=== block 1 ===
Fig. 1: block 1, M4 wires
The bar under the picture is 50 um long.
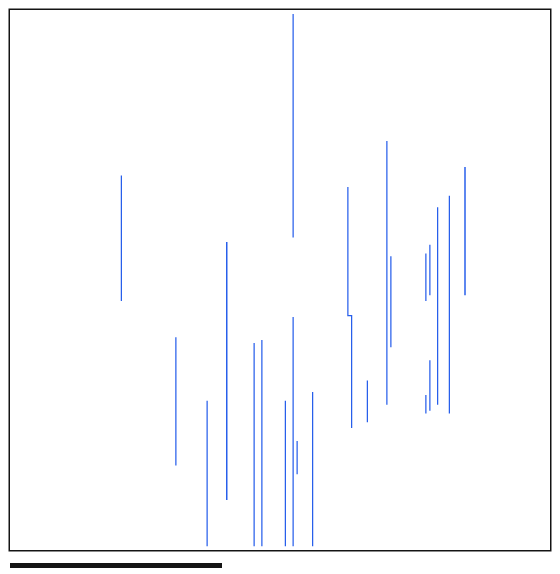

--- src/rtl/instr_fetch_unit.sv ---
// Instruction fetch front end: owns the PC, fetches words over a req/ack
// handshake, holds the fetched instruction until it is consumed, resolves
// j locally and accepts external redirects.
//
// state | meaning
// IDLE  | one cycle after reset release, no request
// REQ   | imem_req high, waiting for imem_ack at address pc
// HOLD  | instruction presented (instr_valid=1) until consumed
module instr_fetch_unit #(
  parameter int                ADDR_W   = 32,
  parameter logic [ADDR_W-1:0] RESET_PC = '0
) (
  input  logic              clk,
  input  logic              rst_n,
  output logic              imem_req,
  output logic [ADDR_W-1:0] imem_addr,
  input  logic              imem_ack,
  input  logic [31:0]       imem_rdata,
  input  logic              stall,
  input  logic              redirect_valid,
  input  logic [ADDR_W-1:0] redirect_pc,
  output logic              instr_valid,
  output logic [31:0]       instr,
  output logic [5:0]        opcode,
  output logic [4:0]        rs,
  output logic [4:0]        rt,
  output logic [4:0]        rd,
  output logic [15:0]       imm,
  output logic [25:0]       jidx,
  output logic [ADDR_W-1:0] pc_out,
  output logic [ADDR_W-1:0] pc_plus4
);

  typedef enum logic [1:0] {
    IDLE = 2'd0,
    REQ  = 2'd1,
    HOLD = 2'd2
  } fetchState_t;

  localparam logic [5:0] OP_J = 6'b000010;

  fetchState_t       stateQ, stateD;
  logic [ADDR_W-1:0] pcQ, pcD;
  logic [ADDR_W-1:0] pcOutQ, pcOutD;
  logic [31:0]       instrQ, instrD;
  logic              validQ, validD;
  // dropQ marks an outstanding request whose response must be thrown away;
  // redirPcQ is where fetching resumes once that response has arrived.
  logic              dropQ, dropD;
  logic [ADDR_W-1:0] redirPcQ, redirPcD;
  logic [ADDR_W-1:0] pcPlus4;
  logic [ADDR_W-1:0] nextPc;

  assign pcPlus4 = pcOutQ + ADDR_W'(4);

  // Sequential successor of the presented instruction, with j resolved here.
  always_comb begin
    nextPc = pcPlus4;
    if (instrQ[31:26] == OP_J) begin
      nextPc = {pcPlus4[ADDR_W-1:28], instrQ[25:0], 2'b00};
    end
  end

  // State register and all fetch-side data registers.
  always_ff @(posedge clk or negedge rst_n) begin
    if (!rst_n) begin
      stateQ   <= IDLE;
      pcQ      <= RESET_PC;
      pcOutQ   <= RESET_PC;
      instrQ   <= '0;
      validQ   <= 1'b0;
      dropQ    <= 1'b0;
      redirPcQ <= RESET_PC;
    end else begin
      stateQ   <= stateD;
      pcQ      <= pcD;
      pcOutQ   <= pcOutD;
      instrQ   <= instrD;
      validQ   <= validD;
      dropQ    <= dropD;
      redirPcQ <= redirPcD;
    end
  end

  // Next-state logic; a redirect overrides everything decided by the case.
  always_comb begin
    stateD   = stateQ;
    pcD      = pcQ;
    pcOutD   = pcOutQ;
    instrD   = instrQ;
    validD   = validQ;
    dropD    = dropQ;
    redirPcD = redirPcQ;

    case (stateQ)
      IDLE: stateD = REQ;
      REQ: begin
        if (imem_ack) begin
          if (dropQ) begin
            dropD = 1'b0;
            pcD   = redirPcQ;
          end else begin
            instrD = imem_rdata;
            pcOutD = pcQ;
            validD = 1'b1;
            stateD = HOLD;
          end
        end
      end
      HOLD: begin
        if (!stall) begin
          pcD    = nextPc;
          validD = 1'b0;
          stateD = REQ;
        end
      end
      default: stateD = IDLE;
    endcase

    if (redirect_valid) begin
      instrD = instrQ;
      pcOutD = pcOutQ;
      validD = 1'b0;
      stateD = REQ;
      if (stateQ == REQ && !imem_ack) begin
        // Address must stay put until the outstanding ack arrives.
        pcD      = pcQ;
        dropD    = 1'b1;
        redirPcD = redirect_pc;
      end else begin
        pcD   = redirect_pc;
        dropD = 1'b0;
      end
    end
  end

  assign imem_req    = (stateQ == REQ);
  assign imem_addr   = pcQ;
  assign instr_valid = validQ;
  assign instr       = instrQ;
  assign opcode      = instrQ[31:26];
  assign rs          = instrQ[25:21];
  assign rt          = instrQ[20:16];
  assign rd          = instrQ[15:11];
  assign imm         = instrQ[15:0];
  assign jidx        = instrQ[25:0];
  assign pc_out      = pcOutQ;
  assign pc_plus4    = pcPlus4;

endmodule

--- config.mk ---
export PLATFORM = sky130hd
export DESIGN_NAME = instr_fetch_unit
export DESIGN_NICKNAME = d
export VERILOG_FILES = /design/src/rtl/instr_fetch_unit.sv
export SDC_FILE = /design/constraint.sdc
export NUM_CORES = 1
export LEC_CHECK = 0
export CORE_UTILIZATION = 45
export CTS_BUF_LIST = sky130_fd_sc_hd__clkbuf_16
export DETAILED_ROUTE_END_ITERATION = 10
export PLACE_DENSITY = 0.78
export SETUP_SLACK_MARGIN = 0.4
export SLEW_MARGIN = 20
export SYNTH_ARGS = -nofsm -noshare
export SYNTH_HDL_FRONTEND = slang
export SYNTH_SLANG_ARGS = --single-unit
export TNS_END_PERCENT = 5
--- constraint.sdc ---
create_clock -name clk -period 2.4 [get_ports clk]
set_input_delay 0.48 -clock clk [delete_from_list [all_inputs] [get_ports clk]]
set_output_delay 0.48 -clock clk [all_outputs]
set_load 0.03 [all_outputs]
=== block 2 ===
## src/rtl/pipe_stage_skid.sv

```systemverilog
// -----------------------------------------------------------------------------
// pipe_stage_skid
//   Valid/ready pipeline stage register with a two-entry skid buffer.
//   Main register M drives the outputs; skid register S catches the entry that
//   arrives in the cycle when in_ready_o is already committed high but the
//   downstream has stalled. in_ready_o comes straight from a flop, so no
//   combinational ready path runs between stages.
//
//   Optional feature macro: PIPE_DEBUG_INSTR_EN
//     Adds a 32-bit instruction tag (in_instr_i / out_instr_o) that travels
//     with each entry and reads 0 for bubbles.
//
// Ports
//   clk          clock, rising edge
//   rst          asynchronous active-high reset
//   flush_i      synchronous kill of all held entries (highest priority)
//   in_valid_i   upstream entry present
//   in_ready_o   stage can accept (registered)
//   in_data_i    upstream datapath payload  [DATA_W]
//   in_ctrl_i    upstream control payload   [CTRL_W]
//   out_valid_o  entry presented downstream
//   out_ready_i  downstream accepts
//   out_data_o   presented datapath payload [DATA_W]
//   out_ctrl_o   presented control payload  [CTRL_W], zero on bubbles if CTRL_CLEAR
//   stall_cnt_o  saturating count of cycles with out_valid & !out_ready [CNT_W]
//   in_instr_i / out_instr_o  debug instruction sideband (PIPE_DEBUG_INSTR_EN)
// -----------------------------------------------------------------------------
module pipe_stage_skid #(
  parameter int unsigned DATA_W     = 32,
  parameter int unsigned CTRL_W     = 4,
  parameter int unsigned CTRL_CLEAR = 1,
  parameter int unsigned CNT_W      = 16
) (
  input  logic              clk,
  input  logic              rst,
  input  logic              flush_i,
  input  logic              in_valid_i,
  output logic              in_ready_o,
  input  logic [DATA_W-1:0] in_data_i,
  input  logic [CTRL_W-1:0] in_ctrl_i,
`ifdef PIPE_DEBUG_INSTR_EN
  input  logic [31:0]       in_instr_i,
  output logic [31:0]       out_instr_o,
`endif
  output logic              out_valid_o,
  input  logic              out_ready_i,
  output logic [DATA_W-1:0] out_data_o,
  output logic [CTRL_W-1:0] out_ctrl_o,
  output logic [CNT_W-1:0]  stall_cnt_o
);

  typedef enum logic [1:0] {
    ST_EMPTY = 2'd0,
    ST_ONE   = 2'd1,
    ST_FULL  = 2'd2
  } state_e;

  localparam logic [CNT_W-1:0] CNT_MAX = {CNT_W{1'b1}};

  state_e              state_q, state_d;
  logic                out_valid_q;
  logic                in_ready_q;
  logic [DATA_W-1:0]   m_data_q, s_data_q;
  logic [CTRL_W-1:0]   m_ctrl_q, s_ctrl_q;
  logic [CNT_W-1:0]    stall_cnt_q;

  logic                acc_s, drn_s;
  logic                load_m_in_s, load_m_skid_s, load_s_s;

  assign acc_s = in_valid_i & in_ready_q;
  assign drn_s = out_valid_q & out_ready_i;

  // State register; valid/ready are re-derived from the next state so both
  // leave the stage as flop outputs.
  always_ff @(posedge clk or posedge rst) begin
    if (rst) begin
      state_q     <= ST_EMPTY;
      out_valid_q <= 1'b0;
      in_ready_q  <= 1'b1;
    end else begin
      state_q     <= state_d;
      out_valid_q <= (state_d != ST_EMPTY);
      in_ready_q  <= (state_d != ST_FULL);
    end
  end

  // Next-state logic; flush overrides every handshake.
  always_comb begin
    state_d = state_q;
    if (flush_i) begin
      state_d = ST_EMPTY;
    end else begin
      case (state_q)
        ST_EMPTY: begin
          if (acc_s) state_d = ST_ONE;
          else       state_d = ST_EMPTY;
        end
        ST_ONE: begin
          if (acc_s && !drn_s)      state_d = ST_FULL;
          else if (!acc_s && drn_s) state_d = ST_EMPTY;
          else                      state_d = ST_ONE;
        end
        ST_FULL: begin
          if (drn_s) state_d = ST_ONE;
          else       state_d = ST_FULL;
        end
        default: state_d = ST_EMPTY;
      endcase
    end
  end

  // Register load enables for M and S, decoded from the current state.
  always_comb begin
    load_m_in_s   = 1'b0;
    load_m_skid_s = 1'b0;
    load_s_s      = 1'b0;
    if (flush_i) begin
      load_m_in_s   = 1'b0;
      load_m_skid_s = 1'b0;
      load_s_s      = 1'b0;
    end else begin
      case (state_q)
        ST_EMPTY: load_m_in_s = acc_s;
        ST_ONE: begin
          load_m_in_s = acc_s & drn_s;
          load_s_s     = acc_s & ~drn_s;
        end
        ST_FULL:  load_m_skid_s = drn_s;
        default: begin
          load_m_in_s   = 1'b0;
          load_m_skid_s = 1'b0;
          load_s_s      = 1'b0;
        end
      endcase
    end
  end

  // Payload storage; flushed entries keep stale payload but lose validity.
  always_ff @(posedge clk or posedge rst) begin
    if (rst) begin
      m_data_q <= '0;
      m_ctrl_q <= '0;
      s_data_q <= '0;
      s_ctrl_q <= '0;
    end else begin
      if (load_m_in_s) begin
        m_data_q <= in_data_i;
        m_ctrl_q <= in_ctrl_i;
      end else if (load_m_skid_s) begin
        m_data_q <= s_data_q;
        m_ctrl_q <= s_ctrl_q;
      end
      if (load_s_s) begin
        s_data_q <= in_data_i;
        s_ctrl_q <= in_ctrl_i;
      end
    end
  end

`ifdef PIPE_DEBUG_INSTR_EN
  logic [31:0] m_instr_q, s_instr_q;

  // Instruction tag follows exactly the same moves as the payload.
  always_ff @(posedge clk or posedge rst) begin
    if (rst) begin
      m_instr_q <= 32'h0000_0000;
      s_instr_q <= 32'h0000_0000;
    end else begin
      if (load_m_in_s)        m_instr_q <= in_instr_i;
      else if (load_m_skid_s) m_instr_q <= s_instr_q;
      if (load_s_s)           s_instr_q <= in_instr_i;
    end
  end

  assign out_instr_o = m_instr_q & {32{out_valid_q}};
`else
  // Debug instruction sideband not built: no tag storage in this stage.
`endif

  // Saturating stall counter, cleared only by reset.
  always_ff @(posedge clk or posedge rst) begin
    if (rst) begin
      stall_cnt_q <= '0;
    end else if (out_valid_q && !out_ready_i && !flush_i && (stall_cnt_q != CNT_MAX)) begin
      stall_cnt_q <= stall_cnt_q + {{(CNT_W-1){1'b0}}, 1'b1};
    end
  end

  // Output drive; bubbles never present live control bits when CTRL_CLEAR.
  always_comb begin
    out_valid_o = out_valid_q;
    in_ready_o  = in_ready_q;
    out_data_o  = m_data_q;
    stall_cnt_o = stall_cnt_q;
    if (CTRL_CLEAR != 0) begin
      out_ctrl_o = m_ctrl_q & {CTRL_W{out_valid_q}};
    end else begin
      out_ctrl_o = m_ctrl_q;
    end
  end

endmodule

```

## config.mk

```make
export PLATFORM = sky130hd
export DESIGN_NAME = pipe_stage_skid
export DESIGN_NICKNAME = d
export VERILOG_FILES = /design/src/rtl/pipe_stage_skid.sv
export SDC_FILE = /design/constraint.sdc
export NUM_CORES = 1
export LEC_CHECK = 0
export CORE_ASPECT_RATIO = 1.1
export CORE_UTILIZATION = 54
export DETAILED_ROUTE_END_ITERATION = 7
export PLACE_DENSITY = 0.95
export SLEW_MARGIN = 20
export SYNTH_ARGS = -nofsm -noshare
export SYNTH_HDL_FRONTEND = slang
export SYNTH_SLANG_ARGS = --single-unit
```

## constraint.sdc

```tcl
create_clock -name clk -period 5.3 [get_ports clk]
set_input_delay 0.53 -clock clk [delete_from_list [all_inputs] [get_ports clk]]
set_output_delay 0.53 -clock clk [all_outputs]
set_load 0.02 [all_outputs]
```

=== block 3 ===
--- src/rtl/obi_uart_tx.sv ---
// obi_uart_tx: transmit half of the OBI UART.
// A TX FIFO (or single holding register when FIFOs are disabled) feeds a
// start/data/parity/stop serializer paced by a 16x-oversample baud tick.
// Optional build macro: OBI_UART_TX_CTS_FLOW_EN adds a cts_i input that
// gates the start of each new frame.
module obi_uart_tx #(
   parameter int FifoDepth      = 16,
   parameter int OversampleRate = 16
) (
   input  logic                        clk_i,
   input  logic                        rst_i,
   input  logic                        baud_tick_i,
`ifdef OBI_UART_TX_CTS_FLOW_EN
   input  logic                        cts_i,
`endif
   input  logic                        thr_write_i,
   input  logic [7:0]                  thr_data_i,
   input  logic [7:0]                  lcr_i,
   input  logic                        fifo_en_i,
   input  logic                        fifo_rst_i,
   output logic                        fifo_rst_clr_o,
   output logic                        thr_empty_o,
   output logic                        tx_empty_o,
   output logic [$clog2(FifoDepth):0]  fifo_level_o,
   output logic                        overflow_o,
   output logic                        txd_o
);

   localparam int PtrW   = $clog2(FifoDepth);
   localparam int LevelW = PtrW + 1;
   localparam int CntW   = $clog2(OversampleRate * 2);

   typedef enum logic [2:0] {
      StIdle,
      StStart,
      StData,
      StParity,
      StStop
   } txState_e;

   // FIFO storage and bookkeeping
   logic [7:0]        fifoMem_q [FifoDepth];
   logic [PtrW-1:0]   wrPtr_q, wrPtr_d;
   logic [PtrW-1:0]   rdPtr_q, rdPtr_d;
   logic [LevelW-1:0] level_q, level_d;
   logic [LevelW-1:0] capacity;
   logic              fifoEn_q;
   logic              fifoEmpty;
   logic              fifoFull;
   logic              fifoClear;
   logic              push;
   logic              pop;
   logic [7:0]        fifoHead;

   // Status and pulse outputs
   logic              overflow_q, overflow_d;
   logic              rstClr_q, rstClr_d;
   logic              thrEmpty_q;
   logic              txEmpty_q;

   // Serializer state
   txState_e          state_q, state_d;
   logic [CntW-1:0]   tickCnt_q, tickCnt_d;
   logic [2:0]        bitIdx_q, bitIdx_d;
   logic [7:0]        shift_q, shift_d;
   logic [3:0]        frameLcr_q, frameLcr_d;
   logic              parity_q, parity_d;
   logic [2:0]        lastBitIdx;
   logic [CntW-1:0]   bitLast;
   logic [CntW-1:0]   stopLast;
   logic              ctsOk;
   logic              txdLine;
   logic              unusedLcr;

   assign unusedLcr = lcr_i[7];

`ifdef OBI_UART_TX_CTS_FLOW_EN
   assign ctsOk = cts_i;
`else
   assign ctsOk = 1'b1;
`endif

   assign fifoEmpty = (level_q == '0);
   assign fifoHead  = fifoMem_q[rdPtr_q];

   // Parity over the active word bits only; stick parity overrides the data.
   function automatic logic framePar(input logic [7:0] data, input logic [5:0] lcr);
      logic [7:0] masked;
      masked = data & (8'hFF >> (2'd3 - lcr[1:0]));
      if (lcr[5]) begin
         return ~lcr[4];
      end else if (lcr[4]) begin
         return ^masked;
      end else begin
         return ~^masked;
      end
   endfunction

   // FIFO next-state: capacity shrinks to one entry in holding-register mode,
   // a pop frees a slot in the same cycle, and any clear request wins.
   always_comb begin
      capacity   = fifo_en_i ? LevelW'(FifoDepth) : LevelW'(1);
      fifoFull   = (level_q >= capacity);
      fifoClear  = fifo_rst_i || (fifo_en_i != fifoEn_q);
      push       = thr_write_i && (!fifoFull || pop) && !fifoClear;
      overflow_d = thr_write_i && fifoFull && !pop && !fifoClear;
      rstClr_d   = fifo_rst_i && !rstClr_q;
      wrPtr_d    = wrPtr_q;
      rdPtr_d    = rdPtr_q;
      level_d    = level_q;
      if (push) begin
         wrPtr_d = wrPtr_q + 1'b1;
      end
      if (pop) begin
         rdPtr_d = rdPtr_q + 1'b1;
      end
      if (push && !pop) begin
         level_d = level_q + 1'b1;
      end else if (pop && !push) begin
         level_d = level_q - 1'b1;
      end
      if (fifoClear) begin
         wrPtr_d = '0;
         rdPtr_d = '0;
         level_d = '0;
      end
   end

   // FIFO pointers, occupancy and the fifo-enable history used to spot toggles.
   always_ff @(posedge clk_i or posedge rst_i) begin
      if (rst_i) begin
         wrPtr_q  <= '0;
         rdPtr_q  <= '0;
         level_q  <= '0;
         fifoEn_q <= 1'b0;
      end else begin
         wrPtr_q  <= wrPtr_d;
         rdPtr_q  <= rdPtr_d;
         level_q  <= level_d;
         fifoEn_q <= fifo_en_i;
      end
   end

   // Data array needs no reset: only entries between the pointers are ever read.
   always_ff @(posedge clk_i) begin
      if (push) begin
         fifoMem_q[wrPtr_q] <= thr_data_i;
      end
   end

   // Bit-boundary limits taken from the frame's latched line settings.
   always_comb begin
      lastBitIdx = 3'd4 + {1'b0, frameLcr_q[1:0]};
      bitLast    = CntW'(OversampleRate - 1);
      stopLast   = CntW'(OversampleRate - 1);
      if (frameLcr_q[2]) begin
         if (frameLcr_q[1:0] == 2'd0) begin
            stopLast = CntW'((OversampleRate * 3) / 2 - 1);
         end else begin
            stopLast = CntW'(OversampleRate * 2 - 1);
         end
      end
   end

   // Serializer next-state: everything advances only on a baud tick and the
   // tick counter restarts at every bit boundary.
   always_comb begin
      state_d    = state_q;
      tickCnt_d  = tickCnt_q;
      bitIdx_d   = bitIdx_q;
      shift_d    = shift_q;
      frameLcr_d = frameLcr_q;
      parity_d   = parity_q;
      pop        = 1'b0;
      case (state_q)
         StIdle: begin
            if (baud_tick_i && !fifoEmpty && ctsOk) begin
               pop        = 1'b1;
               state_d    = StStart;
               tickCnt_d  = '0;
               bitIdx_d   = '0;
               shift_d    = fifoHead;
               frameLcr_d = lcr_i[3:0];
               parity_d   = framePar(fifoHead, lcr_i[5:0]);
            end
         end
         StStart: begin
            if (baud_tick_i) begin
               if (tickCnt_q == bitLast) begin
                  tickCnt_d = '0;
                  state_d   = StData;
               end else begin
                  tickCnt_d = tickCnt_q + 1'b1;
               end
            end
         end
         StData: begin
            if (baud_tick_i) begin
               if (tickCnt_q == bitLast) begin
                  tickCnt_d = '0;
                  shift_d   = {1'b0, shift_q[7:1]};
                  if (bitIdx_q == lastBitIdx) begin
                     state_d = frameLcr_q[3] ? StParity : StStop;
                  end else begin
                     bitIdx_d = bitIdx_q + 1'b1;
                  end
               end else begin
                  tickCnt_d = tickCnt_q + 1'b1;
               end
            end
         end
         StParity: begin
            if (baud_tick_i) begin
               if (tickCnt_q == bitLast) begin
                  tickCnt_d = '0;
                  state_d   = StStop;
               end else begin
                  tickCnt_d = tickCnt_q + 1'b1;
               end
            end
         end
         StStop: begin
            if (baud_tick_i) begin
               if (tickCnt_q == stopLast) begin
                  tickCnt_d = '0;
                  state_d   = StIdle;
               end else begin
                  tickCnt_d = tickCnt_q + 1'b1;
               end
            end
         end
         default: begin
            state_d   = StIdle;
            tickCnt_d = '0;
         end
      endcase
   end

   // Serializer registers; reset drops any frame in flight.
   always_ff @(posedge clk_i or posedge rst_i) begin
      if (rst_i) begin
         state_q    <= StIdle;
         tickCnt_q  <= '0;
         bitIdx_q   <= '0;
         shift_q    <= '0;
         frameLcr_q <= '0;
         parity_q   <= 1'b0;
      end else begin
         state_q    <= state_d;
         tickCnt_q  <= tickCnt_d;
         bitIdx_q   <= bitIdx_d;
         shift_q    <= shift_d;
         frameLcr_q <= frameLcr_d;
         parity_q   <= parity_d;
      end
   end

   // Status flags and one-cycle pulses back to the register block.
   always_ff @(posedge clk_i or posedge rst_i) begin
      if (rst_i) begin
         thrEmpty_q <= 1'b1;
         txEmpty_q  <= 1'b1;
         overflow_q <= 1'b0;
         rstClr_q   <= 1'b0;
      end else begin
         thrEmpty_q <= (level_d == '0);
         txEmpty_q  <= (level_d == '0) && (state_d == StIdle);
         overflow_q <= overflow_d;
         rstClr_q   <= rstClr_d;
      end
   end

   // Line level for the current bit; idle and stop are both mark (high).
   always_comb begin
      txdLine = 1'b1;
      case (state_q)
         StStart:  txdLine = 1'b0;
         StData:   txdLine = shift_q[0];
         StParity: txdLine = parity_q;
         default:  txdLine = 1'b1;
      endcase
   end

   // Break follows the live LCR so software sees it immediately.
   assign txd_o          = lcr_i[6] ? 1'b0 : txdLine;
   assign thr_empty_o    = thrEmpty_q;
   assign tx_empty_o     = txEmpty_q;
   assign fifo_level_o   = level_q;
   assign overflow_o     = overflow_q;
   assign fifo_rst_clr_o = rstClr_q;

endmodule

--- config.mk ---
export PLATFORM = sky130hd
export DESIGN_NAME = obi_uart_tx
export DESIGN_NICKNAME = d
export VERILOG_FILES = /design/src/rtl/obi_uart_tx.sv
export SDC_FILE = /design/constraint.sdc
export NUM_CORES = 1
export LEC_CHECK = 0
export CAP_MARGIN = 20
export CORE_MARGIN = 2
export CORE_UTILIZATION = 40
export CTS_CLUSTER_DIAMETER = 80
export DETAILED_ROUTE_END_ITERATION = 10
export GPL_TIMING_DRIVEN = 1
export PLACE_DENSITY = 0.71
export RECOVER_POWER = 100
export SYNTH_ARGS = -nofsm -noshare
export SYNTH_HDL_FRONTEND = slang
export SYNTH_SLANG_ARGS = --single-unit
--- constraint.sdc ---
create_clock -name clk_i -period 2.89 [get_ports clk_i]
set_clock_uncertainty 0.2 [all_clocks]
set_input_delay 0.289 -clock clk_i [delete_from_list [all_inputs] [get_ports clk_i]]
set_output_delay 0.289 -clock clk_i [all_outputs]
set_load 0.02 [all_outputs]
=== block 4 ===
## src/rtl/ocs_sched_pkg.sv

```systemverilog
// Shared state enum, port/field constants and 3-bit field pack/unpack helpers
// for the 8x8 optical switch request scheduler.
package ocs_sched_pkg;

  localparam int PORTNUM   = 8;
  localparam int DSTWIDTH  = 3;
  localparam int PERMWIDTH = PORTNUM * DSTWIDTH;

  typedef logic [DSTWIDTH-1:0]  dst_t;
  typedef logic [PERMWIDTH-1:0] perm_t;

  typedef enum logic [2:0] {
    IDLE, MATCH, FILL, ISSUE, WAIT, DWELL, DONE
  } state_t;

  function automatic dst_t get_dst(input perm_t v, input dst_t idx);
    return v[idx*DSTWIDTH +: DSTWIDTH];
  endfunction

  function automatic perm_t set_dst(input perm_t v, input dst_t idx, input dst_t d);
    perm_t r;
    r = v;
    r[idx*DSTWIDTH +: DSTWIDTH] = d;
    return r;
  endfunction

endpackage

```

## src/rtl/ocs_perm_builder.sv

```systemverilog
// Round-robin match (8 steps) then lowest-free fill (8 steps) into a full permutation.
// One port per cycle; no backpressure, the caller sequences start/match/fill.
module ocs_perm_builder
  import ocs_sched_pkg::*;
(
  input  logic                 i_clk,
  input  logic                 i_rst,
  input  logic                 i_start,
  input  logic [PORTNUM-1:0]   i_req,
  input  logic [PERMWIDTH-1:0] i_dst,
  input  logic [DSTWIDTH-1:0]  i_rr_ptr,
  input  logic                 i_match,
  input  logic                 i_fill,
  output logic                 o_last_step,
  output logic [PERMWIDTH-1:0] o_perm_nxt,
  output logic [PORTNUM-1:0]   o_won
);

  logic [PORTNUM-1:0]   req_q, req_d;
  logic [PERMWIDTH-1:0] dst_q, dst_d;
  logic [PORTNUM-1:0]   out_used_q, out_used_d;
  logic [PORTNUM-1:0]   in_done_q, in_done_d;
  logic [PORTNUM-1:0]   won_q, won_d;
  logic [PERMWIDTH-1:0] perm_q, perm_d;
  logic [DSTWIDTH-1:0]  step_q, step_d;
  logic [DSTWIDTH-1:0]  port_k, dst_k, free_idx;

  always_comb begin
    req_d      = req_q;
    dst_d      = dst_q;
    out_used_d = out_used_q;
    in_done_d  = in_done_q;
    won_d      = won_q;
    perm_d     = perm_q;
    step_d     = step_q;
    port_k     = i_rr_ptr + step_q;
    dst_k      = get_dst(dst_q, port_k);
    free_idx   = '0;
    for (int i = PORTNUM - 1; i >= 0; i--) begin
      if (!out_used_q[i]) free_idx = dst_t'(i);
    end

    if (i_start) begin
      req_d      = i_req;
      dst_d      = i_dst;
      out_used_d = '0;
      in_done_d  = '0;
      won_d      = '0;
      step_d     = '0;
    end else if (i_match) begin
      if (req_q[port_k] && !out_used_q[dst_k]) begin
        perm_d            = set_dst(perm_q, port_k, dst_k);
        out_used_d[dst_k] = 1'b1;
        in_done_d[port_k] = 1'b1;
        won_d[port_k]     = 1'b1;
      end
      step_d = step_q + 1'b1;
    end else if (i_fill) begin
      // Free outputs always equal unserved inputs, so free_idx is valid here
      if (!in_done_q[step_q]) begin
        perm_d               = set_dst(perm_q, step_q, free_idx);
        out_used_d[free_idx] = 1'b1;
        in_done_d[step_q]    = 1'b1;
      end
      step_d = step_q + 1'b1;
    end
  end

  always_ff @(posedge i_clk) begin
    if (i_rst) begin
      req_q      <= '0;
      dst_q      <= '0;
      out_used_q <= '0;
      in_done_q  <= '0;
      won_q      <= '0;
      perm_q     <= '0;
      step_q     <= '0;
    end else begin
      req_q      <= req_d;
      dst_q      <= dst_d;
      out_used_q <= out_used_d;
      in_done_q  <= in_done_d;
      won_q      <= won_d;
      perm_q     <= perm_d;
      step_q     <= step_d;
    end
  end

  assign o_last_step = (step_q == 3'd7);
  assign o_perm_nxt  = perm_d;
  assign o_won       = won_q;

endmodule

```

## src/rtl/ocs_8x8_req_sched.sv

```systemverilog
// Request scheduler: issue 17 cycles after a request, waits on controller grant (timeout), dwells, pulses grants.
// Optional OCS_SCHED_SKIP_SAME_EN: skip issue/wait when the permutation matches the last granted one.
module ocs_8x8_req_sched
  import ocs_sched_pkg::*;
#(
  parameter int P_PORTNUM      = 8,
  parameter int P_DSTWIDTH     = 3,
  parameter int P_DWELL_CYCLES = 16,
  parameter int P_TIMEOUT      = 1024
) (
  input  logic                            i_clk,
  input  logic                            i_rst,
  input  logic [P_PORTNUM-1:0]            i_port_req,
  input  logic [P_PORTNUM*P_DSTWIDTH-1:0] i_port_dst,
  output logic [P_PORTNUM-1:0]            o_port_grant,
  output logic [P_PORTNUM*P_DSTWIDTH-1:0] o_8x8_req,
  output logic                            o_8x8_valid,
  input  logic                            i_grant_valid,
  output logic                            o_busy,
  output logic                            o_err_timeout
);

  localparam int TW = $clog2(P_TIMEOUT + 1);
  localparam int DW = $clog2(P_DWELL_CYCLES + 1);

  state_t               state_q, state_d;
  logic [TW-1:0]        wait_cnt_q, wait_cnt_d;
  logic [DW-1:0]        dwell_cnt_q, dwell_cnt_d;
  logic [DSTWIDTH-1:0]  rr_ptr_q, rr_ptr_d;
  logic [PERMWIDTH-1:0] req_q, req_d;
  logic                 err_q, err_d;
`ifdef OCS_SCHED_SKIP_SAME_EN
  logic [PERMWIDTH-1:0] last_perm_q, last_perm_d;
  logic                 last_vld_q, last_vld_d;
`endif

  logic                 start, last_step, found;
  logic [PERMWIDTH-1:0] perm_nxt;
  logic [PORTNUM-1:0]   won;
  logic [DSTWIDTH-1:0]  scan_idx, first_won;

  assign start = (state_q == IDLE) && (|i_port_req);

  ocs_perm_builder u_builder (
    .i_clk       (i_clk),
    .i_rst       (i_rst),
    .i_start     (start),
    .i_req       (i_port_req),
    .i_dst       (i_port_dst),
    .i_rr_ptr    (rr_ptr_q),
    .i_match     (state_q == MATCH),
    .i_fill      (state_q == FILL),
    .o_last_step (last_step),
    .o_perm_nxt  (perm_nxt),
    .o_won       (won)
  );

  // First winner in scan order from the current pointer
  always_comb begin
    found     = 1'b0;
    first_won = rr_ptr_q;
    scan_idx  = '0;
    for (int i = 0; i < P_PORTNUM; i++) begin
      scan_idx = rr_ptr_q + dst_t'(i);
      if (!found && won[scan_idx]) begin
        first_won = scan_idx;
        found     = 1'b1;
      end
    end
  end

  always_comb begin
    state_d     = state_q;
    wait_cnt_d  = wait_cnt_q;
    dwell_cnt_d = dwell_cnt_q;
    rr_ptr_d    = rr_ptr_q;
    req_d       = req_q;
    err_d       = err_q;
`ifdef OCS_SCHED_SKIP_SAME_EN
    last_perm_d = last_perm_q;
    last_vld_d  = last_vld_q;
`endif
    case (state_q)
      IDLE:  if (start) state_d = MATCH;
      MATCH: if (last_step) state_d = FILL;
      FILL: begin
        if (last_step) begin
`ifdef OCS_SCHED_SKIP_SAME_EN
          if (last_vld_q && (perm_nxt == last_perm_q)) begin
            state_d     = DWELL;
            dwell_cnt_d = '0;
          end else begin
            state_d = ISSUE;
            req_d   = perm_nxt;
          end
`else
          state_d = ISSUE;
          req_d   = perm_nxt;
`endif
        end
      end
      ISSUE: begin
        state_d    = WAIT;
        wait_cnt_d = '0;
      end
      WAIT: begin
        if (wait_cnt_q == TW'(P_TIMEOUT)) begin
          state_d = IDLE;
        end else if (i_grant_valid) begin
          state_d     = DWELL;
          dwell_cnt_d = '0;
`ifdef OCS_SCHED_SKIP_SAME_EN
          last_perm_d = req_q;
          last_vld_d  = 1'b1;
`endif
        end else begin
          wait_cnt_d = wait_cnt_q + 1'b1;
          if (wait_cnt_q == TW'(P_TIMEOUT - 1)) err_d = 1'b1;
        end
      end
      DWELL: begin
        if (dwell_cnt_q == DW'(P_DWELL_CYCLES - 1)) state_d = DONE;
        else dwell_cnt_d = dwell_cnt_q + 1'b1;
      end
      DONE: begin
        rr_ptr_d = first_won + 1'b1;
        state_d  = IDLE;
      end
      default: state_d = IDLE;
    endcase
  end

  always_ff @(posedge i_clk) begin
    if (i_rst) begin
      state_q     <= IDLE;
      wait_cnt_q  <= '0;
      dwell_cnt_q <= '0;
      rr_ptr_q    <= '0;
      req_q       <= '0;
      err_q       <= 1'b0;
`ifdef OCS_SCHED_SKIP_SAME_EN
      last_perm_q <= '0;
      last_vld_q  <= 1'b0;
`endif
    end else begin
      state_q     <= state_d;
      wait_cnt_q  <= wait_cnt_d;
      dwell_cnt_q <= dwell_cnt_d;
      rr_ptr_q    <= rr_ptr_d;
      req_q       <= req_d;
      err_q       <= err_d;
`ifdef OCS_SCHED_SKIP_SAME_EN
      last_perm_q <= last_perm_d;
      last_vld_q  <= last_vld_d;
`endif
    end
  end

  assign o_port_grant  = (state_q == DONE) ? won : '0;
  assign o_8x8_req     = req_q;
  assign o_8x8_valid   = (state_q == ISSUE);
  assign o_busy        = (state_q != IDLE);
  assign o_err_timeout = err_q;

endmodule

```

## config.mk

```make
export PLATFORM = sky130hd
export DESIGN_NAME = ocs_8x8_req_sched
export DESIGN_NICKNAME = d
export VERILOG_FILES = /design/src/rtl/ocs_sched_pkg.sv /design/src/rtl/ocs_perm_builder.sv /design/src/rtl/ocs_8x8_req_sched.sv
export SDC_FILE = /design/constraint.sdc
export NUM_CORES = 1
export LEC_CHECK = 0
export ABC_AREA = 0
export CORE_MARGIN = 1.5
export CORE_UTILIZATION = 59
export DETAILED_ROUTE_END_ITERATION = 12
export GPL_TIMING_DRIVEN = 0
export PLACE_DENSITY = 0.92
export REMOVE_ABC_BUFFERS = 1
export SLEW_MARGIN = 10
export SYNTH_ARGS = -nofsm -noshare
export SYNTH_HDL_FRONTEND = slang
export SYNTH_HIERARCHICAL = 1
export SYNTH_SLANG_ARGS = --single-unit
```

## constraint.sdc

```tcl
create_clock -name i_clk -period 5.4 [get_ports i_clk]
set_input_delay 1.08 -clock i_clk [delete_from_list [all_inputs] [get_ports i_clk]]
set_output_delay 1.08 -clock i_clk [all_outputs]
set_load 0.02 [all_outputs]
```

Fig. 2: block 1, signal wires on met2
The bar under the picture is 50 um long. Cells faint in the background.
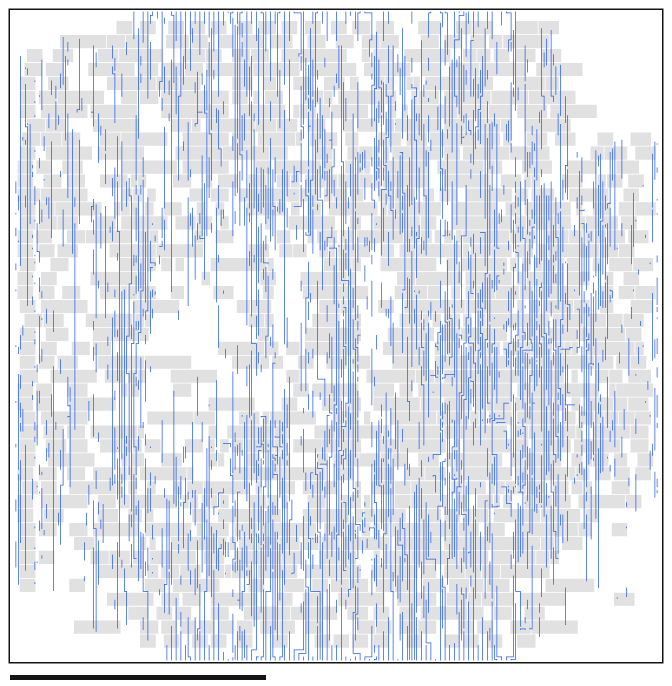
wire length on this layer: 10800 um
main direction: vertical

## Picture notes: Fig. 1
nets with wire on the layer: 19
wire length on this layer: 748 um
main direction: vertical

==> notes.md, block 1 <==
Implementation summary

The run finished, with violations left. The final reports fail on setup timing. Of the synthesized area, sequential elements account for 46.8%. The synthesis-to-finish area growth is 51.8%.

The dominant register cell is sky130_fd_sc_hd__dfrtp_1. Summed over all layers, the global routing overflow is 0. Along the worst path, the maximum fanout reaches 5. The number of gates resized after cts is 202.

Across all setup checks in the final design, the least slack found is -382 ps. The minimum setup slack among reg-to-reg paths is 280 ps. The post-route netlist has 32.2% of its cells at a drive strength greater than 1. By count the netlist is led by 132 x sky130_fd_sc_hd__dfrtp_1, 92 x sky130_fd_sc_hd__mux2_2, 65 x sky130_fd_sc_hd__buf_4, 61 x sky130_fd_sc_hd__nand2_1, 44 x sky130_fd_sc_hd__o21ai_0. The net switching fraction of the power is 46.9%. Static timing analysis puts the maximum clock frequency at 359 MHz. The insertion delay to the later sink of the worst-skew pair is 420 ps.

The largest net degree at the start of global routing is 63. The netlist uses 60 different library cells. The critical path capture point is pc_plus4[24]. The areal power density over the cells is 1380 nW/um2.

In the synthesized netlist the async set-or-reset flop fraction comes to 100%. Of the available clock period, the critical path in the final layout requires 116%. The CTS buffer count is 17. The layout has 1146 filler cells.

The biggest slice of the total power is consumed by combinational cells. Per the gpl log, the routability congestion estimate is 0.902. The detailed-routing iteration count for the pre-antenna-repair pass is 5. The final report lists the setup-violating endpoint count as 19. Per report_power, the Combinational row totals 0.00838 W. The number of remaining DRC errors is 0. The hold buffer count at cts is 0. The internal power is 0.00784 W. The flip-flop and latch power is 0.00395 W. Looking at the clock tree report, the H-tree level count equals 4. The root cell of the clock tree is sky130_fd_sc_hd__clkbuf_16.
## block 1: final cells by class
type	instances	area [um2]	share of cell area, %
clock inverter	15	123	1.14
inverter	13	48.8	0.456
timing repair buffer	332	3120	29.1
antenna	1	2.50	0.0234
sequential	132	3320	31.0
multi-input combinational	432	3410	31.8
tap	211	264	2.46
clock buffer	17	425	3.97
## block 1: routing by layer
layer	GRT usage, %	vias to the layer above	share of wire (%)
met5	0	-	0
met4	12.6	0	3.3
met3	5.57	49	7.0
met2	44.7	316	47
met1	37.6	3150	42
li1	-	2860	-
## block 1: stage by stage
stage,cells,cell area [um2],worst slack [ps]
2_1_floorplan,680,7160,5.33
3_3_place_gp,1108,9870,13.3
3_5_place_dp,1108,9870,-14.6
4_1_cts,1147,10500,-405
5_1_grt,1153,10700,-468
6_report,1153,10700,-382
## block 1: critical path: stages (launching register included)
cell,delay [ps]
sky130_fd_sc_hd__dfrtp_2,370
sky130_fd_sc_hd__nand4_1,150
sky130_fd_sc_hd__buf_4,190
sky130_fd_sc_hd__or4_4,480
sky130_fd_sc_hd__o31a_2,320
sky130_fd_sc_hd__or2_4,230
sky130_fd_sc_hd__buf_6,140
Fig. 3: block 3, signal wires on met2
The bar under the picture is 50 um long. Cells faint in the background.
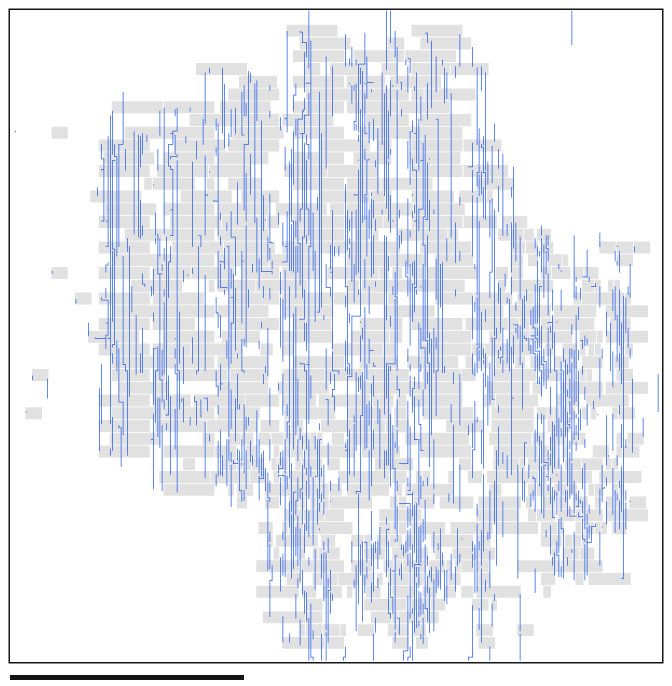
longest straight run: 65.6 um
main direction: vertical

==> notes.md, block 3 <==
Implementation summary

The net count after synthesis is 509. The least setup slack across all paths after layout is -236 ps. In this run the worst hold path is classified as in2reg. The sequential cell count of the final layout is 170. The kind of launch point of the worst setup path is a flip-flop.

Looking at the gate-level netlist, the highest instance count belongs to sky130_fd_sc_hd__edfxtp_1. The number of global-route vias before repair is 4406. The share of synthesized cell area in and-or and or-and compound cells is 5.78%. The power group with the highest consumption is sequential cells.

The end-of-flow timing check tallies setup violations at 6. The mean number of vias per cell is 5.26. The filler cell count in the final layout is 1448. The register name with the most flops is fifoMem_q.

Summing the areas of all fa, ha and maj instances in the mapped netlist gives 2.40% of the synthesized area. Per the area breakdown, the dominant cell category is flip-flops and latches. The post-detailed-routing wire length is 14.5 mm.

Static timing analysis puts the maximum clock frequency at 320 MHz. The final core area utilization is 50.4%. The checks that failed: setup timing.

The flip-flop and latch power is 0.00288 W. The flow ran to the end, but the final reports show violations. The clock buffer count in the final layout is 17. In this run, the number of DRC markers left after iteration 0 of detailed routing was 198. Per the synthesis report, the XOR/XNOR share of the synthesized area is 2.71%. Counting flops and latches in the post-synthesis netlist gives 170. The share of flip-flops with an asynchronous set or reset is 24.7%. The post-synthesis simple-gate area fraction is 8.49%. At the pin with the least slew margin, the transition time is 828 ps. The chip footprint is 19300 um2. The combinational gate power is 0.000650 W. Per the synthesis report, the dominant area consumer among library cells is sky130_fd_sc_hd__edfxtp_1.
## block 3: final timing paths
check / cells past startpoint / startpoint / slack [ps] / to
max in group asynchronous: 4 / rst_i / 800 / rdPtr_q[0]$_DFFE_PP0P_
min in group asynchronous: 3 / rst_i / 630 / tickCnt_q[0]$_DFFE_PP0P_
min reg2reg: 1 / fifo_rst_clr_o$_DFF_PP0_ / 210 / fifo_rst_clr_o$_DFF_PP0_
max: 8 / rdPtr_q[0]$_DFFE_PP0P_ / -240 / parity_q$_DFFE_PP0P_
min: 3 / lcr_i[3] / 190 / frameLcr_q[3]$_DFFE_PP0P_
max reg2reg: 8 / rdPtr_q[0]$_DFFE_PP0P_ / -240 / parity_q$_DFFE_PP0P_
## block 3: critical path, cell delays in order (launching register included)
cell,delay (ps)
sky130_fd_sc_hd__dfrtp_2,430
sky130_fd_sc_hd__buf_12,150
sky130_fd_sc_hd__mux4_2,530
sky130_fd_sc_hd__mux4_2,530
sky130_fd_sc_hd__xnor3_1,420
sky130_fd_sc_hd__xnor2_2,160
sky130_fd_sc_hd__and4_4,160
sky130_fd_sc_hd__o31a_1,230
sky130_fd_sc_hd__o31ai_1,210
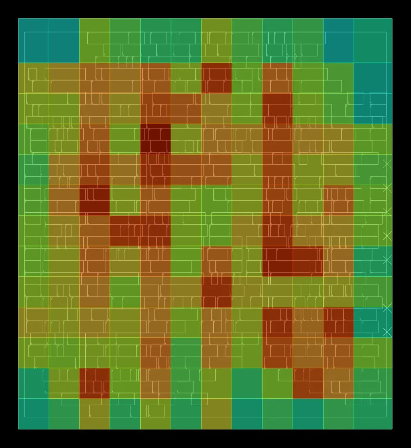
Fig. 4. Routing congestion map (block 2).
met1 Resource Use GR: 29.9%
Final Util: 73.6%

==> notes.md, block 2 <==
Implementation summary

The flow ran to the end, but the final reports show violations. The final reports fail on DRC. The weighted congestion reported at the end of routability-driven placement is 0.836.

Global routing used 24.9% of the available tracks across all layers. The capturing point of the worst reg2reg path is s_data_q[25]$_DFFE_PP0P_. Summing all multi-input logic gate instances after layout gives 1610 um2. The largest clock skew in the final design is 17.8 ps. Detailed placement reports a standard cell area of 5020 um2. After floorplanning, the core was divided into 32 placement rows. The kind of launch point of the worst setup path is an input port. Per the final layout report, the fraction of cells sized above drive strength 1 comes to 16.3%. The wire length on met3 is 471 um. After synthesis, the cell types taking the most area are sky130_fd_sc_hd__dfrtp_1 56%, sky130_fd_sc_hd__mux2_2 10%, sky130_fd_sc_hd__o22ai_1 5.6%, sky130_fd_sc_hd__nand2_1 4.1%, sky130_fd_sc_hd__o21ai_0 4.0%.

The biggest area contributor in the post-synthesis netlist is sky130_fd_sc_hd__dfrtp_1. The worst hold path stage count is 2. The overall overflow remaining after global route is 0. Looking at the post-CTS report, the setup buffer insertion count equals 0. The number of remaining DRC errors is 7.

After synthesis the cells add up to 4050 um2. The setup TNS is 0 ps. Setup repair after global routing left no endpoint under its margin.

The worst setup path is of the in2reg kind. The floorplan net count is 390.
block 2: where the power goes:
group / internal (W) / switching [W] / leakage [nW]
Clock: 0.000268 / 0.000248 / 0.110
Sequential: 0.000954 / 0.000168 / 1.15
Combinational: 0.000424 / 0.000398 / 1.01
Total: 0.00165 / 0.000814 / 2.27
block 2: state kept, by name, summed over array words and instances (netlist names):
signal       flops
stall_cnt_o     16
m_ctrl_q         4
state_q          2
s_data_q        32
in_ready_o       1
out_valid_o      1
out_data_o      32
s_ctrl_q         4
block 2: worst max-delay path by stage:
| stage | startpoint | endpoint | slack (ps) | cells after the start |
|---|---|---|---|---|
| floorplan | rst | m_ctrl_q[0]$_DFFE_PP0P_ | 2380 | 1 |
| global placement | out_ready_i | s_data_q[23]$_DFFE_PP0P_ | 2260 | 8 |
| detailed placement | out_ready_i | s_data_q[21]$_DFFE_PP0P_ | 2130 | 8 |
| CTS | out_ready_i | s_data_q[25]$_DFFE_PP0P_ | 2510 | 8 |
| global route | out_ready_i | s_data_q[21]$_DFFE_PP0P_ | 2390 | 8 |
| finish | out_ready_i | s_data_q[25]$_DFFE_PP0P_ | 2530 | 8 |
Fig. 5: block 4, M4 wires
The bar under the picture is 20 um long.
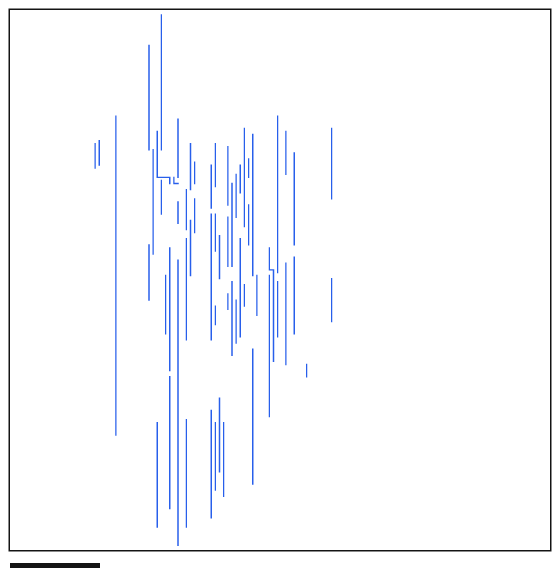
nets with wire on the layer: 58
main direction: vertical

==> notes.md, block 4 <==
Implementation summary

Counting instances, the worst hold path has a depth of 2. The DRC violation total left in the routed layout is recorded as 0. The portion of synthesized cell area occupied by the leading cell type is 32.4%.

The floorplan core density is 60.5%. The CTS buffer count is 17. In this run the number of H-tree levels came out at 4.

The path type of the worst min-delay path is reg2reg. The filler cell count in the final layout is 879. In the global route stage, overall resource usage came out at 31.2%. The CTS sink count is 130. The final layout report lists a non-clock inverter count of 35.

In this run the cell area of the synthesized design comes to 8040 um2. The flop share of the area is 27.5%. The flow ran to the end, and the final reports show no timing, DRC or antenna violations.

The minimum setup slack among reg-to-reg paths is 200 ps.
-- block 4: what timing repair did --
item                       4_1_cts  5_1_grt
cloned                           0        0
gates resized                    6        1
setup endpoints to repair       53       11
-- block 4: stage by stage --
stage	util (%)	hold slack [ps]	cell area, um2
6_report	71.2	452	9460
5_1_grt	71.2	469	9460
4_1_cts	71.1	455	9460
3_5_place_dp	66.1	445	8790
3_3_place_gp	65.0	436	8640
2_1_floorplan	-	424	7730
-- block 4: logic make-up after synthesis --
family	after synthesis
buffers and inverters	103
AND/OR/NAND/NOR	403
XOR/XNOR	23
AND-OR/OR-AND	197
multiplexers	99
adder cells (fa/ha/maj)	18
flip-flops	130
-- block 4: metal layers --
| layer | wire [um] | vias to the layer above | global-route usage [%] |
|---|---|---|---|
| li1 | - | 3577 | - |
| met1 | 8720 | 3671 | 38.4 |
| met2 | 10700 | 561 | 51.4 |
| met3 | 2080 | 132 | 6.23 |
| met4 | 1020 | 0 | 16.9 |
| met5 | 0 | - | 0 |
-- block 4: power breakdown --
part	internal, W	total, W	switching [W]
combinational	0.000654	0.00166	0.00101
sequential	0.00109	0.00122	0.000124
clock	0.000796	0.00123	0.000439
total	0.00254	0.00412	0.00157

=== block 5 ===
Fig. 6: block 5, signal wires on met2
The bar under the picture is 20 um long. Cells faint in the background.
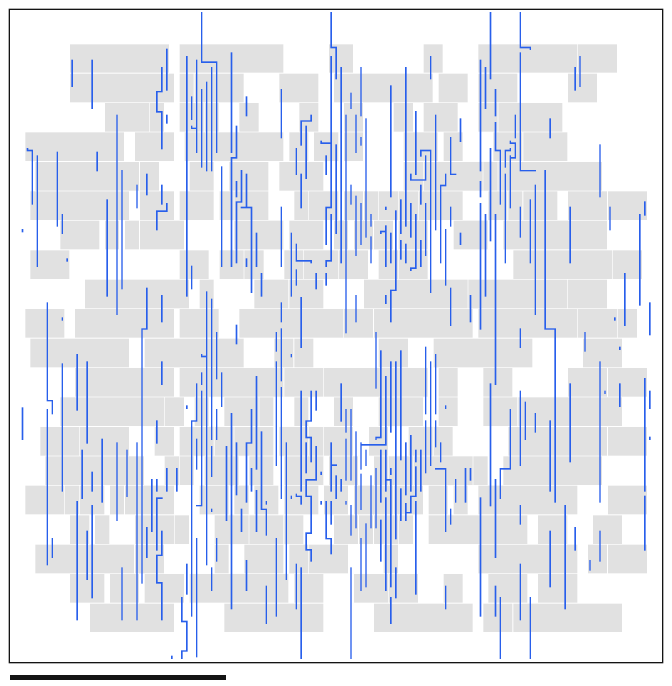

==> config.mk <==
export PLATFORM = sky130hd
export DESIGN_NAME = vga_timing_generator_flat
export DESIGN_NICKNAME = d
export VERILOG_FILES = /design/src/rtl/vga_timing_pkg.sv /design/src/rtl/vga_timing_generator_if.sv /design/src/rtl/vga_axis_counter.sv /design/src/rtl/vga_timing_generator.sv /design/src/flat_wrapper.sv
export SDC_FILE = /design/constraint.sdc
export NUM_CORES = 1
export LEC_CHECK = 0
export CAP_MARGIN = 20
export CORE_UTILIZATION = 55
export CTS_BUF_LIST = sky130_fd_sc_hd__clkbuf_2
export DETAILED_ROUTE_END_ITERATION = 10
export GPL_TIMING_DRIVEN = 0
export PLACE_DENSITY = 0.81
export SLEW_MARGIN = 20
export SYNTH_ARGS = -nofsm -noshare
export SYNTH_HDL_FRONTEND = slang
export SYNTH_HIERARCHICAL = 1
export SYNTH_SLANG_ARGS = --single-unit
==> constraint.sdc <==
create_clock -name clk -period 3.9 [get_ports clk]
set_clock_uncertainty 0.15 [all_clocks]
set_input_delay 0.78 -clock clk [delete_from_list [all_inputs] [get_ports clk]]
set_output_delay 0.78 -clock clk [all_outputs]
set_load 0.02 [all_outputs]
==> src/rtl/vga_timing_pkg.sv <==
// ----------------------------------------------------------------------------
// vga_timing_pkg : default 640x480@60 raster constants and timing helpers
// Revision 1.0
// ----------------------------------------------------------------------------
`default_nettype none

package vga_timing_pkg;

  localparam int DEF_H_VISIBLE = 640;
  localparam int DEF_H_FRONT   = 16;
  localparam int DEF_H_SYNC    = 96;
  localparam int DEF_H_BACK    = 48;
  localparam int DEF_V_VISIBLE = 480;
  localparam int DEF_V_FRONT   = 10;
  localparam int DEF_V_SYNC    = 2;
  localparam int DEF_V_BACK    = 33;
  localparam int DEF_COORD_W   = 10;

  typedef logic [DEF_COORD_W-1:0] coord_t;

  function automatic int calc_total(input int visible, input int front,
                                    input int sync, input int back);
    return visible + front + sync + back;
  endfunction

endpackage

`default_nettype wire

==> src/rtl/vga_timing_generator_if.sv <==
// ----------------------------------------------------------------------------
// vga_timing_generator_if : raster timing bundle from generator to consumers
// Revision 1.0
// ----------------------------------------------------------------------------
`default_nettype none

interface vga_timing_generator_if #(
  parameter int COORD_W = vga_timing_pkg::DEF_COORD_W
);
  logic               hsync;
  logic               vsync;
  logic [COORD_W-1:0] pixel_x;
  logic [COORD_W-1:0] pixel_y;
  logic               video_active;
  logic               line_start;
  logic               frame_start;
  logic               vblank_start;

  modport master (
    output hsync, vsync, pixel_x, pixel_y,
    output video_active, line_start, frame_start, vblank_start
  );

  modport slave (
    input hsync, vsync, pixel_x, pixel_y,
    input video_active, line_start, frame_start, vblank_start
  );
endinterface

`default_nettype wire

==> src/rtl/vga_axis_counter.sv <==
// ----------------------------------------------------------------------------
// vga_axis_counter : wrapping position counter for one raster axis with
//                    registered position/sync and a next-cycle active flag
// Revision 1.0
// ----------------------------------------------------------------------------
`default_nettype none

module vga_axis_counter
  import vga_timing_pkg::*;
#(
  parameter int VISIBLE         = DEF_H_VISIBLE,
  parameter int FRONT           = DEF_H_FRONT,
  parameter int SYNC            = DEF_H_SYNC,
  parameter int BACK            = DEF_H_BACK,
  parameter int SYNC_ACTIVE_LOW = 1,
  parameter int COORD_W         = DEF_COORD_W
) (
  input  wire logic               clk,
  input  wire logic               rst_n,
  input  wire logic               i_advance,
  output logic                    o_wrap,
  output logic      [COORD_W-1:0] o_pos,
  output logic                    o_sync,
  output logic                    o_active_d
);

  localparam int                 c_total     = calc_total(VISIBLE, FRONT, SYNC, BACK);
  localparam logic [COORD_W-1:0] c_last      = COORD_W'(c_total - 1);
  localparam logic [COORD_W-1:0] c_vis       = COORD_W'(VISIBLE);
  localparam logic [COORD_W-1:0] c_sync_lo   = COORD_W'(VISIBLE + FRONT);
  localparam logic [COORD_W-1:0] c_sync_hi   = COORD_W'(VISIBLE + FRONT + SYNC);
  localparam logic               c_sync_idle = (SYNC_ACTIVE_LOW != 0);

  if (FRONT <= 0 || SYNC <= 0 || BACK <= 0) begin : g_bad_segment
    $fatal(1, "vga_axis_counter: porch and sync lengths must be positive");
  end
  if (c_total > (1 << COORD_W)) begin : g_bad_width
    $fatal(1, "vga_axis_counter: axis total does not fit in COORD_W bits");
  end

  logic [COORD_W-1:0] cnt_q, cnt_d;
  logic [COORD_W-1:0] pos_q;
  logic               sync_q, sync_d;

  // cnt_q starts on the last position so the first edge lands on 0
  always_comb begin
    o_wrap     = i_advance && (cnt_q == c_last);
    cnt_d      = cnt_q;
    if (i_advance) begin
      cnt_d = o_wrap ? '0 : cnt_q + COORD_W'(1);
    end
    sync_d     = ((cnt_d >= c_sync_lo) && (cnt_d < c_sync_hi)) ? ~c_sync_idle : c_sync_idle;
    o_active_d = (cnt_d < c_vis);
  end

  always_ff @(posedge clk or negedge rst_n) begin
    if (!rst_n) begin
      cnt_q  <= c_last;
      pos_q  <= '0;
      sync_q <= c_sync_idle;
    end else begin
      cnt_q  <= cnt_d;
      pos_q  <= cnt_d;
      sync_q <= sync_d;
    end
  end

  assign o_pos  = pos_q;
  assign o_sync = sync_q;

endmodule

`default_nettype wire

==> src/rtl/vga_timing_generator.sv <==
// ----------------------------------------------------------------------------
// vga_timing_generator : VGA raster timing (syncs, coordinates, strobes)
// Revision 1.0
// ----------------------------------------------------------------------------
`default_nettype none

module vga_timing_generator
  import vga_timing_pkg::*;
#(
  parameter int H_VISIBLE       = DEF_H_VISIBLE,
  parameter int H_FRONT         = DEF_H_FRONT,
  parameter int H_SYNC          = DEF_H_SYNC,
  parameter int H_BACK          = DEF_H_BACK,
  parameter int V_VISIBLE       = DEF_V_VISIBLE,
  parameter int V_FRONT         = DEF_V_FRONT,
  parameter int V_SYNC          = DEF_V_SYNC,
  parameter int V_BACK          = DEF_V_BACK,
  parameter int SYNC_ACTIVE_LOW = 1,
  parameter int COORD_W         = DEF_COORD_W
) (
  input wire logic clk,
  input wire logic rst_n,
  vga_timing_generator_if.master vga
);

  logic               h_wrap, v_wrap;
  logic               h_sync, v_sync;
  logic               h_active_d, v_active_d;
  logic [COORD_W-1:0] h_pos, v_pos;

  vga_axis_counter #(
    .VISIBLE(H_VISIBLE), .FRONT(H_FRONT), .SYNC(H_SYNC), .BACK(H_BACK),
    .SYNC_ACTIVE_LOW(SYNC_ACTIVE_LOW), .COORD_W(COORD_W)
  ) u_h_axis (
    .clk(clk), .rst_n(rst_n), .i_advance(1'b1),
    .o_wrap(h_wrap), .o_pos(h_pos), .o_sync(h_sync), .o_active_d(h_active_d)
  );

  vga_axis_counter #(
    .VISIBLE(V_VISIBLE), .FRONT(V_FRONT), .SYNC(V_SYNC), .BACK(V_BACK),
    .SYNC_ACTIVE_LOW(SYNC_ACTIVE_LOW), .COORD_W(COORD_W)
  ) u_v_axis (
    .clk(clk), .rst_n(rst_n), .i_advance(h_wrap),
    .o_wrap(v_wrap), .o_pos(v_pos), .o_sync(v_sync), .o_active_d(v_active_d)
  );

  logic v_active_q;
  logic video_active_q, video_active_d;
  logic line_start_q, line_start_d;
  logic frame_start_q, frame_start_d;
  logic vblank_start_q, vblank_start_d;

  // A vertical wrap only happens on a horizontal wrap, so it marks (0,0) next
  always_comb begin
    video_active_d = h_active_d && v_active_d;
    line_start_d   = h_wrap;
    frame_start_d  = v_wrap;
    vblank_start_d = v_active_q && !v_active_d;
  end

  always_ff @(posedge clk or negedge rst_n) begin
    if (!rst_n) begin
      v_active_q     <= 1'b0;
      video_active_q <= 1'b0;
      line_start_q   <= 1'b0;
      frame_start_q  <= 1'b0;
      vblank_start_q <= 1'b0;
    end else begin
      v_active_q     <= v_active_d;
      video_active_q <= video_active_d;
      line_start_q   <= line_start_d;
      frame_start_q  <= frame_start_d;
      vblank_start_q <= vblank_start_d;
    end
  end

  assign vga.hsync        = h_sync;
  assign vga.vsync        = v_sync;
  assign vga.pixel_x      = h_pos;
  assign vga.pixel_y      = v_pos;
  assign vga.video_active = video_active_q;
  assign vga.line_start   = line_start_q;
  assign vga.frame_start  = frame_start_q;
  assign vga.vblank_start = vblank_start_q;

endmodule

`default_nettype wire

==> src/flat_wrapper.sv <==
// flat-port wrapper written by rule: the top's interface ports become plain ports
module vga_timing_generator_flat import vga_timing_pkg::*;
#(
  parameter int H_VISIBLE       = DEF_H_VISIBLE,
  parameter int H_FRONT         = DEF_H_FRONT,
  parameter int H_SYNC          = DEF_H_SYNC,
  parameter int H_BACK          = DEF_H_BACK,
  parameter int V_VISIBLE       = DEF_V_VISIBLE,
  parameter int V_FRONT         = DEF_V_FRONT,
  parameter int V_SYNC          = DEF_V_SYNC,
  parameter int V_BACK          = DEF_V_BACK,
  parameter int SYNC_ACTIVE_LOW = 1,
  parameter int COORD_W         = DEF_COORD_W
)
  (clk, rst_n, vga_hsync, vga_vsync, vga_pixel_x, vga_pixel_y, vga_video_active, vga_line_start, vga_frame_start, vga_vblank_start);
  vga_timing_generator_if #(.COORD_W(COORD_W)) vga_i ();
  input wire logic clk;
  input wire logic rst_n;
  output wire logic [$bits(vga_i.hsync)-1:0] vga_hsync;
  output wire logic [$bits(vga_i.vsync)-1:0] vga_vsync;
  output wire logic [$bits(vga_i.pixel_x)-1:0] vga_pixel_x;
  output wire logic [$bits(vga_i.pixel_y)-1:0] vga_pixel_y;
  output wire logic [$bits(vga_i.video_active)-1:0] vga_video_active;
  output wire logic [$bits(vga_i.line_start)-1:0] vga_line_start;
  output wire logic [$bits(vga_i.frame_start)-1:0] vga_frame_start;
  output wire logic [$bits(vga_i.vblank_start)-1:0] vga_vblank_start;
  assign vga_hsync = vga_i.hsync;
  assign vga_vsync = vga_i.vsync;
  assign vga_pixel_x = vga_i.pixel_x;
  assign vga_pixel_y = vga_i.pixel_y;
  assign vga_video_active = vga_i.video_active;
  assign vga_line_start = vga_i.line_start;
  assign vga_frame_start = vga_i.frame_start;
  assign vga_vblank_start = vga_i.vblank_start;
  vga_timing_generator #(.H_VISIBLE(H_VISIBLE), .H_FRONT(H_FRONT), .H_SYNC(H_SYNC), .H_BACK(H_BACK), .V_VISIBLE(V_VISIBLE), .V_FRONT(V_FRONT), .V_SYNC(V_SYNC), .V_BACK(V_BACK), .SYNC_ACTIVE_LOW(SYNC_ACTIVE_LOW), .COORD_W(COORD_W)) u_core (.clk(clk), .rst_n(rst_n), .vga(vga_i));
endmodule
=== block 6 ===
===== config.mk =====
export PLATFORM = sky130hd
export DESIGN_NAME = dmem_arbiter
export DESIGN_NICKNAME = d
export VERILOG_FILES = /design/src/rtl/dmem_arbiter.sv
export SDC_FILE = /design/constraint.sdc
export NUM_CORES = 1
export LEC_CHECK = 0
export ABC_AREA = 1
export CAP_MARGIN = 25
export CORE_ASPECT_RATIO = 0.9
export CORE_MARGIN = 2
export CORE_UTILIZATION = 42
export CTS_CLUSTER_SIZE = 16
export DETAILED_ROUTE_END_ITERATION = 8
export PLACE_DENSITY = 0.88
export SLEW_MARGIN = 20
export SYNTH_ARGS = -nofsm -noshare
export SYNTH_HDL_FRONTEND = slang
export SYNTH_SLANG_ARGS = --single-unit

===== constraint.sdc =====
create_clock -name clk -period 1.83 [get_ports clk]
set_clock_uncertainty 0.15 [all_clocks]
set_input_delay 0.4575 -clock clk [delete_from_list [all_inputs] [get_ports clk]]
set_output_delay 0.4575 -clock clk [all_outputs]
set_load 0.02 [all_outputs]

===== src/rtl/dmem_arbiter.sv =====
// dmem_arbiter: round-robin two-port load/store sequencer with read-modify-write for a single-port word memory
module dmem_arbiter #(
  parameter int DEPTH_W = 10,
  parameter int DATA_W = 32
) (
  input  logic              clk,
  input  logic              rst,
  input  logic              req0,
  input  logic              we0,
  input  logic [31:0]       addr0,
  input  logic [DATA_W-1:0] wdata0,
  input  logic [3:0]        be0,
  output logic              gnt0,
  output logic              ack0,
  input  logic              req1,
  input  logic              we1,
  input  logic [31:0]       addr1,
  input  logic [DATA_W-1:0] wdata1,
  input  logic [3:0]        be1,
  output logic              gnt1,
  output logic              ack1,
  output logic [DATA_W-1:0] rdata,
  output logic              mem_we,
  output logic [31:0]       mem_addr,
  output logic [DATA_W-1:0] mem_wd,
  input  logic [DATA_W-1:0] mem_rd
);
  typedef enum logic [1:0] {IDLE, ACCESS, MERGE} state_t;
  state_t state, state_nx;
  logic last, owner, l_we, full, none;
  logic [DEPTH_W-1:0] l_addr;
  logic [DATA_W-1:0] l_wdata, mbuf, merged;
  logic [3:0] l_be;
  logic unused;
  assign unused = ^{addr0[31:DEPTH_W+2], addr0[1:0], addr1[31:DEPTH_W+2], addr1[1:0]};
  assign full = l_be == 4'hF;
  assign none = l_be == 4'h0;
  assign gnt0 = rst && state == IDLE && req0 && (!req1 || last);
  assign gnt1 = rst && state == IDLE && req1 && (!req0 || !last);
  for (genvar i = 0; i < 4; i++) begin : g_merge
    assign merged[8*i +: 8] = l_be[i] ? l_wdata[8*i +: 8] : mbuf[8*i +: 8];
  end
  assign mem_we = state == MERGE || (state == ACCESS && l_we && full);
  assign mem_addr = {{(32-DEPTH_W){1'b0}}, l_addr};
  assign mem_wd = state == MERGE ? merged : l_wdata;
  always_ff @(posedge clk or negedge rst)
    if (!rst) state <= IDLE;
    else state <= state_nx;
  always_comb
    state_nx = state == IDLE   ? ((gnt0 || gnt1) ? ACCESS : IDLE) :
               state == ACCESS ? ((l_we && !full && !none) ? MERGE : IDLE) : IDLE;
  always_ff @(posedge clk or negedge rst)
    if (!rst) begin
      last    <= 1'b1;
      owner   <= 1'b0;
      l_we    <= 1'b0;
      l_addr  <= '0;
      l_wdata <= '0;
      l_be    <= '0;
      mbuf    <= '0;
      rdata   <= '0;
      ack0    <= 1'b0;
      ack1    <= 1'b0;
    end else begin
      ack0 <= state != IDLE && state_nx == IDLE && !owner;
      ack1 <= state != IDLE && state_nx == IDLE && owner;
      if (gnt0 || gnt1) begin
        last    <= gnt1;
        owner   <= gnt1;
        l_we    <= gnt1 ? we1 : we0;
        l_addr  <= gnt1 ? addr1[DEPTH_W+1:2] : addr0[DEPTH_W+1:2];
        l_wdata <= gnt1 ? wdata1 : wdata0;
        l_be    <= gnt1 ? be1 : be0;
      end
      if (state == ACCESS) mbuf <= mem_rd;
      if (state == ACCESS && !l_we) rdata <= mem_rd;
    end
endmodule


=== block 7 ===
File: src/rtl/vs_fp_dot_seq_pkg.sv
`default_nettype none
// ============================================================================
// Module      : vs_fp_dot_seq_pkg
// Description : Shared fixed-point types, saturation bounds and dot-sequencer
//               state encoding.
// Revision    : 1.0 - initial release
// ============================================================================
package vs_fp_dot_seq_pkg;

    typedef logic signed [31:0] fp_32_t;
    typedef logic signed [63:0] fp_64_t;

    // Symmetric bounds, matching the saturated adder.
    localparam fp_32_t FP_MAX = 32'sh7FFF_FFFF;
    localparam fp_32_t FP_MIN = -32'sh7FFF_FFFF;

    typedef enum logic [1:0] {
        ST_IDLE  = 2'd0,
        ST_ACCUM = 2'd1,
        ST_DRAIN = 2'd2,
        ST_DONE  = 2'd3
    } vs_dot_state_t;

endpackage
`default_nettype wire

File: src/rtl/vs_fp_shift_sat.sv
`default_nettype none
// ============================================================================
// Module      : vs_fp_shift_sat
// Description : Arithmetic right shift by Q, then symmetric saturation of a
//               64-bit value to fp_32_t with a clip flag.
// Revision    : 1.0 - initial release
// ============================================================================
module vs_fp_shift_sat
    import vs_fp_dot_seq_pkg::*;
#(
    parameter int Q = 15
) (
    input  fp_64_t i_value,
    output fp_32_t o_value,
    output logic   o_clip
);

    fp_64_t w_shifted;
    logic   w_above;
    logic   w_below;

    always_comb begin
        w_shifted = i_value >>> Q;
        w_above   = w_shifted > fp_64_t'(FP_MAX);
        w_below   = w_shifted < fp_64_t'(FP_MIN);
        o_clip    = w_above | w_below;
        if (w_above) begin
            o_value = FP_MAX;
        end else if (w_below) begin
            o_value = FP_MIN;
        end else begin
            o_value = w_shifted[31:0];
        end
    end

endmodule
`default_nettype wire

File: src/rtl/vs_fp_dot_seq.sv
`default_nettype none
// ============================================================================
// Module      : vs_fp_dot_seq
// Description : Job-controlled Q-format dot product: streams operand pairs,
//               accumulates in 64 bits, emits a scaled, saturated result.
// Revision    : 1.0 - initial release
// ============================================================================
module vs_fp_dot_seq
    import vs_fp_dot_seq_pkg::*;
#(
    parameter int Q     = 15,
    parameter int LEN_W = 16
) (
    input  logic             clock,
    input  logic             reset_n,
    input  logic             start,
    input  logic [LEN_W-1:0] len,
    output logic             busy,
    input  logic             in_valid,
    output logic             in_ready,
    input  fp_32_t           a_in,
    input  fp_32_t           b_in,
    output logic             out_valid,
    input  logic             out_ready,
    output fp_32_t           result,
    output logic             overflow
);

    vs_dot_state_t    r_state;
    vs_dot_state_t    w_state_next;
    fp_64_t           r_acc;
    fp_64_t           r_prod;
    logic             r_prod_v;
    logic [LEN_W-1:0] r_remaining;

    fp_64_t w_prod;
    fp_64_t w_acc_next;
    fp_32_t w_sat;
    logic   w_clip;
    logic   w_fire;

    assign w_fire     = in_valid && in_ready;
    assign w_prod     = fp_64_t'(a_in) * fp_64_t'(b_in);
    // A pending product is folded in whenever present, so stalls never lose it.
    assign w_acc_next = r_prod_v ? (r_acc + r_prod) : r_acc;

    vs_fp_shift_sat #(
        .Q (Q)
    ) u_shift_sat (
        .i_value (w_acc_next),
        .o_value (w_sat),
        .o_clip  (w_clip)
    );

    always_comb begin
        w_state_next = r_state;
        busy         = (r_state != ST_IDLE);
        in_ready     = (r_state == ST_ACCUM);
        out_valid    = (r_state == ST_DONE);
        case (r_state)
            ST_IDLE:  if (start) w_state_next = (len == '0) ? ST_DONE : ST_ACCUM;
            ST_ACCUM: if (w_fire && (r_remaining == LEN_W'(1))) w_state_next = ST_DRAIN;
            ST_DRAIN: w_state_next = ST_DONE;
            ST_DONE:  if (out_ready) w_state_next = ST_IDLE;
            default:  w_state_next = ST_IDLE;
        endcase
    end

    always_ff @(posedge clock) begin
        if (!reset_n) begin
            r_state     <= ST_IDLE;
            r_acc       <= '0;
            r_prod      <= '0;
            r_prod_v    <= 1'b0;
            r_remaining <= '0;
            result      <= '0;
            overflow    <= 1'b0;
        end else begin
            r_state <= w_state_next;
            case (r_state)
                ST_IDLE: begin
                    if (start) begin
                        r_acc       <= '0;
                        r_prod_v    <= 1'b0;
                        r_remaining <= len;
                        if (len == '0) begin
                            result   <= '0;
                            overflow <= 1'b0;
                        end
                    end
                end
                ST_ACCUM: begin
                    r_acc    <= w_acc_next;
                    r_prod_v <= w_fire;
                    if (w_fire) begin
                        r_prod      <= w_prod;
                        r_remaining <= r_remaining - LEN_W'(1);
                    end
                end
                ST_DRAIN: begin
                    r_acc    <= w_acc_next;
                    r_prod_v <= 1'b0;
                    result   <= w_sat;
                    overflow <= w_clip;
                end
                default: begin
                end
            endcase
        end
    end

endmodule
`default_nettype wire
File: config.mk
export PLATFORM = sky130hd
export DESIGN_NAME = vs_fp_dot_seq
export DESIGN_NICKNAME = d
export VERILOG_FILES = /design/src/rtl/vs_fp_dot_seq_pkg.sv /design/src/rtl/vs_fp_shift_sat.sv /design/src/rtl/vs_fp_dot_seq.sv
export SDC_FILE = /design/constraint.sdc
export NUM_CORES = 2
export LEC_CHECK = 0
export CORE_MARGIN = 8
export CORE_UTILIZATION = 53
export CTS_BUF_LIST = sky130_fd_sc_hd__clkbuf_16
export DETAILED_ROUTE_END_ITERATION = 10
export PLACE_DENSITY_LB_ADDON = 0.3
export SETUP_SLACK_MARGIN = 0.5
export SYNTH_ARGS = -nofsm -noshare
export SYNTH_HDL_FRONTEND = slang
export SYNTH_SLANG_ARGS = --single-unit
File: constraint.sdc
create_clock -name clock -period 9.03 [get_ports clock]
set_input_delay 0.903 -clock clock [delete_from_list [all_inputs] [get_ports clock]]
set_output_delay 0.903 -clock clock [all_outputs]
set_load 0.1 [all_outputs]
=== block 8 ===
## src/rtl/muldiv_hilo_ctrl.sv

```systemverilog
// muldiv_hilo_ctrl: sequences an iterative multiplier for the execute stage and owns HI/LO.
module muldiv_hilo_ctrl #(
  parameter int WIDTH   = 32,
  parameter int TIMEOUT = 64
) (
  input  logic               clk,
  input  logic               reset,
  input  logic               op_valid,
  input  logic [2:0]         op_code,
  input  logic [WIDTH-1:0]   rs_val,
  input  logic [WIDTH-1:0]   rt_val,
  input  logic               flush,
  output logic               stall,
  output logic [WIDTH-1:0]   rd_data,
  output logic [WIDTH-1:0]   hi,
  output logic [WIDTH-1:0]   lo,
  output logic               busy,
  output logic               timeout_err,
  output logic               mul_start,
  output logic               mul_signed,
  output logic [WIDTH-1:0]   mul_a,
  output logic [WIDTH-1:0]   mul_b,
  input  logic               mul_ready,
  input  logic               mul_done,
  input  logic [2*WIDTH-1:0] mul_p
);
  localparam int CW = $clog2(TIMEOUT) + 1;
  typedef enum logic [1:0] {IDLE, LAUNCH, BUSY, DRAIN} state_t;
  state_t state_q, state_d;
  logic [WIDTH-1:0] hi_q, hi_d, lo_q, lo_d, a_q, a_d, b_q, b_d;
  logic signed_q, signed_d, err_q, err_d;
  logic [CW-1:0] wdog_q, wdog_d;
  logic op_ok, idle, wd_exp;
  assign op_ok   = op_valid & (op_code <= 3'd5) & ~flush;
  assign idle    = state_q == IDLE;
  assign wd_exp  = wdog_q >= CW'(TIMEOUT - 1);
  assign stall   = op_ok & ~idle;
  assign rd_data = (op_ok & idle & op_code == 3'd2) ? hi_q :
                   (op_ok & idle & op_code == 3'd3) ? lo_q : '0;
  assign hi          = hi_q;
  assign lo          = lo_q;
  assign busy        = ~idle;
  assign timeout_err = err_q;
  assign mul_signed  = signed_q;
  assign mul_a       = a_q;
  assign mul_b       = b_q;
  always_comb begin
    state_d   = state_q;
    hi_d      = hi_q;
    lo_d      = lo_q;
    a_d       = a_q;
    b_d       = b_q;
    signed_d  = signed_q;
    err_d     = err_q;
    wdog_d    = wdog_q;
    mul_start = 1'b0;
    case (state_q)
      IDLE: if (op_ok) begin
        if (op_code <= 3'd1) begin
          a_d      = rs_val;
          b_d      = rt_val;
          signed_d = op_code == 3'd0;
          state_d  = LAUNCH;
        end
        hi_d = op_code == 3'd4 ? rs_val : hi_q;
        lo_d = op_code == 3'd5 ? rs_val : lo_q;
      end
      LAUNCH: if (flush) state_d = IDLE;
        else if (mul_ready) begin
          mul_start = 1'b1;
          wdog_d    = '0;
          state_d   = BUSY;
        end
      BUSY, DRAIN: begin
        wdog_d = wdog_q + 1'b1;
        // a product arriving while draining or alongside a flush is dropped
        if (mul_done) begin
          state_d = IDLE;
          if (state_q == BUSY && !flush) begin
            hi_d = mul_p[2*WIDTH-1:WIDTH];
            lo_d = mul_p[WIDTH-1:0];
          end
        end else if (wd_exp) begin
          err_d   = 1'b1;
          state_d = IDLE;
        end else if (state_q == BUSY && flush) state_d = DRAIN;
      end
      default: state_d = IDLE;
    endcase
  end
  always_ff @(posedge clk or negedge reset) begin
    if (!reset) begin
      state_q  <= IDLE;
      hi_q     <= '0;
      lo_q     <= '0;
      a_q      <= '0;
      b_q      <= '0;
      signed_q <= 1'b0;
      err_q    <= 1'b0;
      wdog_q   <= '0;
    end else begin
      state_q  <= state_d;
      hi_q     <= hi_d;
      lo_q     <= lo_d;
      a_q      <= a_d;
      b_q      <= b_d;
      signed_q <= signed_d;
      err_q    <= err_d;
      wdog_q   <= wdog_d;
    end
  end
endmodule

```

## config.mk

```make
export PLATFORM = sky130hd
export DESIGN_NAME = muldiv_hilo_ctrl
export DESIGN_NICKNAME = d
export VERILOG_FILES = /design/src/rtl/muldiv_hilo_ctrl.sv
export SDC_FILE = /design/constraint.sdc
export NUM_CORES = 1
export LEC_CHECK = 0
export ABC_AREA = 0
export CORE_MARGIN = 2
export CORE_UTILIZATION = 46
export DETAILED_ROUTE_END_ITERATION = 12
export PLACE_DENSITY = 0.87
export SLEW_MARGIN = 20
export SYNTH_ARGS = -nofsm -noshare
export SYNTH_HDL_FRONTEND = slang
export SYNTH_SLANG_ARGS = --single-unit
```

## constraint.sdc

```tcl
create_clock -name clk -period 3.27 [get_ports clk]
set_clock_uncertainty 0.1 [all_clocks]
set_input_delay 0.654 -clock clk [delete_from_list [all_inputs] [get_ports clk]]
set_output_delay 0.654 -clock clk [all_outputs]
set_load 0.05 [all_outputs]
```

=== block 9 ===
File: config.mk
export PLATFORM = sky130hd
export DESIGN_NAME = mem_port_arbiter
export DESIGN_NICKNAME = d
export VERILOG_FILES = /design/src/rtl/mem_port_arbiter.sv
export SDC_FILE = /design/constraint.sdc
export NUM_CORES = 1
export LEC_CHECK = 0
export CORE_AREA = 2 2 289 291
export CTS_BUF_LIST = sky130_fd_sc_hd__clkbuf_16
export CTS_CLUSTER_SIZE = 8
export DETAILED_ROUTE_END_ITERATION = 12
export DIE_AREA = 0 0 291 293
export SYNTH_ARGS = -nofsm -noshare
export SYNTH_HDL_FRONTEND = slang
export SYNTH_SLANG_ARGS = --single-unit
File: constraint.sdc
create_clock -name CLK -period 26.6 [get_ports CLK]
set_input_delay 5.32 -clock CLK [delete_from_list [all_inputs] [get_ports CLK]]
set_output_delay 5.32 -clock CLK [all_outputs]
set_load 0.02 [all_outputs]
File: src/rtl/mem_port_arbiter.sv
// mem_port_arbiter: round-robin sharing of one block-wide memory port between icache (read) and dcache (read/write-back)
module mem_port_arbiter #(
  parameter int ADDR_W = 28,
  parameter int BLOCK_W = 128,
  parameter int TIMEOUT_CYCLES = 255
) (
  input  logic               CLK,
  input  logic               RESET,
  input  logic               I_READ,
  input  logic [ADDR_W-1:0]  I_BLOCK_ADDR,
  output logic [BLOCK_W-1:0] I_READDATA,
  output logic               I_BUSYWAIT,
  input  logic               D_READ,
  input  logic               D_WRITE,
  input  logic [ADDR_W-1:0]  D_BLOCK_ADDR,
  input  logic [BLOCK_W-1:0] D_WRITEDATA,
  output logic [BLOCK_W-1:0] D_READDATA,
  output logic               D_BUSYWAIT,
  output logic               MEM_READ,
  output logic               MEM_WRITE,
  output logic [ADDR_W-1:0]  MEM_BLOCK_ADDR,
  output logic [BLOCK_W-1:0] MEM_WRITEDATA,
  input  logic [BLOCK_W-1:0] MEM_READDATA,
  input  logic               MEM_BUSYWAIT,
  output logic               ERROR
);
  typedef enum logic [1:0] {IDLE, ISSUE, WAIT, DONE} state_t;
  state_t state, state_n;
  logic req_i, req_d, pick_d, gnt_d, last_d, op_wr, timeout_hit, finish;
  logic [ADDR_W-1:0] addr_q;
  logic [BLOCK_W-1:0] wdata_q;
  logic [15:0] cnt;
  assign req_i = I_READ;
  assign req_d = D_READ | D_WRITE;
  // dcache wins unless both request and it was the last one served
  assign pick_d = req_d && !(req_i && last_d);
  assign timeout_hit = MEM_BUSYWAIT && (cnt + 16'd1 == 16'(TIMEOUT_CYCLES));
  assign finish = state == WAIT && (!MEM_BUSYWAIT || timeout_hit);
  always_comb begin
    state_n = state == IDLE ? ((req_i || req_d) ? ISSUE : IDLE) :
              state == ISSUE ? WAIT :
              state == WAIT ? (finish ? DONE : WAIT) : IDLE;
  end
  always_ff @(posedge CLK or posedge RESET) begin
    if (RESET) state <= IDLE;
    else state <= state_n;
  end
  assign MEM_READ = (state == ISSUE || state == WAIT) && !op_wr;
  assign MEM_WRITE = (state == ISSUE || state == WAIT) && op_wr;
  assign MEM_BLOCK_ADDR = addr_q;
  assign MEM_WRITEDATA = wdata_q;
  assign I_BUSYWAIT = req_i && !(state == DONE && !gnt_d);
  assign D_BUSYWAIT = req_d && !(state == DONE && gnt_d);
  always_ff @(posedge CLK or posedge RESET) begin
    if (RESET) begin
      gnt_d <= 1'b0;
      last_d <= 1'b0;
      op_wr <= 1'b0;
      addr_q <= '0;
      wdata_q <= '0;
      cnt <= '0;
      ERROR <= 1'b0;
      I_READDATA <= '0;
      D_READDATA <= '0;
    end else begin
      if (state == IDLE && (req_i || req_d)) begin
        gnt_d <= pick_d;
        last_d <= pick_d;
        op_wr <= pick_d && D_WRITE;
        addr_q <= pick_d ? D_BLOCK_ADDR : I_BLOCK_ADDR;
        wdata_q <= D_WRITEDATA;
      end
      cnt <= (state == WAIT && !finish) ? cnt + 16'd1 : '0;
      if (finish) begin
        if (MEM_BUSYWAIT) ERROR <= 1'b1;
        if (!op_wr && gnt_d) D_READDATA <= MEM_BUSYWAIT ? '0 : MEM_READDATA;
        if (!op_wr && !gnt_d) I_READDATA <= MEM_BUSYWAIT ? '0 : MEM_READDATA;
      end
    end
  end
endmodule

Fig. 7: block 6, M4 wires
The bar under the picture is 50 um long.
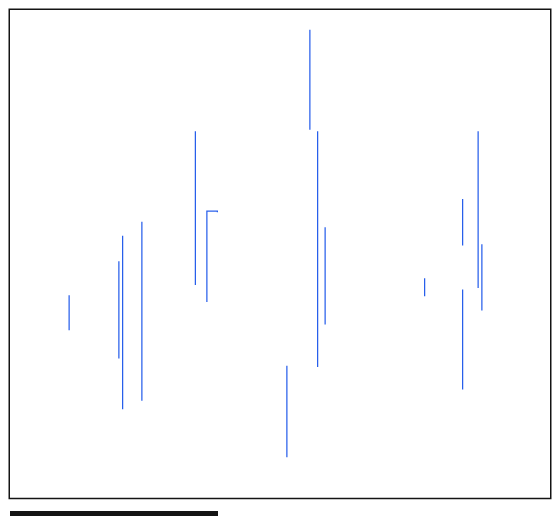
longest straight run: 56.4 um
nets with wire on the layer: 12

==> notes.md, block 6 <==
Implementation summary

The mean number of vias per cell is 5.04. Non-clock inverters in the final layout number 92. The least setup slack across all paths after layout is -383 ps.

The final critical path time including I/O delays and setup is 2210 ps. The commonest cells after synthesis are 231 x sky130_fd_sc_hd__nand2_1, 127 x sky130_fd_sc_hd__nand3_1, 116 x sky130_fd_sc_hd__dfrtp_1, 87 x sky130_fd_sc_hd__inv_1, 66 x sky130_fd_sc_hd__o21ai_0. The post-synthesis simple-gate area fraction is 26.4%. The end-of-flow timing check tallies setup violations at 77.

Non-clock buffers in the final layout number 274. STA lists the maximum fanout along the critical path as 7. The count of nets left with antenna violations after detail routing is 0. The wire length on met3 is 1.62 mm.

The checks that failed: setup timing. STA puts the critical path data required time at 1220 ps. The synthesized-area fraction occupied by xor and xnor cells is 0%. The class of the most critical setup path is reg2out. The run finished, with violations left.

The first global-routing pass estimated 28.9 mm of wire. The average footprint of a synthesized cell is 7.87 um2.
[block 6: through the flow]
stage	hold WS (ps)	utilization (%)	worst slack, ps	instances
3_5_place_dp	280	59.3	-636	1153
3_3_place_gp	271	59.3	-642	1153
5_1_grt	136	70.1	-461	1214
2_1_floorplan	11.9	-	73.7	784
6_report	103	70.1	-383	1214
4_1_cts	98.5	65.4	-474	1198
[block 6: logic make-up (layout without fill, tap and decap cells)]
| group | count (synthesis) | in the layout |
|---|---|---|
| AND-OR/OR-AND | 115 | 115 |
| buffers and inverters | 160 | 397 |
| flip-flops | 117 | 117 |
| AND/OR/NAND/NOR | 370 | 370 |
| other | 1 | 22 |
[block 6: state kept, by name (all words and copies together) (netlist names), 2 cells and up]
| signal | flops |
|---|---|
| rdata | 32 |
| mbuf | 32 |
| l_addr | 10 |
| l_wdata | 32 |
| state | 2 |
| l_be | 4 |
[block 6: worst reg2reg max path, delay by kind of cell (launching register included)]
| kind | cells | cell delay (ps) |
|---|---|---|
| AND/OR/NAND/NOR | 4 | 360 |
| buffers and inverters | 5 | 730 |
| flip-flops | 1 | 410 |
| AND-OR/OR-AND | 1 | 180 |
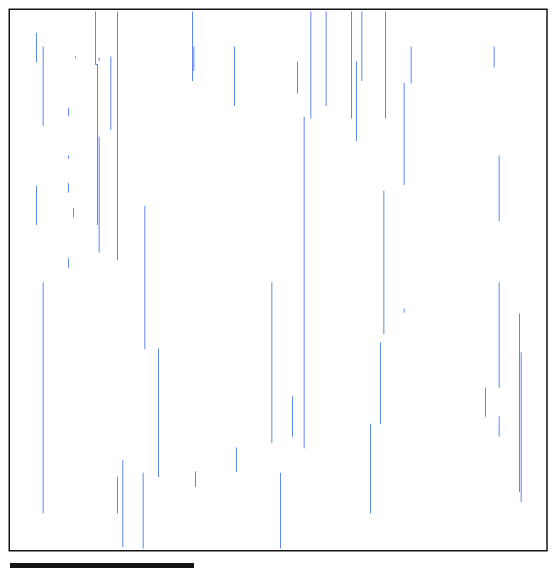
Fig. 8. M4 wires (block 9).
The bar under the picture is 100 um long.
share of all routed wire: 3.3%
longest straight run: 180 um
main direction: vertical
wire length on this layer: 2140 um

==> notes.md, block 9 <==
Implementation summary

The flow ran to the end, and the final reports show no timing, DRC or antenna violations. The most used flip-flop cell after synthesis is sky130_fd_sc_hd__dfrtp_1. The highest attainable clock frequency is 82.4 MHz. The instance tally after logic synthesis is 1364. The area of the core is 81800 um2.

From bottom edge to top edge, the die measures 293 um. Leaving out filler cells and counting taps, the final layout contains 3146. The total routing usage reported by global routing is 14.8%. The average footprint of a synthesized cell is 13.3 um2. The inverter tally of the final layout excluding the clock network is 7. The filler cell count in the final layout is 8033.

The cell count of the worst reg-to-reg path is 10. The clock tree cell share of total cell area is 5.62%. The chip occupies 85300 um2. The dominant kind of cell by area is flip-flops and latches. The design has 433 sequential cells.
-- block 9: worst register-to-register path, cell delays in order, from the launching register on --
cell and delay [ps]:
sky130_fd_sc_hd__dfrtp_1 400, sky130_fd_sc_hd__ha_1 240, sky130_fd_sc_hd__nand4_2 200, sky130_fd_sc_hd__nor3_2 280, sky130_fd_sc_hd__mux2i_1 110, sky130_fd_sc_hd__a32oi_1 340
sky130_fd_sc_hd__o21a_4 500, sky130_fd_sc_hd__buf_4 810, sky130_fd_sc_hd__buf_4 720, sky130_fd_sc_hd__buf_4 810, sky130_fd_sc_hd__a21o_1 290
-- block 9: final timing paths --
kind                                        start                              to  slack (ps)
worst max-delay path                      D_WRITE                      D_BUSYWAIT       14470
worst min-delay path            ERROR$_DFFE_PP0P_               ERROR$_DFFE_PP0P_         470
worst max register to register   cnt[0]$_DFF_PP0_      I_READDATA[62]$_DFFE_PP0P_       21840
worst min register to register  ERROR$_DFFE_PP0P_               ERROR$_DFFE_PP0P_         470
max in group asynchronous                   RESET                cnt[5]$_DFF_PP0_       19050
min in group asynchronous                   RESET  MEM_WRITEDATA[119]$_DFFE_PP0P_        5220
Fig. 9: block 5, placement density heat map
6 x 6 tiles, from white (low) to dark blue (high), 0 to 100% covered.
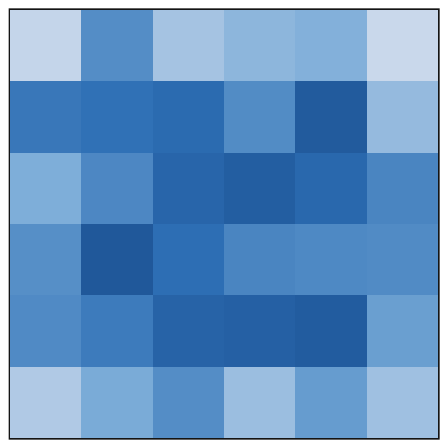
mean over tiles: 61%
densest ninth of the die: center
fullest tile: 84%
tiles over 75% full: 25%
Final Util: 72.0%
share of the core filled by cells before placement: 59.6%

Notes on Fig. 6 above:
longest straight run: 25.2 um
main direction: vertical
nets with wire on the layer: 180
wire length on this layer: 1570 um
vias: 1378
Total Routed Length: 3.43 mm
met2 Usage GRT: 32.5%

==> notes.md, block 5 <==
Implementation summary

The final critical path time including I/O delays and setup is 3130 ps. The worst register-to-register path has a depth of 10. The clock tree cell share of total cell area is 1.78%.

At the end of the flow, the number of nets in the layout was 211. The number of gates resized after cts is 0.

The area of the core is 3130 um2. The count of nets left with antenna violations after detail routing is 0. For this run, design rule violations remaining after detail routing come to 0. Per the layout report, the design carries 8 clock buffers. The library cell with the highest instance count after synthesis is sky130_fd_sc_hd__dfrtp_1. STA on the placed design reports a worst setup slack of 809 ps. The violation count after the first detailed-routing iteration is 62. The number of distinct standard cells referenced by the synthesized netlist is 50. The setup TNS is 0 ps. The cell count after placement is 243.

The flow ran to the end, and the final reports show no timing, DRC or antenna violations. Sorting the Yosys area breakdown by cell type puts at the top sky130_fd_sc_hd__dfrtp_1. Setup repair after global routing left no endpoint under its margin.
==> block 5: worst max path at each step <==
stage | end | slack [ps] | cells after the start
5_1_grt | u_core/vga.video_active$_DFF_PN0_ | 590 | 10
3_3_place_gp | u_core/vga.video_active$_DFF_PN0_ | 840 | 10
3_5_place_dp | u_core/vga.video_active$_DFF_PN0_ | 810 | 10
2_1_floorplan | u_core/vga.video_active$_DFF_PN0_ | 1070 | 10
4_1_cts | u_core/vga.video_active$_DFF_PN0_ | 770 | 10
6_report | u_core/vga.video_active$_DFF_PN0_ | 770 | 10
==> block 5: metrics by stage <==
step | cell area [um2] | util (%) | hold WS, ps
4_1_cts | 2250 | 72.0 | 142
6_report | 2250 | 72.0 | 144
3_5_place_dp | 2210 | 70.8 | 328
2_1_floorplan | 1870 | - | 299
5_1_grt | 2250 | 72.0 | 124
3_3_place_gp | 2190 | 70.0 | 305
==> block 5: worst max-delay path: cells and delay by family (launching register included) <==
family | cells | cell delay [ps]
AND/OR/NAND/NOR | 4 | 1050
buffers and inverters | 3 | 630
flip-flops | 1 | 620
AND-OR/OR-AND | 2 | 400
adder cells (fa/ha/maj) | 1 | 160
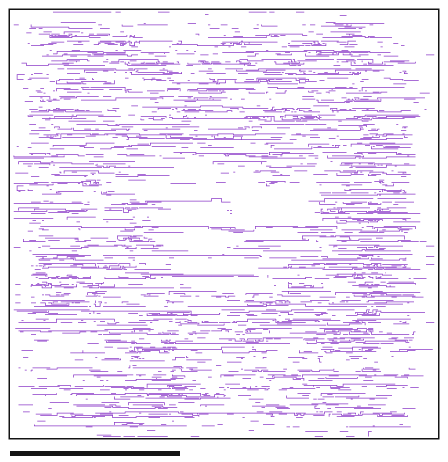
Fig. 10. Met1 routing (block 8).
The bar under the picture is 50 um long.
main direction: horizontal
share of all routed wire: 39%
vias: 5581
met1 Resource Use GR: 32.8%

==> notes.md, block 8 <==
Implementation summary

The flow ran to the end, and the final reports show no timing, DRC or antenna violations. The number of maximum-capacitance violations recorded for the run is 0. The library cells used most frequently in the layout, excluding fill and tap cells, are 265 x sky130_fd_sc_hd__clkdlybuf4s50_1, 164 x sky130_fd_sc_hd__nand2_1, 138 x sky130_fd_sc_hd__dfrtp_1. Logged for this run, the post-placement worst setup slack is 211 ps. According to the timing report, the data required time at the worst endpoint equals 2520 ps. The vertical extent of the die is 126 um. The transition time recorded at the tightest slew-check pin is 696 ps. In the final layout, the multi-input gates occupy 3090 um2. The final-report setup violation count is 0. The warning tally printed by Yosys for this design is 0.

Per the GRT congestion report, total overflow comes to 0. The detailed router reports a met3 wire length of 1.13 mm. By area the synthesized netlist is led by sky130_fd_sc_hd__dfrtp_1 51%, sky130_fd_sc_hd__mux2_4 13%, sky130_fd_sc_hd__nand2_1 9.1%, sky130_fd_sc_hd__mux2_1 8.1%, sky130_fd_sc_hd__mux2i_1 4.9%.

In this run the register-to-register setup slack is 1060 ps. The half-perimeter wire length after placement is 15.4 mm. The share of flip-flops with an asynchronous set or reset is 100%.
block 8: stage by stage:
stage | hold WS (ps) | utilization (%) | cells
floorplan | 258 | - | 574
global placement | 366 | 71.1 | 1040
detailed placement | 373 | 71.1 | 1040
CTS | 185 | 75.3 | 1071
global route | 207 | 75.3 | 1072
finish | 166 | 75.3 | 1072
block 8: worst max-delay path by stage:
stage	from	end	slack (ps)	depth (start not counted)
final	flush	rd_data[1]	220	7
after global routing	flush	rd_data[1]	30	7
after CTS	flush	rd_data[1]	200	7
after detailed placement	flush	rd_data[10]	210	7
after global placement	flush	rd_data[31]	240	7
after floorplan	op_code[0]	rd_data[10]	430	4
block 8: registers in the layout (all words and copies together), names as in the netlist:
name / cells
mul_signed: 1
state_q: 2
lo: 32
hi: 32
wdog_q: 7
timeout_err: 1
mul_a: 32
mul_b: 32
block 8: cells by family after synthesis:
kind of cell	after synthesis
DFF	139
muxes	162
buffers and inverters	37
and+or+nand+nor	215
adders and majority gates	1
xor gates and xnor gates	5
AOI/OAI and AO/OA	15
Fig. 11: block 7, met1 routing
The bar under the picture is 100 um long.
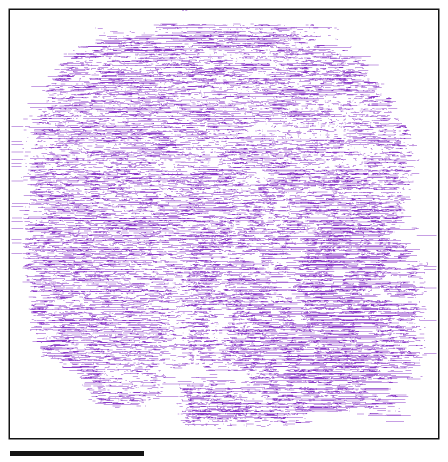
nets with wire on the layer: 6469
main direction: horizontal
wire length on this layer: 58.0 mm
longest straight run: 58.0 um
share of all routed wire: 41%

==> notes.md, block 7 <==
Implementation summary

On the worst setup and hold paths after CTS, the clock-pin slew comes to 70 ps. The highest routed metal layer is met5. The synthesis-to-finish area growth is 9.76%. The maximum clock path buffer count is 2. The post-placement worst setup slack is -152 ps.

For the pin with the worst max-slew slack, the measured transition is 1210 ps. The clock tree from TritonCTS is yes. The fraction of final cell area spent on non-clock buffers in this run is 7.03%.

The flop share of the area is 6.72%. The highest attainable clock frequency is 121 MHz. The most instantiated logic cell after routing is sky130_fd_sc_hd__fa_1. The layout buffer count excluding clock buffers is 313.

The vertical extent of the die is 320 um. The cell count after placement is 6726. Per the synthesis report, the single largest cell type by area occupies 44.4% of cell area. The flow ran to the end, and the final reports show no timing, DRC or antenna violations. The number of global-route vias before repair was 40600. The area fraction in mux cells is 0.435%.
block 7: worst max-delay path, delay by kind of cell:
| family | cells | cell delay, ps |
|---|---|---|
| buffers and inverters | 8 | 1130 |
| xor gates and xnor gates | 1 | 140 |
| AOI/OAI and AO/OA | 10 | 1500 |
| adders and majority gates | 9 | 4400 |
| and+or+nand+nor | 2 | 500 |
block 7: how the worst max path moves through the flow:
stage                     startpoint                      end  slack (ps)  cells after the start
after floorplan              b_in[5]  r_prod[60]$_SDFFE_PN0P_         510                     28
after global placement       a_in[8]  r_prod[61]$_SDFFE_PN0P_          30                     29
after detailed placement     b_in[4]  r_prod[61]$_SDFFE_PN0P_        -150                     30
after CTS                   a_in[24]  r_prod[61]$_SDFFE_PN0P_         520                     29
after global routing         b_in[5]  r_prod[60]$_SDFFE_PN0P_         440                     29
final                       a_in[13]  r_prod[59]$_SDFFE_PN0P_         760                     30
block 7: flip-flops by register name, indices dropped and copies added, names as in the netlist:
signal,cells
overflow,1
r_acc,64
r_prod,64
r_prod_v,1
r_remaining,16
r_state,2
result,32
block 7: what timing repair did:
item,in CTS,in global routing
pin swaps,0,23
resized,5,95
gates cloned,0,25
setup buffers,0,8
setup endpoints to repair,3,22

=== block 10 ===
Fig. 12: block 10, metal 3
The bar under the picture is 20 um long. Cells faint in the background.
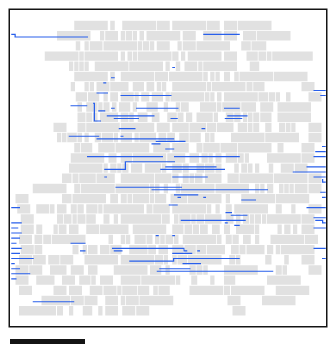

[src/rtl/color_pkg.sv]
// -----------------------------------------------------------------------------
// color_pkg
// Shared definitions for the colour-frame classifier:
//   - RGB332 field slice positions {R[2:0], G[2:0], B[1:0]}
//   - RESULT codes driven onto the treasure-colour GPIO lines
//   - FSM state encoding for the frame accumulator
//   - 15-bit saturating counter type and increment helper
// -----------------------------------------------------------------------------
package color_pkg;

  // RGB332 field positions
  localparam int R_MSB = 7;
  localparam int R_LSB = 5;
  localparam int G_MSB = 4;
  localparam int G_LSB = 2;
  localparam int B_MSB = 1;
  localparam int B_LSB = 0;

  // A blue pixel may carry at most this much red
  localparam logic [2:0] BLUE_R_MAX = 3'd2;

  // RESULT codes
  localparam logic [2:0] RES_NONE = 3'b000;
  localparam logic [2:0] RES_RED  = 3'b110;
  localparam logic [2:0] RES_BLUE = 3'b111;

  typedef enum logic [1:0] {
    IDLE   = 2'd0,
    ACCUM  = 2'd1,
    DECIDE = 2'd2
  } state_t;

  localparam int CNT_W = 15;
  typedef logic [CNT_W-1:0] count_t;

  // Saturating increment; holds at all-ones
  function automatic count_t sat_inc(input count_t c);
    return (c == '1) ? c : c + 1'b1;
  endfunction

endpackage

[src/rtl/rgb332_classifier.sv]
// -----------------------------------------------------------------------------
// rgb332_classifier
// Combinational red/blue test of one RGB332 pixel. Shared between the frame
// classifier and the debug overlay so both agree on what "red" and "blue" mean.
//   PIXEL_IN  in  8  {R[2:0], G[2:0], B[1:0]}
//   IS_RED    out 1  R>=R_MIN, G<=G_MAX, B==0
//   IS_BLUE   out 1  B>=B_MIN, G<=G_MAX, R<=2
// The two outputs can never be high together: red needs R>=R_MIN (>2) and B==0,
// blue needs R<=2 and B>=B_MIN (>0).
// -----------------------------------------------------------------------------
module rgb332_classifier
  import color_pkg::*;
#(
  parameter logic [2:0] R_MIN = 3'd5,
  parameter logic [1:0] B_MIN = 2'd2,
  parameter logic [2:0] G_MAX = 3'd3
) (
  input  logic [7:0] PIXEL_IN,
  output logic       IS_RED,
  output logic       IS_BLUE
);

  logic [2:0] r;
  logic [2:0] g;
  logic [1:0] b;

  assign r = PIXEL_IN[R_MSB:R_LSB];
  assign g = PIXEL_IN[G_MSB:G_LSB];
  assign b = PIXEL_IN[B_MSB:B_LSB];

  assign IS_RED  = (r >= R_MIN) && (g <= G_MAX) && (b == 2'd0);
  assign IS_BLUE = (b >= B_MIN) && (g <= G_MAX) && (r <= BLUE_R_MAX);

endmodule

[src/rtl/color_frame_classifier.sv]
// -----------------------------------------------------------------------------
// color_frame_classifier
// Watches the frame-buffer read stream, counts red- and blue-dominant pixels
// inside a rectangular region of interest, and once per frame issues a
// red/blue/none decision that only reaches RESULT after N_CONFIRM identical
// consecutive decisions.
//   CLK           in   1  pixel clock
//   RESET_N       in   1  asynchronous active-low reset
//   FRAME_START   in   1  one-cycle pulse at start of frame (restarts counting)
//   PIXEL_VALID   in   1  PIXEL_IN/X/Y valid this cycle
//   PIXEL_IN      in   8  RGB332 pixel
//   PIXEL_X       in  10  column of PIXEL_IN
//   PIXEL_Y       in  10  row of PIXEL_IN
//   RESULT        out  3  000 none, 110 red, 111 blue (debounced)
//   RESULT_VALID  out  1  one-cycle pulse per completed frame decision
//   RED_COUNT     out 15  red count of the last completed frame
//   BLUE_COUNT    out 15  blue count of the last completed frame
// -----------------------------------------------------------------------------
module color_frame_classifier
  import color_pkg::*;
#(
  parameter int         WIDTH        = 176,
  parameter int         HEIGHT       = 144,
  parameter int         ROI_X0       = 24,
  parameter int         ROI_X1       = 151,
  parameter int         ROI_Y0       = 16,
  parameter int         ROI_Y1       = 127,
  parameter logic [2:0] R_MIN        = 3'd5,
  parameter logic [1:0] B_MIN        = 2'd2,
  parameter logic [2:0] G_MAX        = 3'd3,
  parameter logic [14:0] COUNT_THRESH = 15'd2000,
  parameter int         N_CONFIRM    = 3
) (
  input  logic        CLK,
  input  logic        RESET_N,
  input  logic        FRAME_START,
  input  logic        PIXEL_VALID,
  input  logic [7:0]  PIXEL_IN,
  input  logic [9:0]  PIXEL_X,
  input  logic [9:0]  PIXEL_Y,
  output logic [2:0]  RESULT,
  output logic        RESULT_VALID,
  output logic [14:0] RED_COUNT,
  output logic [14:0] BLUE_COUNT
);

  localparam int STREAK_W = $clog2(N_CONFIRM + 1);

  localparam logic [9:0]          X_LO       = 10'(ROI_X0);
  localparam logic [9:0]          X_HI       = 10'(ROI_X1);
  localparam logic [9:0]          Y_LO       = 10'(ROI_Y0);
  localparam logic [9:0]          Y_HI       = 10'(ROI_Y1);
  localparam logic [9:0]          X_LAST     = 10'(WIDTH - 1);
  localparam logic [9:0]          Y_LAST     = 10'(HEIGHT - 1);
  localparam logic [STREAK_W-1:0] STREAK_MAX = STREAK_W'(N_CONFIRM);

  state_t                state;
  count_t                red_acc;
  count_t                blue_acc;
  logic [2:0]            candidate;
  logic [STREAK_W-1:0]   streak;

  // ---------------------------------------------------------------------------
  // Per-pixel qualification
  // ---------------------------------------------------------------------------
  logic is_red;
  logic is_blue;
  logic in_roi;
  logic accept;
  logic is_last;

  rgb332_classifier #(
    .R_MIN (R_MIN),
    .B_MIN (B_MIN),
    .G_MAX (G_MAX)
  ) u_classifier (
    .PIXEL_IN (PIXEL_IN),
    .IS_RED   (is_red),
    .IS_BLUE  (is_blue)
  );

  // The in-frame terms keep stray coordinates out even if the ROI parameters
  // are ever set to reach past the frame edge.
  assign in_roi = (PIXEL_X >= X_LO) && (PIXEL_X <= X_HI) &&
                  (PIXEL_Y >= Y_LO) && (PIXEL_Y <= Y_HI) &&
                  (PIXEL_X <= X_LAST) && (PIXEL_Y <= Y_LAST);
  assign accept  = PIXEL_VALID && in_roi;
  assign is_last = PIXEL_VALID && (PIXEL_X == X_LAST) && (PIXEL_Y == Y_LAST);

  // ---------------------------------------------------------------------------
  // Frame decision and debounce bookkeeping (used only in DECIDE)
  // ---------------------------------------------------------------------------
  logic [2:0]          raw;
  logic [2:0]          next_candidate;
  logic [STREAK_W-1:0] next_streak;

  // NOTE: every always_comb output gets a default first, so no path can leave
  // it unassigned and infer a latch.
  always_comb begin
    raw = RES_NONE;
    if (red_acc > blue_acc && red_acc >= COUNT_THRESH) begin
      raw = RES_RED;
    end else if (blue_acc > red_acc && blue_acc >= COUNT_THRESH) begin
      raw = RES_BLUE;
    end
  end

  always_comb begin
    next_candidate = raw;
    next_streak    = STREAK_W'(1);
    if (raw == candidate) begin
      next_streak = (streak == STREAK_MAX) ? streak : streak + 1'b1;
    end
  end

  // ---------------------------------------------------------------------------
  // FSM and all registered outputs
  // ---------------------------------------------------------------------------
  // NOTE: sequential state uses non-blocking assignments so every register
  // samples pre-edge values regardless of statement order.
  always_ff @(posedge CLK or negedge RESET_N) begin
    if (!RESET_N) begin
      state        <= IDLE;
      red_acc      <= '0;
      blue_acc     <= '0;
      candidate    <= RES_NONE;
      streak       <= '0;
      RESULT       <= RES_NONE;
      RESULT_VALID <= 1'b0;
      RED_COUNT    <= '0;
      BLUE_COUNT   <= '0;
    end else begin
      RESULT_VALID <= 1'b0;
      case (state)
        IDLE: begin
          if (FRAME_START) begin
            red_acc  <= '0;
            blue_acc <= '0;
            state    <= ACCUM;
          end
        end

        ACCUM: begin
          // The last pixel outranks a coincident FRAME_START: it is counted
          // and the frame is closed.
          if (FRAME_START && !is_last) begin
            red_acc  <= '0;
            blue_acc <= '0;
          end else begin
            if (accept && is_red)  red_acc  <= sat_inc(red_acc);
            if (accept && is_blue) blue_acc <= sat_inc(blue_acc);
            if (is_last)           state    <= DECIDE;
          end
        end

        DECIDE: begin
          RED_COUNT    <= red_acc;
          BLUE_COUNT   <= blue_acc;
          candidate    <= next_candidate;
          streak       <= next_streak;
          if (next_streak == STREAK_MAX) RESULT <= next_candidate;
          RESULT_VALID <= 1'b1;
          state        <= IDLE;
        end

        default: state <= IDLE;
      endcase
    end
  end

endmodule

[config.mk]
export PLATFORM = sky130hd
export DESIGN_NAME = color_frame_classifier
export DESIGN_NICKNAME = d
export VERILOG_FILES = /design/src/rtl/color_pkg.sv /design/src/rtl/rgb332_classifier.sv /design/src/rtl/color_frame_classifier.sv
export SDC_FILE = /design/constraint.sdc
export NUM_CORES = 1
export LEC_CHECK = 0
export CAP_MARGIN = 40
export CORE_UTILIZATION = 53
export CTS_CLUSTER_DIAMETER = 200
export DETAILED_ROUTE_END_ITERATION = 10
export GPL_ROUTABILITY_DRIVEN = 0
export HOLD_SLACK_MARGIN = 0.05
export PLACE_DENSITY = 0.9
export SETUP_SLACK_MARGIN = 0.15
export SLEW_MARGIN = 20
export SYNTH_ARGS = -nofsm -noshare
export SYNTH_HDL_FRONTEND = slang
export SYNTH_HIERARCHICAL = 1
export SYNTH_SLANG_ARGS = --single-unit
[constraint.sdc]
create_clock -name CLK -period 3.6 [get_ports CLK]
set_clock_uncertainty 0.2 [all_clocks]
set_input_delay 0.72 -clock CLK [delete_from_list [all_inputs] [get_ports CLK]]
set_output_delay 0.72 -clock CLK [all_outputs]
set_load 0.02 [all_outputs]
=== block 11 ===
**config.mk**
```make
export PLATFORM = sky130hd
export DESIGN_NAME = regfile_scoreboard_flat
export DESIGN_NICKNAME = d
export VERILOG_FILES = /design/src/rtl/regfile_scoreboard_if.sv /design/src/rtl/regfile_scoreboard.sv /design/src/flat_wrapper.sv
export SDC_FILE = /design/constraint.sdc
export NUM_CORES = 2
export LEC_CHECK = 0
export CAP_MARGIN = 40
export CELL_PAD_IN_SITES_DETAIL_PLACEMENT = 1
export CELL_PAD_IN_SITES_GLOBAL_PLACEMENT = 1
export CORE_UTILIZATION = 40
export CTS_CLUSTER_SIZE = 30
export DETAILED_ROUTE_END_ITERATION = 10
export PLACE_DENSITY = 0.72
export SLEW_MARGIN = 15
export SYNTH_ARGS = -nofsm -noshare
export SYNTH_HDL_FRONTEND = slang
export SYNTH_SLANG_ARGS = --single-unit
```
**constraint.sdc**
```tcl
create_clock -name clk -period 7.15 [get_ports clk]
set_input_delay 1.43 -clock clk [delete_from_list [all_inputs] [get_ports clk]]
set_output_delay 1.43 -clock clk [all_outputs]
set_load 0.01 [all_outputs]
```
**src/rtl/regfile_scoreboard_if.sv**
```systemverilog
`default_nettype none
// ============================================================================
//  Module      : regfile_scoreboard_if
//  Description : Read, write, LO/HI, issue and status bus of the register
//                file scoreboard.
//  Revision    : 1.0
// ============================================================================
interface regfile_scoreboard_if #(
  parameter int DATA_W = 32,
  parameter int ADDR_W = 5,
  parameter int NREAD  = 3
);
  logic [NREAD*ADDR_W-1:0] rdAddr;
  logic [NREAD*2-1:0]      rdSel;
  logic [NREAD*DATA_W-1:0] rdData;
  logic [NREAD-1:0]        rdBusy;

  logic                    wrEnA;
  logic [ADDR_W-1:0]       wrAddrA;
  logic [DATA_W-1:0]       wrDataA;
  logic                    wrEnB;
  logic [ADDR_W-1:0]       wrAddrB;
  logic [DATA_W-1:0]       wrDataB;

  logic                    wrLoHi;
  logic [DATA_W-1:0]       loData;
  logic [DATA_W-1:0]       hiData;

  logic                    issueEn;
  logic [ADDR_W-1:0]       issueAddr;
  logic                    issueLoHi;
  logic                    flush;

  logic [ADDR_W:0]         pendingCount;
  logic                    loHiBusy;

  modport master (
    output rdAddr, rdSel, wrEnA, wrAddrA, wrDataA, wrEnB, wrAddrB, wrDataB,
           wrLoHi, loData, hiData, issueEn, issueAddr, issueLoHi, flush,
    input  rdData, rdBusy, pendingCount, loHiBusy
  );

  modport slave (
    input  rdAddr, rdSel, wrEnA, wrAddrA, wrDataA, wrEnB, wrAddrB, wrDataB,
           wrLoHi, loData, hiData, issueEn, issueAddr, issueLoHi, flush,
    output rdData, rdBusy, pendingCount, loHiBusy
  );
endinterface
`default_nettype wire

```
**src/rtl/regfile_scoreboard.sv**
```systemverilog
`default_nettype none
// ============================================================================
//  Module      : regfile_scoreboard
//  Description : Multi-port GPR file with write bypass, HI/LO pair and a
//                per-register pending scoreboard for issue hazard detection.
//  Revision    : 1.0
// ============================================================================
module regfile_scoreboard #(
  parameter int DATA_W   = 32,
  parameter int ADDR_W   = 5,
  parameter int NREAD    = 3,
  parameter int ZERO_REG = 1
) (
  input  wire logic          clk,
  input  wire logic          rst_n,
  regfile_scoreboard_if.slave bus
);
  localparam int c_DEPTH = 2**ADDR_W;
  localparam int c_CNT_W = ADDR_W + 1;

  logic [DATA_W-1:0]      r_gpr [c_DEPTH];
  logic [DATA_W-1:0]      r_lo;
  logic [DATA_W-1:0]      r_hi;
  logic [c_DEPTH-1:0]     r_pending;
  logic [c_CNT_W-1:0]     r_pend_cnt;
  logic                   r_lohi_busy;

  logic [c_DEPTH-1:0]     w_wr_a_hit;
  logic [c_DEPTH-1:0]     w_wr_b_hit;
  logic [c_DEPTH-1:0]     w_issue_hit;
  logic [c_DEPTH-1:0]     w_pending_nxt;
  logic [c_CNT_W-1:0]     w_pend_cnt_nxt;
  logic                   w_lohi_busy_nxt;
  logic [NREAD*DATA_W-1:0] w_rd_flat;
  logic [NREAD-1:0]       w_rd_busy;

  // Hit vectors exclude the hardwired zero register, so it is never written or marked pending.
  always_comb begin
    w_wr_a_hit  = '0;
    w_wr_b_hit  = '0;
    w_issue_hit = '0;
    for (int r = 0; r < c_DEPTH; r++) begin
      if (!(ZERO_REG != 0 && r == 0)) begin
        w_wr_a_hit[r]  = bus.wrEnA   && (bus.wrAddrA   == ADDR_W'(r));
        w_wr_b_hit[r]  = bus.wrEnB   && (bus.wrAddrB   == ADDR_W'(r));
        w_issue_hit[r] = bus.issueEn && (bus.issueAddr == ADDR_W'(r));
      end
    end
  end

  // Issue outranks writeback: the newly issued producer is younger than the one retiring.
  always_comb begin
    w_pending_nxt  = r_pending;
    w_pend_cnt_nxt = '0;
    for (int r = 0; r < c_DEPTH; r++) begin
      if (bus.flush)
        w_pending_nxt[r] = 1'b0;
      else if (w_issue_hit[r])
        w_pending_nxt[r] = 1'b1;
      else if (w_wr_a_hit[r] || w_wr_b_hit[r])
        w_pending_nxt[r] = 1'b0;
      w_pend_cnt_nxt = w_pend_cnt_nxt + c_CNT_W'(w_pending_nxt[r]);
    end
  end

  always_comb begin
    w_lohi_busy_nxt = r_lohi_busy;
    if (bus.flush)
      w_lohi_busy_nxt = 1'b0;
    else if (bus.issueLoHi)
      w_lohi_busy_nxt = 1'b1;
    else if (bus.wrLoHi)
      w_lohi_busy_nxt = 1'b0;
  end

  always_ff @(posedge clk or negedge rst_n) begin
    if (!rst_n) begin
      for (int r = 0; r < c_DEPTH; r++)
        r_gpr[r] <= '0;
      r_lo        <= '0;
      r_hi        <= '0;
      r_pending   <= '0;
      r_pend_cnt  <= '0;
      r_lohi_busy <= 1'b0;
    end else begin
      for (int r = 0; r < c_DEPTH; r++) begin
        if (w_wr_b_hit[r])
          r_gpr[r] <= bus.wrDataB;
        else if (w_wr_a_hit[r])
          r_gpr[r] <= bus.wrDataA;
      end
      if (bus.wrLoHi) begin
        r_lo <= bus.loData;
        r_hi <= bus.hiData;
      end
      r_pending   <= w_pending_nxt;
      r_pend_cnt  <= w_pend_cnt_nxt;
      r_lohi_busy <= w_lohi_busy_nxt;
    end
  end

  for (genvar g = 0; g < NREAD; g++) begin : g_rd
    logic [ADDR_W-1:0] w_addr;
    logic [1:0]        w_sel;
    logic              w_zero;
    logic              w_written;
    logic [DATA_W-1:0] w_gpr;
    logic [DATA_W-1:0] w_data;
    logic              w_busy;

    assign w_addr    = bus.rdAddr[g*ADDR_W +: ADDR_W];
    assign w_sel     = bus.rdSel[g*2 +: 2];
    assign w_zero    = (ZERO_REG != 0) && (w_addr == '0);
    assign w_written = w_wr_a_hit[w_addr] || w_wr_b_hit[w_addr];

    always_comb begin
      w_gpr = r_gpr[w_addr];
      if (w_wr_b_hit[w_addr])
        w_gpr = bus.wrDataB;
      else if (w_wr_a_hit[w_addr])
        w_gpr = bus.wrDataA;
      if (w_zero)
        w_gpr = '0;
    end

    always_comb begin
      w_data = '0;
      w_busy = 1'b0;
      case (w_sel)
        2'b00: begin
          w_data = w_gpr;
          w_busy = r_pending[w_addr] && !w_written && !w_zero;
        end
        2'b01: begin
          w_data = bus.wrLoHi ? bus.loData : r_lo;
          w_busy = r_lohi_busy && !bus.wrLoHi;
        end
        2'b10: begin
          w_data = bus.wrLoHi ? bus.hiData : r_hi;
          w_busy = r_lohi_busy && !bus.wrLoHi;
        end
        default: begin
          w_data = '0;
          w_busy = 1'b0;
        end
      endcase
    end

    assign w_rd_flat[g*DATA_W +: DATA_W] = w_data;
    assign w_rd_busy[g]                  = w_busy;
  end

  assign bus.rdData       = w_rd_flat;
  assign bus.rdBusy       = w_rd_busy;
  assign bus.pendingCount = r_pend_cnt;
  assign bus.loHiBusy     = r_lohi_busy;
endmodule
`default_nettype wire

```
**src/flat_wrapper.sv**
```systemverilog
// flat-port wrapper written by rule: the top's interface ports become plain ports
module regfile_scoreboard_flat 
#(
  parameter int DATA_W   = 32,
  parameter int ADDR_W   = 5,
  parameter int NREAD    = 3,
  parameter int ZERO_REG = 1
)
  (clk, rst_n, bus_rdAddr, bus_rdSel, bus_wrEnA, bus_wrAddrA, bus_wrDataA, bus_wrEnB, bus_wrAddrB, bus_wrDataB, bus_wrLoHi, bus_loData, bus_hiData, bus_issueEn, bus_issueAddr, bus_issueLoHi, bus_flush, bus_rdData, bus_rdBusy, bus_pendingCount, bus_loHiBusy);
  regfile_scoreboard_if #(.DATA_W(DATA_W), .ADDR_W(ADDR_W), .NREAD(NREAD)) bus_i ();
  input  wire logic clk;
  input  wire logic rst_n;
  input wire logic [$bits(bus_i.rdAddr)-1:0] bus_rdAddr;
  input wire logic [$bits(bus_i.rdSel)-1:0] bus_rdSel;
  input wire logic [$bits(bus_i.wrEnA)-1:0] bus_wrEnA;
  input wire logic [$bits(bus_i.wrAddrA)-1:0] bus_wrAddrA;
  input wire logic [$bits(bus_i.wrDataA)-1:0] bus_wrDataA;
  input wire logic [$bits(bus_i.wrEnB)-1:0] bus_wrEnB;
  input wire logic [$bits(bus_i.wrAddrB)-1:0] bus_wrAddrB;
  input wire logic [$bits(bus_i.wrDataB)-1:0] bus_wrDataB;
  input wire logic [$bits(bus_i.wrLoHi)-1:0] bus_wrLoHi;
  input wire logic [$bits(bus_i.loData)-1:0] bus_loData;
  input wire logic [$bits(bus_i.hiData)-1:0] bus_hiData;
  input wire logic [$bits(bus_i.issueEn)-1:0] bus_issueEn;
  input wire logic [$bits(bus_i.issueAddr)-1:0] bus_issueAddr;
  input wire logic [$bits(bus_i.issueLoHi)-1:0] bus_issueLoHi;
  input wire logic [$bits(bus_i.flush)-1:0] bus_flush;
  output wire logic [$bits(bus_i.rdData)-1:0] bus_rdData;
  output wire logic [$bits(bus_i.rdBusy)-1:0] bus_rdBusy;
  output wire logic [$bits(bus_i.pendingCount)-1:0] bus_pendingCount;
  output wire logic [$bits(bus_i.loHiBusy)-1:0] bus_loHiBusy;
  assign bus_i.rdAddr = bus_rdAddr;
  assign bus_i.rdSel = bus_rdSel;
  assign bus_i.wrEnA = bus_wrEnA;
  assign bus_i.wrAddrA = bus_wrAddrA;
  assign bus_i.wrDataA = bus_wrDataA;
  assign bus_i.wrEnB = bus_wrEnB;
  assign bus_i.wrAddrB = bus_wrAddrB;
  assign bus_i.wrDataB = bus_wrDataB;
  assign bus_i.wrLoHi = bus_wrLoHi;
  assign bus_i.loData = bus_loData;
  assign bus_i.hiData = bus_hiData;
  assign bus_i.issueEn = bus_issueEn;
  assign bus_i.issueAddr = bus_issueAddr;
  assign bus_i.issueLoHi = bus_issueLoHi;
  assign bus_i.flush = bus_flush;
  assign bus_rdData = bus_i.rdData;
  assign bus_rdBusy = bus_i.rdBusy;
  assign bus_pendingCount = bus_i.pendingCount;
  assign bus_loHiBusy = bus_i.loHiBusy;
  regfile_scoreboard #(.DATA_W(DATA_W), .ADDR_W(ADDR_W), .NREAD(NREAD), .ZERO_REG(ZERO_REG)) u_core (.clk(clk), .rst_n(rst_n), .bus(bus_i));
endmodule
```

==> layout pictures side by side <==
M4 wires.
(a)
The bar under the picture is 100 um long.
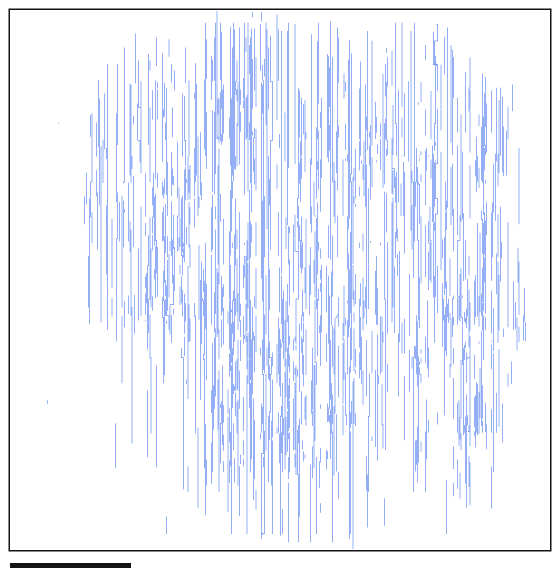
(b)
The bar under the picture is 20 um long.
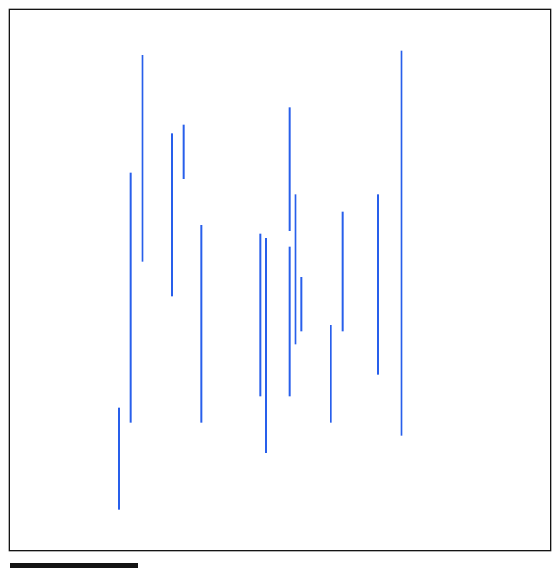
- (b) = block 10
- (a) = block 11
The one with the largest die is (a).

Fig. 13: block 11, signal wires on met2
The bar under the picture is 100 um long. Cells faint in the background.
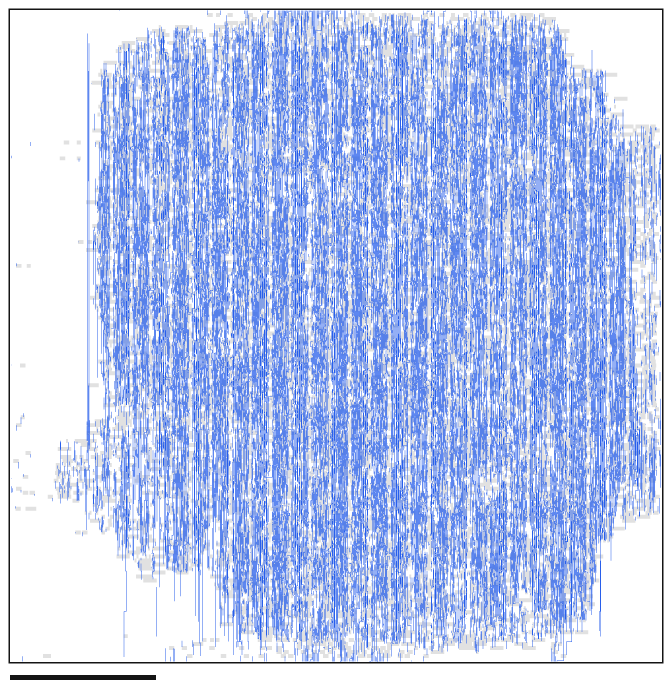
nets with wire on the layer: 7134
main direction: vertical

==> notes.md, block 11 <==
Implementation summary

The run finished with clean final reports. The post-synthesis simple-gate area fraction is 10.3%. The most instantiated logic cell after routing is sky130_fd_sc_hd__nor2_1. Checking max transition, the worst relative margin is 29.4%. The number of gates resized after cts is 0. Net switching is 34.0% of the power. The per-cell routed wire length is 39.0 um. The fraction of power consumed by sequential logic is 38.7%.

The vertical extent of the die is 445 um. Per the detail_route log, met3 wirelength is 64.4 mm. The floorplan step defined a core boundary enclosing 195000 um2.

Per the detailed-route log, wirelength across all metal layers totals 417 mm. The main area contributors are sky130_fd_sc_hd__dfrtp_1 35%, sky130_fd_sc_hd__mux4_2 22%, sky130_fd_sc_hd__a21oi_1 7.7%, sky130_fd_sc_hd__mux2i_1 6.3%, sky130_fd_sc_hd__nor2_1 6.1%. The share of synthesized area in the top cell type comes to 34.8%. The clock-pin slew of the registers on the worst-case setup and hold paths is 60 ps. The biggest area consumer among synthesized cells is sky130_fd_sc_hd__dfrtp_1.

For this block, wires on met1 add up to 142 mm. For met3 alone, demand over resource in global routing was 18.0%. The final core area utilization is 46.9%. Yosys mapped the design onto 68 distinct sky130hd cell types.

The number of remaining DRC errors is 0.
==> block 11: layout make-up <==
type	instances	area (um2)	share of cell area (%)
Timing Repair Buffer	817	8350	9.12
Tap cell	2624	3280	3.59
Clock buffer	195	4110	4.48
Inverter	92	349	0.381
Sequential cell	1095	27400	29.9
Clock inverter	37	527	0.575
Antenna cell	19	47.5	0.0519
Multi-Input combinational cell	5800	47500	51.9
==> block 11: registers in the layout (all words and copies together) (netlist names) <==
signal,count
u_core.r_hi,32
u_core.bus.pendingCount,6
u_core.bus.loHiBusy,1
u_core.r_lo,32
u_core.r_gpr,992
u_core.r_pending,32
==> block 11: power by group through the flow <==
stage	registers, W	logic (W)	clock network (W)
after floorplan	0.00875	0.00497	0
after global placement	0.00908	0.00686	0
after detailed placement	0.00929	0.00715	0
after CTS	0.00921	0.00719	0.00743
after global routing	0.00949	0.00772	0.00764
final	0.00935	0.00739	0.00742
==> block 11: per-stage QoR <==
step	setup WS (ps)	cells
3_5_place_dp	-422	10400
4_1_cts	370	10700
3_3_place_gp	-426	10400
5_1_grt	189	10700
2_1_floorplan	195	7974
6_report	206	10700
Fig. 14: block 10, routing congestion map
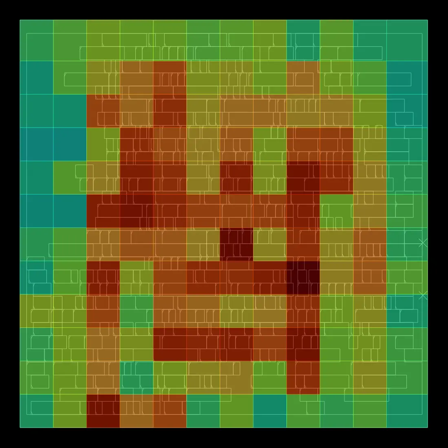
Final Util: 70.3%
met2 Usage GRT: 44.1%
GR Util All Layers: 26.8%
fraction of met3 tracks used by global routing: 6.10%
Most Used Layer, Global Route: met2

Fig. 15: block 10, met1 routing
The bar under the picture is 20 um long.
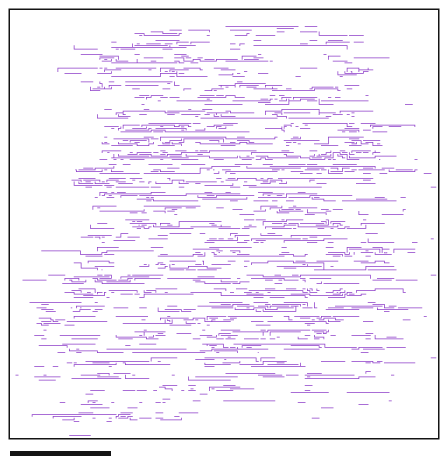
main direction: horizontal
wire length on this layer: 3430 um
longest straight run: 20.7 um
nets with wire on the layer: 438

## Picture notes: Fig. 12
nets with wire on the layer: 60
longest straight run: 30.8 um
main direction: horizontal
wire length on this layer: 529 um
vias: 3151
Total Routed Length: 8.71 mm

==> notes.md, block 10 <==
Implementation summary

According to the finish report, the design has a final net count of 499. The proportion of cell area occupied by multi-input gates is 38.0%. The chip footprint is 7120 um2. The sort of element at the end of the critical path is a flip-flop.

Per the finish-stage timing summary, setup violations number 0. The power share of the combinational group is 7.5%. Per report_power, the Combinational row totals 0.000127 W. The final reports fail on DRC.

Setup slack on the worst path after placement came out at 82.4 ps. The run finished, with violations left. The leakage power total is 1.98 nW. The multi-input gate count is 278. The fraction of power consumed by sequential logic is 46.6%.

The clock network power reported by the tool is 0.000778 W. In this run, the synthesized area fraction spent on adder and majority cells is recorded as 6.61%. The cell-mix breakdown from Yosys lists the XOR/XNOR area share as 5.36%.

The DRC violation total left in the routed layout is recorded as 2. The yosys warning tally is 6. The number of global-route vias before repair was 3156.

The instance tally after logic synthesis is 381.
[block 10: state kept, by name (all words and copies together), names as in the netlist]
register      cells
BLUE_COUNT       15
RESULT            2
state             2
red_acc          15
RED_COUNT        15
RESULT_VALID      1
candidate         2
streak            2
blue_acc         15
[block 10: synthesized netlist by cell type (all sizes together)]
cell	count	area, um2
nand2	72	270
dfrtp	69	1730
nor2	33	124
o21ai	30	150
inv	20	75.1
ha	19	238
nand3	12	60.1
nand4	12	75.1
nor4	12	96.3
xnor2	11	96.3
xor2	11	96.3
a21oi	8	40.0
clkbuf	8	30.0
nor3	8	40.0
a211oi	7	52.6
buf	5	35.0
a21o	4	30.0
nand2b	4	25.0
a2111oi	3	32.5
or4	3	22.5
a31oi	2	27.5
a41oi	2	36.3
and3	2	12.5
and4	2	17.5
mux2	2	22.5
nand3b	2	15.0
nand4b	2	17.5
o31ai	2	15.0
or3	2	12.5
a21bo	1	10.0
a221o	1	10.0
a31o	1	8.76
and2	1	6.26
clkinv	1	3.75
nor2b	1	6.26
o2111a	1	11.3
o21bai	1	7.51
o22a	1	8.76
o311a	1	10.0
o41ai	1	8.76
or4b	1	13.8

=== block 12 ===
Fig. 16: block 12, met1 routing
The bar under the picture is 20 um long.
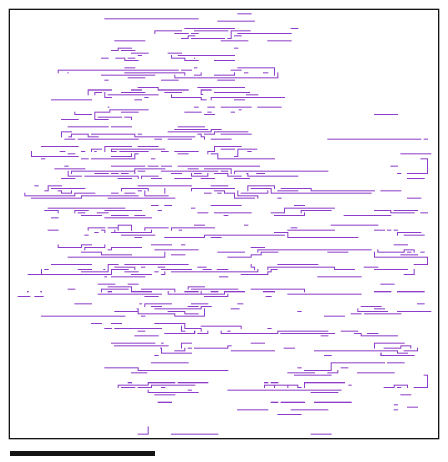

$ cat src/rtl/fifo_pkg.sv
// fifo_pkg: shared sizing and pointer helpers for the 256x9 APB-to-FIFO path.
//   FIFO_DW    array word width
//   FIFO_AW    array address width
//   FIFO_DEPTH number of array entries
//   ptr_t      pointer with one extra wrap bit above the address
//   ptr_level  entries between a write and a read pointer (modulo pointer range)
package fifo_pkg;
  localparam int FIFO_DW    = 9;
  localparam int FIFO_AW    = 8;
  localparam int FIFO_DEPTH = 1 << FIFO_AW;

  typedef logic [FIFO_AW:0] ptr_t;

  // Wrap bit makes plain subtraction give 0..DEPTH for a well-behaved writer.
  function automatic ptr_t ptr_level(input ptr_t wr, input ptr_t rd);
    return wr - rd;
  endfunction
endpackage

$ cat src/rtl/fifo_out_reg.sv
// fifo_out_reg: one-entry valid/ready output register.
//   clk, rst_n   clock, synchronous active-low reset
//   clr          drop the held entry (dout keeps its last value)
//   load         capture data; wins over a same-cycle consume so the stage
//                can take one entry per cycle
//   data         entry to capture on load
//   ready        downstream accepts the held entry this cycle
//   dout         held entry
//   dout_valid   dout holds an entry
module fifo_out_reg #(
  parameter int DW = 9
) (
  input  logic          clk,
  input  logic          rst_n,
  input  logic          clr,
  input  logic          load,
  input  logic [DW-1:0] data,
  input  logic          ready,
  output logic [DW-1:0] dout,
  output logic          dout_valid
);
  logic [DW-1:0] dout_q;
  logic          vld_q;

  always_ff @(posedge clk) begin
    if (!rst_n) begin
      dout_q <= '0;
      vld_q  <= 1'b0;
    end else if (clr) begin
      vld_q  <= 1'b0;
    end else if (load) begin
      dout_q <= data;
      vld_q  <= 1'b1;
    end else if (ready) begin
      vld_q  <= 1'b0;
    end
  end

  assign dout       = dout_q;
  assign dout_valid = vld_q;
endmodule

$ cat src/rtl/fifo_rd_ctrl.sv
// fifo_rd_ctrl: read-side controller for the 256x9 FIFO array.
//   clk, rst_n   clock, synchronous active-low reset (overrides flush)
//   wr_ptr       writer pointer, MSB is the wrap bit
//   mem_addr     array read address (combinational from rd_ptr)
//   mem_rdata    array read data, combinational from mem_addr
//   rd_ptr       read pointer returned to the writer for its full check
//   dout*        downstream valid/ready stream through one output register
//   flush        discard everything up to the sampled wr_ptr
//   level        unpopped entries in the array, empty when zero
//   ovf_err      sticky: level went above DEPTH
module fifo_rd_ctrl
  import fifo_pkg::*;
#(
  parameter int DW = FIFO_DW,
  parameter int AW = FIFO_AW
) (
  input  logic          clk,
  input  logic          rst_n,
  input  logic [AW:0]   wr_ptr,
  output logic [AW-1:0] mem_addr,
  input  logic [DW-1:0] mem_rdata,
  output logic [AW:0]   rd_ptr,
  output logic [DW-1:0] dout,
  output logic          dout_valid,
  input  logic          dout_ready,
  input  logic          flush,
  output logic [AW:0]   level,
  output logic          empty,
  output logic          ovf_err
);
  logic [AW:0] rd_ptr_q, rd_ptr_d;
  logic        ovf_q, ovf_d;
  logic        pop;
  logic        over;

  assign level    = wr_ptr - rd_ptr_q;
  assign empty    = (wr_ptr == rd_ptr_q);
  assign mem_addr = rd_ptr_q[AW-1:0];
  assign rd_ptr   = rd_ptr_q;
  assign ovf_err  = ovf_q;

  // level > DEPTH: wrap bit set with any low bit also set.
  assign over = level[AW] & (|level[AW-1:0]);

  // Pop whenever the output stage is free or being drained this cycle.
  assign pop = !empty && (!dout_valid || dout_ready) && !flush;

  always_comb begin
    rd_ptr_d = rd_ptr_q;
    if (flush)    rd_ptr_d = wr_ptr;
    else if (pop) rd_ptr_d = rd_ptr_q + 1'b1;
    ovf_d = ovf_q | over;
  end

  always_ff @(posedge clk) begin
    if (!rst_n) begin
      rd_ptr_q <= '0;
      ovf_q    <= 1'b0;
    end else begin
      rd_ptr_q <= rd_ptr_d;
      ovf_q    <= ovf_d;
    end
  end

  fifo_out_reg #(.DW(DW)) u_out (
    .clk       (clk),
    .rst_n     (rst_n),
    .clr       (flush),
    .load      (pop),
    .data      (mem_rdata),
    .ready     (dout_ready),
    .dout      (dout),
    .dout_valid(dout_valid)
  );
endmodule

$ cat config.mk
export PLATFORM = sky130hd
export DESIGN_NAME = fifo_rd_ctrl
export DESIGN_NICKNAME = d
export VERILOG_FILES = /design/src/rtl/fifo_pkg.sv /design/src/rtl/fifo_out_reg.sv /design/src/rtl/fifo_rd_ctrl.sv
export SDC_FILE = /design/constraint.sdc
export NUM_CORES = 1
export LEC_CHECK = 0
export CAP_MARGIN = 40
export CORE_MARGIN = 1.5
export CORE_UTILIZATION = 46
export DETAILED_ROUTE_END_ITERATION = 7
export DONT_BUFFER_PORTS = 1
export HOLD_SLACK_MARGIN = 0.15
export PLACE_DENSITY = 0.71
export SYNTH_ARGS = -nofsm -noshare
export SYNTH_HDL_FRONTEND = slang
export SYNTH_HIERARCHICAL = 1
export SYNTH_SLANG_ARGS = --single-unit
$ cat constraint.sdc
create_clock -name clk -period 2.9 [get_ports clk]
set_clock_uncertainty 0.15 [all_clocks]
set_input_delay 0.29 -clock clk [delete_from_list [all_inputs] [get_ports clk]]
set_output_delay 0.29 -clock clk [all_outputs]
set_load 0.01 [all_outputs]
=== block 13 ===
==> src/rtl/capi_put_plus.sv <==
// rtl/capi_put_plus.sv - host-write engine: splits one put command into 512B-aligned write requests
// Ports:
//   clk, reset           clock; asynchronous active-low reset
//   put_addr/ctxt/size   client command (ea, context, byte size multiple of 16)
//   put_valid/put_acc    command handshake, only accepted while idle
//   put_data_v/r/d       client 16B data beats, 128 data + 2 odd parity bits
//   o_req_v/r/d          write request {uid,tag,ctxt,ea,tsize}
//   o_wdata_v/r/a/d      write data, addressed {uid,tag,beat}
//   i_rsp_v/d            write response {rc,uid,tag}
//   o_rsp_miss           one-cycle pulse: our uid but tag not outstanding
//   put_done_v/r/rc      single completion carrying the OR of all response rcs
//   o_perror             sticky data parity error
module capi_put_plus #(
  parameter int uid_width    = 5,
  parameter int uid          = 0,
  parameter int tag_width    = 8,
  parameter int ea_width     = 64,
  parameter int ctxtid_width = 9,
  parameter int ssize_width  = 18,
  parameter int tsize_width  = 12,
  parameter int rc_width     = 1
) (
  input  logic                                                    clk,
  input  logic                                                    reset,
  input  logic [ea_width-1:0]                                     put_addr,
  input  logic [ctxtid_width-1:0]                                 put_ctxt,
  input  logic [ssize_width-1:0]                                  put_size,
  input  logic                                                    put_valid,
  output logic                                                    put_acc,
  input  logic                                                    put_data_v,
  output logic                                                    put_data_r,
  input  logic [129:0]                                            put_data_d,
  output logic                                                    o_req_v,
  input  logic                                                    o_req_r,
  output logic [tag_width+ctxtid_width+ea_width+tsize_width-1:0]  o_req_d,
  output logic                                                    o_wdata_v,
  input  logic                                                    o_wdata_r,
  output logic [tag_width+4:0]                                    o_wdata_a,
  output logic [129:0]                                            o_wdata_d,
  input  logic                                                    i_rsp_v,
  input  logic [rc_width+tag_width-1:0]                           i_rsp_d,
  output logic                                                    o_rsp_miss,
  output logic                                                    put_done_v,
  input  logic                                                    put_done_r,
  output logic [rc_width-1:0]                                     put_done_rc,
  output logic                                                    o_perror
);

  localparam int lcl   = tag_width - uid_width;
  localparam int ntags = 1 << lcl;
  localparam int req_w = tag_width + ctxtid_width + ea_width + tsize_width;
  localparam logic [uid_width-1:0] uid_v = uid_width'(uid);

  typedef enum logic [2:0] {
    S_IDLE,
    S_CALC,
    S_REQ,
    S_DATA,
    S_WAIT,
    S_DONE
  } state_t;

  state_t state, state_nxt;

  logic [ea_width-1:0]     ea_q;
  logic [ctxtid_width-1:0] ctxt_q;
  logic [ssize_width-1:0]  rem_q;
  logic [tsize_width-1:0]  chunk_q;
  logic [lcl-1:0]          tag_q;
  logic [4:0]              beat_q;
  logic [req_w-1:0]        req_q;
  logic [ntags-1:0]        out_vec;
  logic [lcl:0]            out_cnt;
  logic [rc_width-1:0]     rc_acc;
  logic                    miss_q;
  logic                    perr_q;

  // Lowest-index free tag. Uses the registered pool, so a tag freed this
  // cycle only becomes allocatable next cycle.
  logic           free_found;
  logic [lcl-1:0] free_tag;

  always_comb begin
    free_found = 1'b0;
    free_tag   = '0;
    for (int i = ntags - 1; i >= 0; i--) begin
      if (!out_vec[i]) begin
        free_found = 1'b1;
        free_tag   = i[lcl-1:0];
      end
    end
  end

  // Bytes left before the next 512B boundary (1..512).
  logic [9:0]             room;
  logic [tsize_width-1:0] chunk_calc;

  assign room = 10'd512 - {1'b0, ea_q[8:0]};

  always_comb begin
    chunk_calc = tsize_width'(room);
    if (rem_q < ssize_width'(room)) begin
      chunk_calc = tsize_width'(rem_q);
    end
  end

  // Response decode: {rc, uid, local tag}.
  logic [rc_width-1:0]  rsp_rc;
  logic [uid_width-1:0] rsp_uid;
  logic [lcl-1:0]       rsp_tag;
  logic                 rsp_match;
  logic                 rsp_hit;
  logic                 rsp_miss;

  assign rsp_rc    = i_rsp_d[rc_width+tag_width-1:tag_width];
  assign rsp_uid   = i_rsp_d[tag_width-1:lcl];
  assign rsp_tag   = i_rsp_d[lcl-1:0];
  assign rsp_match = i_rsp_v && (rsp_uid == uid_v);
  assign rsp_hit   = rsp_match && out_vec[rsp_tag];
  assign rsp_miss  = rsp_match && !out_vec[rsp_tag];

  logic alloc;
  logic xfer;
  logic last_beat;
  logic par_bad;

  assign alloc     = (state == S_CALC) && free_found;
  assign xfer      = (state == S_DATA) && put_data_v && o_wdata_r;
  // chunk is at most 512, so chunk/16 fits in 6 bits.
  assign last_beat = ({1'b0, beat_q} == (chunk_q[9:4] - 6'd1));
  // Odd parity per 64b half: bit 128 covers [63:0], bit 129 covers [127:64].
  assign par_bad   = !(^{put_data_d[128], put_data_d[63:0]}) ||
                     !(^{put_data_d[129], put_data_d[127:64]});

  always_ff @(posedge clk or negedge reset) begin
    if (!reset) begin
      state <= S_IDLE;
    end else begin
      state <= state_nxt;
    end
  end

  always_comb begin
    state_nxt   = state;
    put_acc     = 1'b0;
    o_req_v     = 1'b0;
    o_wdata_v   = 1'b0;
    put_data_r  = 1'b0;
    o_wdata_a   = '0;
    o_wdata_d   = '0;
    put_done_v  = 1'b0;
    put_done_rc = '0;
    case (state)
      S_IDLE: begin
        // Gate with reset so the accept stays low while reset is held.
        put_acc = put_valid && reset;
        if (put_acc) begin
          state_nxt = (put_size == '0) ? S_DONE : S_CALC;
        end
      end
      S_CALC: begin
        if (free_found) begin
          state_nxt = S_REQ;
        end
      end
      S_REQ: begin
        o_req_v = 1'b1;
        if (o_req_r) begin
          state_nxt = S_DATA;
        end
      end
      S_DATA: begin
        o_wdata_v  = put_data_v;
        put_data_r = o_wdata_r;
        o_wdata_a  = {uid_v, tag_q, beat_q};
        o_wdata_d  = put_data_d;
        if (xfer && last_beat) begin
          state_nxt = (rem_q == ssize_width'(chunk_q)) ? S_WAIT : S_CALC;
        end
      end
      S_WAIT: begin
        if (out_cnt == '0) begin
          state_nxt = S_DONE;
        end
      end
      S_DONE: begin
        put_done_v  = 1'b1;
        put_done_rc = rc_acc;
        if (put_done_r) begin
          state_nxt = S_IDLE;
        end
      end
      default: state_nxt = S_IDLE;
    endcase
  end

  always_ff @(posedge clk or negedge reset) begin
    if (!reset) begin
      ea_q    <= '0;
      ctxt_q  <= '0;
      rem_q   <= '0;
      chunk_q <= '0;
      tag_q   <= '0;
      beat_q  <= '0;
      req_q   <= '0;
    end else begin
      if (put_acc) begin
        ea_q   <= put_addr;
        ctxt_q <= put_ctxt;
        rem_q  <= put_size;
      end
      if (alloc) begin
        tag_q   <= free_tag;
        chunk_q <= chunk_calc;
        req_q   <= {uid_v, free_tag, ctxt_q, ea_q, chunk_calc};
      end
      if ((state == S_REQ) && o_req_r) begin
        beat_q <= '0;
      end
      if (xfer) begin
        if (last_beat) begin
          ea_q  <= ea_q + ea_width'(chunk_q);
          rem_q <= rem_q - ssize_width'(chunk_q);
        end else begin
          beat_q <= beat_q + 5'd1;
        end
      end
    end
  end

  // Tag pool and accounting. An allocated tag is never outstanding, so a
  // same-cycle allocate and free always touch different bits.
  always_ff @(posedge clk or negedge reset) begin
    if (!reset) begin
      out_vec <= '0;
      out_cnt <= '0;
      rc_acc  <= '0;
      miss_q  <= 1'b0;
      perr_q  <= 1'b0;
    end else begin
      if (rsp_hit) begin
        out_vec[rsp_tag] <= 1'b0;
      end
      if (alloc) begin
        out_vec[free_tag] <= 1'b1;
      end
      out_cnt <= out_cnt + {{lcl{1'b0}}, alloc} - {{lcl{1'b0}}, rsp_hit};
      if ((state == S_DONE) && put_done_r) begin
        rc_acc <= '0;
      end else if (rsp_hit) begin
        rc_acc <= rc_acc | rsp_rc;
      end
      miss_q <= rsp_miss;
      if (xfer && par_bad) begin
        perr_q <= 1'b1;
      end
    end
  end

  assign o_req_d    = req_q;
  assign o_rsp_miss = miss_q;
  assign o_perror   = perr_q;

endmodule

==> config.mk <==
export PLATFORM = sky130hd
export DESIGN_NAME = capi_put_plus
export DESIGN_NICKNAME = d
export VERILOG_FILES = /design/src/rtl/capi_put_plus.sv
export SDC_FILE = /design/constraint.sdc
export NUM_CORES = 1
export LEC_CHECK = 0
export ABC_AREA = 1
export CAP_MARGIN = 5
export CORE_MARGIN = 4
export CORE_UTILIZATION = 45
export CTS_BUF_LIST = sky130_fd_sc_hd__clkbuf_8
export DETAILED_ROUTE_END_ITERATION = 10
export PLACE_DENSITY = 0.87
export SLEW_MARGIN = 20
export SYNTH_ARGS = -nofsm -noshare
export SYNTH_HDL_FRONTEND = slang
export SYNTH_SLANG_ARGS = --single-unit
==> constraint.sdc <==
create_clock -name clk -period 2.8 [get_ports clk]
set_input_delay 0.84 -clock clk [delete_from_list [all_inputs] [get_ports clk]]
set_output_delay 0.84 -clock clk [all_outputs]
set_load 0.1 [all_outputs]
=== block 14 ===
## config.mk

```make
export PLATFORM = sky130hd
export DESIGN_NAME = mac_ahb_master
export DESIGN_NICKNAME = d
export VERILOG_FILES = /design/src/rtl/mac_ahb_master_pkg.sv /design/src/rtl/mac_ahb_master.sv
export SDC_FILE = /design/constraint.sdc
export NUM_CORES = 1
export LEC_CHECK = 0
export CAP_MARGIN = 20
export CORE_UTILIZATION = 39
export CTS_CLUSTER_SIZE = 8
export DETAILED_ROUTE_END_ITERATION = 8
export GPL_TIMING_DRIVEN = 1
export PLACE_DENSITY = 0.8
export REMOVE_ABC_BUFFERS = 1
export SYNTH_ARGS = -nofsm -noshare
export SYNTH_HDL_FRONTEND = slang
export SYNTH_SLANG_ARGS = --single-unit
```

## constraint.sdc

```tcl
create_clock -name hclk -period 2.1 [get_ports hclk]
set_input_delay 0.42 -clock hclk [delete_from_list [all_inputs] [get_ports hclk]]
set_output_delay 0.42 -clock hclk [all_outputs]
set_load 0.1 [all_outputs]
```

## src/rtl/mac_ahb_master_pkg.sv

```systemverilog
// Shared AHB-Lite encodings and MAC register map used by the master, the MAC slave and the benches.
package mac_ahb_master_pkg;

    typedef enum logic [1:0] {
        TransIdle   = 2'b00,
        TransBusy   = 2'b01,
        TransNonseq = 2'b10,
        TransSeq    = 2'b11
    } htrans_e;

    localparam logic [2:0]  HSIZE_WORD = 3'b010;

    localparam logic [31:0] MAC_OFS_A = 32'h0000_0000;
    localparam logic [31:0] MAC_OFS_B = 32'h0000_0004;
    localparam logic [31:0] MAC_OFS_R = 32'h0000_0008;

endpackage

```

## src/rtl/mac_ahb_master.sv

```systemverilog
// AHB-Lite master that streams operand pairs into the MAC register block, then reads back
// the accumulator. Single non-overlapped transfers only; ERROR responses abort the job.
module mac_ahb_master
    import mac_ahb_master_pkg::*;
#(
    parameter logic [31:0] BASE_ADDR = 32'h0000_0000
) (
    input  logic        hclk,
    input  logic        rst_n,
    input  logic        cmd_valid,
    output logic        cmd_ready,
    input  logic [7:0]  cmd_len,
    input  logic        op_valid,
    output logic        op_ready,
    input  logic [31:0] op_a,
    input  logic [31:0] op_b,
    output logic        res_valid,
    output logic [31:0] res_data,
    output logic        res_err,
    output logic [31:0] haddr,
    output logic [1:0]  htrans,
    output logic        hwrite,
    output logic [2:0]  hsize,
    output logic [31:0] hwdata,
    input  logic [31:0] hrdata,
    input  logic        hready,
    input  logic        hresp
);

    typedef enum logic [3:0] {
        StIdle,
        StWaitOp,
        StAAddr,
        StAData,
        StBAddr,
        StBData,
        StRAddr,
        StRData,
        StDone
    } state_e;

    state_e      state_q, state_d;
    logic [7:0]  cnt_q, cnt_d;
    logic [31:0] a_q, a_d;
    logic [31:0] b_q, b_d;
    logic [31:0] res_data_q, res_data_d;
    logic        res_err_q, res_err_d;

    always_ff @(posedge hclk or negedge rst_n) begin
        if (!rst_n) begin
            state_q    <= StIdle;
            cnt_q      <= '0;
            a_q        <= '0;
            b_q        <= '0;
            res_data_q <= '0;
            res_err_q  <= 1'b0;
        end else begin
            state_q    <= state_d;
            cnt_q      <= cnt_d;
            a_q        <= a_d;
            b_q        <= b_d;
            res_data_q <= res_data_d;
            res_err_q  <= res_err_d;
        end
    end

    always_comb begin
        state_d    = state_q;
        cnt_d      = cnt_q;
        a_d        = a_q;
        b_d        = b_q;
        res_data_d = res_data_q;
        res_err_d  = res_err_q;
        unique case (state_q)
            StIdle: begin
                if (cmd_valid) begin
                    cnt_d     = cmd_len;
                    res_err_d = 1'b0;
                    state_d   = (cmd_len != 8'd0) ? StWaitOp : StRAddr;
                end
            end
            StWaitOp: begin
                if (op_valid) begin
                    a_d     = op_a;
                    b_d     = op_b;
                    state_d = StAAddr;
                end
            end
            StAAddr: if (hready) state_d = StAData;
            StAData: begin
                if (hready) begin
                    if (hresp) begin
                        res_err_d = 1'b1;
                        state_d   = StDone;
                    end else begin
                        state_d   = StBAddr;
                    end
                end
            end
            StBAddr: if (hready) state_d = StBData;
            StBData: begin
                if (hready) begin
                    if (hresp) begin
                        res_err_d = 1'b1;
                        state_d   = StDone;
                    end else begin
                        cnt_d   = cnt_q - 8'd1;
                        state_d = (cnt_d != 8'd0) ? StWaitOp : StRAddr;
                    end
                end
            end
            StRAddr: if (hready) state_d = StRData;
            StRData: begin
                if (hready) begin
                    // An errored read leaves the previous result visible.
                    if (hresp) begin
                        res_err_d  = 1'b1;
                    end else begin
                        res_data_d = hrdata;
                    end
                    state_d = StDone;
                end
            end
            StDone:  state_d = StIdle;
            default: state_d = StIdle;
        endcase
    end

    always_comb begin
        cmd_ready = 1'b0;
        op_ready  = 1'b0;
        res_valid = 1'b0;
        htrans    = TransIdle;
        haddr     = '0;
        hwrite    = 1'b0;
        hwdata    = '0;
        unique case (state_q)
            StIdle:   cmd_ready = 1'b1;
            StWaitOp: op_ready  = 1'b1;
            StAAddr: begin
                htrans = TransNonseq;
                haddr  = BASE_ADDR + MAC_OFS_A;
                hwrite = 1'b1;
            end
            StAData:  hwdata = a_q;
            StBAddr: begin
                htrans = TransNonseq;
                haddr  = BASE_ADDR + MAC_OFS_B;
                hwrite = 1'b1;
            end
            StBData:  hwdata = b_q;
            StRAddr: begin
                htrans = TransNonseq;
                haddr  = BASE_ADDR + MAC_OFS_R;
            end
            StRData:  ;
            StDone:   res_valid = 1'b1;
            default:  ;
        endcase
    end

    assign hsize    = HSIZE_WORD;
    assign res_data = res_data_q;
    assign res_err  = res_err_q;

endmodule

```

=== block 15 ===
`src/rtl/ven_payout.sv`:
```
// ven_payout: queues vend/change requests from the vending FSM and turns each
// one into a timed vend-motor pulse and per-coin ejector pulses.
module ven_payout #(
  parameter int VEND_CYCLES  = 8,
  parameter int EJECT_CYCLES = 4,
  parameter int GAP_CYCLES   = 2,
  parameter int TIMEOUT      = 32,
  parameter int DEPTH        = 4
) (
  input  logic       clk,
  input  logic       rst,
  input  logic       vend_req,
  input  logic [1:0] change_req,
  input  logic       drop_sense,
  output logic       motor_on,
  output logic       eject,
  output logic       done,
  output logic       busy,
  output logic       overflow,
  output logic       fault
);

  localparam int AW   = $clog2(DEPTH);
  localparam int CW   = AW + 1;
  localparam int T1   = (VEND_CYCLES > EJECT_CYCLES) ? VEND_CYCLES : EJECT_CYCLES;
  localparam int T2   = (T1 > GAP_CYCLES) ? T1 : GAP_CYCLES;
  localparam int TMAX = (T2 > TIMEOUT) ? T2 : TIMEOUT;
  localparam int TW   = $clog2(TMAX + 1);

  localparam logic [CW-1:0] FULL_CNT   = CW'(DEPTH);
  localparam logic [TW-1:0] VEND_LAST  = TW'(VEND_CYCLES - 1);
  localparam logic [TW-1:0] WAIT_LAST  = TW'(TIMEOUT - 1);
  localparam logic [TW-1:0] EJECT_LAST = TW'(EJECT_CYCLES - 1);
  localparam logic [TW-1:0] GAP_LAST   = TW'(GAP_CYCLES - 1);

  typedef enum logic [2:0] {IDLE, VEND, WAIT_DROP, EJECT, GAP} state_t;

  state_t        state, state_nxt;
  logic [TW-1:0] timer;
  logic [1:0]    coins;
  logic          timeout_hit;
  logic          motor_nxt, eject_nxt, done_nxt;

  logic [2:0]    mem [DEPTH];
  logic [AW-1:0] wr_ptr, rd_ptr;
  logic [CW-1:0] count;
  logic [2:0]    head;
  logic [1:0]    req_coins;
  logic          req_valid, full, push, pop;

  // Illegal change code 11 collapses to "no change owed".
  always_comb begin
    case (change_req)
      2'b01:   req_coins = 2'd1;
      2'b10:   req_coins = 2'd2;
      default: req_coins = 2'd0;
    endcase
  end

  assign req_valid = vend_req | (req_coins != 2'd0);
  assign full      = (count == FULL_CNT);
  assign push      = req_valid & ~full;
  assign pop       = (state == IDLE) && (count != '0);
  assign head      = mem[rd_ptr];
  assign busy      = (count != '0) || (state != IDLE);

  always_ff @(posedge clk) begin
    if (push) mem[wr_ptr] <= {vend_req, req_coins};
  end

  // Full is judged on the pre-edge count, so a pop cannot rescue a push.
  always_ff @(posedge clk) begin
    if (rst) begin
      wr_ptr   <= '0;
      rd_ptr   <= '0;
      count    <= '0;
      overflow <= 1'b0;
    end else begin
      if (push) wr_ptr <= wr_ptr + AW'(1);
      if (pop)  rd_ptr <= rd_ptr + AW'(1);
      if (req_valid && full) overflow <= 1'b1;
      count <= count + CW'(push) - CW'(pop);
    end
  end

  always_ff @(posedge clk) begin
    if (rst) begin
      state    <= IDLE;
      timer    <= '0;
      coins    <= '0;
      fault    <= 1'b0;
      motor_on <= 1'b0;
      eject    <= 1'b0;
      done     <= 1'b0;
    end else begin
      state    <= state_nxt;
      motor_on <= motor_nxt;
      eject    <= eject_nxt;
      done     <= done_nxt;
      if (state_nxt != state || state == IDLE) timer <= '0;
      else                                     timer <= timer + TW'(1);
      if (timeout_hit) fault <= 1'b1;
      if (pop)                                   coins <= head[1:0];
      else if (state == EJECT && state_nxt == GAP) coins <= coins - 2'd1;
    end
  end

  // Coins are decremented on leaving EJECT, so GAP sees the remaining count.
  always_comb begin
    state_nxt   = state;
    timeout_hit = 1'b0;
    case (state)
      IDLE:      if (pop) state_nxt = head[2] ? VEND : EJECT;
      VEND:      if (timer == VEND_LAST) state_nxt = WAIT_DROP;
      WAIT_DROP: if (drop_sense || timer == WAIT_LAST) begin
                   timeout_hit = ~drop_sense;
                   state_nxt   = (coins != 2'd0) ? EJECT : IDLE;
                 end
      EJECT:     if (timer == EJECT_LAST) state_nxt = GAP;
      GAP:       if (timer == GAP_LAST) state_nxt = (coins != 2'd0) ? EJECT : IDLE;
      default:   state_nxt = IDLE;
    endcase
  end

  always_comb begin
    motor_nxt = (state_nxt == VEND);
    eject_nxt = (state_nxt == EJECT);
    done_nxt  = (state_nxt == IDLE) && (state != IDLE);
  end

endmodule

```
`config.mk`:
```
export PLATFORM = sky130hd
export DESIGN_NAME = ven_payout
export DESIGN_NICKNAME = d
export VERILOG_FILES = /design/src/rtl/ven_payout.sv
export SDC_FILE = /design/constraint.sdc
export NUM_CORES = 1
export LEC_CHECK = 0
export CAP_MARGIN = 40
export CELL_PAD_IN_SITES_DETAIL_PLACEMENT = 1
export CELL_PAD_IN_SITES_GLOBAL_PLACEMENT = 1
export CORE_ASPECT_RATIO = 1.1
export CORE_MARGIN = 2
export CORE_UTILIZATION = 46
export CTS_BUF_LIST = sky130_fd_sc_hd__clkbuf_4 sky130_fd_sc_hd__clkbuf_8 sky130_fd_sc_hd__clkbuf_16
export DETAILED_ROUTE_END_ITERATION = 8
export PLACE_DENSITY = 0.81
export SYNTH_ARGS = -nofsm -noshare
export SYNTH_HDL_FRONTEND = slang
export SYNTH_SLANG_ARGS = --single-unit
```
`constraint.sdc`:
```
create_clock -name clk -period 3.24 [get_ports clk]
set_input_delay 0.648 -clock clk [delete_from_list [all_inputs] [get_ports clk]]
set_output_delay 0.648 -clock clk [all_outputs]
set_load 0.01 [all_outputs]
```
Fig. 17: block 14, M4 wires
The bar under the picture is 20 um long.
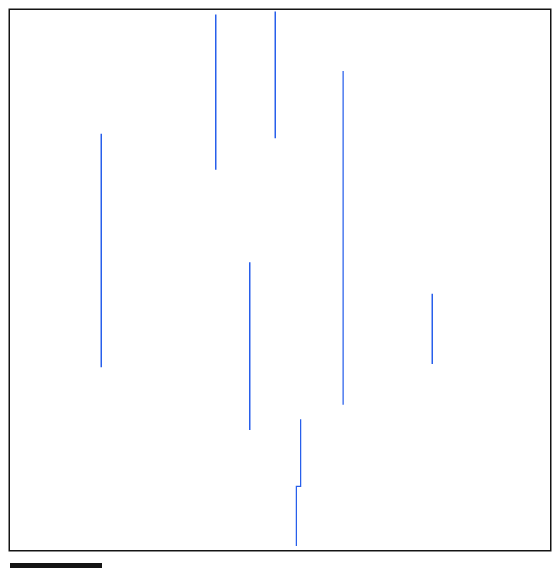
share of all routed wire: 2.0%
nets with wire on the layer: 6
Total Routed Length: 13.4 mm
vias: 3948

==> notes.md, block 14 <==
Implementation summary

The largest incremental delay on the critical path is 440 ps. The final reports fail on setup timing. The maximum level of the CTS H-tree is 3. With fillers left out, the area of the finished cells amounts to 8220 um2. The run finished, with violations left. The post-placement worst setup slack is -5.56 ps. The critical path depth in cells is 5.

The number of distinct standard cells referenced by the synthesized netlist is 49. The multi-input gate count is 264. The share of layout cells above drive strength 1 is 27.6%. The final-report setup violation count is 33. The critical path contains buffers and inverters numbering 3 combined. The final antenna diode tally reported by the flow is 0. In this run the worst setup path terminates at hwdata[13]. Counting along the longest clock path gives a buffer depth of 2. The detailed-routing iteration count for the pre-antenna-repair pass is 4.

The clock buffer count in the final layout is 11. The setup TNS is -3540 ps. The least setup slack across all paths after layout is -135 ps. Multi-input gates account for 29.4% of the area.
==> block 14: what timing repair did <==
action	CTS	global route
hold buffers	1	0
setup buffers	5	3
gates cloned	3	0
gates resized	34	13
endpoints found under the hold margin	21	0
pin swaps	6	4
endpoints found under the setup margin	37	40
==> block 14: routing by layer <==
| metal | track usage [%] | up-vias | part of all wire (%) |
|---|---|---|---|
| met3 | 5.30 | 18 | 6.1 |
| met2 | 36.2 | 146 | 52 |
| li1 | - | 1820 | - |
| met1 | 23.7 | 1964 | 40 |
| met4 | 7.93 | 0 | 2.0 |
| met5 | 0 | - | 0 |
==> block 14: flip-flops by register name, summed over array words and instances, names as in the netlist <==
name / cells
res_err: 1
state_q: 4
a_q: 32
cnt_q: 8
b_q: 32
res_data: 32
Fig. 18: block 15, placement density heat map
6 x 7 tiles, from white (low) to dark blue (high), 0 to 100% covered.
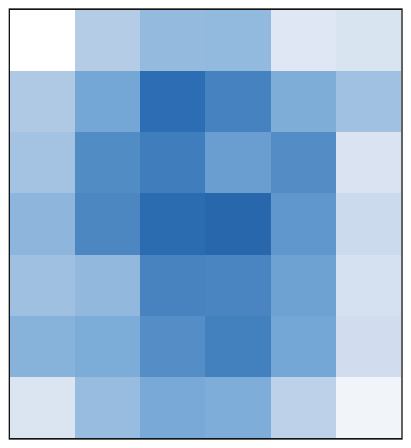
tiles over 75% full: 7.1%
densest ninth of the die: center
nearly empty tiles: 2.4%
fullest tile: 78%

==> notes.md, block 15 <==
Implementation summary

The run finished with clean final reports. Summing all placed instances gives a cell area of 1960 um2. On the critical path, the stage with the largest delay is an instance of sky130_fd_sc_hd__clkdlybuf4s50_1. The data required time of the critical path is 3400 ps. The finished layout cell area is 2050 um2. The synthesized netlist was found by Yosys to have 165 cells. Across the run, the number of max-cap violations was 0.

Per the detail_route report, the via count comes to 1266. Sorting the Yosys area breakdown by cell type puts at the top sky130_fd_sc_hd__dfxtp_1. STA lists the startpoint of the worst register-to-register path as state[1]$_SDFF_PP0_. The startpoint identified for the worst hold timing path is fault$_SDFFE_PP0P_. Of the post-synthesis cell area, the dominant cell type holds 27.6%. In the per-layer summary, the met1 wirelength comes to 1.46 mm. For this run, global-route usage on met2 was measured as 35.0%. The weighted congestion reported at the end of routability-driven placement is 0.815. Leaving out fill and tap cells, the most frequent cells in the layout are 25 x sky130_fd_sc_hd__dfxtp_1, 18 x sky130_fd_sc_hd__nor2_1, 12 x sky130_fd_sc_hd__nor3_1, 12 x sky130_fd_sc_hd__edfxtp_1. The placement report lists the number of port buffers as 11.
==> block 15: cell type report <==
class,count,area share (%)
multi-input combinational,112,42.9
sequential,37,42.0
timing repair buffer,12,5.74
clock buffer,5,3.36
tap,50,3.05
inverter,10,1.83
clock inverter,3,1.10
==> block 15: cells by family after synthesis <==
logic type               share of synthesized area [%]
AND-OR/OR-AND                                     8.97
XOR/XNOR                                          5.31
adder cells (fa/ha/maj)                           8.70
buffers and inverters                             4.00
flip-flops                                        47.5
multiplexers                                      5.38
AND/OR/NAND/NOR                                   20.2
==> block 15: worst max-delay path, delay by kind of cell <==
kind                     cells  cell delay, ps
AND-OR/OR-AND                1             190
XOR/XNOR                     2             320
adder cells (fa/ha/maj)      4            1050
buffers and inverters        5             700
AND/OR/NAND/NOR              2             140
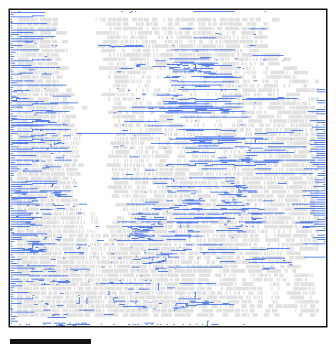
Fig. 19. Metal 3 (block 13).
The bar under the picture is 50 um long. Cells faint in the background.
main direction: horizontal
longest straight run: 55.2 um
wire length on this layer: 6020 um
vias: 18900
Total Routed Length: 70.6 mm

==> notes.md, block 13 <==
Implementation summary

The flow ran to the end, but the final reports show violations. The final reports fail on setup timing. The final-report setup violation count is 52. The tightest hold margin is 472 ps. The dominant register cell is sky130_fd_sc_hd__dfrtp_1. The maximum clock path buffer count is 3.

The least setup slack across all paths after layout is -113 ps. The critical path capture point is chunk_q[6]$_DFFE_PN0P_. For met2 alone, demand over resource in global routing was 55.1%. According to the timing report, the data required time at the worst endpoint equals 3200 ps.

Summed over all layers, the global routing overflow is 0. Grouping stages by cell kind, the critical path spends the most delay in simple AND/OR/NAND/NOR gates.

The finished design was reported to have a net count of 3229. After detailed routing, the number of vias per cell comes to 5.49. Once the clock tree was built, the setup fixing pass inserted 6 buffers. The clock-pin slew of the registers on the worst-case setup and hold paths is 60 ps. The report lists the number of cells resized after CTS as 154. The post-placement worst setup slack is -419 ps. The initial antenna violation count is 19. Hold analysis lists the worst path endpoint as o_perror$_DFFE_PN0P_. The finished cells cover 24800 um2. The OpenROAD warning count is 33. The share of flip-flops with an asynchronous set or reset is 100%. For met3 alone, demand over resource in global routing was 5.71%.
## block 13: flip-flops by register name, indices dropped and copies added, names as in the netlist
register / flops
beat_q: 5
chunk_q: 11
ctxt_q: 9
ea_q: 64
o_perror: 1
o_req_d: 74
o_rsp_miss: 1
out_cnt: 4
out_vec: 8
rc_acc: 1
rem_q: 18
state: 3
tag_q: 3
## block 13: cell type report
type / count / area share (%)
antenna: 19 / 0.192
clock buffer: 43 / 2.39
timing repair inverter: 1 / 0.0454
multi-input combinational: 1766 / 40.2
clock inverter: 12 / 0.646
timing repair buffer: 564 / 28.0
tap: 455 / 2.30
inverter: 378 / 5.75
sequential: 202 / 20.4
## block 13: kinds of logic after synthesis
logic type / after synthesis / synth area share, %
buffers and inverters: 463 / 11.7
other: 1 / 0.0238
adder cells (fa/ha/maj): 44 / 3.64
multiplexers: 1 / 0.0636
AND-OR/OR-AND: 343 / 12.2
XOR/XNOR: 162 / 9.02
flip-flops: 202 / 32.1
AND/OR/NAND/NOR: 1206 / 31.2
## block 13: per-layer routing
metal,up-vias,share of wire (%)
met4,0,7.6
met3,309,8.5
li1,8629,-
met2,1095,48
met1,8865,36
met5,-,0
Fig. 20: block 12, placement density heat map
12 x 12 tiles, from white (low) to dark blue (high), 0 to 100% covered.
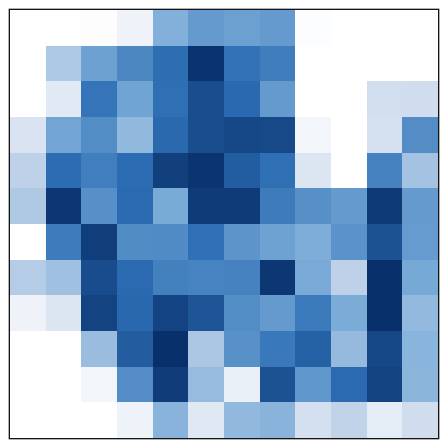
mean over tiles: 49%
emptiest ninth of the die: north-east
fullest tile: 100%
nearly empty tiles: 17%
tiles over 75% full: 26%

Notes on Fig. 16 above:
nets with wire on the layer: 208
wire length on this layer: 1560 um
main direction: horizontal
longest straight run: 16.6 um
share of all routed wire: 43%

==> notes.md, block 12 <==
Implementation summary

The reported max-cap violation count is 0. The dominant kind of combinational cell is simple AND/OR/NAND/NOR gates. Per the gpl log, the routability congestion estimate is 0.899. The vertical extent of the die is 59.2 um. After the first detailed-routing iteration, the DRC count stood at 37. The final critical path time including I/O delays and setup is 2770 ps.

Entering global routing, the biggest net connects 31 pins. The most instantiated logic cell after routing is sky130_fd_sc_hd__nand2_1. The run finished with clean final reports. Broken down by cell family, the worst path's largest delay share belongs to AND-OR/OR-AND gates. Summing the sequential cell areas from Yosys gives 27.6% of the chip area. The clock tree from TritonCTS is yes.

The script logs the ratio of routed vias to standard cells as 5.47. The largest fanout of any net on the critical path is 8. Together, buffers and inverters on the worst path number 2. After global routing, the most crowded layer is met2. On the worst setup and hold paths after CTS, the clock-pin slew comes to 120 ps. The insertion delay to the later sink of the worst-skew pair is 310 ps. The highest attainable clock frequency is 361 MHz. The critical path goes through inv_1 -> ha_2 -> nand4_1 -> o32a_4 -> a21oi_1 -> o21ai_0 -> dlygate4sd3_1 -> and2_1.

Among all stages on the critical path, the maximum delay recorded is 560 ps. The number of global-route vias before repair was 1302. The number of remaining DRC errors is 0. In the Yosys stats the netlist draws on 36 distinct library cells. The count of library flops with an enable pin is 0. Yosys printed 6 warnings.

The synthesized-area fraction occupied by xor and xnor cells is 8.45%. Per the STA report, the cell with the highest stage delay on the worst path is sky130_fd_sc_hd__dlygate4sd3_1. The critical path runs through a total of 8 cells.

The antenna diode instance count is 0.
==> block 12: metal layers <==
metal | share of wire (%) | wire length [um]
met1 | 43 | 1560
met2 | 48 | 1720
met3 | 7.0 | 251
met4 | 2.2 | 78
met5 | 0 | 0
==> block 12: sequential cells by signal, summed over array words and instances, names as in the netlist <==
name              cells
u_out/dout_valid      1
u_out/dout            9
rd_ptr                9
ovf_err               1
==> block 12: through the flow <==
stage	utilization, %	setup WS (ps)
after floorplan	-	364
after global routing	58.2	-17.1
final	58.2	129
after CTS	57.0	10.4
after detailed placement	47.6	256
after global placement	47.6	325
==> block 12: cell type report <==
type | instances | area (um2) | area share (%)
clock buffers | 3 | 22.5 | 1.28
clock inverters | 1 | 30.0 | 1.70
inverters | 16 | 60.1 | 3.41
multi-input cells | 129 | 907 | 51.5
flip-flops and latches | 20 | 405 | 23.0
well taps | 44 | 55.1 | 3.12
repair buffers | 29 | 283 | 16.0
==> block 12: timing repair <==
action / CTS / global route
gates resized: 0 / 8
hold buffers: 23 / 0
hold endpoints to repair: 20 / 0
setup endpoints to repair: 0 / 2

=== block 16 ===
Fig. 21: block 16, signal wires on met2
The bar under the picture is 20 um long. Cells faint in the background.
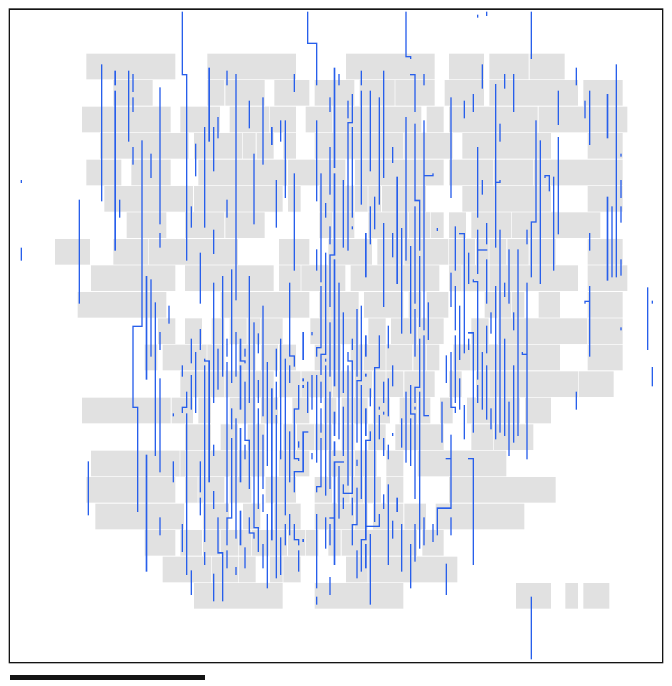

### config.mk
export PLATFORM = sky130hd
export DESIGN_NAME = serial_rx
export DESIGN_NICKNAME = d
export VERILOG_FILES = /design/src/rtl/serial_rx.sv
export SDC_FILE = /design/constraint.sdc
export NUM_CORES = 1
export LEC_CHECK = 0
export CORE_MARGIN = 3
export CORE_UTILIZATION = 52
export DETAILED_ROUTE_END_ITERATION = 6
export GPL_ROUTABILITY_DRIVEN = 0
export GPL_TIMING_DRIVEN = 1
export PLACE_DENSITY = 0.83
export SLEW_MARGIN = 20
export SYNTH_ARGS = -nofsm -noshare
export SYNTH_HDL_FRONTEND = slang
export SYNTH_SLANG_ARGS = --single-unit
### constraint.sdc
create_clock -name clk -period 2.4 [get_ports clk]
set_input_delay 0.24 -clock clk [delete_from_list [all_inputs] [get_ports clk]]
set_output_delay 0.24 -clock clk [all_outputs]
set_load 0.03 [all_outputs]
### src/rtl/serial_rx.sv
// UART 8N1 receiver: mid-bit sampling by clock counting, one-entry holding register
// with valid/ready handshake, and single-cycle framing-error and overrun pulses.
module serial_rx #(
  parameter int unsigned BAUD_DIV = 1250
) (
  input  logic       clk,
  input  logic       rst,
  input  logic       rx,
  input  logic       ready,
  output logic [7:0] data,
  output logic       valid,
  output logic       ferr,
  output logic       ovr
);

  localparam int unsigned HALF = BAUD_DIV / 2;
  localparam int unsigned CW   = $clog2(BAUD_DIV);

  // Counter reload values: a count of N cycles reloads with N-1 and fires at zero.
  localparam logic [CW-1:0] HalfLoad = CW'(HALF - 1);
  localparam logic [CW-1:0] BaudLoad = CW'(BAUD_DIV - 1);

  typedef enum logic [2:0] {
    StIdle,
    StStart,
    StData,
    StStop,
    StBreak
  } state_e;

  state_e          state;
  logic [CW-1:0]   cnt;
  logic [2:0]      bit_idx;
  logic [7:0]      shreg;
  logic            stop_good;

  assign stop_good = (state == StStop) && (cnt == '0) && rx;

  always_ff @(posedge clk or posedge rst) begin
    if (rst) begin
      state   <= StIdle;
      cnt     <= '0;
      bit_idx <= '0;
      shreg   <= '0;
      data    <= '0;
      valid   <= 1'b0;
      ferr    <= 1'b0;
      ovr     <= 1'b0;
    end else begin
      ferr <= 1'b0;
      ovr  <= 1'b0;

      // A delivery may coincide with a drain; the drain then frees the slot for the new byte.
      if (stop_good) begin
        if (!valid || ready) begin
          data  <= shreg;
          valid <= 1'b1;
        end else begin
          ovr <= 1'b1;
        end
      end else if (valid && ready) begin
        valid <= 1'b0;
      end

      unique case (state)
        StIdle: begin
          if (!rx) begin
            state <= StStart;
            cnt   <= HalfLoad;
          end
        end
        StStart: begin
          if (cnt != '0) begin
            cnt <= cnt - 1'b1;
          end else if (!rx) begin
            state   <= StData;
            cnt     <= BaudLoad;
            bit_idx <= '0;
          end else begin
            state <= StIdle;
          end
        end
        StData: begin
          if (cnt != '0) begin
            cnt <= cnt - 1'b1;
          end else begin
            shreg[bit_idx] <= rx;
            cnt            <= BaudLoad;
            if (bit_idx == 3'd7) begin
              state <= StStop;
            end else begin
              bit_idx <= bit_idx + 1'b1;
            end
          end
        end
        StStop: begin
          if (cnt != '0) begin
            cnt <= cnt - 1'b1;
          end else if (rx) begin
            state <= StIdle;
          end else begin
            ferr  <= 1'b1;
            state <= StBreak;
          end
        end
        StBreak: begin
          if (rx) begin
            state <= StIdle;
          end
        end
        default: state <= StIdle;
      endcase
    end
  end

endmodule
=== block 17 ===
<file path="config.mk">
export PLATFORM = sky130hd
export DESIGN_NAME = serial_sample_rx_flat
export DESIGN_NICKNAME = d
export VERILOG_FILES = /design/src/rtl/serial_sample_rx_if.sv /design/src/rtl/serial_sample_rx.sv /design/src/flat_wrapper.sv
export SDC_FILE = /design/constraint.sdc
export NUM_CORES = 1
export LEC_CHECK = 0
export CAP_MARGIN = 20
export CORE_UTILIZATION = 56
export CTS_CLUSTER_SIZE = 30
export DETAILED_ROUTE_END_ITERATION = 10
export GPL_TIMING_DRIVEN = 0
export PLACE_DENSITY_LB_ADDON = 0.3
export SLEW_MARGIN = 20
export SYNTH_ARGS = -nofsm -noshare
export SYNTH_HDL_FRONTEND = slang
export SYNTH_SLANG_ARGS = --single-unit
</file>
<file path="constraint.sdc">
create_clock -name clk -period 3.6 [get_ports clk]
set_input_delay 0.9 -clock clk [delete_from_list [all_inputs] [get_ports clk]]
set_output_delay 0.9 -clock clk [all_outputs]
set_load 0.005 [all_outputs]
</file>
<file path="src/rtl/serial_sample_rx_if.sv">
// Valid/ready word port carrying received samples toward the FT245 TX side.
interface serial_sample_rx_if #(
  parameter int DATA_WIDTH = 8
);
  logic [DATA_WIDTH-1:0] data_o;
  logic                  valid_o;
  logic                  ready_i;

  modport master (output data_o, output valid_o, input ready_i);
  modport slave  (input data_o, input valid_o, output ready_i);
endinterface

</file>
<file path="src/rtl/serial_sample_rx.sv">
// Deserializes nsync-framed, MSB-first words clocked by bclk into parallel
// samples on a registered valid/ready port, with sticky overflow/framing flags.
module serial_sample_rx #(
  parameter int DATA_WIDTH  = 8,
  parameter int SYNC_STAGES = 2
) (
  input  logic              clk,
  input  logic              rst,
  input  logic              enable,
  input  logic              clr_i,
  input  logic              sin,
  input  logic              bclk_in,
  input  logic              nsync_in,
  serial_sample_rx_if.master tx,
  output logic              overflow_o,
  output logic              frame_err_o,
  output logic [15:0]       word_count_o
);

  localparam int CNT_W = $clog2(DATA_WIDTH + 1);

  localparam logic [1:0] ST_IDLE  = 2'd0;
  localparam logic [1:0] ST_SHIFT = 2'd1;
  localparam logic [1:0] ST_WAIT  = 2'd2;

  logic [SYNC_STAGES-1:0] sin_sync_r;
  logic [SYNC_STAGES-1:0] bclk_sync_r;
  logic [SYNC_STAGES-1:0] nsync_sync_r;
  logic [SYNC_STAGES-1:0] flush_r;
  logic                   bclk_prev_r;
  logic                   nsync_prev_r;
  logic                   armed_r;

  logic                   sin_s;
  logic                   bclk_s;
  logic                   nsync_s;
  logic                   bclk_rise_s;
  logic                   nsync_fall_s;
  logic                   nsync_rise_s;

  logic [1:0]             state_r;
  logic [CNT_W-1:0]       bit_cnt_r;
  logic [DATA_WIDTH-1:0]  shift_r;
  logic                   word_done_r;

  logic [DATA_WIDTH-1:0]  data_r;
  logic                   valid_r;
  logic                   overflow_r;
  logic                   frame_err_r;
  logic [15:0]            word_count_r;

  logic                   consume_s;
  logic                   load_s;
  logic                   overflow_evt_s;
  logic                   frame_err_evt_s;

  assign sin_s        = sin_sync_r[SYNC_STAGES-1];
  assign bclk_s       = bclk_sync_r[SYNC_STAGES-1];
  assign nsync_s      = nsync_sync_r[SYNC_STAGES-1];
  assign bclk_rise_s  = bclk_s & ~bclk_prev_r;
  assign nsync_fall_s = ~nsync_s & nsync_prev_r;
  assign nsync_rise_s = nsync_s & ~nsync_prev_r;

  // Synchronizers, edge-detect flops, and a post-reset arm that ignores a frame already in flight
  always_ff @(posedge clk) begin
    if (rst) begin
      sin_sync_r   <= {SYNC_STAGES{1'b0}};
      bclk_sync_r  <= {SYNC_STAGES{1'b0}};
      nsync_sync_r <= {SYNC_STAGES{1'b1}};
      flush_r      <= {SYNC_STAGES{1'b0}};
      bclk_prev_r  <= 1'b0;
      nsync_prev_r <= 1'b1;
      armed_r      <= 1'b0;
    end else begin
      sin_sync_r   <= {sin_sync_r[SYNC_STAGES-2:0], sin};
      bclk_sync_r  <= {bclk_sync_r[SYNC_STAGES-2:0], bclk_in};
      nsync_sync_r <= {nsync_sync_r[SYNC_STAGES-2:0], nsync_in};
      flush_r      <= {flush_r[SYNC_STAGES-2:0], 1'b1};
      bclk_prev_r  <= bclk_s;
      nsync_prev_r <= nsync_s;
      armed_r      <= armed_r | (flush_r[SYNC_STAGES-1] & nsync_s);
    end
  end

  // Frame state machine and shift register
  always_ff @(posedge clk) begin
    if (rst) begin
      state_r     <= ST_IDLE;
      bit_cnt_r   <= {CNT_W{1'b0}};
      shift_r     <= {DATA_WIDTH{1'b0}};
      word_done_r <= 1'b0;
    end else begin
      word_done_r <= 1'b0;
      if (!enable) begin
        state_r   <= ST_IDLE;
        bit_cnt_r <= {CNT_W{1'b0}};
      end else begin
        case (state_r)
          ST_IDLE: begin
            if (nsync_fall_s && armed_r) begin
              shift_r   <= {DATA_WIDTH{1'b0}};
              bit_cnt_r <= {CNT_W{1'b0}};
              state_r   <= ST_SHIFT;
            end
          end
          ST_SHIFT: begin
            // nsync_rise takes precedence over a coincident bclk edge
            if (nsync_rise_s) begin
              state_r <= ST_IDLE;
            end else if (bclk_rise_s) begin
              shift_r   <= {shift_r[DATA_WIDTH-2:0], sin_s};
              bit_cnt_r <= bit_cnt_r + CNT_W'(1);
              if (bit_cnt_r == CNT_W'(DATA_WIDTH - 1)) begin
                word_done_r <= 1'b1;
                state_r     <= ST_WAIT;
              end
            end
          end
          ST_WAIT: begin
            if (nsync_rise_s) begin
              state_r <= ST_IDLE;
            end
          end
          default: begin
            state_r <= ST_IDLE;
          end
        endcase
      end
    end
  end

  assign consume_s       = valid_r & tx.ready_i;
  assign load_s          = word_done_r & (~valid_r | tx.ready_i);
  assign overflow_evt_s  = word_done_r & valid_r & ~tx.ready_i;
  assign frame_err_evt_s = enable & (state_r == ST_SHIFT) & nsync_rise_s;

  // Output register, word counter and sticky flags (set wins over clear)
  always_ff @(posedge clk) begin
    if (rst) begin
      data_r       <= {DATA_WIDTH{1'b0}};
      valid_r      <= 1'b0;
      word_count_r <= 16'd0;
      overflow_r   <= 1'b0;
      frame_err_r  <= 1'b0;
    end else begin
      if (load_s) begin
        data_r       <= shift_r;
        valid_r      <= 1'b1;
        word_count_r <= word_count_r + 16'd1;
      end else if (consume_s) begin
        valid_r <= 1'b0;
      end

      if (overflow_evt_s) begin
        overflow_r <= 1'b1;
      end else if (clr_i) begin
        overflow_r <= 1'b0;
      end

      if (frame_err_evt_s) begin
        frame_err_r <= 1'b1;
      end else if (clr_i) begin
        frame_err_r <= 1'b0;
      end
    end
  end

  assign tx.data_o    = data_r;
  assign tx.valid_o   = valid_r;
  assign overflow_o   = overflow_r;
  assign frame_err_o  = frame_err_r;
  assign word_count_o = word_count_r;

endmodule

</file>
<file path="src/flat_wrapper.sv">
// flat-port wrapper written by rule: the top's interface ports become plain ports
module serial_sample_rx_flat 
#(
  parameter int DATA_WIDTH  = 8,
  parameter int SYNC_STAGES = 2
)
  (clk, rst, enable, clr_i, sin, bclk_in, nsync_in, overflow_o, frame_err_o, word_count_o, tx_data_o, tx_valid_o, tx_ready_i);
  serial_sample_rx_if #(.DATA_WIDTH(DATA_WIDTH)) tx_i ();
  input  logic clk;
  input  logic rst;
  input  logic enable;
  input  logic clr_i;
  input  logic sin;
  input  logic bclk_in;
  input  logic nsync_in;
  output logic overflow_o;
  output logic frame_err_o;
  output logic [15:0] word_count_o;
  output wire logic [$bits(tx_i.data_o)-1:0] tx_data_o;
  output wire logic [$bits(tx_i.valid_o)-1:0] tx_valid_o;
  input wire logic [$bits(tx_i.ready_i)-1:0] tx_ready_i;
  assign tx_data_o = tx_i.data_o;
  assign tx_valid_o = tx_i.valid_o;
  assign tx_i.ready_i = tx_ready_i;
  serial_sample_rx #(.DATA_WIDTH(DATA_WIDTH), .SYNC_STAGES(SYNC_STAGES)) u_core (.clk(clk), .rst(rst), .enable(enable), .clr_i(clr_i), .sin(sin), .bclk_in(bclk_in), .nsync_in(nsync_in), .tx(tx_i), .overflow_o(overflow_o), .frame_err_o(frame_err_o), .word_count_o(word_count_o));
endmodule
</file>
=== block 18 ===
`src/rtl/hazard_pkg.sv`:
```
// Shared types and constants for the forwarding/hazard controller.
package hazard_pkg;

  typedef enum logic [1:0] {
    HZ_RUN      = 2'd0,
    HZ_LD_STALL = 2'd1,
    HZ_MC_WAIT  = 2'd2
  } hz_state_e;

  localparam int FWD_NONE   = 0;
  localparam int REG_ADDR_W = 5;

  // x0 is hard-wired zero, so it never matches for forwarding or hazards.
  function automatic logic addr_hit(input logic [REG_ADDR_W-1:0] a,
                                    input logic [REG_ADDR_W-1:0] b);
    return (a != '0) && (a == b);
  endfunction

endpackage

```
`src/rtl/fwd_sel_one.sv`:
```
// One EX source against NUM_STAGES downstream stages; nearest writing stage wins.
// Purely combinational, no backpressure.
module fwd_sel_one
  import hazard_pkg::*;
#(
  parameter int NUM_STAGES = 2,
  parameter int SEL_W      = $clog2(NUM_STAGES + 1)
) (
  input  logic [REG_ADDR_W-1:0]            rs_addr,
  input  logic [NUM_STAGES*REG_ADDR_W-1:0] stg_rd_addr,
  input  logic [NUM_STAGES-1:0]            stg_rd_wren,
  output logic [SEL_W-1:0]                 sel
);

  // Scan farthest to nearest so the nearest match is the last assignment.
  always_comb begin
    sel = SEL_W'(FWD_NONE);
    for (int s = NUM_STAGES; s >= 1; s--) begin
      if (stg_rd_wren[s-1] &&
          addr_hit(stg_rd_addr[(s-1)*REG_ADDR_W +: REG_ADDR_W], rs_addr)) begin
        sel = SEL_W'(s);
      end
    end
  end

endmodule

```
`src/rtl/hazard_fwd_ctrl.sv`:
```
// Forward selects, load-use and multi-cycle scoreboard stall; HAZARD_PERF_EN adds stall counters.
// Selects and o_stall are combinational; o_stall is the backpressure driven into IF/ID.
module hazard_fwd_ctrl
  import hazard_pkg::*;
#(
  parameter  int NUM_SRC    = 2,
  parameter  int NUM_STAGES = 2,
  localparam int SEL_W      = $clog2(NUM_STAGES + 1)
) (
  input  logic                             i_clk,
  input  logic                             i_rst_n,
  input  logic [NUM_SRC*REG_ADDR_W-1:0]    i_ex_rs_addr,
  input  logic [NUM_STAGES*REG_ADDR_W-1:0] i_stg_rd_addr,
  input  logic [NUM_STAGES-1:0]            i_stg_rd_wren,
  input  logic [NUM_SRC*REG_ADDR_W-1:0]    i_id_rs_addr,
  input  logic [NUM_SRC-1:0]               i_id_rs_used,
  input  logic [REG_ADDR_W-1:0]            i_ex_rd_addr,
  input  logic                             i_ex_is_load,
  input  logic                             i_mc_issue,
  input  logic [REG_ADDR_W-1:0]            i_mc_rd_addr,
  input  logic                             i_mc_done,
`ifdef HAZARD_PERF_EN
  output logic [31:0]                      o_stall_cycles,
  output logic [15:0]                      o_ld_stall_cnt,
`endif
  output logic [NUM_SRC*SEL_W-1:0]         o_fwd_sel,
  output logic                             o_stall,
  output logic                             o_mc_busy
);

  logic [31:0]     pending;
  logic [31:0]     pending_n;
  logic [REG_ADDR_W-1:0] mc_rd_q;
  logic            mc_clr;
  logic            mc_set;
  logic            ld_haz;
  logic            pend_hit;
  logic            mc_haz;
  hz_state_e       state;

  for (genvar k = 0; k < NUM_SRC; k++) begin : g_src
    fwd_sel_one #(
      .NUM_STAGES (NUM_STAGES),
      .SEL_W      (SEL_W)
    ) u_fwd_sel (
      .rs_addr     (i_ex_rs_addr[k*REG_ADDR_W +: REG_ADDR_W]),
      .stg_rd_addr (i_stg_rd_addr),
      .stg_rd_wren (i_stg_rd_wren),
      .sel         (o_fwd_sel[k*SEL_W +: SEL_W])
    );
  end

  always_comb begin
    ld_haz   = 1'b0;
    pend_hit = 1'b0;
    for (int k = 0; k < NUM_SRC; k++) begin
      if (i_id_rs_used[k]) begin
        if (addr_hit(i_id_rs_addr[k*REG_ADDR_W +: REG_ADDR_W], i_ex_rd_addr)) begin
          ld_haz = i_ex_is_load;
        end
        if (pending[i_id_rs_addr[k*REG_ADDR_W +: REG_ADDR_W]]) begin
          pend_hit = 1'b1;
        end
      end
    end
  end

  assign o_mc_busy = (pending != '0);
  assign mc_haz    = pend_hit || (i_mc_issue && o_mc_busy);
  assign o_stall   = ld_haz || mc_haz;

  // A done retiring the only entry frees the slot for an issue in the same cycle.
  assign mc_clr = i_mc_done && o_mc_busy;
  assign mc_set = i_mc_issue && (!o_mc_busy || mc_clr);

  always_comb begin
    pending_n = pending;
    if (mc_clr) begin
      pending_n[mc_rd_q] = 1'b0;
    end
    if (mc_set) begin
      pending_n[i_mc_rd_addr] = 1'b1;
    end
    pending_n[0] = 1'b0;
  end

  always_ff @(posedge i_clk) begin
    if (!i_rst_n) begin
      pending <= '0;
      mc_rd_q <= '0;
    end else begin
      pending <= pending_n;
      if (mc_set) begin
        mc_rd_q <= i_mc_rd_addr;
      end
    end
  end

  always_ff @(posedge i_clk) begin
    if (!i_rst_n) begin
      state <= HZ_RUN;
    end else begin
      case (state)
        HZ_RUN: begin
          if (ld_haz) begin
            state <= HZ_LD_STALL;
          end else if (mc_haz) begin
            state <= HZ_MC_WAIT;
          end
        end
        HZ_LD_STALL: state <= HZ_RUN;
        HZ_MC_WAIT: begin
          if (i_mc_done) begin
            state <= HZ_RUN;
          end
        end
        default: state <= HZ_RUN;
      endcase
    end
  end

`ifdef HAZARD_PERF_EN
  always_ff @(posedge i_clk) begin
    if (!i_rst_n) begin
      o_stall_cycles <= '0;
      o_ld_stall_cnt <= '0;
    end else begin
      if (o_stall && (o_stall_cycles != 32'hFFFF_FFFF)) begin
        o_stall_cycles <= o_stall_cycles + 32'd1;
      end
      if ((state == HZ_RUN) && ld_haz && (o_ld_stall_cnt != 16'hFFFF)) begin
        o_ld_stall_cnt <= o_ld_stall_cnt + 16'd1;
      end
    end
  end
`endif

  // Only one multi-cycle op may be outstanding; a second issue is dropped.
  a_issue_while_busy: assert property (@(posedge i_clk) disable iff (!i_rst_n)
    !(i_mc_issue && o_mc_busy && !i_mc_done));

  a_ld_stall_one_cycle: assert property (@(posedge i_clk) disable iff (!i_rst_n)
    (state == HZ_LD_STALL) |=> (state == HZ_RUN));

  a_pending_onehot: assert property (@(posedge i_clk) disable iff (!i_rst_n)
    $onehot0(pending) && !pending[0]);

endmodule
```
`config.mk`:
```
export PLATFORM = sky130hd
export DESIGN_NAME = hazard_fwd_ctrl
export DESIGN_NICKNAME = d
export VERILOG_FILES = /design/src/rtl/hazard_pkg.sv /design/src/rtl/fwd_sel_one.sv /design/src/rtl/hazard_fwd_ctrl.sv
export SDC_FILE = /design/constraint.sdc
export NUM_CORES = 1
export LEC_CHECK = 0
export CAP_MARGIN = 40
export CORE_AREA = 2 2 80 82
export DETAILED_ROUTE_END_ITERATION = 8
export DIE_AREA = 0 0 82 84
export GPL_ROUTABILITY_DRIVEN = 0
export GPL_TIMING_DRIVEN = 1
export HOLD_SLACK_MARGIN = 0.05
export PLACE_DENSITY = 0.76
export SLEW_MARGIN = 15
export SYNTH_ARGS = -nofsm -noshare
export SYNTH_HDL_FRONTEND = slang
export SYNTH_SLANG_ARGS = --single-unit
```
`constraint.sdc`:
```
create_clock -name i_clk -period 7.63 [get_ports i_clk]
set_input_delay 1.9075 -clock i_clk [delete_from_list [all_inputs] [get_ports i_clk]]
set_output_delay 1.9075 -clock i_clk [all_outputs]
set_load 0.01 [all_outputs]
```
Fig. 22: block 17, routing congestion map
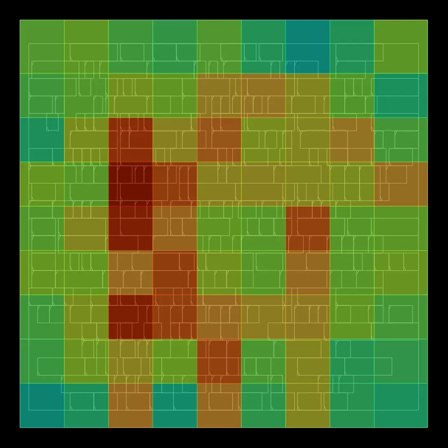
met1 Resource Use GR: 28.0%
fraction of met3 tracks used by global routing: 7.25%
Most Used Layer, Global Route: met2
GR Util All Layers: 22.9%

==> notes.md, block 17 <==
Implementation summary

The run finished with clean final reports. The timing report shows that the slowest cell on the worst path is sky130_fd_sc_hd__clkdlybuf4s50_1. The post-detailed-routing wire length is 4.24 mm. The mapped netlist covers 2120 um2.

The final critical-path share of the clock period is 66.0%. The routed design uses 1.97 mm of met2 wire. The mean number of vias per cell is 5.40.

The count of nets left with antenna violations after detail routing is 0. The fraction of power consumed by sequential logic is 60.9%. The floorplan step defined a core boundary enclosing 3470 um2. The reported max-cap violation count is 0.

The per-cell routed wire length is 13.2 um. The required time at the worst endpoint is listed as 3810 ps. In the final layout, the fill cell count is 250.

In this run, the synthesized area fraction spent on AND-OR/OR-AND gates is recorded as 9.62%. Among all stages on the critical path, the maximum delay recorded is 470 ps. The global-route wire length before repair is 7.04 mm. STA reports a reg2reg setup slack of 1830 ps. Together, buffers and inverters on the worst path number 3. The die is 63.5 um tall.

The dominant kind of combinational cell is simple AND/OR/NAND/NOR gates. Sorting the synthesized cells by area gives the leading types as sky130_fd_sc_hd__dfxtp_1 50%, sky130_fd_sc_hd__nand2_1 8.0%, sky130_fd_sc_hd__a21oi_1 5.0%, sky130_fd_sc_hd__mux2i_1 4.3%, sky130_fd_sc_hd__nor2b_1 3.2%. The CTS sink count is 53. The initial antenna violation count is 0. The net switching fraction of the power is 21.7%. Yosys reports that the leading cell type by area covers 50.1% of the netlist area. The critical path's top delay family is buffers and inverters. The finished layout holds 321 standard cells, fillers aside. The cell count after placement is 313.

The setup TNS is 0 ps. STA classifies the critical path endpoint as a flip-flop. In the final design database the tool counted 284 nets.
## block 17: worst reg2reg max path, delay by kind of cell (launching register included)
kind                     cells  cell delay (ps)
AND-OR/OR-AND                1              150
AND/OR/NAND/NOR              3              920
adder cells (fa/ha/maj)      1              230
flip-flops                   1              400
## block 17: sequential cells by signal (all words and copies together) (netlist names), 2 cells and up
name	flops
u_core.bclk_sync_r	2
u_core.state_r	2
u_core.flush_r	2
u_core.shift_r	8
u_core.word_count_o	16
u_core.bit_cnt_r	4
u_core.tx.data_o	8
u_core.sin_sync_r	2
u_core.nsync_sync_r	2
## block 17: area by class of cell
type	count	area, um2	share of cell area (%)
flip-flops and latches	53	1060	40.6
multi-input cells	167	982	37.6
repair buffers	34	340	13.0
clock buffers	6	82.6	3.16
plain buffers	8	57.6	2.20
well taps	46	57.6	2.20
inverters	5	18.8	0.718
clock inverters	2	13.8	0.527
## block 17: stage by stage
stage               utilization, %  setup slack, ps  hold slack [ps]
global route                  75.4             1130              441
global placement              72.6              891              401
CTS                           75.4             1210              423
finish                        75.4             1220              420
detailed placement            72.6              881              400
floorplan                        -             1520              389
Fig. 23: block 18, placement density heat map
8 x 8 tiles, from white (low) to dark blue (high), 0 to 100% covered.
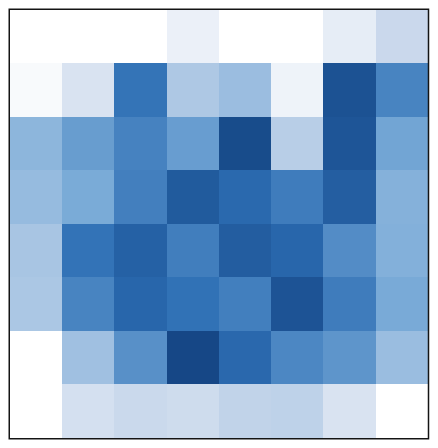
tiles over 75% full: 20%
mean over tiles: 47%
fullest tile: 91%

==> notes.md, block 18 <==
Implementation summary

The fraction of final cell area spent on clock buffers and inverters in this run is 2.81%. Gates resized during post-CTS repair numbered 0. The area taken by flip-flops and latches is 721 um2. On met3, the global router reports a usage of 3.35%.

Looking at the gate-level netlist, the highest instance count belongs to sky130_fd_sc_hd__dfxtp_1. The synthesized design contains 36 register bits. The hold path startpoint is pending[30]$_SDFF_PN0_. The overall overflow remaining after global route is 0. The flow ran to the end, and the final reports show no timing, DRC or antenna violations. The path type of the worst min-delay path is reg2reg. The floorplan step defined a die boundary enclosing 6890 um2.

The clock-pin slew of the registers on the worst-case setup and hold paths is 70 ps. After detailed routing, the number of vias per cell comes to 6.39. The worst VDD IR drop from the latest analysis is 0.132 mV. Per the run summary, max-cap violations total 0. The yosys cell count is 299. Including well taps, the total number of placed cells is 408.

The arrival time of data at the critical path endpoint is 4680 ps. The count of cells in the finished layout, fillers not included, comes to 417. The setup path with the least slack is of type in2out. The final core area utilization is 54.1%. Looking at the clock tree report, the maximum root-to-sink buffer count equals 2. The multi-input gate count is 232. The number of cells on the worst hold path is listed as 2. Of the post-synthesis cell area, the dominant cell type holds 27.2%. The average footprint of a synthesized cell is 8.88 um2. The floorplan core density is 43.5%. Entering global routing, the biggest net connects 41 pins.
block 18: per-layer routing:
| layer | wire length [um] | vias up |
|---|---|---|
| met5 | 0 | - |
| met2 | 3450 | 120 |
| met3 | 649 | 10 |
| met1 | 3340 | 1259 |
| li1 | - | 1277 |
| met4 | 86 | 0 |
block 18: where the power goes:
group          internal (W)  switching (W)
logic             0.0000565      0.0000652
clock network     0.0000720      0.0000670
registers          0.000192     0.00000701
total              0.000321       0.000139
block 18: worst register-to-register path: stages (launching register included):
cell,delay (ps)
sky130_fd_sc_hd__dfxtp_1,350
sky130_fd_sc_hd__nor4_1,330
sky130_fd_sc_hd__nand4_1,260
sky130_fd_sc_hd__o21a_1,350
sky130_fd_sc_hd__or4_1,600
sky130_fd_sc_hd__o31ai_1,290
block 18: sequential cells by signal, indices dropped and copies added (netlist names):
register / cells
pending: 31
mc_rd_q: 5
block 18: cells by family (layout without fill, tap and decap cells):
logic type / Yosys count / after routing / share of synthesized area, %
and+or+nand+nor: 100 / 100 / 22.0
AOI/OAI and AO/OA: 76 / 76 / 21.0
DFF: 36 / 36 / 27.2
buffers and inverters: 31 / 72 / 4.86
xor gates and xnor gates: 28 / 28 / 9.24
muxes: 28 / 28 / 15.8
Fig. 24: block 16, met1 routing
The bar under the picture is 20 um long.
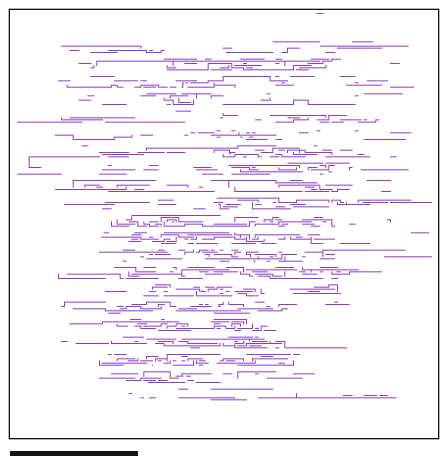
nets with wire on the layer: 206
wire length on this layer: 1810 um
share of all routed wire: 46%
main direction: horizontal
longest straight run: 35.0 um

Fig. 25: block 16, routing congestion map
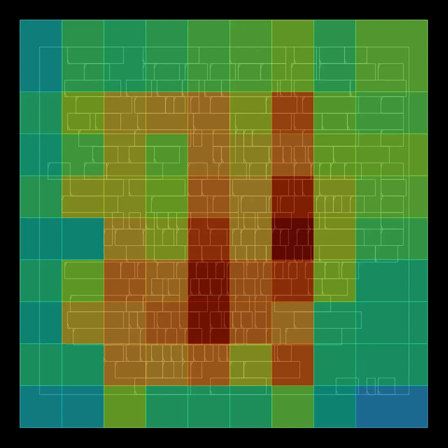
GR Util All Layers: 19.8%
fraction of met3 tracks used by global routing: 4.72%

About Fig. 21:
nets with wire on the layer: 188
main direction: vertical
longest straight run: 23.1 um
met2 Usage GRT: 31.3%
vias: 1504
Total Routed Length: 3.93 mm

==> notes.md, block 16 <==
Implementation summary

The run finished with clean final reports. The source of the worst register-to-register timing path is cnt[1]$_DFFE_PP0P_. The row count is 21. According to the timing report, the arrival time at the worst endpoint equals 2470 ps. Leaving out fill and tap cells, the most frequent cells in the layout are 36 x sky130_fd_sc_hd__dfrtp_1, 16 x sky130_fd_sc_hd__mux2_1, 14 x sky130_fd_sc_hd__nor2_1, 14 x sky130_fd_sc_hd__nand2_1, 14 x sky130_fd_sc_hd__clkdlybuf4s50_1. The number of antenna diodes in the final layout is 0. The kind of launch point of the worst setup path is a flip-flop. The final-report setup violation count is 0.

The number of buffer and inverter instances along the worst setup path is 2. The yosys cell count is 190. In this run switching power makes up 38.9% of total power. Per the placement log, port buffering inserted 14 buffers. The dominant register cell is sky130_fd_sc_hd__dfrtp_1. The maximum VDD drop is 0.608 mV. Summed over all layers, the global routing overflow is 0. The library cell with the highest instance count after synthesis is sky130_fd_sc_hd__dfrtp_1. Post-CTS repair ended up resizing 0 cells. In the routed design, unresolved DRC markers number 0.

By instance count after routing, the leading logic cell type is sky130_fd_sc_hd__dfrtp_1. In this run, post-CTS hold repair placed 0 buffers. The report counts max-capacitance violations totalling 0. In this run the deepest clock path goes through 2 buffers.

The count of library flops with an enable pin is 0. The per-cell routed wire length is 15.0 um. Dividing total power by cell area gives a power density of 1010 nW/um2. The average footprint of a synthesized cell is 10.2 um2. The number of nets at the end of the flow is 222. The worst register-to-register path has a setup slack of 100 ps. The power share of the combinational group is 35.0%. The critical path capture point is data[2]$_DFFE_PP0P_. The leakage power total is 1.01 nW. The internal power is 0.00142 W.
==> block 16: cells by family (layout without fill, tap and decap cells) <==
kind of cell / count (synthesis) / count (layout) / synth area share (%)
fa+ha+maj: 4 / 4 / 2.59
simple gates: 69 / 69 / 21.7
mux: 19 / 19 / 10.9
xor+xnor: 1 / 1 / 0.453
buf+inv: 18 / 43 / 4.01
flops: 36 / 36 / 46.5
compound gates: 43 / 43 / 13.8
==> block 16: area by class of cell <==
type / count / area, um2 / area share [%]
clock buffers: 5 / 68.8 / 2.98
clock inverters: 3 / 42.5 / 1.84
inverters: 9 / 33.8 / 1.46
multi-input cells: 136 / 975 / 42.2
flip-flops and latches: 36 / 901 / 39.0
well taps: 46 / 57.6 / 2.49
repair buffers: 26 / 230 / 9.97
==> block 16: per-layer routing <==
layer | global-route usage [%] | part of all wire [%] | vias up
li1 | - | - | 734
met1 | 25.3 | 46 | 712
met2 | 31.3 | 47 | 48
met3 | 4.72 | 4.6 | 10
met4 | 9.37 | 2.5 | 0
met5 | 0 | 0 | -

=== block 19 ===
Fig. 26: block 19, metal 3
The bar under the picture is 10 um long. Cells faint in the background.
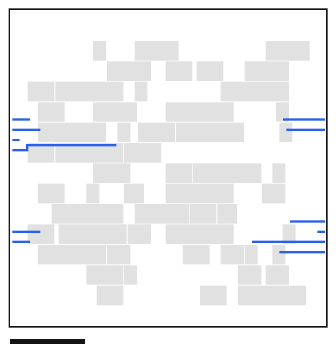

**src/rtl/fanout_settle_checker_sampler.sv**
```systemverilog
// Input sampling stage: registers src and the copies, then derives the
// source-change flag and the per-copy mismatch vector from the samples.
module fanout_settle_checker_sampler #(
  parameter int                  N_COPIES = 10,
  parameter logic [N_COPIES-1:0] INV_MASK = 10'b1010101010
) (
  input  logic                i_clk,
  input  logic                i_rst_n,
  input  logic                i_src,
  input  logic [N_COPIES-1:0] i_copies,
  output logic                o_chg,
  output logic [N_COPIES-1:0] o_mm
);

  logic                r_s_src;
  logic                r_p_src;
  logic [N_COPIES-1:0] r_s_cp;
  logic [N_COPIES-1:0] w_exp;

  // Sample the source, the copies and the previous source every cycle
  always_ff @(posedge i_clk or negedge i_rst_n) begin
    if (!i_rst_n) begin
      r_s_src <= 1'b0;
      r_p_src <= 1'b0;
      r_s_cp  <= '0;
    end else begin
      r_s_src <= i_src;
      r_p_src <= r_s_src;
      r_s_cp  <= i_copies;
    end
  end

  assign w_exp = {N_COPIES{r_s_src}} ^ INV_MASK;
  assign o_chg = (r_s_src !== r_p_src);

  // Case-inequality so an unknown copy is flagged rather than masked
  always_comb begin
    o_mm = '0;
    for (int k = 0; k < N_COPIES; k++) begin
      o_mm[k] = (r_s_cp[k] !== w_exp[k]);
    end
  end

endmodule

```
**config.mk**
```make
export PLATFORM = sky130hd
export DESIGN_NAME = fanout_settle_checker_sampler
export DESIGN_NICKNAME = d
export VERILOG_FILES = /design/src/rtl/fanout_settle_checker_sampler.sv
export SDC_FILE = /design/constraint.sdc
export NUM_CORES = 1
export LEC_CHECK = 0
export CAP_MARGIN = 20
export CELL_PAD_IN_SITES_DETAIL_PLACEMENT = 0
export CELL_PAD_IN_SITES_GLOBAL_PLACEMENT = 1
export CORE_MARGIN = 2
export CORE_UTILIZATION = 28
export CTS_BUF_LIST = sky130_fd_sc_hd__clkbuf_8
export CTS_CLUSTER_DIAMETER = 100
export DETAILED_ROUTE_END_ITERATION = 10
export PLACE_DENSITY_LB_ADDON = 0.15
export SLEW_MARGIN = 25
export SYNTH_ARGS = -nofsm -noshare
export SYNTH_HDL_FRONTEND = slang
export SYNTH_SLANG_ARGS = --single-unit
```
**constraint.sdc**
```tcl
create_clock -name i_clk -period 1.2 [get_ports i_clk]
set_input_delay 0.24 -clock i_clk [delete_from_list [all_inputs] [get_ports i_clk]]
set_output_delay 0.24 -clock i_clk [all_outputs]
set_load 0.005 [all_outputs]
```
=== block 20 ===
[config.mk]
export PLATFORM = sky130hd
export DESIGN_NAME = conv_tile_sched_flat
export DESIGN_NICKNAME = d
export VERILOG_FILES = /design/src/rtl/conv_tile_sched_if.sv /design/src/rtl/conv_tile_sched.sv /design/src/flat_wrapper.sv
export SDC_FILE = /design/constraint.sdc
export NUM_CORES = 1
export LEC_CHECK = 0
export CORE_MARGIN = 4
export CORE_UTILIZATION = 46
export CTS_CLUSTER_SIZE = 20
export DETAILED_ROUTE_END_ITERATION = 10
export MAX_ROUTING_LAYER = met4
export PLACE_DENSITY = 0.79
export SLEW_MARGIN = 30
export SYNTH_ARGS = -nofsm -noshare
export SYNTH_HDL_FRONTEND = slang
export SYNTH_SLANG_ARGS = --single-unit
[constraint.sdc]
create_clock -name clk -period 2.35 [get_ports clk]
set_input_delay 0.235 -clock clk [delete_from_list [all_inputs] [get_ports clk]]
set_output_delay 0.235 -clock clk [all_outputs]
set_load 0.03 [all_outputs]
[src/rtl/conv_tile_sched_if.sv]
// Command handshake bundle between the layer sequencer/host (master) and conv_tile_sched (slave).
interface conv_tile_sched_if #(
  parameter int IFM_AW = 12,
  parameter int WGT_AW = 10,
  parameter int OFM_AW = 12,
  parameter int TILE_W = 4
);
  logic              cmd_valid;
  logic              cmd_ready;
  logic [TILE_W-1:0] cmd_tiles;
  logic [1:0]        cmd_ci;
  logic [1:0]        cmd_co;
  logic [IFM_AW-1:0] cmd_ifm_base;
  logic [WGT_AW-1:0] cmd_wgt_base;
  logic [OFM_AW-1:0] cmd_ofm_base;

  modport master (
    output cmd_valid, cmd_tiles, cmd_ci, cmd_co, cmd_ifm_base, cmd_wgt_base, cmd_ofm_base,
    input  cmd_ready
  );

  modport slave (
    input  cmd_valid, cmd_tiles, cmd_ci, cmd_co, cmd_ifm_base, cmd_wgt_base, cmd_ofm_base,
    output cmd_ready
  );
endinterface

[src/rtl/conv_tile_sched.sv]
// Tile scheduler for the 3x3 conv accelerator: per-tile start/end sequencing plus SRAM address generation.
// Optional SCHED_PERF_EN adds a saturating RUN-cycle counter on perf_cycles.
//
// state | meaning
// IDLE  | waiting for a command, cmd_ready high
// LOAD  | command latched, pointers loaded, tile count validated
// START | acc_start pulse, weight pointer and watchdog rewound
// RUN   | accelerator active, strobes mapped to SRAM accesses
// DONE  | done pulse, err reports illegal command or timeout
module conv_tile_sched #(
  parameter int IFM_AW = 12,
  parameter int WGT_AW = 10,
  parameter int OFM_AW = 12,
  parameter int TILE_W = 4,
  parameter int TO_W   = 16
) (
  input  logic              clk,
  input  logic              rst,
  conv_tile_sched_if.slave  cmd,
  output logic              acc_start,
  output logic [1:0]        acc_cfg_ci,
  output logic [1:0]        acc_cfg_co,
  input  logic              acc_ifm_read,
  input  logic              acc_wgt_read,
  input  logic              acc_ofm0_v,
  input  logic              acc_ofm1_v,
  input  logic              acc_end,
  output logic              ifm_ren,
  output logic [IFM_AW-1:0] ifm_addr,
  output logic              wgt_ren,
  output logic [WGT_AW-1:0] wgt_addr,
  output logic              ofm_we0,
  output logic [OFM_AW-1:0] ofm_addr0,
  output logic              ofm_we1,
  output logic [OFM_AW-1:0] ofm_addr1,
  output logic              busy,
  output logic              done,
  output logic              err,
  output logic [TILE_W-1:0] tile_idx
`ifdef SCHED_PERF_EN
  ,
  output logic [31:0]       perf_cycles
`endif
);

  typedef enum logic [2:0] {S_IDLE, S_LOAD, S_START, S_RUN, S_DONE} state_t;

  localparam logic [TO_W-1:0] WD_MAX = '1;

  state_t            state;
  logic [TILE_W-1:0] tiles_q;
  logic [IFM_AW-1:0] ifm_base_q;
  logic [WGT_AW-1:0] wgt_base_q;
  logic [OFM_AW-1:0] ofm_base_q;
  logic [IFM_AW-1:0] ifm_ptr;
  logic [WGT_AW-1:0] wgt_ptr;
  logic [OFM_AW-1:0] ofm_ptr;
  logic [TO_W-1:0]   wd_cnt;
  logic              run;
  logic [1:0]        ofm_inc;

  assign run       = (state == S_RUN);
  assign ifm_ren   = run & acc_ifm_read;
  assign ifm_addr  = ifm_ptr;
  assign wgt_ren   = run & acc_wgt_read;
  assign wgt_addr  = wgt_ptr;
  assign ofm_we0   = run & acc_ofm0_v;
  assign ofm_we1   = run & acc_ofm1_v;
  // Port 1 takes the slot after port 0 only when both write in the same cycle.
  assign ofm_addr0 = ofm_ptr;
  assign ofm_addr1 = ofm_we0 ? ofm_ptr + 1'b1 : ofm_ptr;
  assign ofm_inc   = {1'b0, ofm_we0} + {1'b0, ofm_we1};

  always_ff @(posedge clk) begin
    if (rst) begin
      state         <= S_IDLE;
      cmd.cmd_ready <= 1'b0;
      busy          <= 1'b0;
      done          <= 1'b0;
      err           <= 1'b0;
      acc_start     <= 1'b0;
      acc_cfg_ci    <= '0;
      acc_cfg_co    <= '0;
      tile_idx      <= '0;
      tiles_q       <= '0;
      ifm_base_q    <= '0;
      wgt_base_q    <= '0;
      ofm_base_q    <= '0;
      ifm_ptr       <= '0;
      wgt_ptr       <= '0;
      ofm_ptr       <= '0;
      wd_cnt        <= '0;
`ifdef SCHED_PERF_EN
      perf_cycles   <= '0;
`endif
    end else begin
      acc_start <= 1'b0;
      done      <= 1'b0;
      case (state)
        S_IDLE: begin
          if (cmd.cmd_valid && cmd.cmd_ready) begin
            tiles_q       <= cmd.cmd_tiles;
            acc_cfg_ci    <= cmd.cmd_ci;
            acc_cfg_co    <= cmd.cmd_co;
            ifm_base_q    <= cmd.cmd_ifm_base;
            wgt_base_q    <= cmd.cmd_wgt_base;
            ofm_base_q    <= cmd.cmd_ofm_base;
            err           <= 1'b0;
            cmd.cmd_ready <= 1'b0;
            busy          <= 1'b1;
`ifdef SCHED_PERF_EN
            perf_cycles   <= '0;
`endif
            state         <= S_LOAD;
          end else begin
            cmd.cmd_ready <= 1'b1;
          end
        end
        S_LOAD: begin
          ifm_ptr  <= ifm_base_q;
          ofm_ptr  <= ofm_base_q;
          tile_idx <= '0;
          if (tiles_q == '0) begin
            err   <= 1'b1;
            done  <= 1'b1;
            state <= S_DONE;
          end else begin
            acc_start <= 1'b1;
            state     <= S_START;
          end
        end
        S_START: begin
          wgt_ptr <= wgt_base_q;
          wd_cnt  <= '0;
          state   <= S_RUN;
        end
        S_RUN: begin
          if (acc_ifm_read) ifm_ptr <= ifm_ptr + 1'b1;
          if (acc_wgt_read) wgt_ptr <= wgt_ptr + 1'b1;
          ofm_ptr <= ofm_ptr + OFM_AW'(ofm_inc);
`ifdef SCHED_PERF_EN
          if (perf_cycles != '1) perf_cycles <= perf_cycles + 1'b1;
`endif
          if (acc_end) begin
            if (tile_idx == tiles_q - 1'b1) begin
              done  <= 1'b1;
              state <= S_DONE;
            end else begin
              tile_idx  <= tile_idx + 1'b1;
              acc_start <= 1'b1;
              state     <= S_START;
            end
          end else begin
            wd_cnt <= wd_cnt + 1'b1;
            // Reaching the all-ones count means the tile has hung.
            if (wd_cnt == WD_MAX - 1'b1) begin
              err   <= 1'b1;
              done  <= 1'b1;
              state <= S_DONE;
            end
          end
        end
        S_DONE: begin
          busy          <= 1'b0;
          cmd.cmd_ready <= 1'b1;
          state         <= S_IDLE;
        end
        default: state <= S_IDLE;
      endcase
    end
  end

endmodule

[src/flat_wrapper.sv]
// flat-port wrapper written by rule: the top's interface ports become plain ports
module conv_tile_sched_flat 
#(
  parameter int IFM_AW = 12,
  parameter int WGT_AW = 10,
  parameter int OFM_AW = 12,
  parameter int TILE_W = 4,
  parameter int TO_W   = 16
)
  (clk, rst, acc_start, acc_cfg_ci, acc_cfg_co, acc_ifm_read, acc_wgt_read, acc_ofm0_v, acc_ofm1_v, acc_end, ifm_ren, ifm_addr, wgt_ren, wgt_addr, ofm_we0, ofm_addr0, ofm_we1, ofm_addr1, busy, done, err, tile_idx, cmd_cmd_valid, cmd_cmd_tiles, cmd_cmd_ci, cmd_cmd_co, cmd_cmd_ifm_base, cmd_cmd_wgt_base, cmd_cmd_ofm_base, cmd_cmd_ready);
  conv_tile_sched_if #(.IFM_AW(IFM_AW), .WGT_AW(WGT_AW), .OFM_AW(OFM_AW), .TILE_W(TILE_W)) cmd_i ();
  input  logic clk;
  input  logic rst;
  output logic acc_start;
  output logic [1:0] acc_cfg_ci;
  output logic [1:0] acc_cfg_co;
  input  logic acc_ifm_read;
  input  logic acc_wgt_read;
  input  logic acc_ofm0_v;
  input  logic acc_ofm1_v;
  input  logic acc_end;
  output logic ifm_ren;
  output logic [IFM_AW-1:0] ifm_addr;
  output logic wgt_ren;
  output logic [WGT_AW-1:0] wgt_addr;
  output logic ofm_we0;
  output logic [OFM_AW-1:0] ofm_addr0;
  output logic ofm_we1;
  output logic [OFM_AW-1:0] ofm_addr1;
  output logic busy;
  output logic done;
  output logic err;
  output logic [TILE_W-1:0] tile_idx;
  input wire logic [$bits(cmd_i.cmd_valid)-1:0] cmd_cmd_valid;
  input wire logic [$bits(cmd_i.cmd_tiles)-1:0] cmd_cmd_tiles;
  input wire logic [$bits(cmd_i.cmd_ci)-1:0] cmd_cmd_ci;
  input wire logic [$bits(cmd_i.cmd_co)-1:0] cmd_cmd_co;
  input wire logic [$bits(cmd_i.cmd_ifm_base)-1:0] cmd_cmd_ifm_base;
  input wire logic [$bits(cmd_i.cmd_wgt_base)-1:0] cmd_cmd_wgt_base;
  input wire logic [$bits(cmd_i.cmd_ofm_base)-1:0] cmd_cmd_ofm_base;
  output wire logic [$bits(cmd_i.cmd_ready)-1:0] cmd_cmd_ready;
  assign cmd_i.cmd_valid = cmd_cmd_valid;
  assign cmd_i.cmd_tiles = cmd_cmd_tiles;
  assign cmd_i.cmd_ci = cmd_cmd_ci;
  assign cmd_i.cmd_co = cmd_cmd_co;
  assign cmd_i.cmd_ifm_base = cmd_cmd_ifm_base;
  assign cmd_i.cmd_wgt_base = cmd_cmd_wgt_base;
  assign cmd_i.cmd_ofm_base = cmd_cmd_ofm_base;
  assign cmd_cmd_ready = cmd_i.cmd_ready;
  conv_tile_sched #(.IFM_AW(IFM_AW), .WGT_AW(WGT_AW), .OFM_AW(OFM_AW), .TILE_W(TILE_W), .TO_W(TO_W)) u_core (.clk(clk), .rst(rst), .cmd(cmd_i), .acc_start(acc_start), .acc_cfg_ci(acc_cfg_ci), .acc_cfg_co(acc_cfg_co), .acc_ifm_read(acc_ifm_read), .acc_wgt_read(acc_wgt_read), .acc_ofm0_v(acc_ofm0_v), .acc_ofm1_v(acc_ofm1_v), .acc_end(acc_end), .ifm_ren(ifm_ren), .ifm_addr(ifm_addr), .wgt_ren(wgt_ren), .wgt_addr(wgt_addr), .ofm_we0(ofm_we0), .ofm_addr0(ofm_addr0), .ofm_we1(ofm_we1), .ofm_addr1(ofm_addr1), .busy(busy), .done(done), .err(err), .tile_idx(tile_idx));
endmodule

==> notes/layouts.md <==
Pictures saved along the way, in no particular order.

Met1 routing.
Plate I
The bar under the picture is 10 um long.
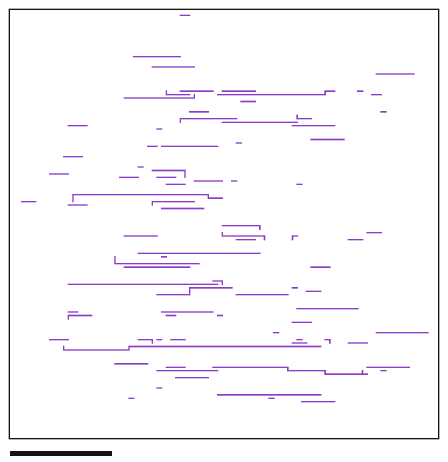
Plate II
The bar under the picture is 20 um long.
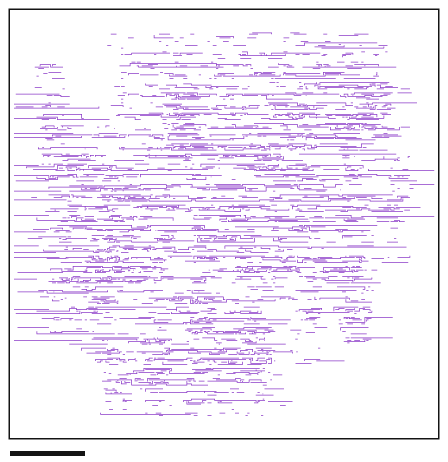
- block 19 = Plate I
- block 20 = Plate II
Of these, largest die: Plate II

Key to Plate I:
main direction: horizontal
nets with wire on the layer: 53
wire length on this layer: 310 um

Fig. 27: block 19, signal wires on met2
The bar under the picture is 10 um long. Cells faint in the background.
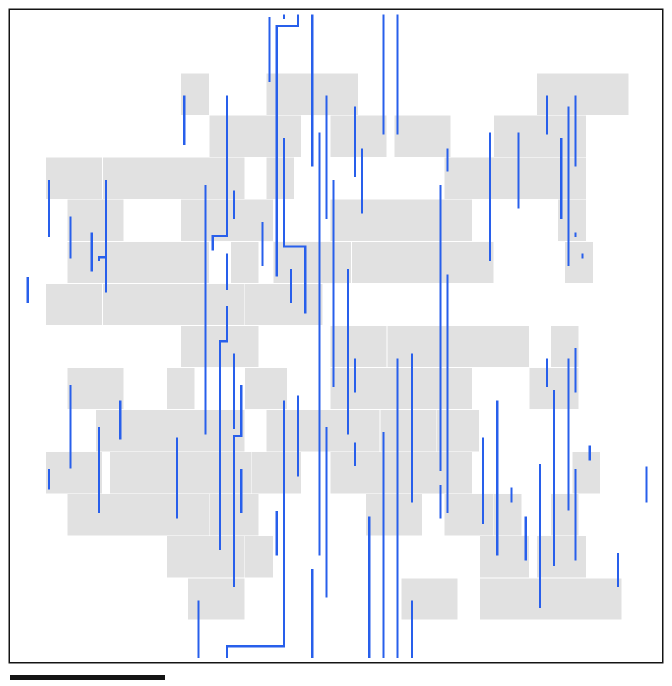
main direction: vertical
longest straight run: 27.2 um

## Picture notes: Fig. 26
longest straight run: 11.7 um
nets with wire on the layer: 12
main direction: horizontal
Total Routed Length: 850 um
fraction of met3 tracks used by global routing: 5.60%

==> notes.md, block 19 <==
Implementation summary

The instance tally after logic synthesis is 24. The transition time at the pin with the least slew margin is 150 ps. The path type of the worst min-delay path is in2async. The length of routed met2 wiring is 483 um. The count of buffers added on input and output ports is 23. The routed via count is 282. The floorplan die width is 42.2 um. TritonCTS built the clock tree. The first global-routing pass estimated 1.40 mm of wire. The clock-pin slew of the registers on the worst-case setup and hold paths is 50 ps. The finished layout cell area is 744 um2. The most instantiated logic cell after routing is sky130_fd_sc_hd__clkdlybuf4s50_1. The mean number of vias per cell is 4.09.

The run finished, with violations left. The register with the most flip-flops in the layout has 10 of them. After its last routability iteration, the placer logged a weighted congestion of 0.671.

According to the timing report, the critical path is launched from r_s_src$_DFF_PN0_. The least setup slack across all paths after layout is -158 ps. The synthesized netlist devotes 23.6% of its cell area to XOR and XNOR gates. The insertion delay to the later sink of the worst-skew pair is 240 ps. The largest register by flop count is r_s_cp. The overall overflow remaining after global route is 0. The tightest hold margin is 314 ps. The final-report setup violation count is 11. The checks that failed: setup timing.

Clock skew on the completed layout was measured at 0.0618 ps. By startpoint and endpoint, the worst setup path is classified as reg2out. The floorplan core density is 30.6%. The share of synthesized area occupied by flip-flops and latches is 73.6%.

For this run, global-route usage on met1 was measured as 11.9%. The worst-case reg-to-reg setup slack stands at 350 ps. The number of distinct standard cells referenced by the synthesized netlist is 4. The initial antenna violation count was 0. The area fraction in mux cells is 0%.
-- block 19: worst max-delay path: stages (launching register included) --
cell	delay, ps
sky130_fd_sc_hd__dfrtp_2	430
sky130_fd_sc_hd__buf_12	150
sky130_fd_sc_hd__xor2_1	150
sky130_fd_sc_hd__buf_2	140
-- block 19: cell type report --
cell class	instances	area, um2
Sequential cell	12	302
Clock buffer	4	55.1
Multi-Input combinational cell	11	134
Fill cell	126	589
Tap cell	15	18.8
Timing Repair Buffer	27	235
-- block 19: where the power goes --
group	total [W]	leakage, nW	switching, W	internal [W]
logic	0.000157	0.186	0.0000522	0.000104
clock network	0.000433	0.0288	0.000143	0.000289
registers	0.000440	0.139	0.0000140	0.000426
-- block 19: cells in the mapped netlist --
| master | count | area share [%] |
|---|---|---|
| sky130_fd_sc_hd__dfrtp_1 | 12 | 74 |
| sky130_fd_sc_hd__xor2_1 | 6 | 13 |
| sky130_fd_sc_hd__xnor2_1 | 5 | 11 |
| sky130_fd_sc_hd__buf_6 | 1 | 2.8 |
-- block 19: what timing repair did --
action                                  CTS  global route
endpoints found under the setup margin   11            11
setup buffers                             1             0
pin swaps                                 8             1
gates resized                            49             2
cloned                                    1             0
hold buffers                              0             0
Fig. 28: block 20, signal wires on met2
The bar under the picture is 20 um long. Cells faint in the background.
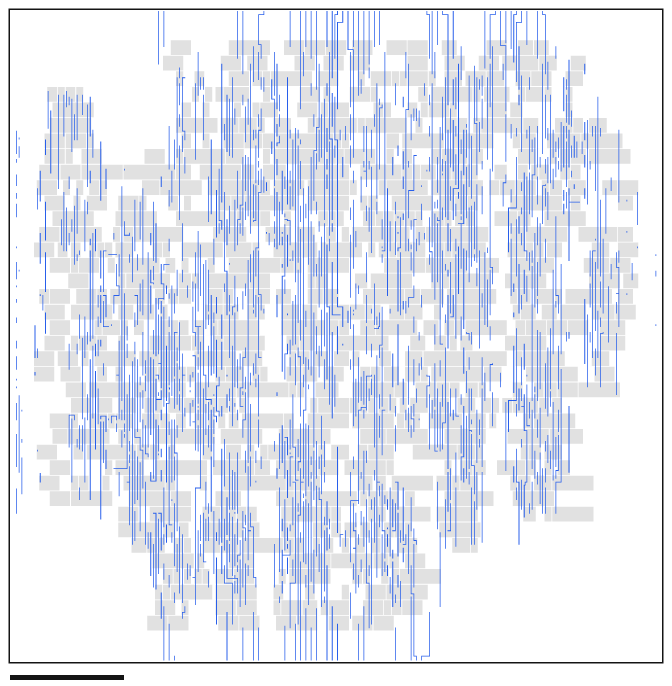
nets with wire on the layer: 696
wire length on this layer: 7190 um
longest straight run: 38.8 um
main direction: vertical
vias: 5112
Total Routed Length: 14.5 mm

==> notes.md, block 20 <==
Implementation summary

The chip footprint is 13000 um2. Post-synthesis, Yosys gives the total cell area as 5170 um2. Per the summary, power density relative to cell area is 600 nW/um2. The kind of launch point of the worst setup path is a flip-flop. Per Yosys stat, the portion of area used by sequential elements is 40.3%.

501 cells are multi-input combinational gates. Clock tree buffers and inverters occupy 4.57% of the routed design's cell area. The area taken by sequential standard cells is reported as 2080 um2. TritonCTS created 9 clock buffers. The violation count after the first detailed-routing iteration is 408. The critical path's top delay family is simple AND/OR/NAND/NOR gates.

Entering global routing, the biggest net connects 45 pins. The detailed-routing iteration count for the pre-antenna-repair pass is 5. Adding up every negative setup slack in the final design gives 0 ps. The maximum level of the CTS H-tree is 3.

The DRC violation total left in the routed layout is recorded as 0. The total routing usage reported by global routing is 23.0%. The floorplan die width is 114 um. The maximum clock path buffer count is 2. After clock tree synthesis, the clock-pin slew on the worst setup and hold paths is 80 ps.

The worst register-to-register path begins at u_core.state[2]$_SDFFE_PP0P_. For this configuration, the core starts out at a cell density of 47.3%. The flow ran to the end, and the final reports show no timing, DRC or antenna violations.

Tracing the worst setup path back leads to its startpoint at u_core.state[2]$_SDFFE_PP0P_. The tap cell count is 140. The area share of buffers outside the clock network is 18.3%. The area of the core is 10900 um2. The arrival time of data at the critical path endpoint is 2020 ps. The largest clock skew in the final design is 8.82 ps.

The CTS sink count is 104. The synth_stat.txt file lists the number of cells as 660. In the hold timing report, the worst path depth is 2. In the final design, more cell area goes to logic gates than to any other class. Multi-input logic gates represent a cell area share of 42.7%. The final report lists a non-filler cell total of 905. The least setup slack across all paths after layout is 91.9 ps. The post-placement worst setup slack is 97.0 ps.

Endpoints failing hold in the final report were tallied at 0. The leakage power total is 2.36 nW. The number of antenna diodes in the final layout is 0. Counting pins that exceed their max-slew limit in the final report gives 0.
[block 20: through the flow]
stage          util [%]  power [W]
3_5_place_dp       58.4    0.00251
2_1_floorplan         -    0.00226
3_3_place_gp       58.4    0.00249
4_1_cts            61.2    0.00405
6_report           61.3    0.00402
5_1_grt            61.3    0.00417
[block 20: layout by cell type, fill, tap and decap left out, drive strengths merged, types with 4 or more instances in the layout]
cell	instances
nand3	24
nand2b	6
nand4	12
buf	34
dfxtp	104
nor3	16
o21ai	31
nor4	8
and3	10
xor2	15
mux2i	5
a22oi	5
a31oi	5
nor2	57
o22ai	7
xnor2	14
ha	9
a21oi	79
inv	15
or3	4
a211oi	15
and2	8
nand2	129
clkdlybuf4s50	95
clkbuf	10
[block 20: power by group]
part	internal, W	switching, W	total (W)
Clock	0.000846	0.000705	0.00155
Combinational	0.000250	0.000331	0.000581
Sequential	0.00183	0.0000623	0.00189
[block 20: per-layer routing]
layer  global-route usage (%)  vias to the layer above  part of all wire, %
li1                         -                     2503                    -
met3                     4.19                       17                  5.2
met4                     6.33                        0                  1.5
met2                     38.2                      179                   49
met1                     28.8                     2413                   44
met5                        -                        -                    0

=== block 21 ===
Fig. 29: block 21, metal 3
The bar under the picture is 50 um long. Cells faint in the background.
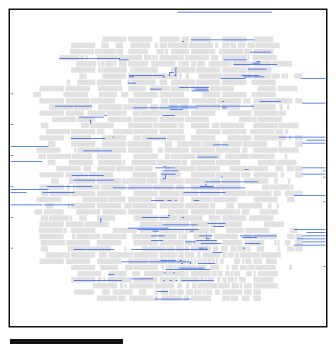

<file path="config.mk">
export PLATFORM = sky130hd
export DESIGN_NAME = fifo_flex
export DESIGN_NICKNAME = d
export VERILOG_FILES = /design/src/rtl/fifo_pkg.sv /design/src/rtl/fifo_mem.sv /design/src/rtl/fifo_flex.sv
export SDC_FILE = /design/constraint.sdc
export NUM_CORES = 1
export LEC_CHECK = 0
export ABC_AREA = 0
export CORE_MARGIN = 10
export CORE_UTILIZATION = 62
export DETAILED_ROUTE_END_ITERATION = 10
export PLACE_DENSITY = 0.88
export SLEW_MARGIN = 5
export SYNTH_ARGS = -nofsm -noshare
export SYNTH_HDL_FRONTEND = slang
export SYNTH_SLANG_ARGS = --single-unit
</file>
<file path="constraint.sdc">
create_clock -name clk -period 11.5 [get_ports clk]
set_input_delay 1.725 -clock clk [delete_from_list [all_inputs] [get_ports clk]]
set_output_delay 1.725 -clock clk [all_outputs]
set_load 0.005 [all_outputs]
</file>
<file path="src/rtl/fifo_pkg.sv">
// Shared sizing helpers and read-mode encoding for the flexible FIFO.
package fifo_pkg;

    typedef enum logic {
        FIFO_STD  = 1'b0,
        FIFO_FWFT = 1'b1
    } fifo_mode_e;

    function automatic int fifo_depth(input int addr_width);
        return 1 << addr_width;
    endfunction

    // One extra bit so the count can represent a completely full FIFO.
    function automatic int fifo_cnt_w(input int addr_width);
        return addr_width + 1;
    endfunction

endpackage

</file>
<file path="src/rtl/fifo_mem.sv">
// Register-array storage: one synchronous write port, one asynchronous read port.
module fifo_mem
    import fifo_pkg::*;
#(
    parameter int DATA_WIDTH = 24,
    parameter int ADDR_WIDTH = 3
) (
    input  logic                  clk,
    input  logic                  we,
    input  logic [ADDR_WIDTH-1:0] w_addr,
    input  logic [DATA_WIDTH-1:0] w_data,
    input  logic [ADDR_WIDTH-1:0] r_addr,
    output logic [DATA_WIDTH-1:0] r_data
);

    localparam int DEPTH = fifo_depth(ADDR_WIDTH);

    logic [DATA_WIDTH-1:0] mem_q [DEPTH];

    // NOTE: storage has no reset; stale contents are never visible because
    // the pointers and count are reset, and a reset array would cost a mux per bit.
    always_ff @(posedge clk) begin
        if (we) begin
            mem_q[w_addr] <= w_data;
        end
    end

    assign r_data = mem_q[r_addr];

endmodule

</file>
<file path="src/rtl/fifo_flex.sv">
// Parametrised synchronous FIFO with occupancy flags, FWFT option, flush
// and sticky overflow/underflow reporting.
module fifo_flex
    import fifo_pkg::*;
#(
    parameter int DATA_WIDTH = 24,
    parameter int ADDR_WIDTH = 3,
    parameter int FWFT       = 0,
    parameter int AF_LEVEL   = (1 << ADDR_WIDTH) - 2,
    parameter int AE_LEVEL   = 2
) (
    input  logic                  clk,
    input  logic                  reset,
    input  logic                  flush,
    input  logic                  rd,
    input  logic                  wr,
    input  logic [DATA_WIDTH-1:0] w_data,
    input  logic                  clr_err,
    output logic [DATA_WIDTH-1:0] r_data,
    output logic                  r_valid,
    output logic                  empty,
    output logic                  full,
    output logic                  almost_empty,
    output logic                  almost_full,
    output logic [ADDR_WIDTH:0]   count,
    output logic                  overflow,
    output logic                  underflow
);

    localparam int                DEPTH   = fifo_depth(ADDR_WIDTH);
    localparam int                CW      = fifo_cnt_w(ADDR_WIDTH);
    localparam logic [CW-1:0]     DEPTH_C = CW'(DEPTH);
    localparam logic [CW-1:0]     AF_C    = CW'(AF_LEVEL);
    localparam logic [CW-1:0]     AE_C    = CW'(AE_LEVEL);
    localparam logic [CW-1:0]     CNT_ONE = CW'(1);
    localparam logic [ADDR_WIDTH-1:0] PTR_ONE = ADDR_WIDTH'(1);
    localparam fifo_mode_e        MODE    = (FWFT != 0) ? FIFO_FWFT : FIFO_STD;

    if (AF_LEVEL < 1 || AF_LEVEL > DEPTH) begin : g_bad_af
        $error("fifo_flex: AF_LEVEL %0d outside 1..%0d", AF_LEVEL, DEPTH);
    end
    if (AE_LEVEL < 0 || AE_LEVEL > DEPTH - 1) begin : g_bad_ae
        $error("fifo_flex: AE_LEVEL %0d outside 0..%0d", AE_LEVEL, DEPTH - 1);
    end

    logic [ADDR_WIDTH-1:0] w_ptr_q, w_ptr_d;
    logic [ADDR_WIDTH-1:0] r_ptr_q, r_ptr_d;
    logic [CW-1:0]         count_q, count_d;
    logic [DATA_WIDTH-1:0] r_data_q, r_data_d;
    logic                  r_valid_q, r_valid_d;
    logic                  overflow_q, overflow_d;
    logic                  underflow_q, underflow_d;
    logic [DATA_WIDTH-1:0] mem_rdata;
    logic                  rd_ok, wr_ok, mem_we;

    // Status flags decode the count register only, never the live rd/wr.
    assign empty        = (count_q == '0);
    assign full         = (count_q == DEPTH_C);
    assign almost_empty = (count_q <= AE_C);
    assign almost_full  = (count_q >= AF_C);
    assign count        = count_q;
    assign overflow     = overflow_q;
    assign underflow    = underflow_q;

    // A full FIFO still accepts a write when the same edge pops a word.
    assign rd_ok  = rd & ~empty;
    assign wr_ok  = wr & (~full | rd_ok);
    assign mem_we = wr_ok & ~flush;

    fifo_mem #(
        .DATA_WIDTH (DATA_WIDTH),
        .ADDR_WIDTH (ADDR_WIDTH)
    ) u_mem (
        .clk    (clk),
        .we     (mem_we),
        .w_addr (w_ptr_q),
        .w_data (w_data),
        .r_addr (r_ptr_q),
        .r_data (mem_rdata)
    );

    always_comb begin
        // NOTE: every next-state value is defaulted first so no path leaves
        // a variable unassigned and infers a latch.
        w_ptr_d     = w_ptr_q;
        r_ptr_d     = r_ptr_q;
        count_d     = count_q;
        r_data_d    = r_data_q;
        r_valid_d   = 1'b0;
        overflow_d  = overflow_q  & ~clr_err;
        underflow_d = underflow_q & ~clr_err;

        if (flush) begin
            w_ptr_d = '0;
            r_ptr_d = '0;
            count_d = '0;
        end else begin
            if (wr_ok) w_ptr_d = w_ptr_q + PTR_ONE;
            if (rd_ok) begin
                r_ptr_d   = r_ptr_q + PTR_ONE;
                r_data_d  = mem_rdata;
                r_valid_d = 1'b1;
            end
            case ({wr_ok, rd_ok})
                2'b10:   count_d = count_q + CNT_ONE;
                2'b01:   count_d = count_q - CNT_ONE;
                default: count_d = count_q;
            endcase
            // Setting after the clear makes a coincident set win over clr_err.
            if (wr & ~wr_ok) overflow_d  = 1'b1;
            if (rd & ~rd_ok) underflow_d = 1'b1;
        end
    end

    // NOTE: state registers use non-blocking assignments so every flop samples
    // the pre-edge values regardless of statement order.
    always_ff @(posedge clk or negedge reset) begin
        if (!reset) begin
            w_ptr_q     <= '0;
            r_ptr_q     <= '0;
            count_q     <= '0;
            r_data_q    <= '0;
            r_valid_q   <= 1'b0;
            overflow_q  <= 1'b0;
            underflow_q <= 1'b0;
        end else begin
            w_ptr_q     <= w_ptr_d;
            r_ptr_q     <= r_ptr_d;
            count_q     <= count_d;
            r_data_q    <= r_data_d;
            r_valid_q   <= r_valid_d;
            overflow_q  <= overflow_d;
            underflow_q <= underflow_d;
        end
    end

    if (MODE == FIFO_FWFT) begin : g_fwft
        assign r_data  = empty ? '0 : mem_rdata;
        assign r_valid = ~empty;
    end else begin : g_std
        assign r_data  = r_data_q;
        assign r_valid = r_valid_q;
    end

endmodule

</file>
=== block 22 ===
`src/rtl/serial_in_parallel_out_pkg.sv`:
```
`default_nettype none
// ============================================================================
// Module      : serial_in_parallel_out_pkg
// Description : Shared state encoding and width helpers for the serial-in /
//               parallel-out receive shift register.
// Revision    : 1.0 - initial release
// ============================================================================
package serial_in_parallel_out_pkg;

    // Collector states: waiting, accumulating bits, holding a completed word
    typedef enum logic [1:0] {
        IDLE    = 2'd0,
        COLLECT = 2'd1,
        DONE    = 2'd2
    } state_t;

    localparam int C_DEFAULT_WORD_LENGTH = 4;

    // Collected word is the product width of two operands
    function automatic int out_length(input int word_length);
        return 2 * word_length;
    endfunction

    // Counter must be able to represent the value OUT_LENGTH itself
    function automatic int count_width(input int word_length);
        return $clog2(2 * word_length + 1);
    endfunction

endpackage
`default_nettype wire

```
`src/rtl/serial_in_parallel_out_bit_counter.sv`:
```
`default_nettype none
// ============================================================================
// Module      : serial_in_parallel_out_bit_counter
// Description : Saturating bit counter with synchronous clear and enable.
//               Flags when the next accepted bit completes the word.
// Revision    : 1.0 - initial release
// ============================================================================
module serial_in_parallel_out_bit_counter #(
    parameter int MAX_COUNT   = 8,
    parameter int COUNT_WIDTH = 4
) (
    input  logic                   clk,
    input  logic                   i_clr,
    input  logic                   i_en,
    output logic [COUNT_WIDTH-1:0] o_count,
    output logic                   o_last_bit
);

    localparam logic [COUNT_WIDTH-1:0] C_MAX      = COUNT_WIDTH'(MAX_COUNT);
    localparam logic [COUNT_WIDTH-1:0] C_MAX_LESS = COUNT_WIDTH'(MAX_COUNT - 1);

    logic [COUNT_WIDTH-1:0] r_count;
    logic                   w_full;

    assign w_full     = (r_count == C_MAX);
    assign o_last_bit = (r_count == C_MAX_LESS);
    assign o_count    = r_count;

    // Count accepted bits; clear dominates, saturate at MAX_COUNT (no wrap)
    always_ff @(posedge clk) begin
        if (i_clr) begin
            r_count <= '0;
        end else if (i_en && !w_full) begin
            r_count <= r_count + COUNT_WIDTH'(1);
        end
    end

endmodule
`default_nettype wire

```
`src/rtl/serial_in_parallel_out.sv`:
```
`default_nettype none
// ============================================================================
// Module      : serial_in_parallel_out
// Description : Collects an LSB-first serial stream into a 2*WORD_LENGTH-bit
//               word, pulses valid on completion and holds the word.
// Revision    : 1.0 - initial release
// ============================================================================
module serial_in_parallel_out
    import serial_in_parallel_out_pkg::*;
#(
    parameter  int WORD_LENGTH = C_DEFAULT_WORD_LENGTH,
    localparam int OUT_LENGTH  = out_length(WORD_LENGTH),
    localparam int COUNT_WIDTH = count_width(WORD_LENGTH)
) (
    input  logic                   clk,
    input  logic                   reset,
    input  logic                   start,
    input  logic                   data_in,
    input  logic                   shift,
    output logic [OUT_LENGTH-1:0]  data_out,
    output logic                   valid,
    output logic                   busy,
    output logic [COUNT_WIDTH-1:0] bit_count,
    output logic                   overrun
);

    state_t                  r_state;
    state_t                  w_state_next;
    logic [OUT_LENGTH-1:0]   r_shift_reg;
    logic [OUT_LENGTH-1:0]   r_data_out;
    logic                    r_valid;
    logic                    r_overrun;
    logic [OUT_LENGTH-1:0]   w_shifted;
    logic                    w_accept;
    logic                    w_complete;
    logic                    w_last_bit;
    logic                    w_cnt_clr;

    // start always wins over shift, so a start-cycle bit is never accepted
    assign w_accept   = shift && !start && (r_state == COLLECT);
    assign w_complete = w_accept && w_last_bit;
    assign w_shifted  = {data_in, r_shift_reg[OUT_LENGTH-1:1]};
    assign w_cnt_clr  = !reset || start;

    serial_in_parallel_out_bit_counter #(
        .MAX_COUNT   (OUT_LENGTH),
        .COUNT_WIDTH (COUNT_WIDTH)
    ) u_bit_counter (
        .clk        (clk),
        .i_clr      (w_cnt_clr),
        .i_en       (w_accept),
        .o_count    (bit_count),
        .o_last_bit (w_last_bit)
    );

    // State register
    always_ff @(posedge clk) begin
        if (!reset) begin
            r_state <= IDLE;
        end else begin
            r_state <= w_state_next;
        end
    end

    // Next-state: start restarts collection from any state, final bit ends it
    always_comb begin
        w_state_next = r_state;
        if (start) begin
            w_state_next = COLLECT;
        end else if (w_complete) begin
            w_state_next = DONE;
        end
    end

    // Datapath: shift register, held output word, valid pulse, sticky overrun
    always_ff @(posedge clk) begin
        if (!reset) begin
            r_shift_reg <= '0;
            r_data_out  <= '0;
            r_valid     <= 1'b0;
            r_overrun   <= 1'b0;
        end else begin
            r_valid <= w_complete;
            if (start) begin
                r_shift_reg <= '0;
            end else if (w_accept) begin
                r_shift_reg <= w_shifted;
            end
            if (w_complete) begin
                r_data_out <= w_shifted;
            end
            if (start) begin
                r_overrun <= 1'b0;
            end else if (shift && (r_state != COLLECT)) begin
                r_overrun <= 1'b1;
            end
        end
    end

    assign data_out = r_data_out;
    assign valid    = r_valid;
    assign overrun  = r_overrun;
    assign busy     = (r_state == COLLECT);

endmodule
`default_nettype wire

```
`config.mk`:
```
export PLATFORM = sky130hd
export DESIGN_NAME = serial_in_parallel_out
export DESIGN_NICKNAME = d
export VERILOG_FILES = /design/src/rtl/serial_in_parallel_out_pkg.sv /design/src/rtl/serial_in_parallel_out_bit_counter.sv /design/src/rtl/serial_in_parallel_out.sv
export SDC_FILE = /design/constraint.sdc
export NUM_CORES = 1
export LEC_CHECK = 0
export CAP_MARGIN = 20
export CORE_MARGIN = 4
export CORE_UTILIZATION = 33
export CTS_BUF_LIST = sky130_fd_sc_hd__clkbuf_8
export DETAILED_ROUTE_END_ITERATION = 7
export GPL_TIMING_DRIVEN = 1
export PLACE_DENSITY = 0.65
export SYNTH_ARGS = -nofsm -noshare
export SYNTH_HDL_FRONTEND = slang
export SYNTH_SLANG_ARGS = --single-unit
```
`constraint.sdc`:
```
create_clock -name clk -period 3.7 [get_ports clk]
set_input_delay 0.555 -clock clk [delete_from_list [all_inputs] [get_ports clk]]
set_output_delay 0.555 -clock clk [all_outputs]
set_load 0.02 [all_outputs]
```
Fig. 30: block 21, routing congestion map
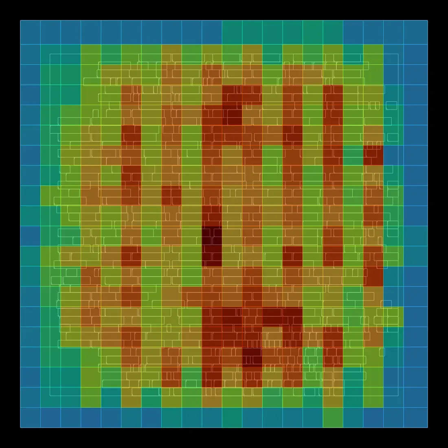
met2 Usage GRT: 31.6%
detail-routed net length per standard cell: 26.1 um

## Picture notes: Fig. 29
nets with wire on the layer: 87
longest straight run: 58.0 um
share of all routed wire: 6.5%

==> notes.md, block 21 <==
Implementation summary

The global-route wire length before repair is 28.8 mm. The register bit total from synthesis is 229. The initial antenna violation count is 0.

The startpoint of the most critical setup path is rd. Per the CTS log, the buffer count on the longest clock path is 3. In this run, the synthesized area fraction spent on adder and majority cells is recorded as 0.794%. In this run the tools logged warnings totalling 26.

The power group with the highest consumption is sequential cells. Final hold analysis gives a worst-case slack of 492 ps. The run finished with clean final reports. The proportion of cell area occupied by multi-input gates is 19.5%. The average footprint of a synthesized cell is 19.9 um2. Total power normalized to cell area comes to 215 nW/um2.

The transition time at the pin with the least slew margin is 1280 ps. The portion of synthesized cell area occupied by the leading cell type is 65.3%. The clock tree cell share of total cell area is 7.50%. The number of nets in the synthesized netlist is 478. The critical path's top delay family is AND-OR/OR-AND gates. The share of layout cells above drive strength 1 is 21.9%. After Yosys synthesis, and, or, nand and nor cells account for 2.91% of the synthesized area. Port buffering added 64 buffers. The power spent charging and discharging nets is 0.000564 W. The count of nets left with antenna violations after detail routing is 0. The flow reports that the clock network draws 34.1% of the design power. Per the post-synthesis report, the number of cells in the design is 443.

The vertical extent of the die is 139 um. In the global route stage, overall resource usage came out at 19.1%. The yosys warning tally is 0. The largest incremental delay on the critical path is 660 ps. Sorting the synthesized cells by area gives the leading types as sky130_fd_sc_hd__edfxtp_1 65%, sky130_fd_sc_hd__mux4_2 12%, sky130_fd_sc_hd__dfrtp_1 10%, sky130_fd_sc_hd__mux2i_1 2.7%, sky130_fd_sc_hd__a21oi_1 1.6%. The multi-input gate count is 184. The CTS sink count is 229. Synthesis instantiated 43 different standard cells from the library. For this run, the script counts the antenna cells in the layout as 0.
block 21: cells in the final DEF (no fill, tap or decap), types with 11 or more instances in the layout:
cell / Yosys / final
sky130_fd_sc_hd__clkdlybuf4s50_1: 0 / 63
sky130_fd_sc_hd__clkbuf_16: 0 / 23
sky130_fd_sc_hd__dfrtp_1: 37 / 35
sky130_fd_sc_hd__mux2i_1: 24 / 24
sky130_fd_sc_hd__mux4_2: 48 / 48
sky130_fd_sc_hd__nor2_1: 32 / 30
sky130_fd_sc_hd__buf_4: 3 / 11
sky130_fd_sc_hd__a21oi_1: 28 / 28
sky130_fd_sc_hd__edfxtp_1: 192 / 192
block 21: flip-flops by register name, indices dropped and copies added (netlist names):
signal and flops:
u_mem.mem_q 192, r_data 24, count 4, r_ptr_q 3, w_ptr_q 3, overflow 1
r_valid 1, underflow 1
block 21: per-stage QoR:
stage	power (W)	area (um2)	setup WS (ps)
2_1_floorplan	0.00130	8830	6390
3_3_place_gp	0.00148	9710	6930
3_5_place_dp	0.00150	9710	6830
4_1_cts	0.00228	10500	7330
5_1_grt	0.00235	10500	7080
6_report	0.00226	10500	7280
Fig. 31: block 22, signal wires on met2
The bar under the picture is 20 um long. Cells faint in the background.
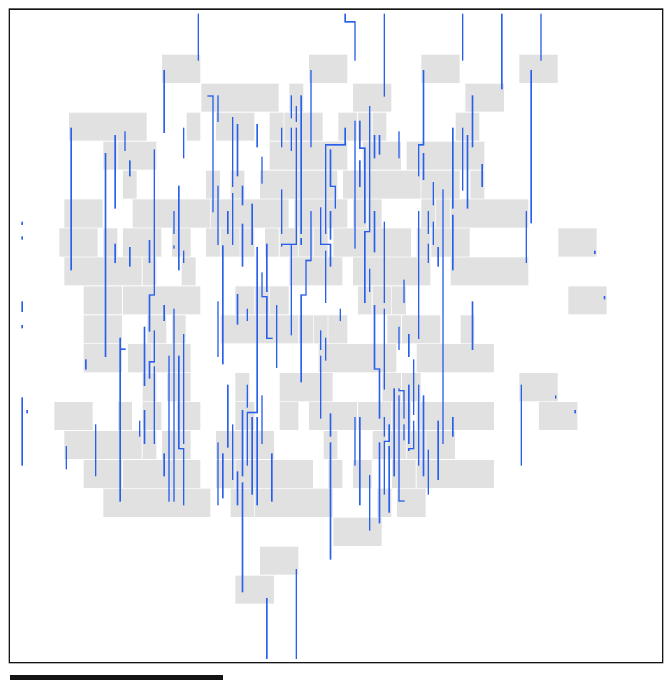
share of all routed wire: 48%
longest straight run: 23.8 um
wire length on this layer: 855 um

Fig. 32: block 22, met1 routing
The bar under the picture is 20 um long.
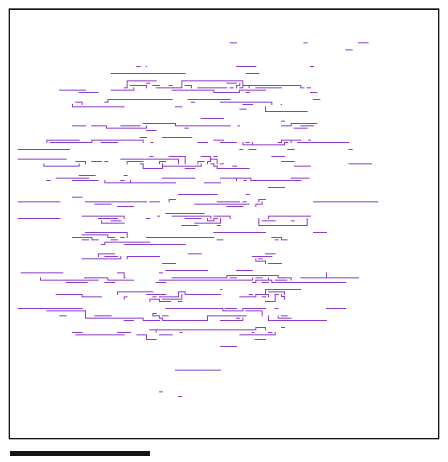
nets with wire on the layer: 118
wire length on this layer: 841 um
share of all routed wire: 47%
main direction: horizontal
longest straight run: 15.2 um

==> notes.md, block 22 <==
Implementation summary

The run finished with clean final reports. The leakage component of the power was reported as 0.390 nW. The flow reports that combinational logic draws 6.2% of the design power.

The floorplan net count is 115. In the synthesized netlist, the cells that appear most often are 34 x sky130_fd_sc_hd__nand2_1, 23 x sky130_fd_sc_hd__dfxtp_1, 11 x sky130_fd_sc_hd__a21oi_1, 8 x sky130_fd_sc_hd__mux2i_1, 5 x sky130_fd_sc_hd__clkbuf_1. The CTS buffer count is 3. The tally of buffers added on design ports is 19. The worst setup path is captured at a primary output. The critical path capture point is busy. Dividing the synthesized area by the synthesized cell count gives 8.68 um2. Entering global routing, the biggest net connects 22 pins. Yosys instantiated no cell more often than sky130_fd_sc_hd__nand2_1. The areal power density over the cells is 357 nW/um2. The tightest hold margin is 457 ps.

According to the timing report, the data required time at the worst endpoint equals 3140 ps. The number of placed instances, taps included, is 153. The launch point of the worst min-delay path is recorded as r_shift_reg[1]$_SDFFE_PP0P_. The first TritonRoute pass finished after 4 iterations. The register with the most flip-flops in the layout has 8 of them. After detailed routing, the total wire length is 1.78 mm. The congestion estimate from routability-driven global placement came to 0.723. In the placement report, post-DP HPWL is listed as 1.27 mm. The maximum VDD drop is 0.202 mV. The minimum setup slack among reg-to-reg paths is 2210 ps.

The dominant kind of combinational cell is simple AND/OR/NAND/NOR gates. The timing report gives the biggest stage delay along the critical path as 600 ps. Per the final report, max-transition violations number 0.

The path type of the worst min-delay path is reg2reg.
[block 22: metal layers]
| layer | GRT usage, % | wire (um) |
|---|---|---|
| met4 | 5.26 | 10 |
| met1 | 14.5 | 840 |
| met2 | 17.2 | 855 |
| met3 | 2.94 | 73 |
| met5 | 0 | 0 |
[block 22: cell families (layout without fill, tap and decap cells)]
logic type | count (synthesis) | count (layout)
multiplexers | 8 | 8
adder cells (fa/ha/maj) | 2 | 2
flip-flops | 23 | 23
AND/OR/NAND/NOR | 47 | 47
buffers and inverters | 10 | 29
AND-OR/OR-AND | 18 | 18
[block 22: tightest hold or removal path: cells and delay by family, from the launching register on]
| kind | cells | cell delay (ps) |
|---|---|---|
| simple gates | 1 | 50 |
| compound gates | 1 | 50 |
| flops | 1 | 310 |
[block 22: layout make-up]
| cell class | instances | area, um2 | share of cell area, % |
|---|---|---|---|
| Inverter | 4 | 15.0 | 1.25 |
| Clock inverter | 1 | 5.00 | 0.418 |
| Timing Repair Buffer | 21 | 203 | 16.9 |
| Tap cell | 31 | 38.8 | 3.24 |
| Clock buffer | 3 | 41.3 | 3.44 |
| Multi-Input combinational cell | 75 | 435 | 36.3 |
| Sequential cell | 23 | 460 | 38.4 |

=== block 23 ===
Fig. 33: block 23, met1 routing
The bar under the picture is 50 um long.
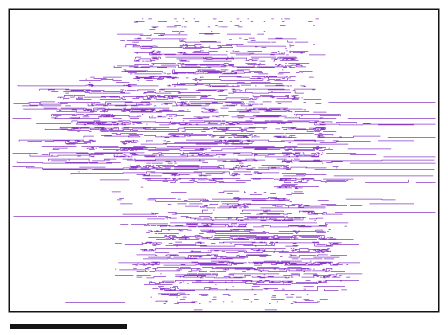
File: src/rtl/lfsr_multi.sv
// lfsr_multi: parametrised LFSR with runtime-selectable Fibonacci or Galois
// form, SHIFT steps per advance, zero-seed protection and on-line period
// measurement against the latched seed.
module lfsr_multi #(
  parameter int WIDTH      = 16,
  parameter int SHIFT      = 1,
  parameter int RESET_SEED = 1,
  parameter int CNT_W      = 32
) (
  input  logic               clk,
  input  logic               rst_n,
  input  logic               reinit,
  input  logic               advance,
  input  logic               mode,
  input  logic [WIDTH-1:0]   seed,
  input  logic [WIDTH-1:0]   taps,
  output logic [SHIFT-1:0]   out,
  output logic [WIDTH-1:0]   out_state,
  output logic [CNT_W-1:0]   adv_count,
  output logic               period_hit,
  output logic [CNT_W-1:0]   period_len,
  output logic               period_valid,
  output logic               seed_fix
);

  localparam logic [WIDTH-1:0] SEED_DEF = WIDTH'(RESET_SEED);
  localparam logic [CNT_W-1:0] CNT_MAX  = {CNT_W{1'b1}};

  // One Fibonacci step: feedback is the parity of the tapped bits.
  function automatic logic [WIDTH-1:0] fib_step(input logic [WIDTH-1:0] s,
                                                input logic [WIDTH-1:0] t);
    logic fb;
    fb = ^(s & t);
    return {s[WIDTH-2:0], fb};
  endfunction

  // One Galois step: shift left, fold the tap mask in when the MSB falls out.
  function automatic logic [WIDTH-1:0] gal_step(input logic [WIDTH-1:0] s,
                                                input logic [WIDTH-1:0] t);
    return {s[WIDTH-2:0], 1'b0} ^ (s[WIDTH-1] ? t : {WIDTH{1'b0}});
  endfunction

  logic [WIDTH-1:0] state_r;
  logic [WIDTH-1:0] seed_lat_r;
  logic [CNT_W-1:0] adv_count_r;
  logic [CNT_W-1:0] period_len_r;
  logic             period_valid_r;
  logic             period_hit_r;
  logic             seed_fix_r;

  logic [WIDTH-1:0] next_s;
  logic [WIDTH-1:0] load_s;
  logic [CNT_W-1:0] cnt_inc_s;
  logic             seed_zero_s;
  logic             match_s;

  // Chain SHIFT single steps and derive the load value, saturated count and seed match.
  always_comb begin
    next_s = state_r;
    for (int k = 0; k < SHIFT; k++) begin
      if (mode) begin
        next_s = gal_step(next_s, taps);
      end else begin
        next_s = fib_step(next_s, taps);
      end
    end
    seed_zero_s = (seed == {WIDTH{1'b0}});
    load_s      = seed_zero_s ? SEED_DEF : seed;
    if (adv_count_r == CNT_MAX) begin
      cnt_inc_s = adv_count_r;
    end else begin
      cnt_inc_s = adv_count_r + {{(CNT_W-1){1'b0}}, 1'b1};
    end
    match_s = (next_s == seed_lat_r);
  end

  // State, counters and period measurement; reinit outranks advance.
  always_ff @(posedge clk or negedge rst_n) begin
    if (!rst_n) begin
      state_r        <= SEED_DEF;
      seed_lat_r     <= SEED_DEF;
      adv_count_r    <= {CNT_W{1'b0}};
      period_len_r   <= {CNT_W{1'b0}};
      period_valid_r <= 1'b0;
      period_hit_r   <= 1'b0;
      seed_fix_r     <= 1'b0;
    end else if (reinit) begin
      state_r        <= load_s;
      seed_lat_r     <= load_s;
      adv_count_r    <= {CNT_W{1'b0}};
      period_len_r   <= {CNT_W{1'b0}};
      period_valid_r <= 1'b0;
      period_hit_r   <= 1'b0;
      seed_fix_r     <= seed_zero_s;
    end else if (advance) begin
      state_r      <= next_s;
      adv_count_r  <= cnt_inc_s;
      period_hit_r <= match_s;
      seed_fix_r   <= 1'b0;
      if (match_s && !period_valid_r) begin
        period_len_r   <= cnt_inc_s;
        period_valid_r <= 1'b1;
      end else begin
        period_len_r   <= period_len_r;
        period_valid_r <= period_valid_r;
      end
    end else begin
      period_hit_r <= 1'b0;
      seed_fix_r   <= 1'b0;
    end
  end

  assign out          = state_r[SHIFT-1:0];
  assign out_state    = state_r;
  assign adv_count    = adv_count_r;
  assign period_hit   = period_hit_r;
  assign period_len   = period_len_r;
  assign period_valid = period_valid_r;
  assign seed_fix     = seed_fix_r;

endmodule

File: config.mk
export PLATFORM = sky130hd
export DESIGN_NAME = lfsr_multi
export DESIGN_NICKNAME = d
export VERILOG_FILES = /design/src/rtl/lfsr_multi.sv
export SDC_FILE = /design/constraint.sdc
export NUM_CORES = 1
export LEC_CHECK = 0
export CAP_MARGIN = 20
export CORE_ASPECT_RATIO = 0.7
export CORE_UTILIZATION = 25
export CTS_CLUSTER_DIAMETER = 50
export CTS_CLUSTER_SIZE = 14
export DETAILED_ROUTE_END_ITERATION = 6
export GPL_TIMING_DRIVEN = 0
export SYNTH_ARGS = -nofsm -noshare
export SYNTH_HDL_FRONTEND = slang
export SYNTH_SLANG_ARGS = --single-unit
File: constraint.sdc
create_clock -name clk -period 3.7 [get_ports clk]
set_input_delay 0.37 -clock clk [delete_from_list [all_inputs] [get_ports clk]]
set_output_delay 0.37 -clock clk [all_outputs]
set_load 0.01 [all_outputs]
==> notes.md <==
Implementation summary

The critical path's top delay family is buffers and inverters. Per the finish-stage timing summary, setup violations number 0. For this run, the number of Yosys warnings is 0. The first global-routing pass estimated 29.2 mm of wire. The post-synthesis chip area from yosys is 5710 um2.

The net switching fraction of the power is 29.8%. STA classifies the critical path endpoint as a flip-flop. Per the summary, power density relative to cell area is 355 nW/um2. The post-route netlist has 6.72% of its cells at a drive strength greater than 1. The length of routed wiring on met1 is 9.82 mm.

The clock buffer count in the final layout is 12. The per-cell routed wire length is 17.8 um. The maximum clock path buffer count is 2. The worst relative slew slack is 36.0%. In the layout the commonest cells are 118 x sky130_fd_sc_hd__clkdlybuf4s50_1, 97 x sky130_fd_sc_hd__dfrtp_1, 58 x sky130_fd_sc_hd__nand2_1.

The post-synthesis simple-gate area fraction is 18.2%. The area share of buffers outside the clock network is 18.8%. Once layout is done, the placed cells without fillers occupy 7630 um2. Static timing analysis puts the maximum clock frequency at 308 MHz. The post-synthesis share of cell area spent on full adders, half adders and majority gates is 0.219%. The worst-case IR drop observed on VDD is 0.214 mV.

The clock tree from TritonCTS is yes. The setup TNS is 0 ps. The top cell type in the final layout, fill and taps aside, is sky130_fd_sc_hd__clkdlybuf4s50_1. Entering global routing, the biggest net connects 56 pins. The initial antenna violation count is 0. The largest clock skew in the final design is 10.0 ps. In this run the tools logged warnings totalling 26. By area the synthesized netlist is led by sky130_fd_sc_hd__dfrtp_1 43%, sky130_fd_sc_hd__xor2_1 8.7%, sky130_fd_sc_hd__xnor2_1 6.7%, sky130_fd_sc_hd__a41oi_1 4.8%, sky130_fd_sc_hd__a311oi_1 4.0%. Per the run report, area growth between synthesis and finish was 33.6%. The report lists the cells along the critical path as clkdlybuf4s50_1 -> buf_4 -> buf_2 -> nand3_1 -> xnor2_1 -> nand3_1 -> nor4_2 -> nand2_1 -> a21oi_2 -> buf_2 -> a311oi_1. The number of remaining DRC errors is 0. The post-synthesis instance area is 5710 um2. The overall power of the completed layout is 0.00271 W.

The dominant kind of cell by area is logic gates. Tap insertion was completed with 305 tapcells. The inverter tally of the final layout excluding the clock network is 24. The power spent charging and discharging nets is 0.000806 W.

The netlist uses 48 different library cells. The flow ran to the end, and the final reports show no timing, DRC or antenna violations. The area taken by multi-input combinational cells is reported as 2930 um2.

The filler cell count in the final layout is 2298. The count of library flops with an enable pin is 0. The row count is 45. The critical path in the final layout is reported with a setup slack of 453 ps.

The number of top-level pins is 121. The yosys cell count is 623. The placement report lists the number of port buffers as 119.

The share of synthesized cell area in and-or and or-and compound cells is 16.9%. The area of the core is 22000 um2. The CTS sink count is 99. The number of non-filler instances in the completed layout is 1064.

The CTS buffer count is 9. The number of max-slew violations in the final report is 0. After detailed routing, the met3 layer carries 1.02 mm of wire. The half-perimeter wire length after placement is 14.5 mm.

The overall overflow remaining after global route is 0. The clock network takes up 4.02% of total cell area after layout. Per the post-synthesis report, the nets total 661.
About Fig. 33:
nets with wire on the layer: 725
wire length on this layer: 9820 um
main direction: horizontal
longest straight run: 62.6 um
share of all routed wire: 52%

[state kept, by name, summed over array words and instances, names as in the netlist]
signal,cells
adv_count,32
period_len,32
out_state,16
seed_lat_r,16
seed_fix,1
period_hit,1
period_valid,1
[power groups by stage]
stage	Sequential, W	Clock [W]	Combinational (W)
after global placement	0.00119	0	0.000545
after CTS	0.00117	0.00100	0.000554
after floorplan	0.00118	0	0.000324
final	0.00117	0.000982	0.000557
after detailed placement	0.00119	0	0.000552
after global routing	0.00117	0.00105	0.000607
[final timing paths]
path | from | endpoint | slack, ps | cells past startpoint
min reg2reg | seed_lat_r[7]$_DFFE_PN0P_ | seed_lat_r[7]$_DFFE_PN0P_ | 540 | 2
max in group asynchronous | rst_n | seed_lat_r[0]$_DFFE_PN1P_ | 2930 | 2
min | rst_n | out_state[11]$_DFFE_PN0P_ | 30 | 1
max | mode | period_len[14]$_DFFE_PN0P_ | 450 | 11
min in group clk | seed_lat_r[7]$_DFFE_PN0P_ | seed_lat_r[7]$_DFFE_PN0P_ | 540 | 2
max reg2reg | adv_count[1]$_DFFE_PN0P_ | period_len[21]$_DFFE_PN0P_ | 490 | 9


==> screenshots <==
M4 wires.
picture 1
The bar under the picture is 50 um long.
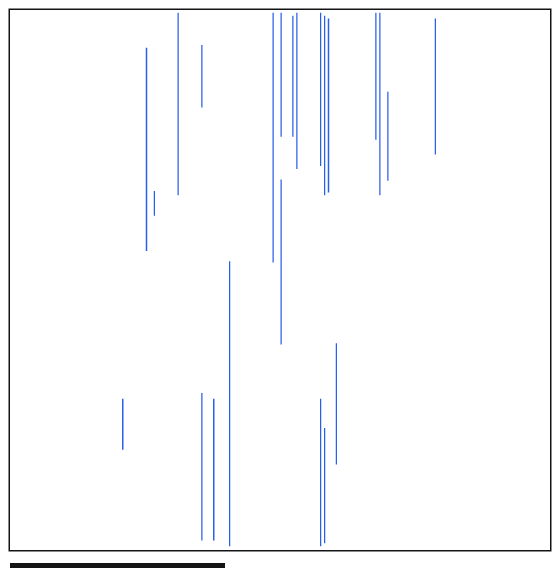
picture 2
The bar under the picture is 100 um long.
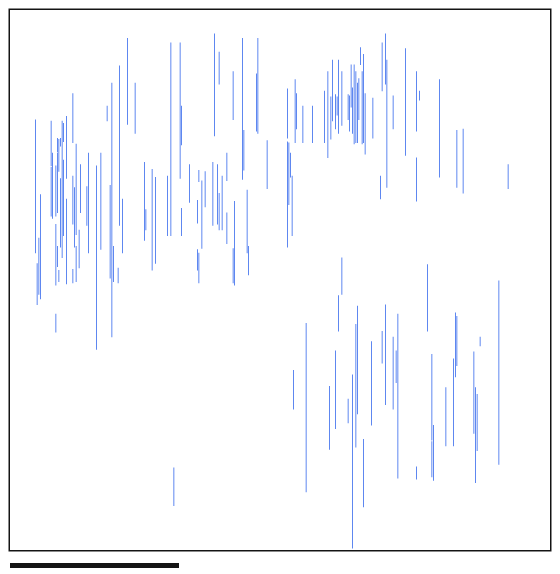
picture 3
The bar under the picture is 50 um long.
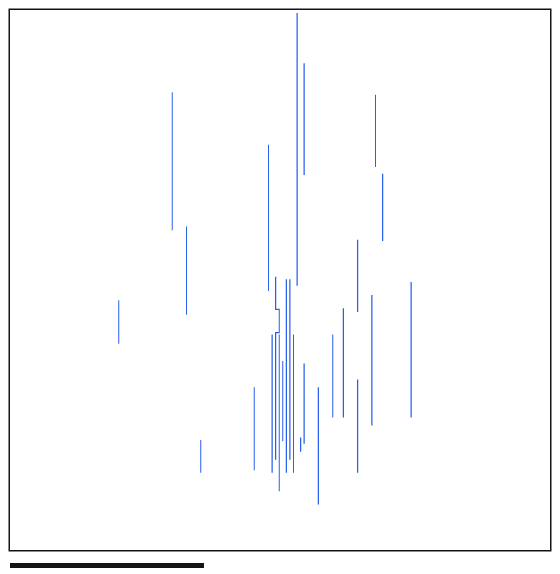
picture 4
The bar under the picture is 50 um long.
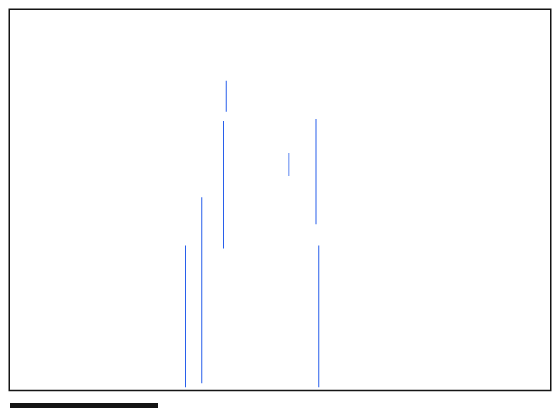
picture 5
The bar under the picture is 50 um long.
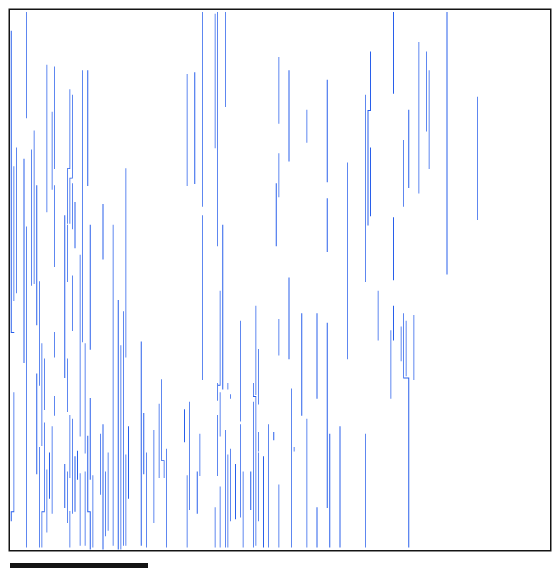
picture 1: block 8
picture 4: block 23
picture 5: block 13
picture 3: block 21
picture 2: block 7
The one with the smallest die is picture 1.
The one with the largest die is picture 2.


==> notes/layouts.md <==
Pictures saved along the way, in no particular order.

Routing congestion map.
image #1
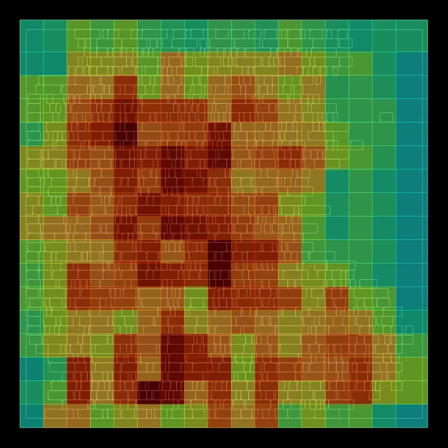
image #2
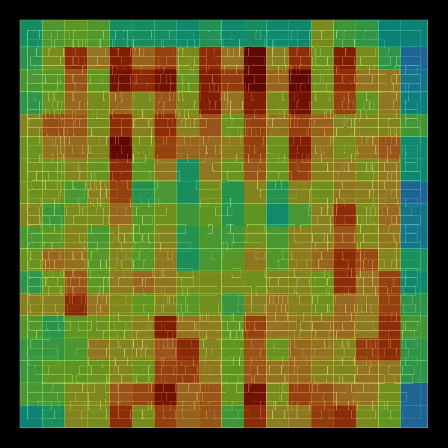
image #3
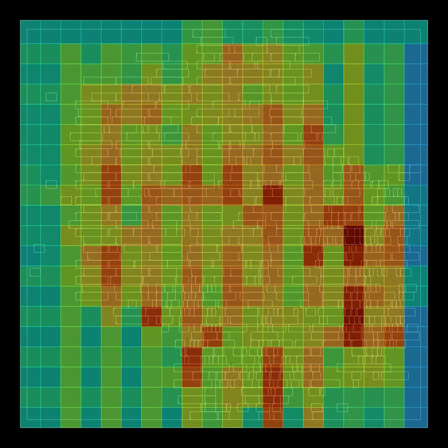
image #4
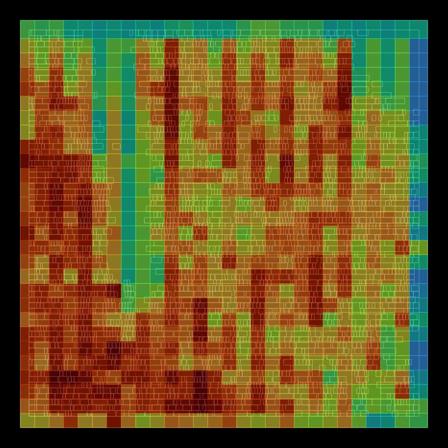
image #5
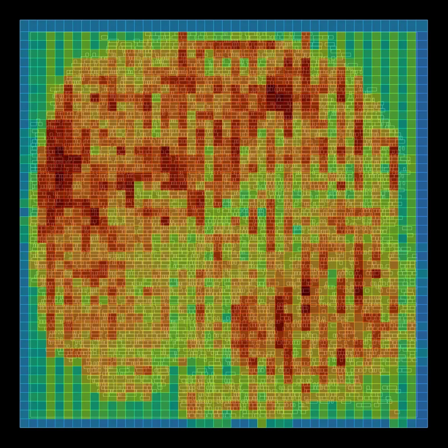
image #6
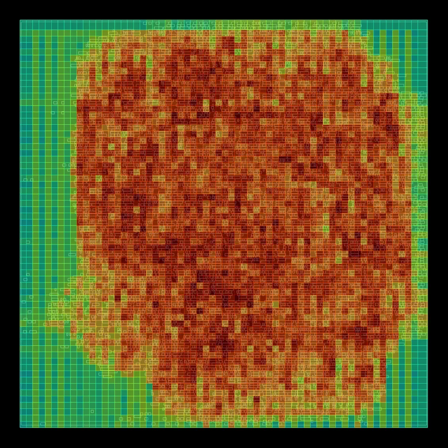
The one with the most wire per cell is image #6.
block 7 -> image #5
block 11 -> image #6
block 3 -> image #3
block 13 -> image #4
block 8 -> image #2
block 4 -> image #1

Power and IR drop assume default switching activity.
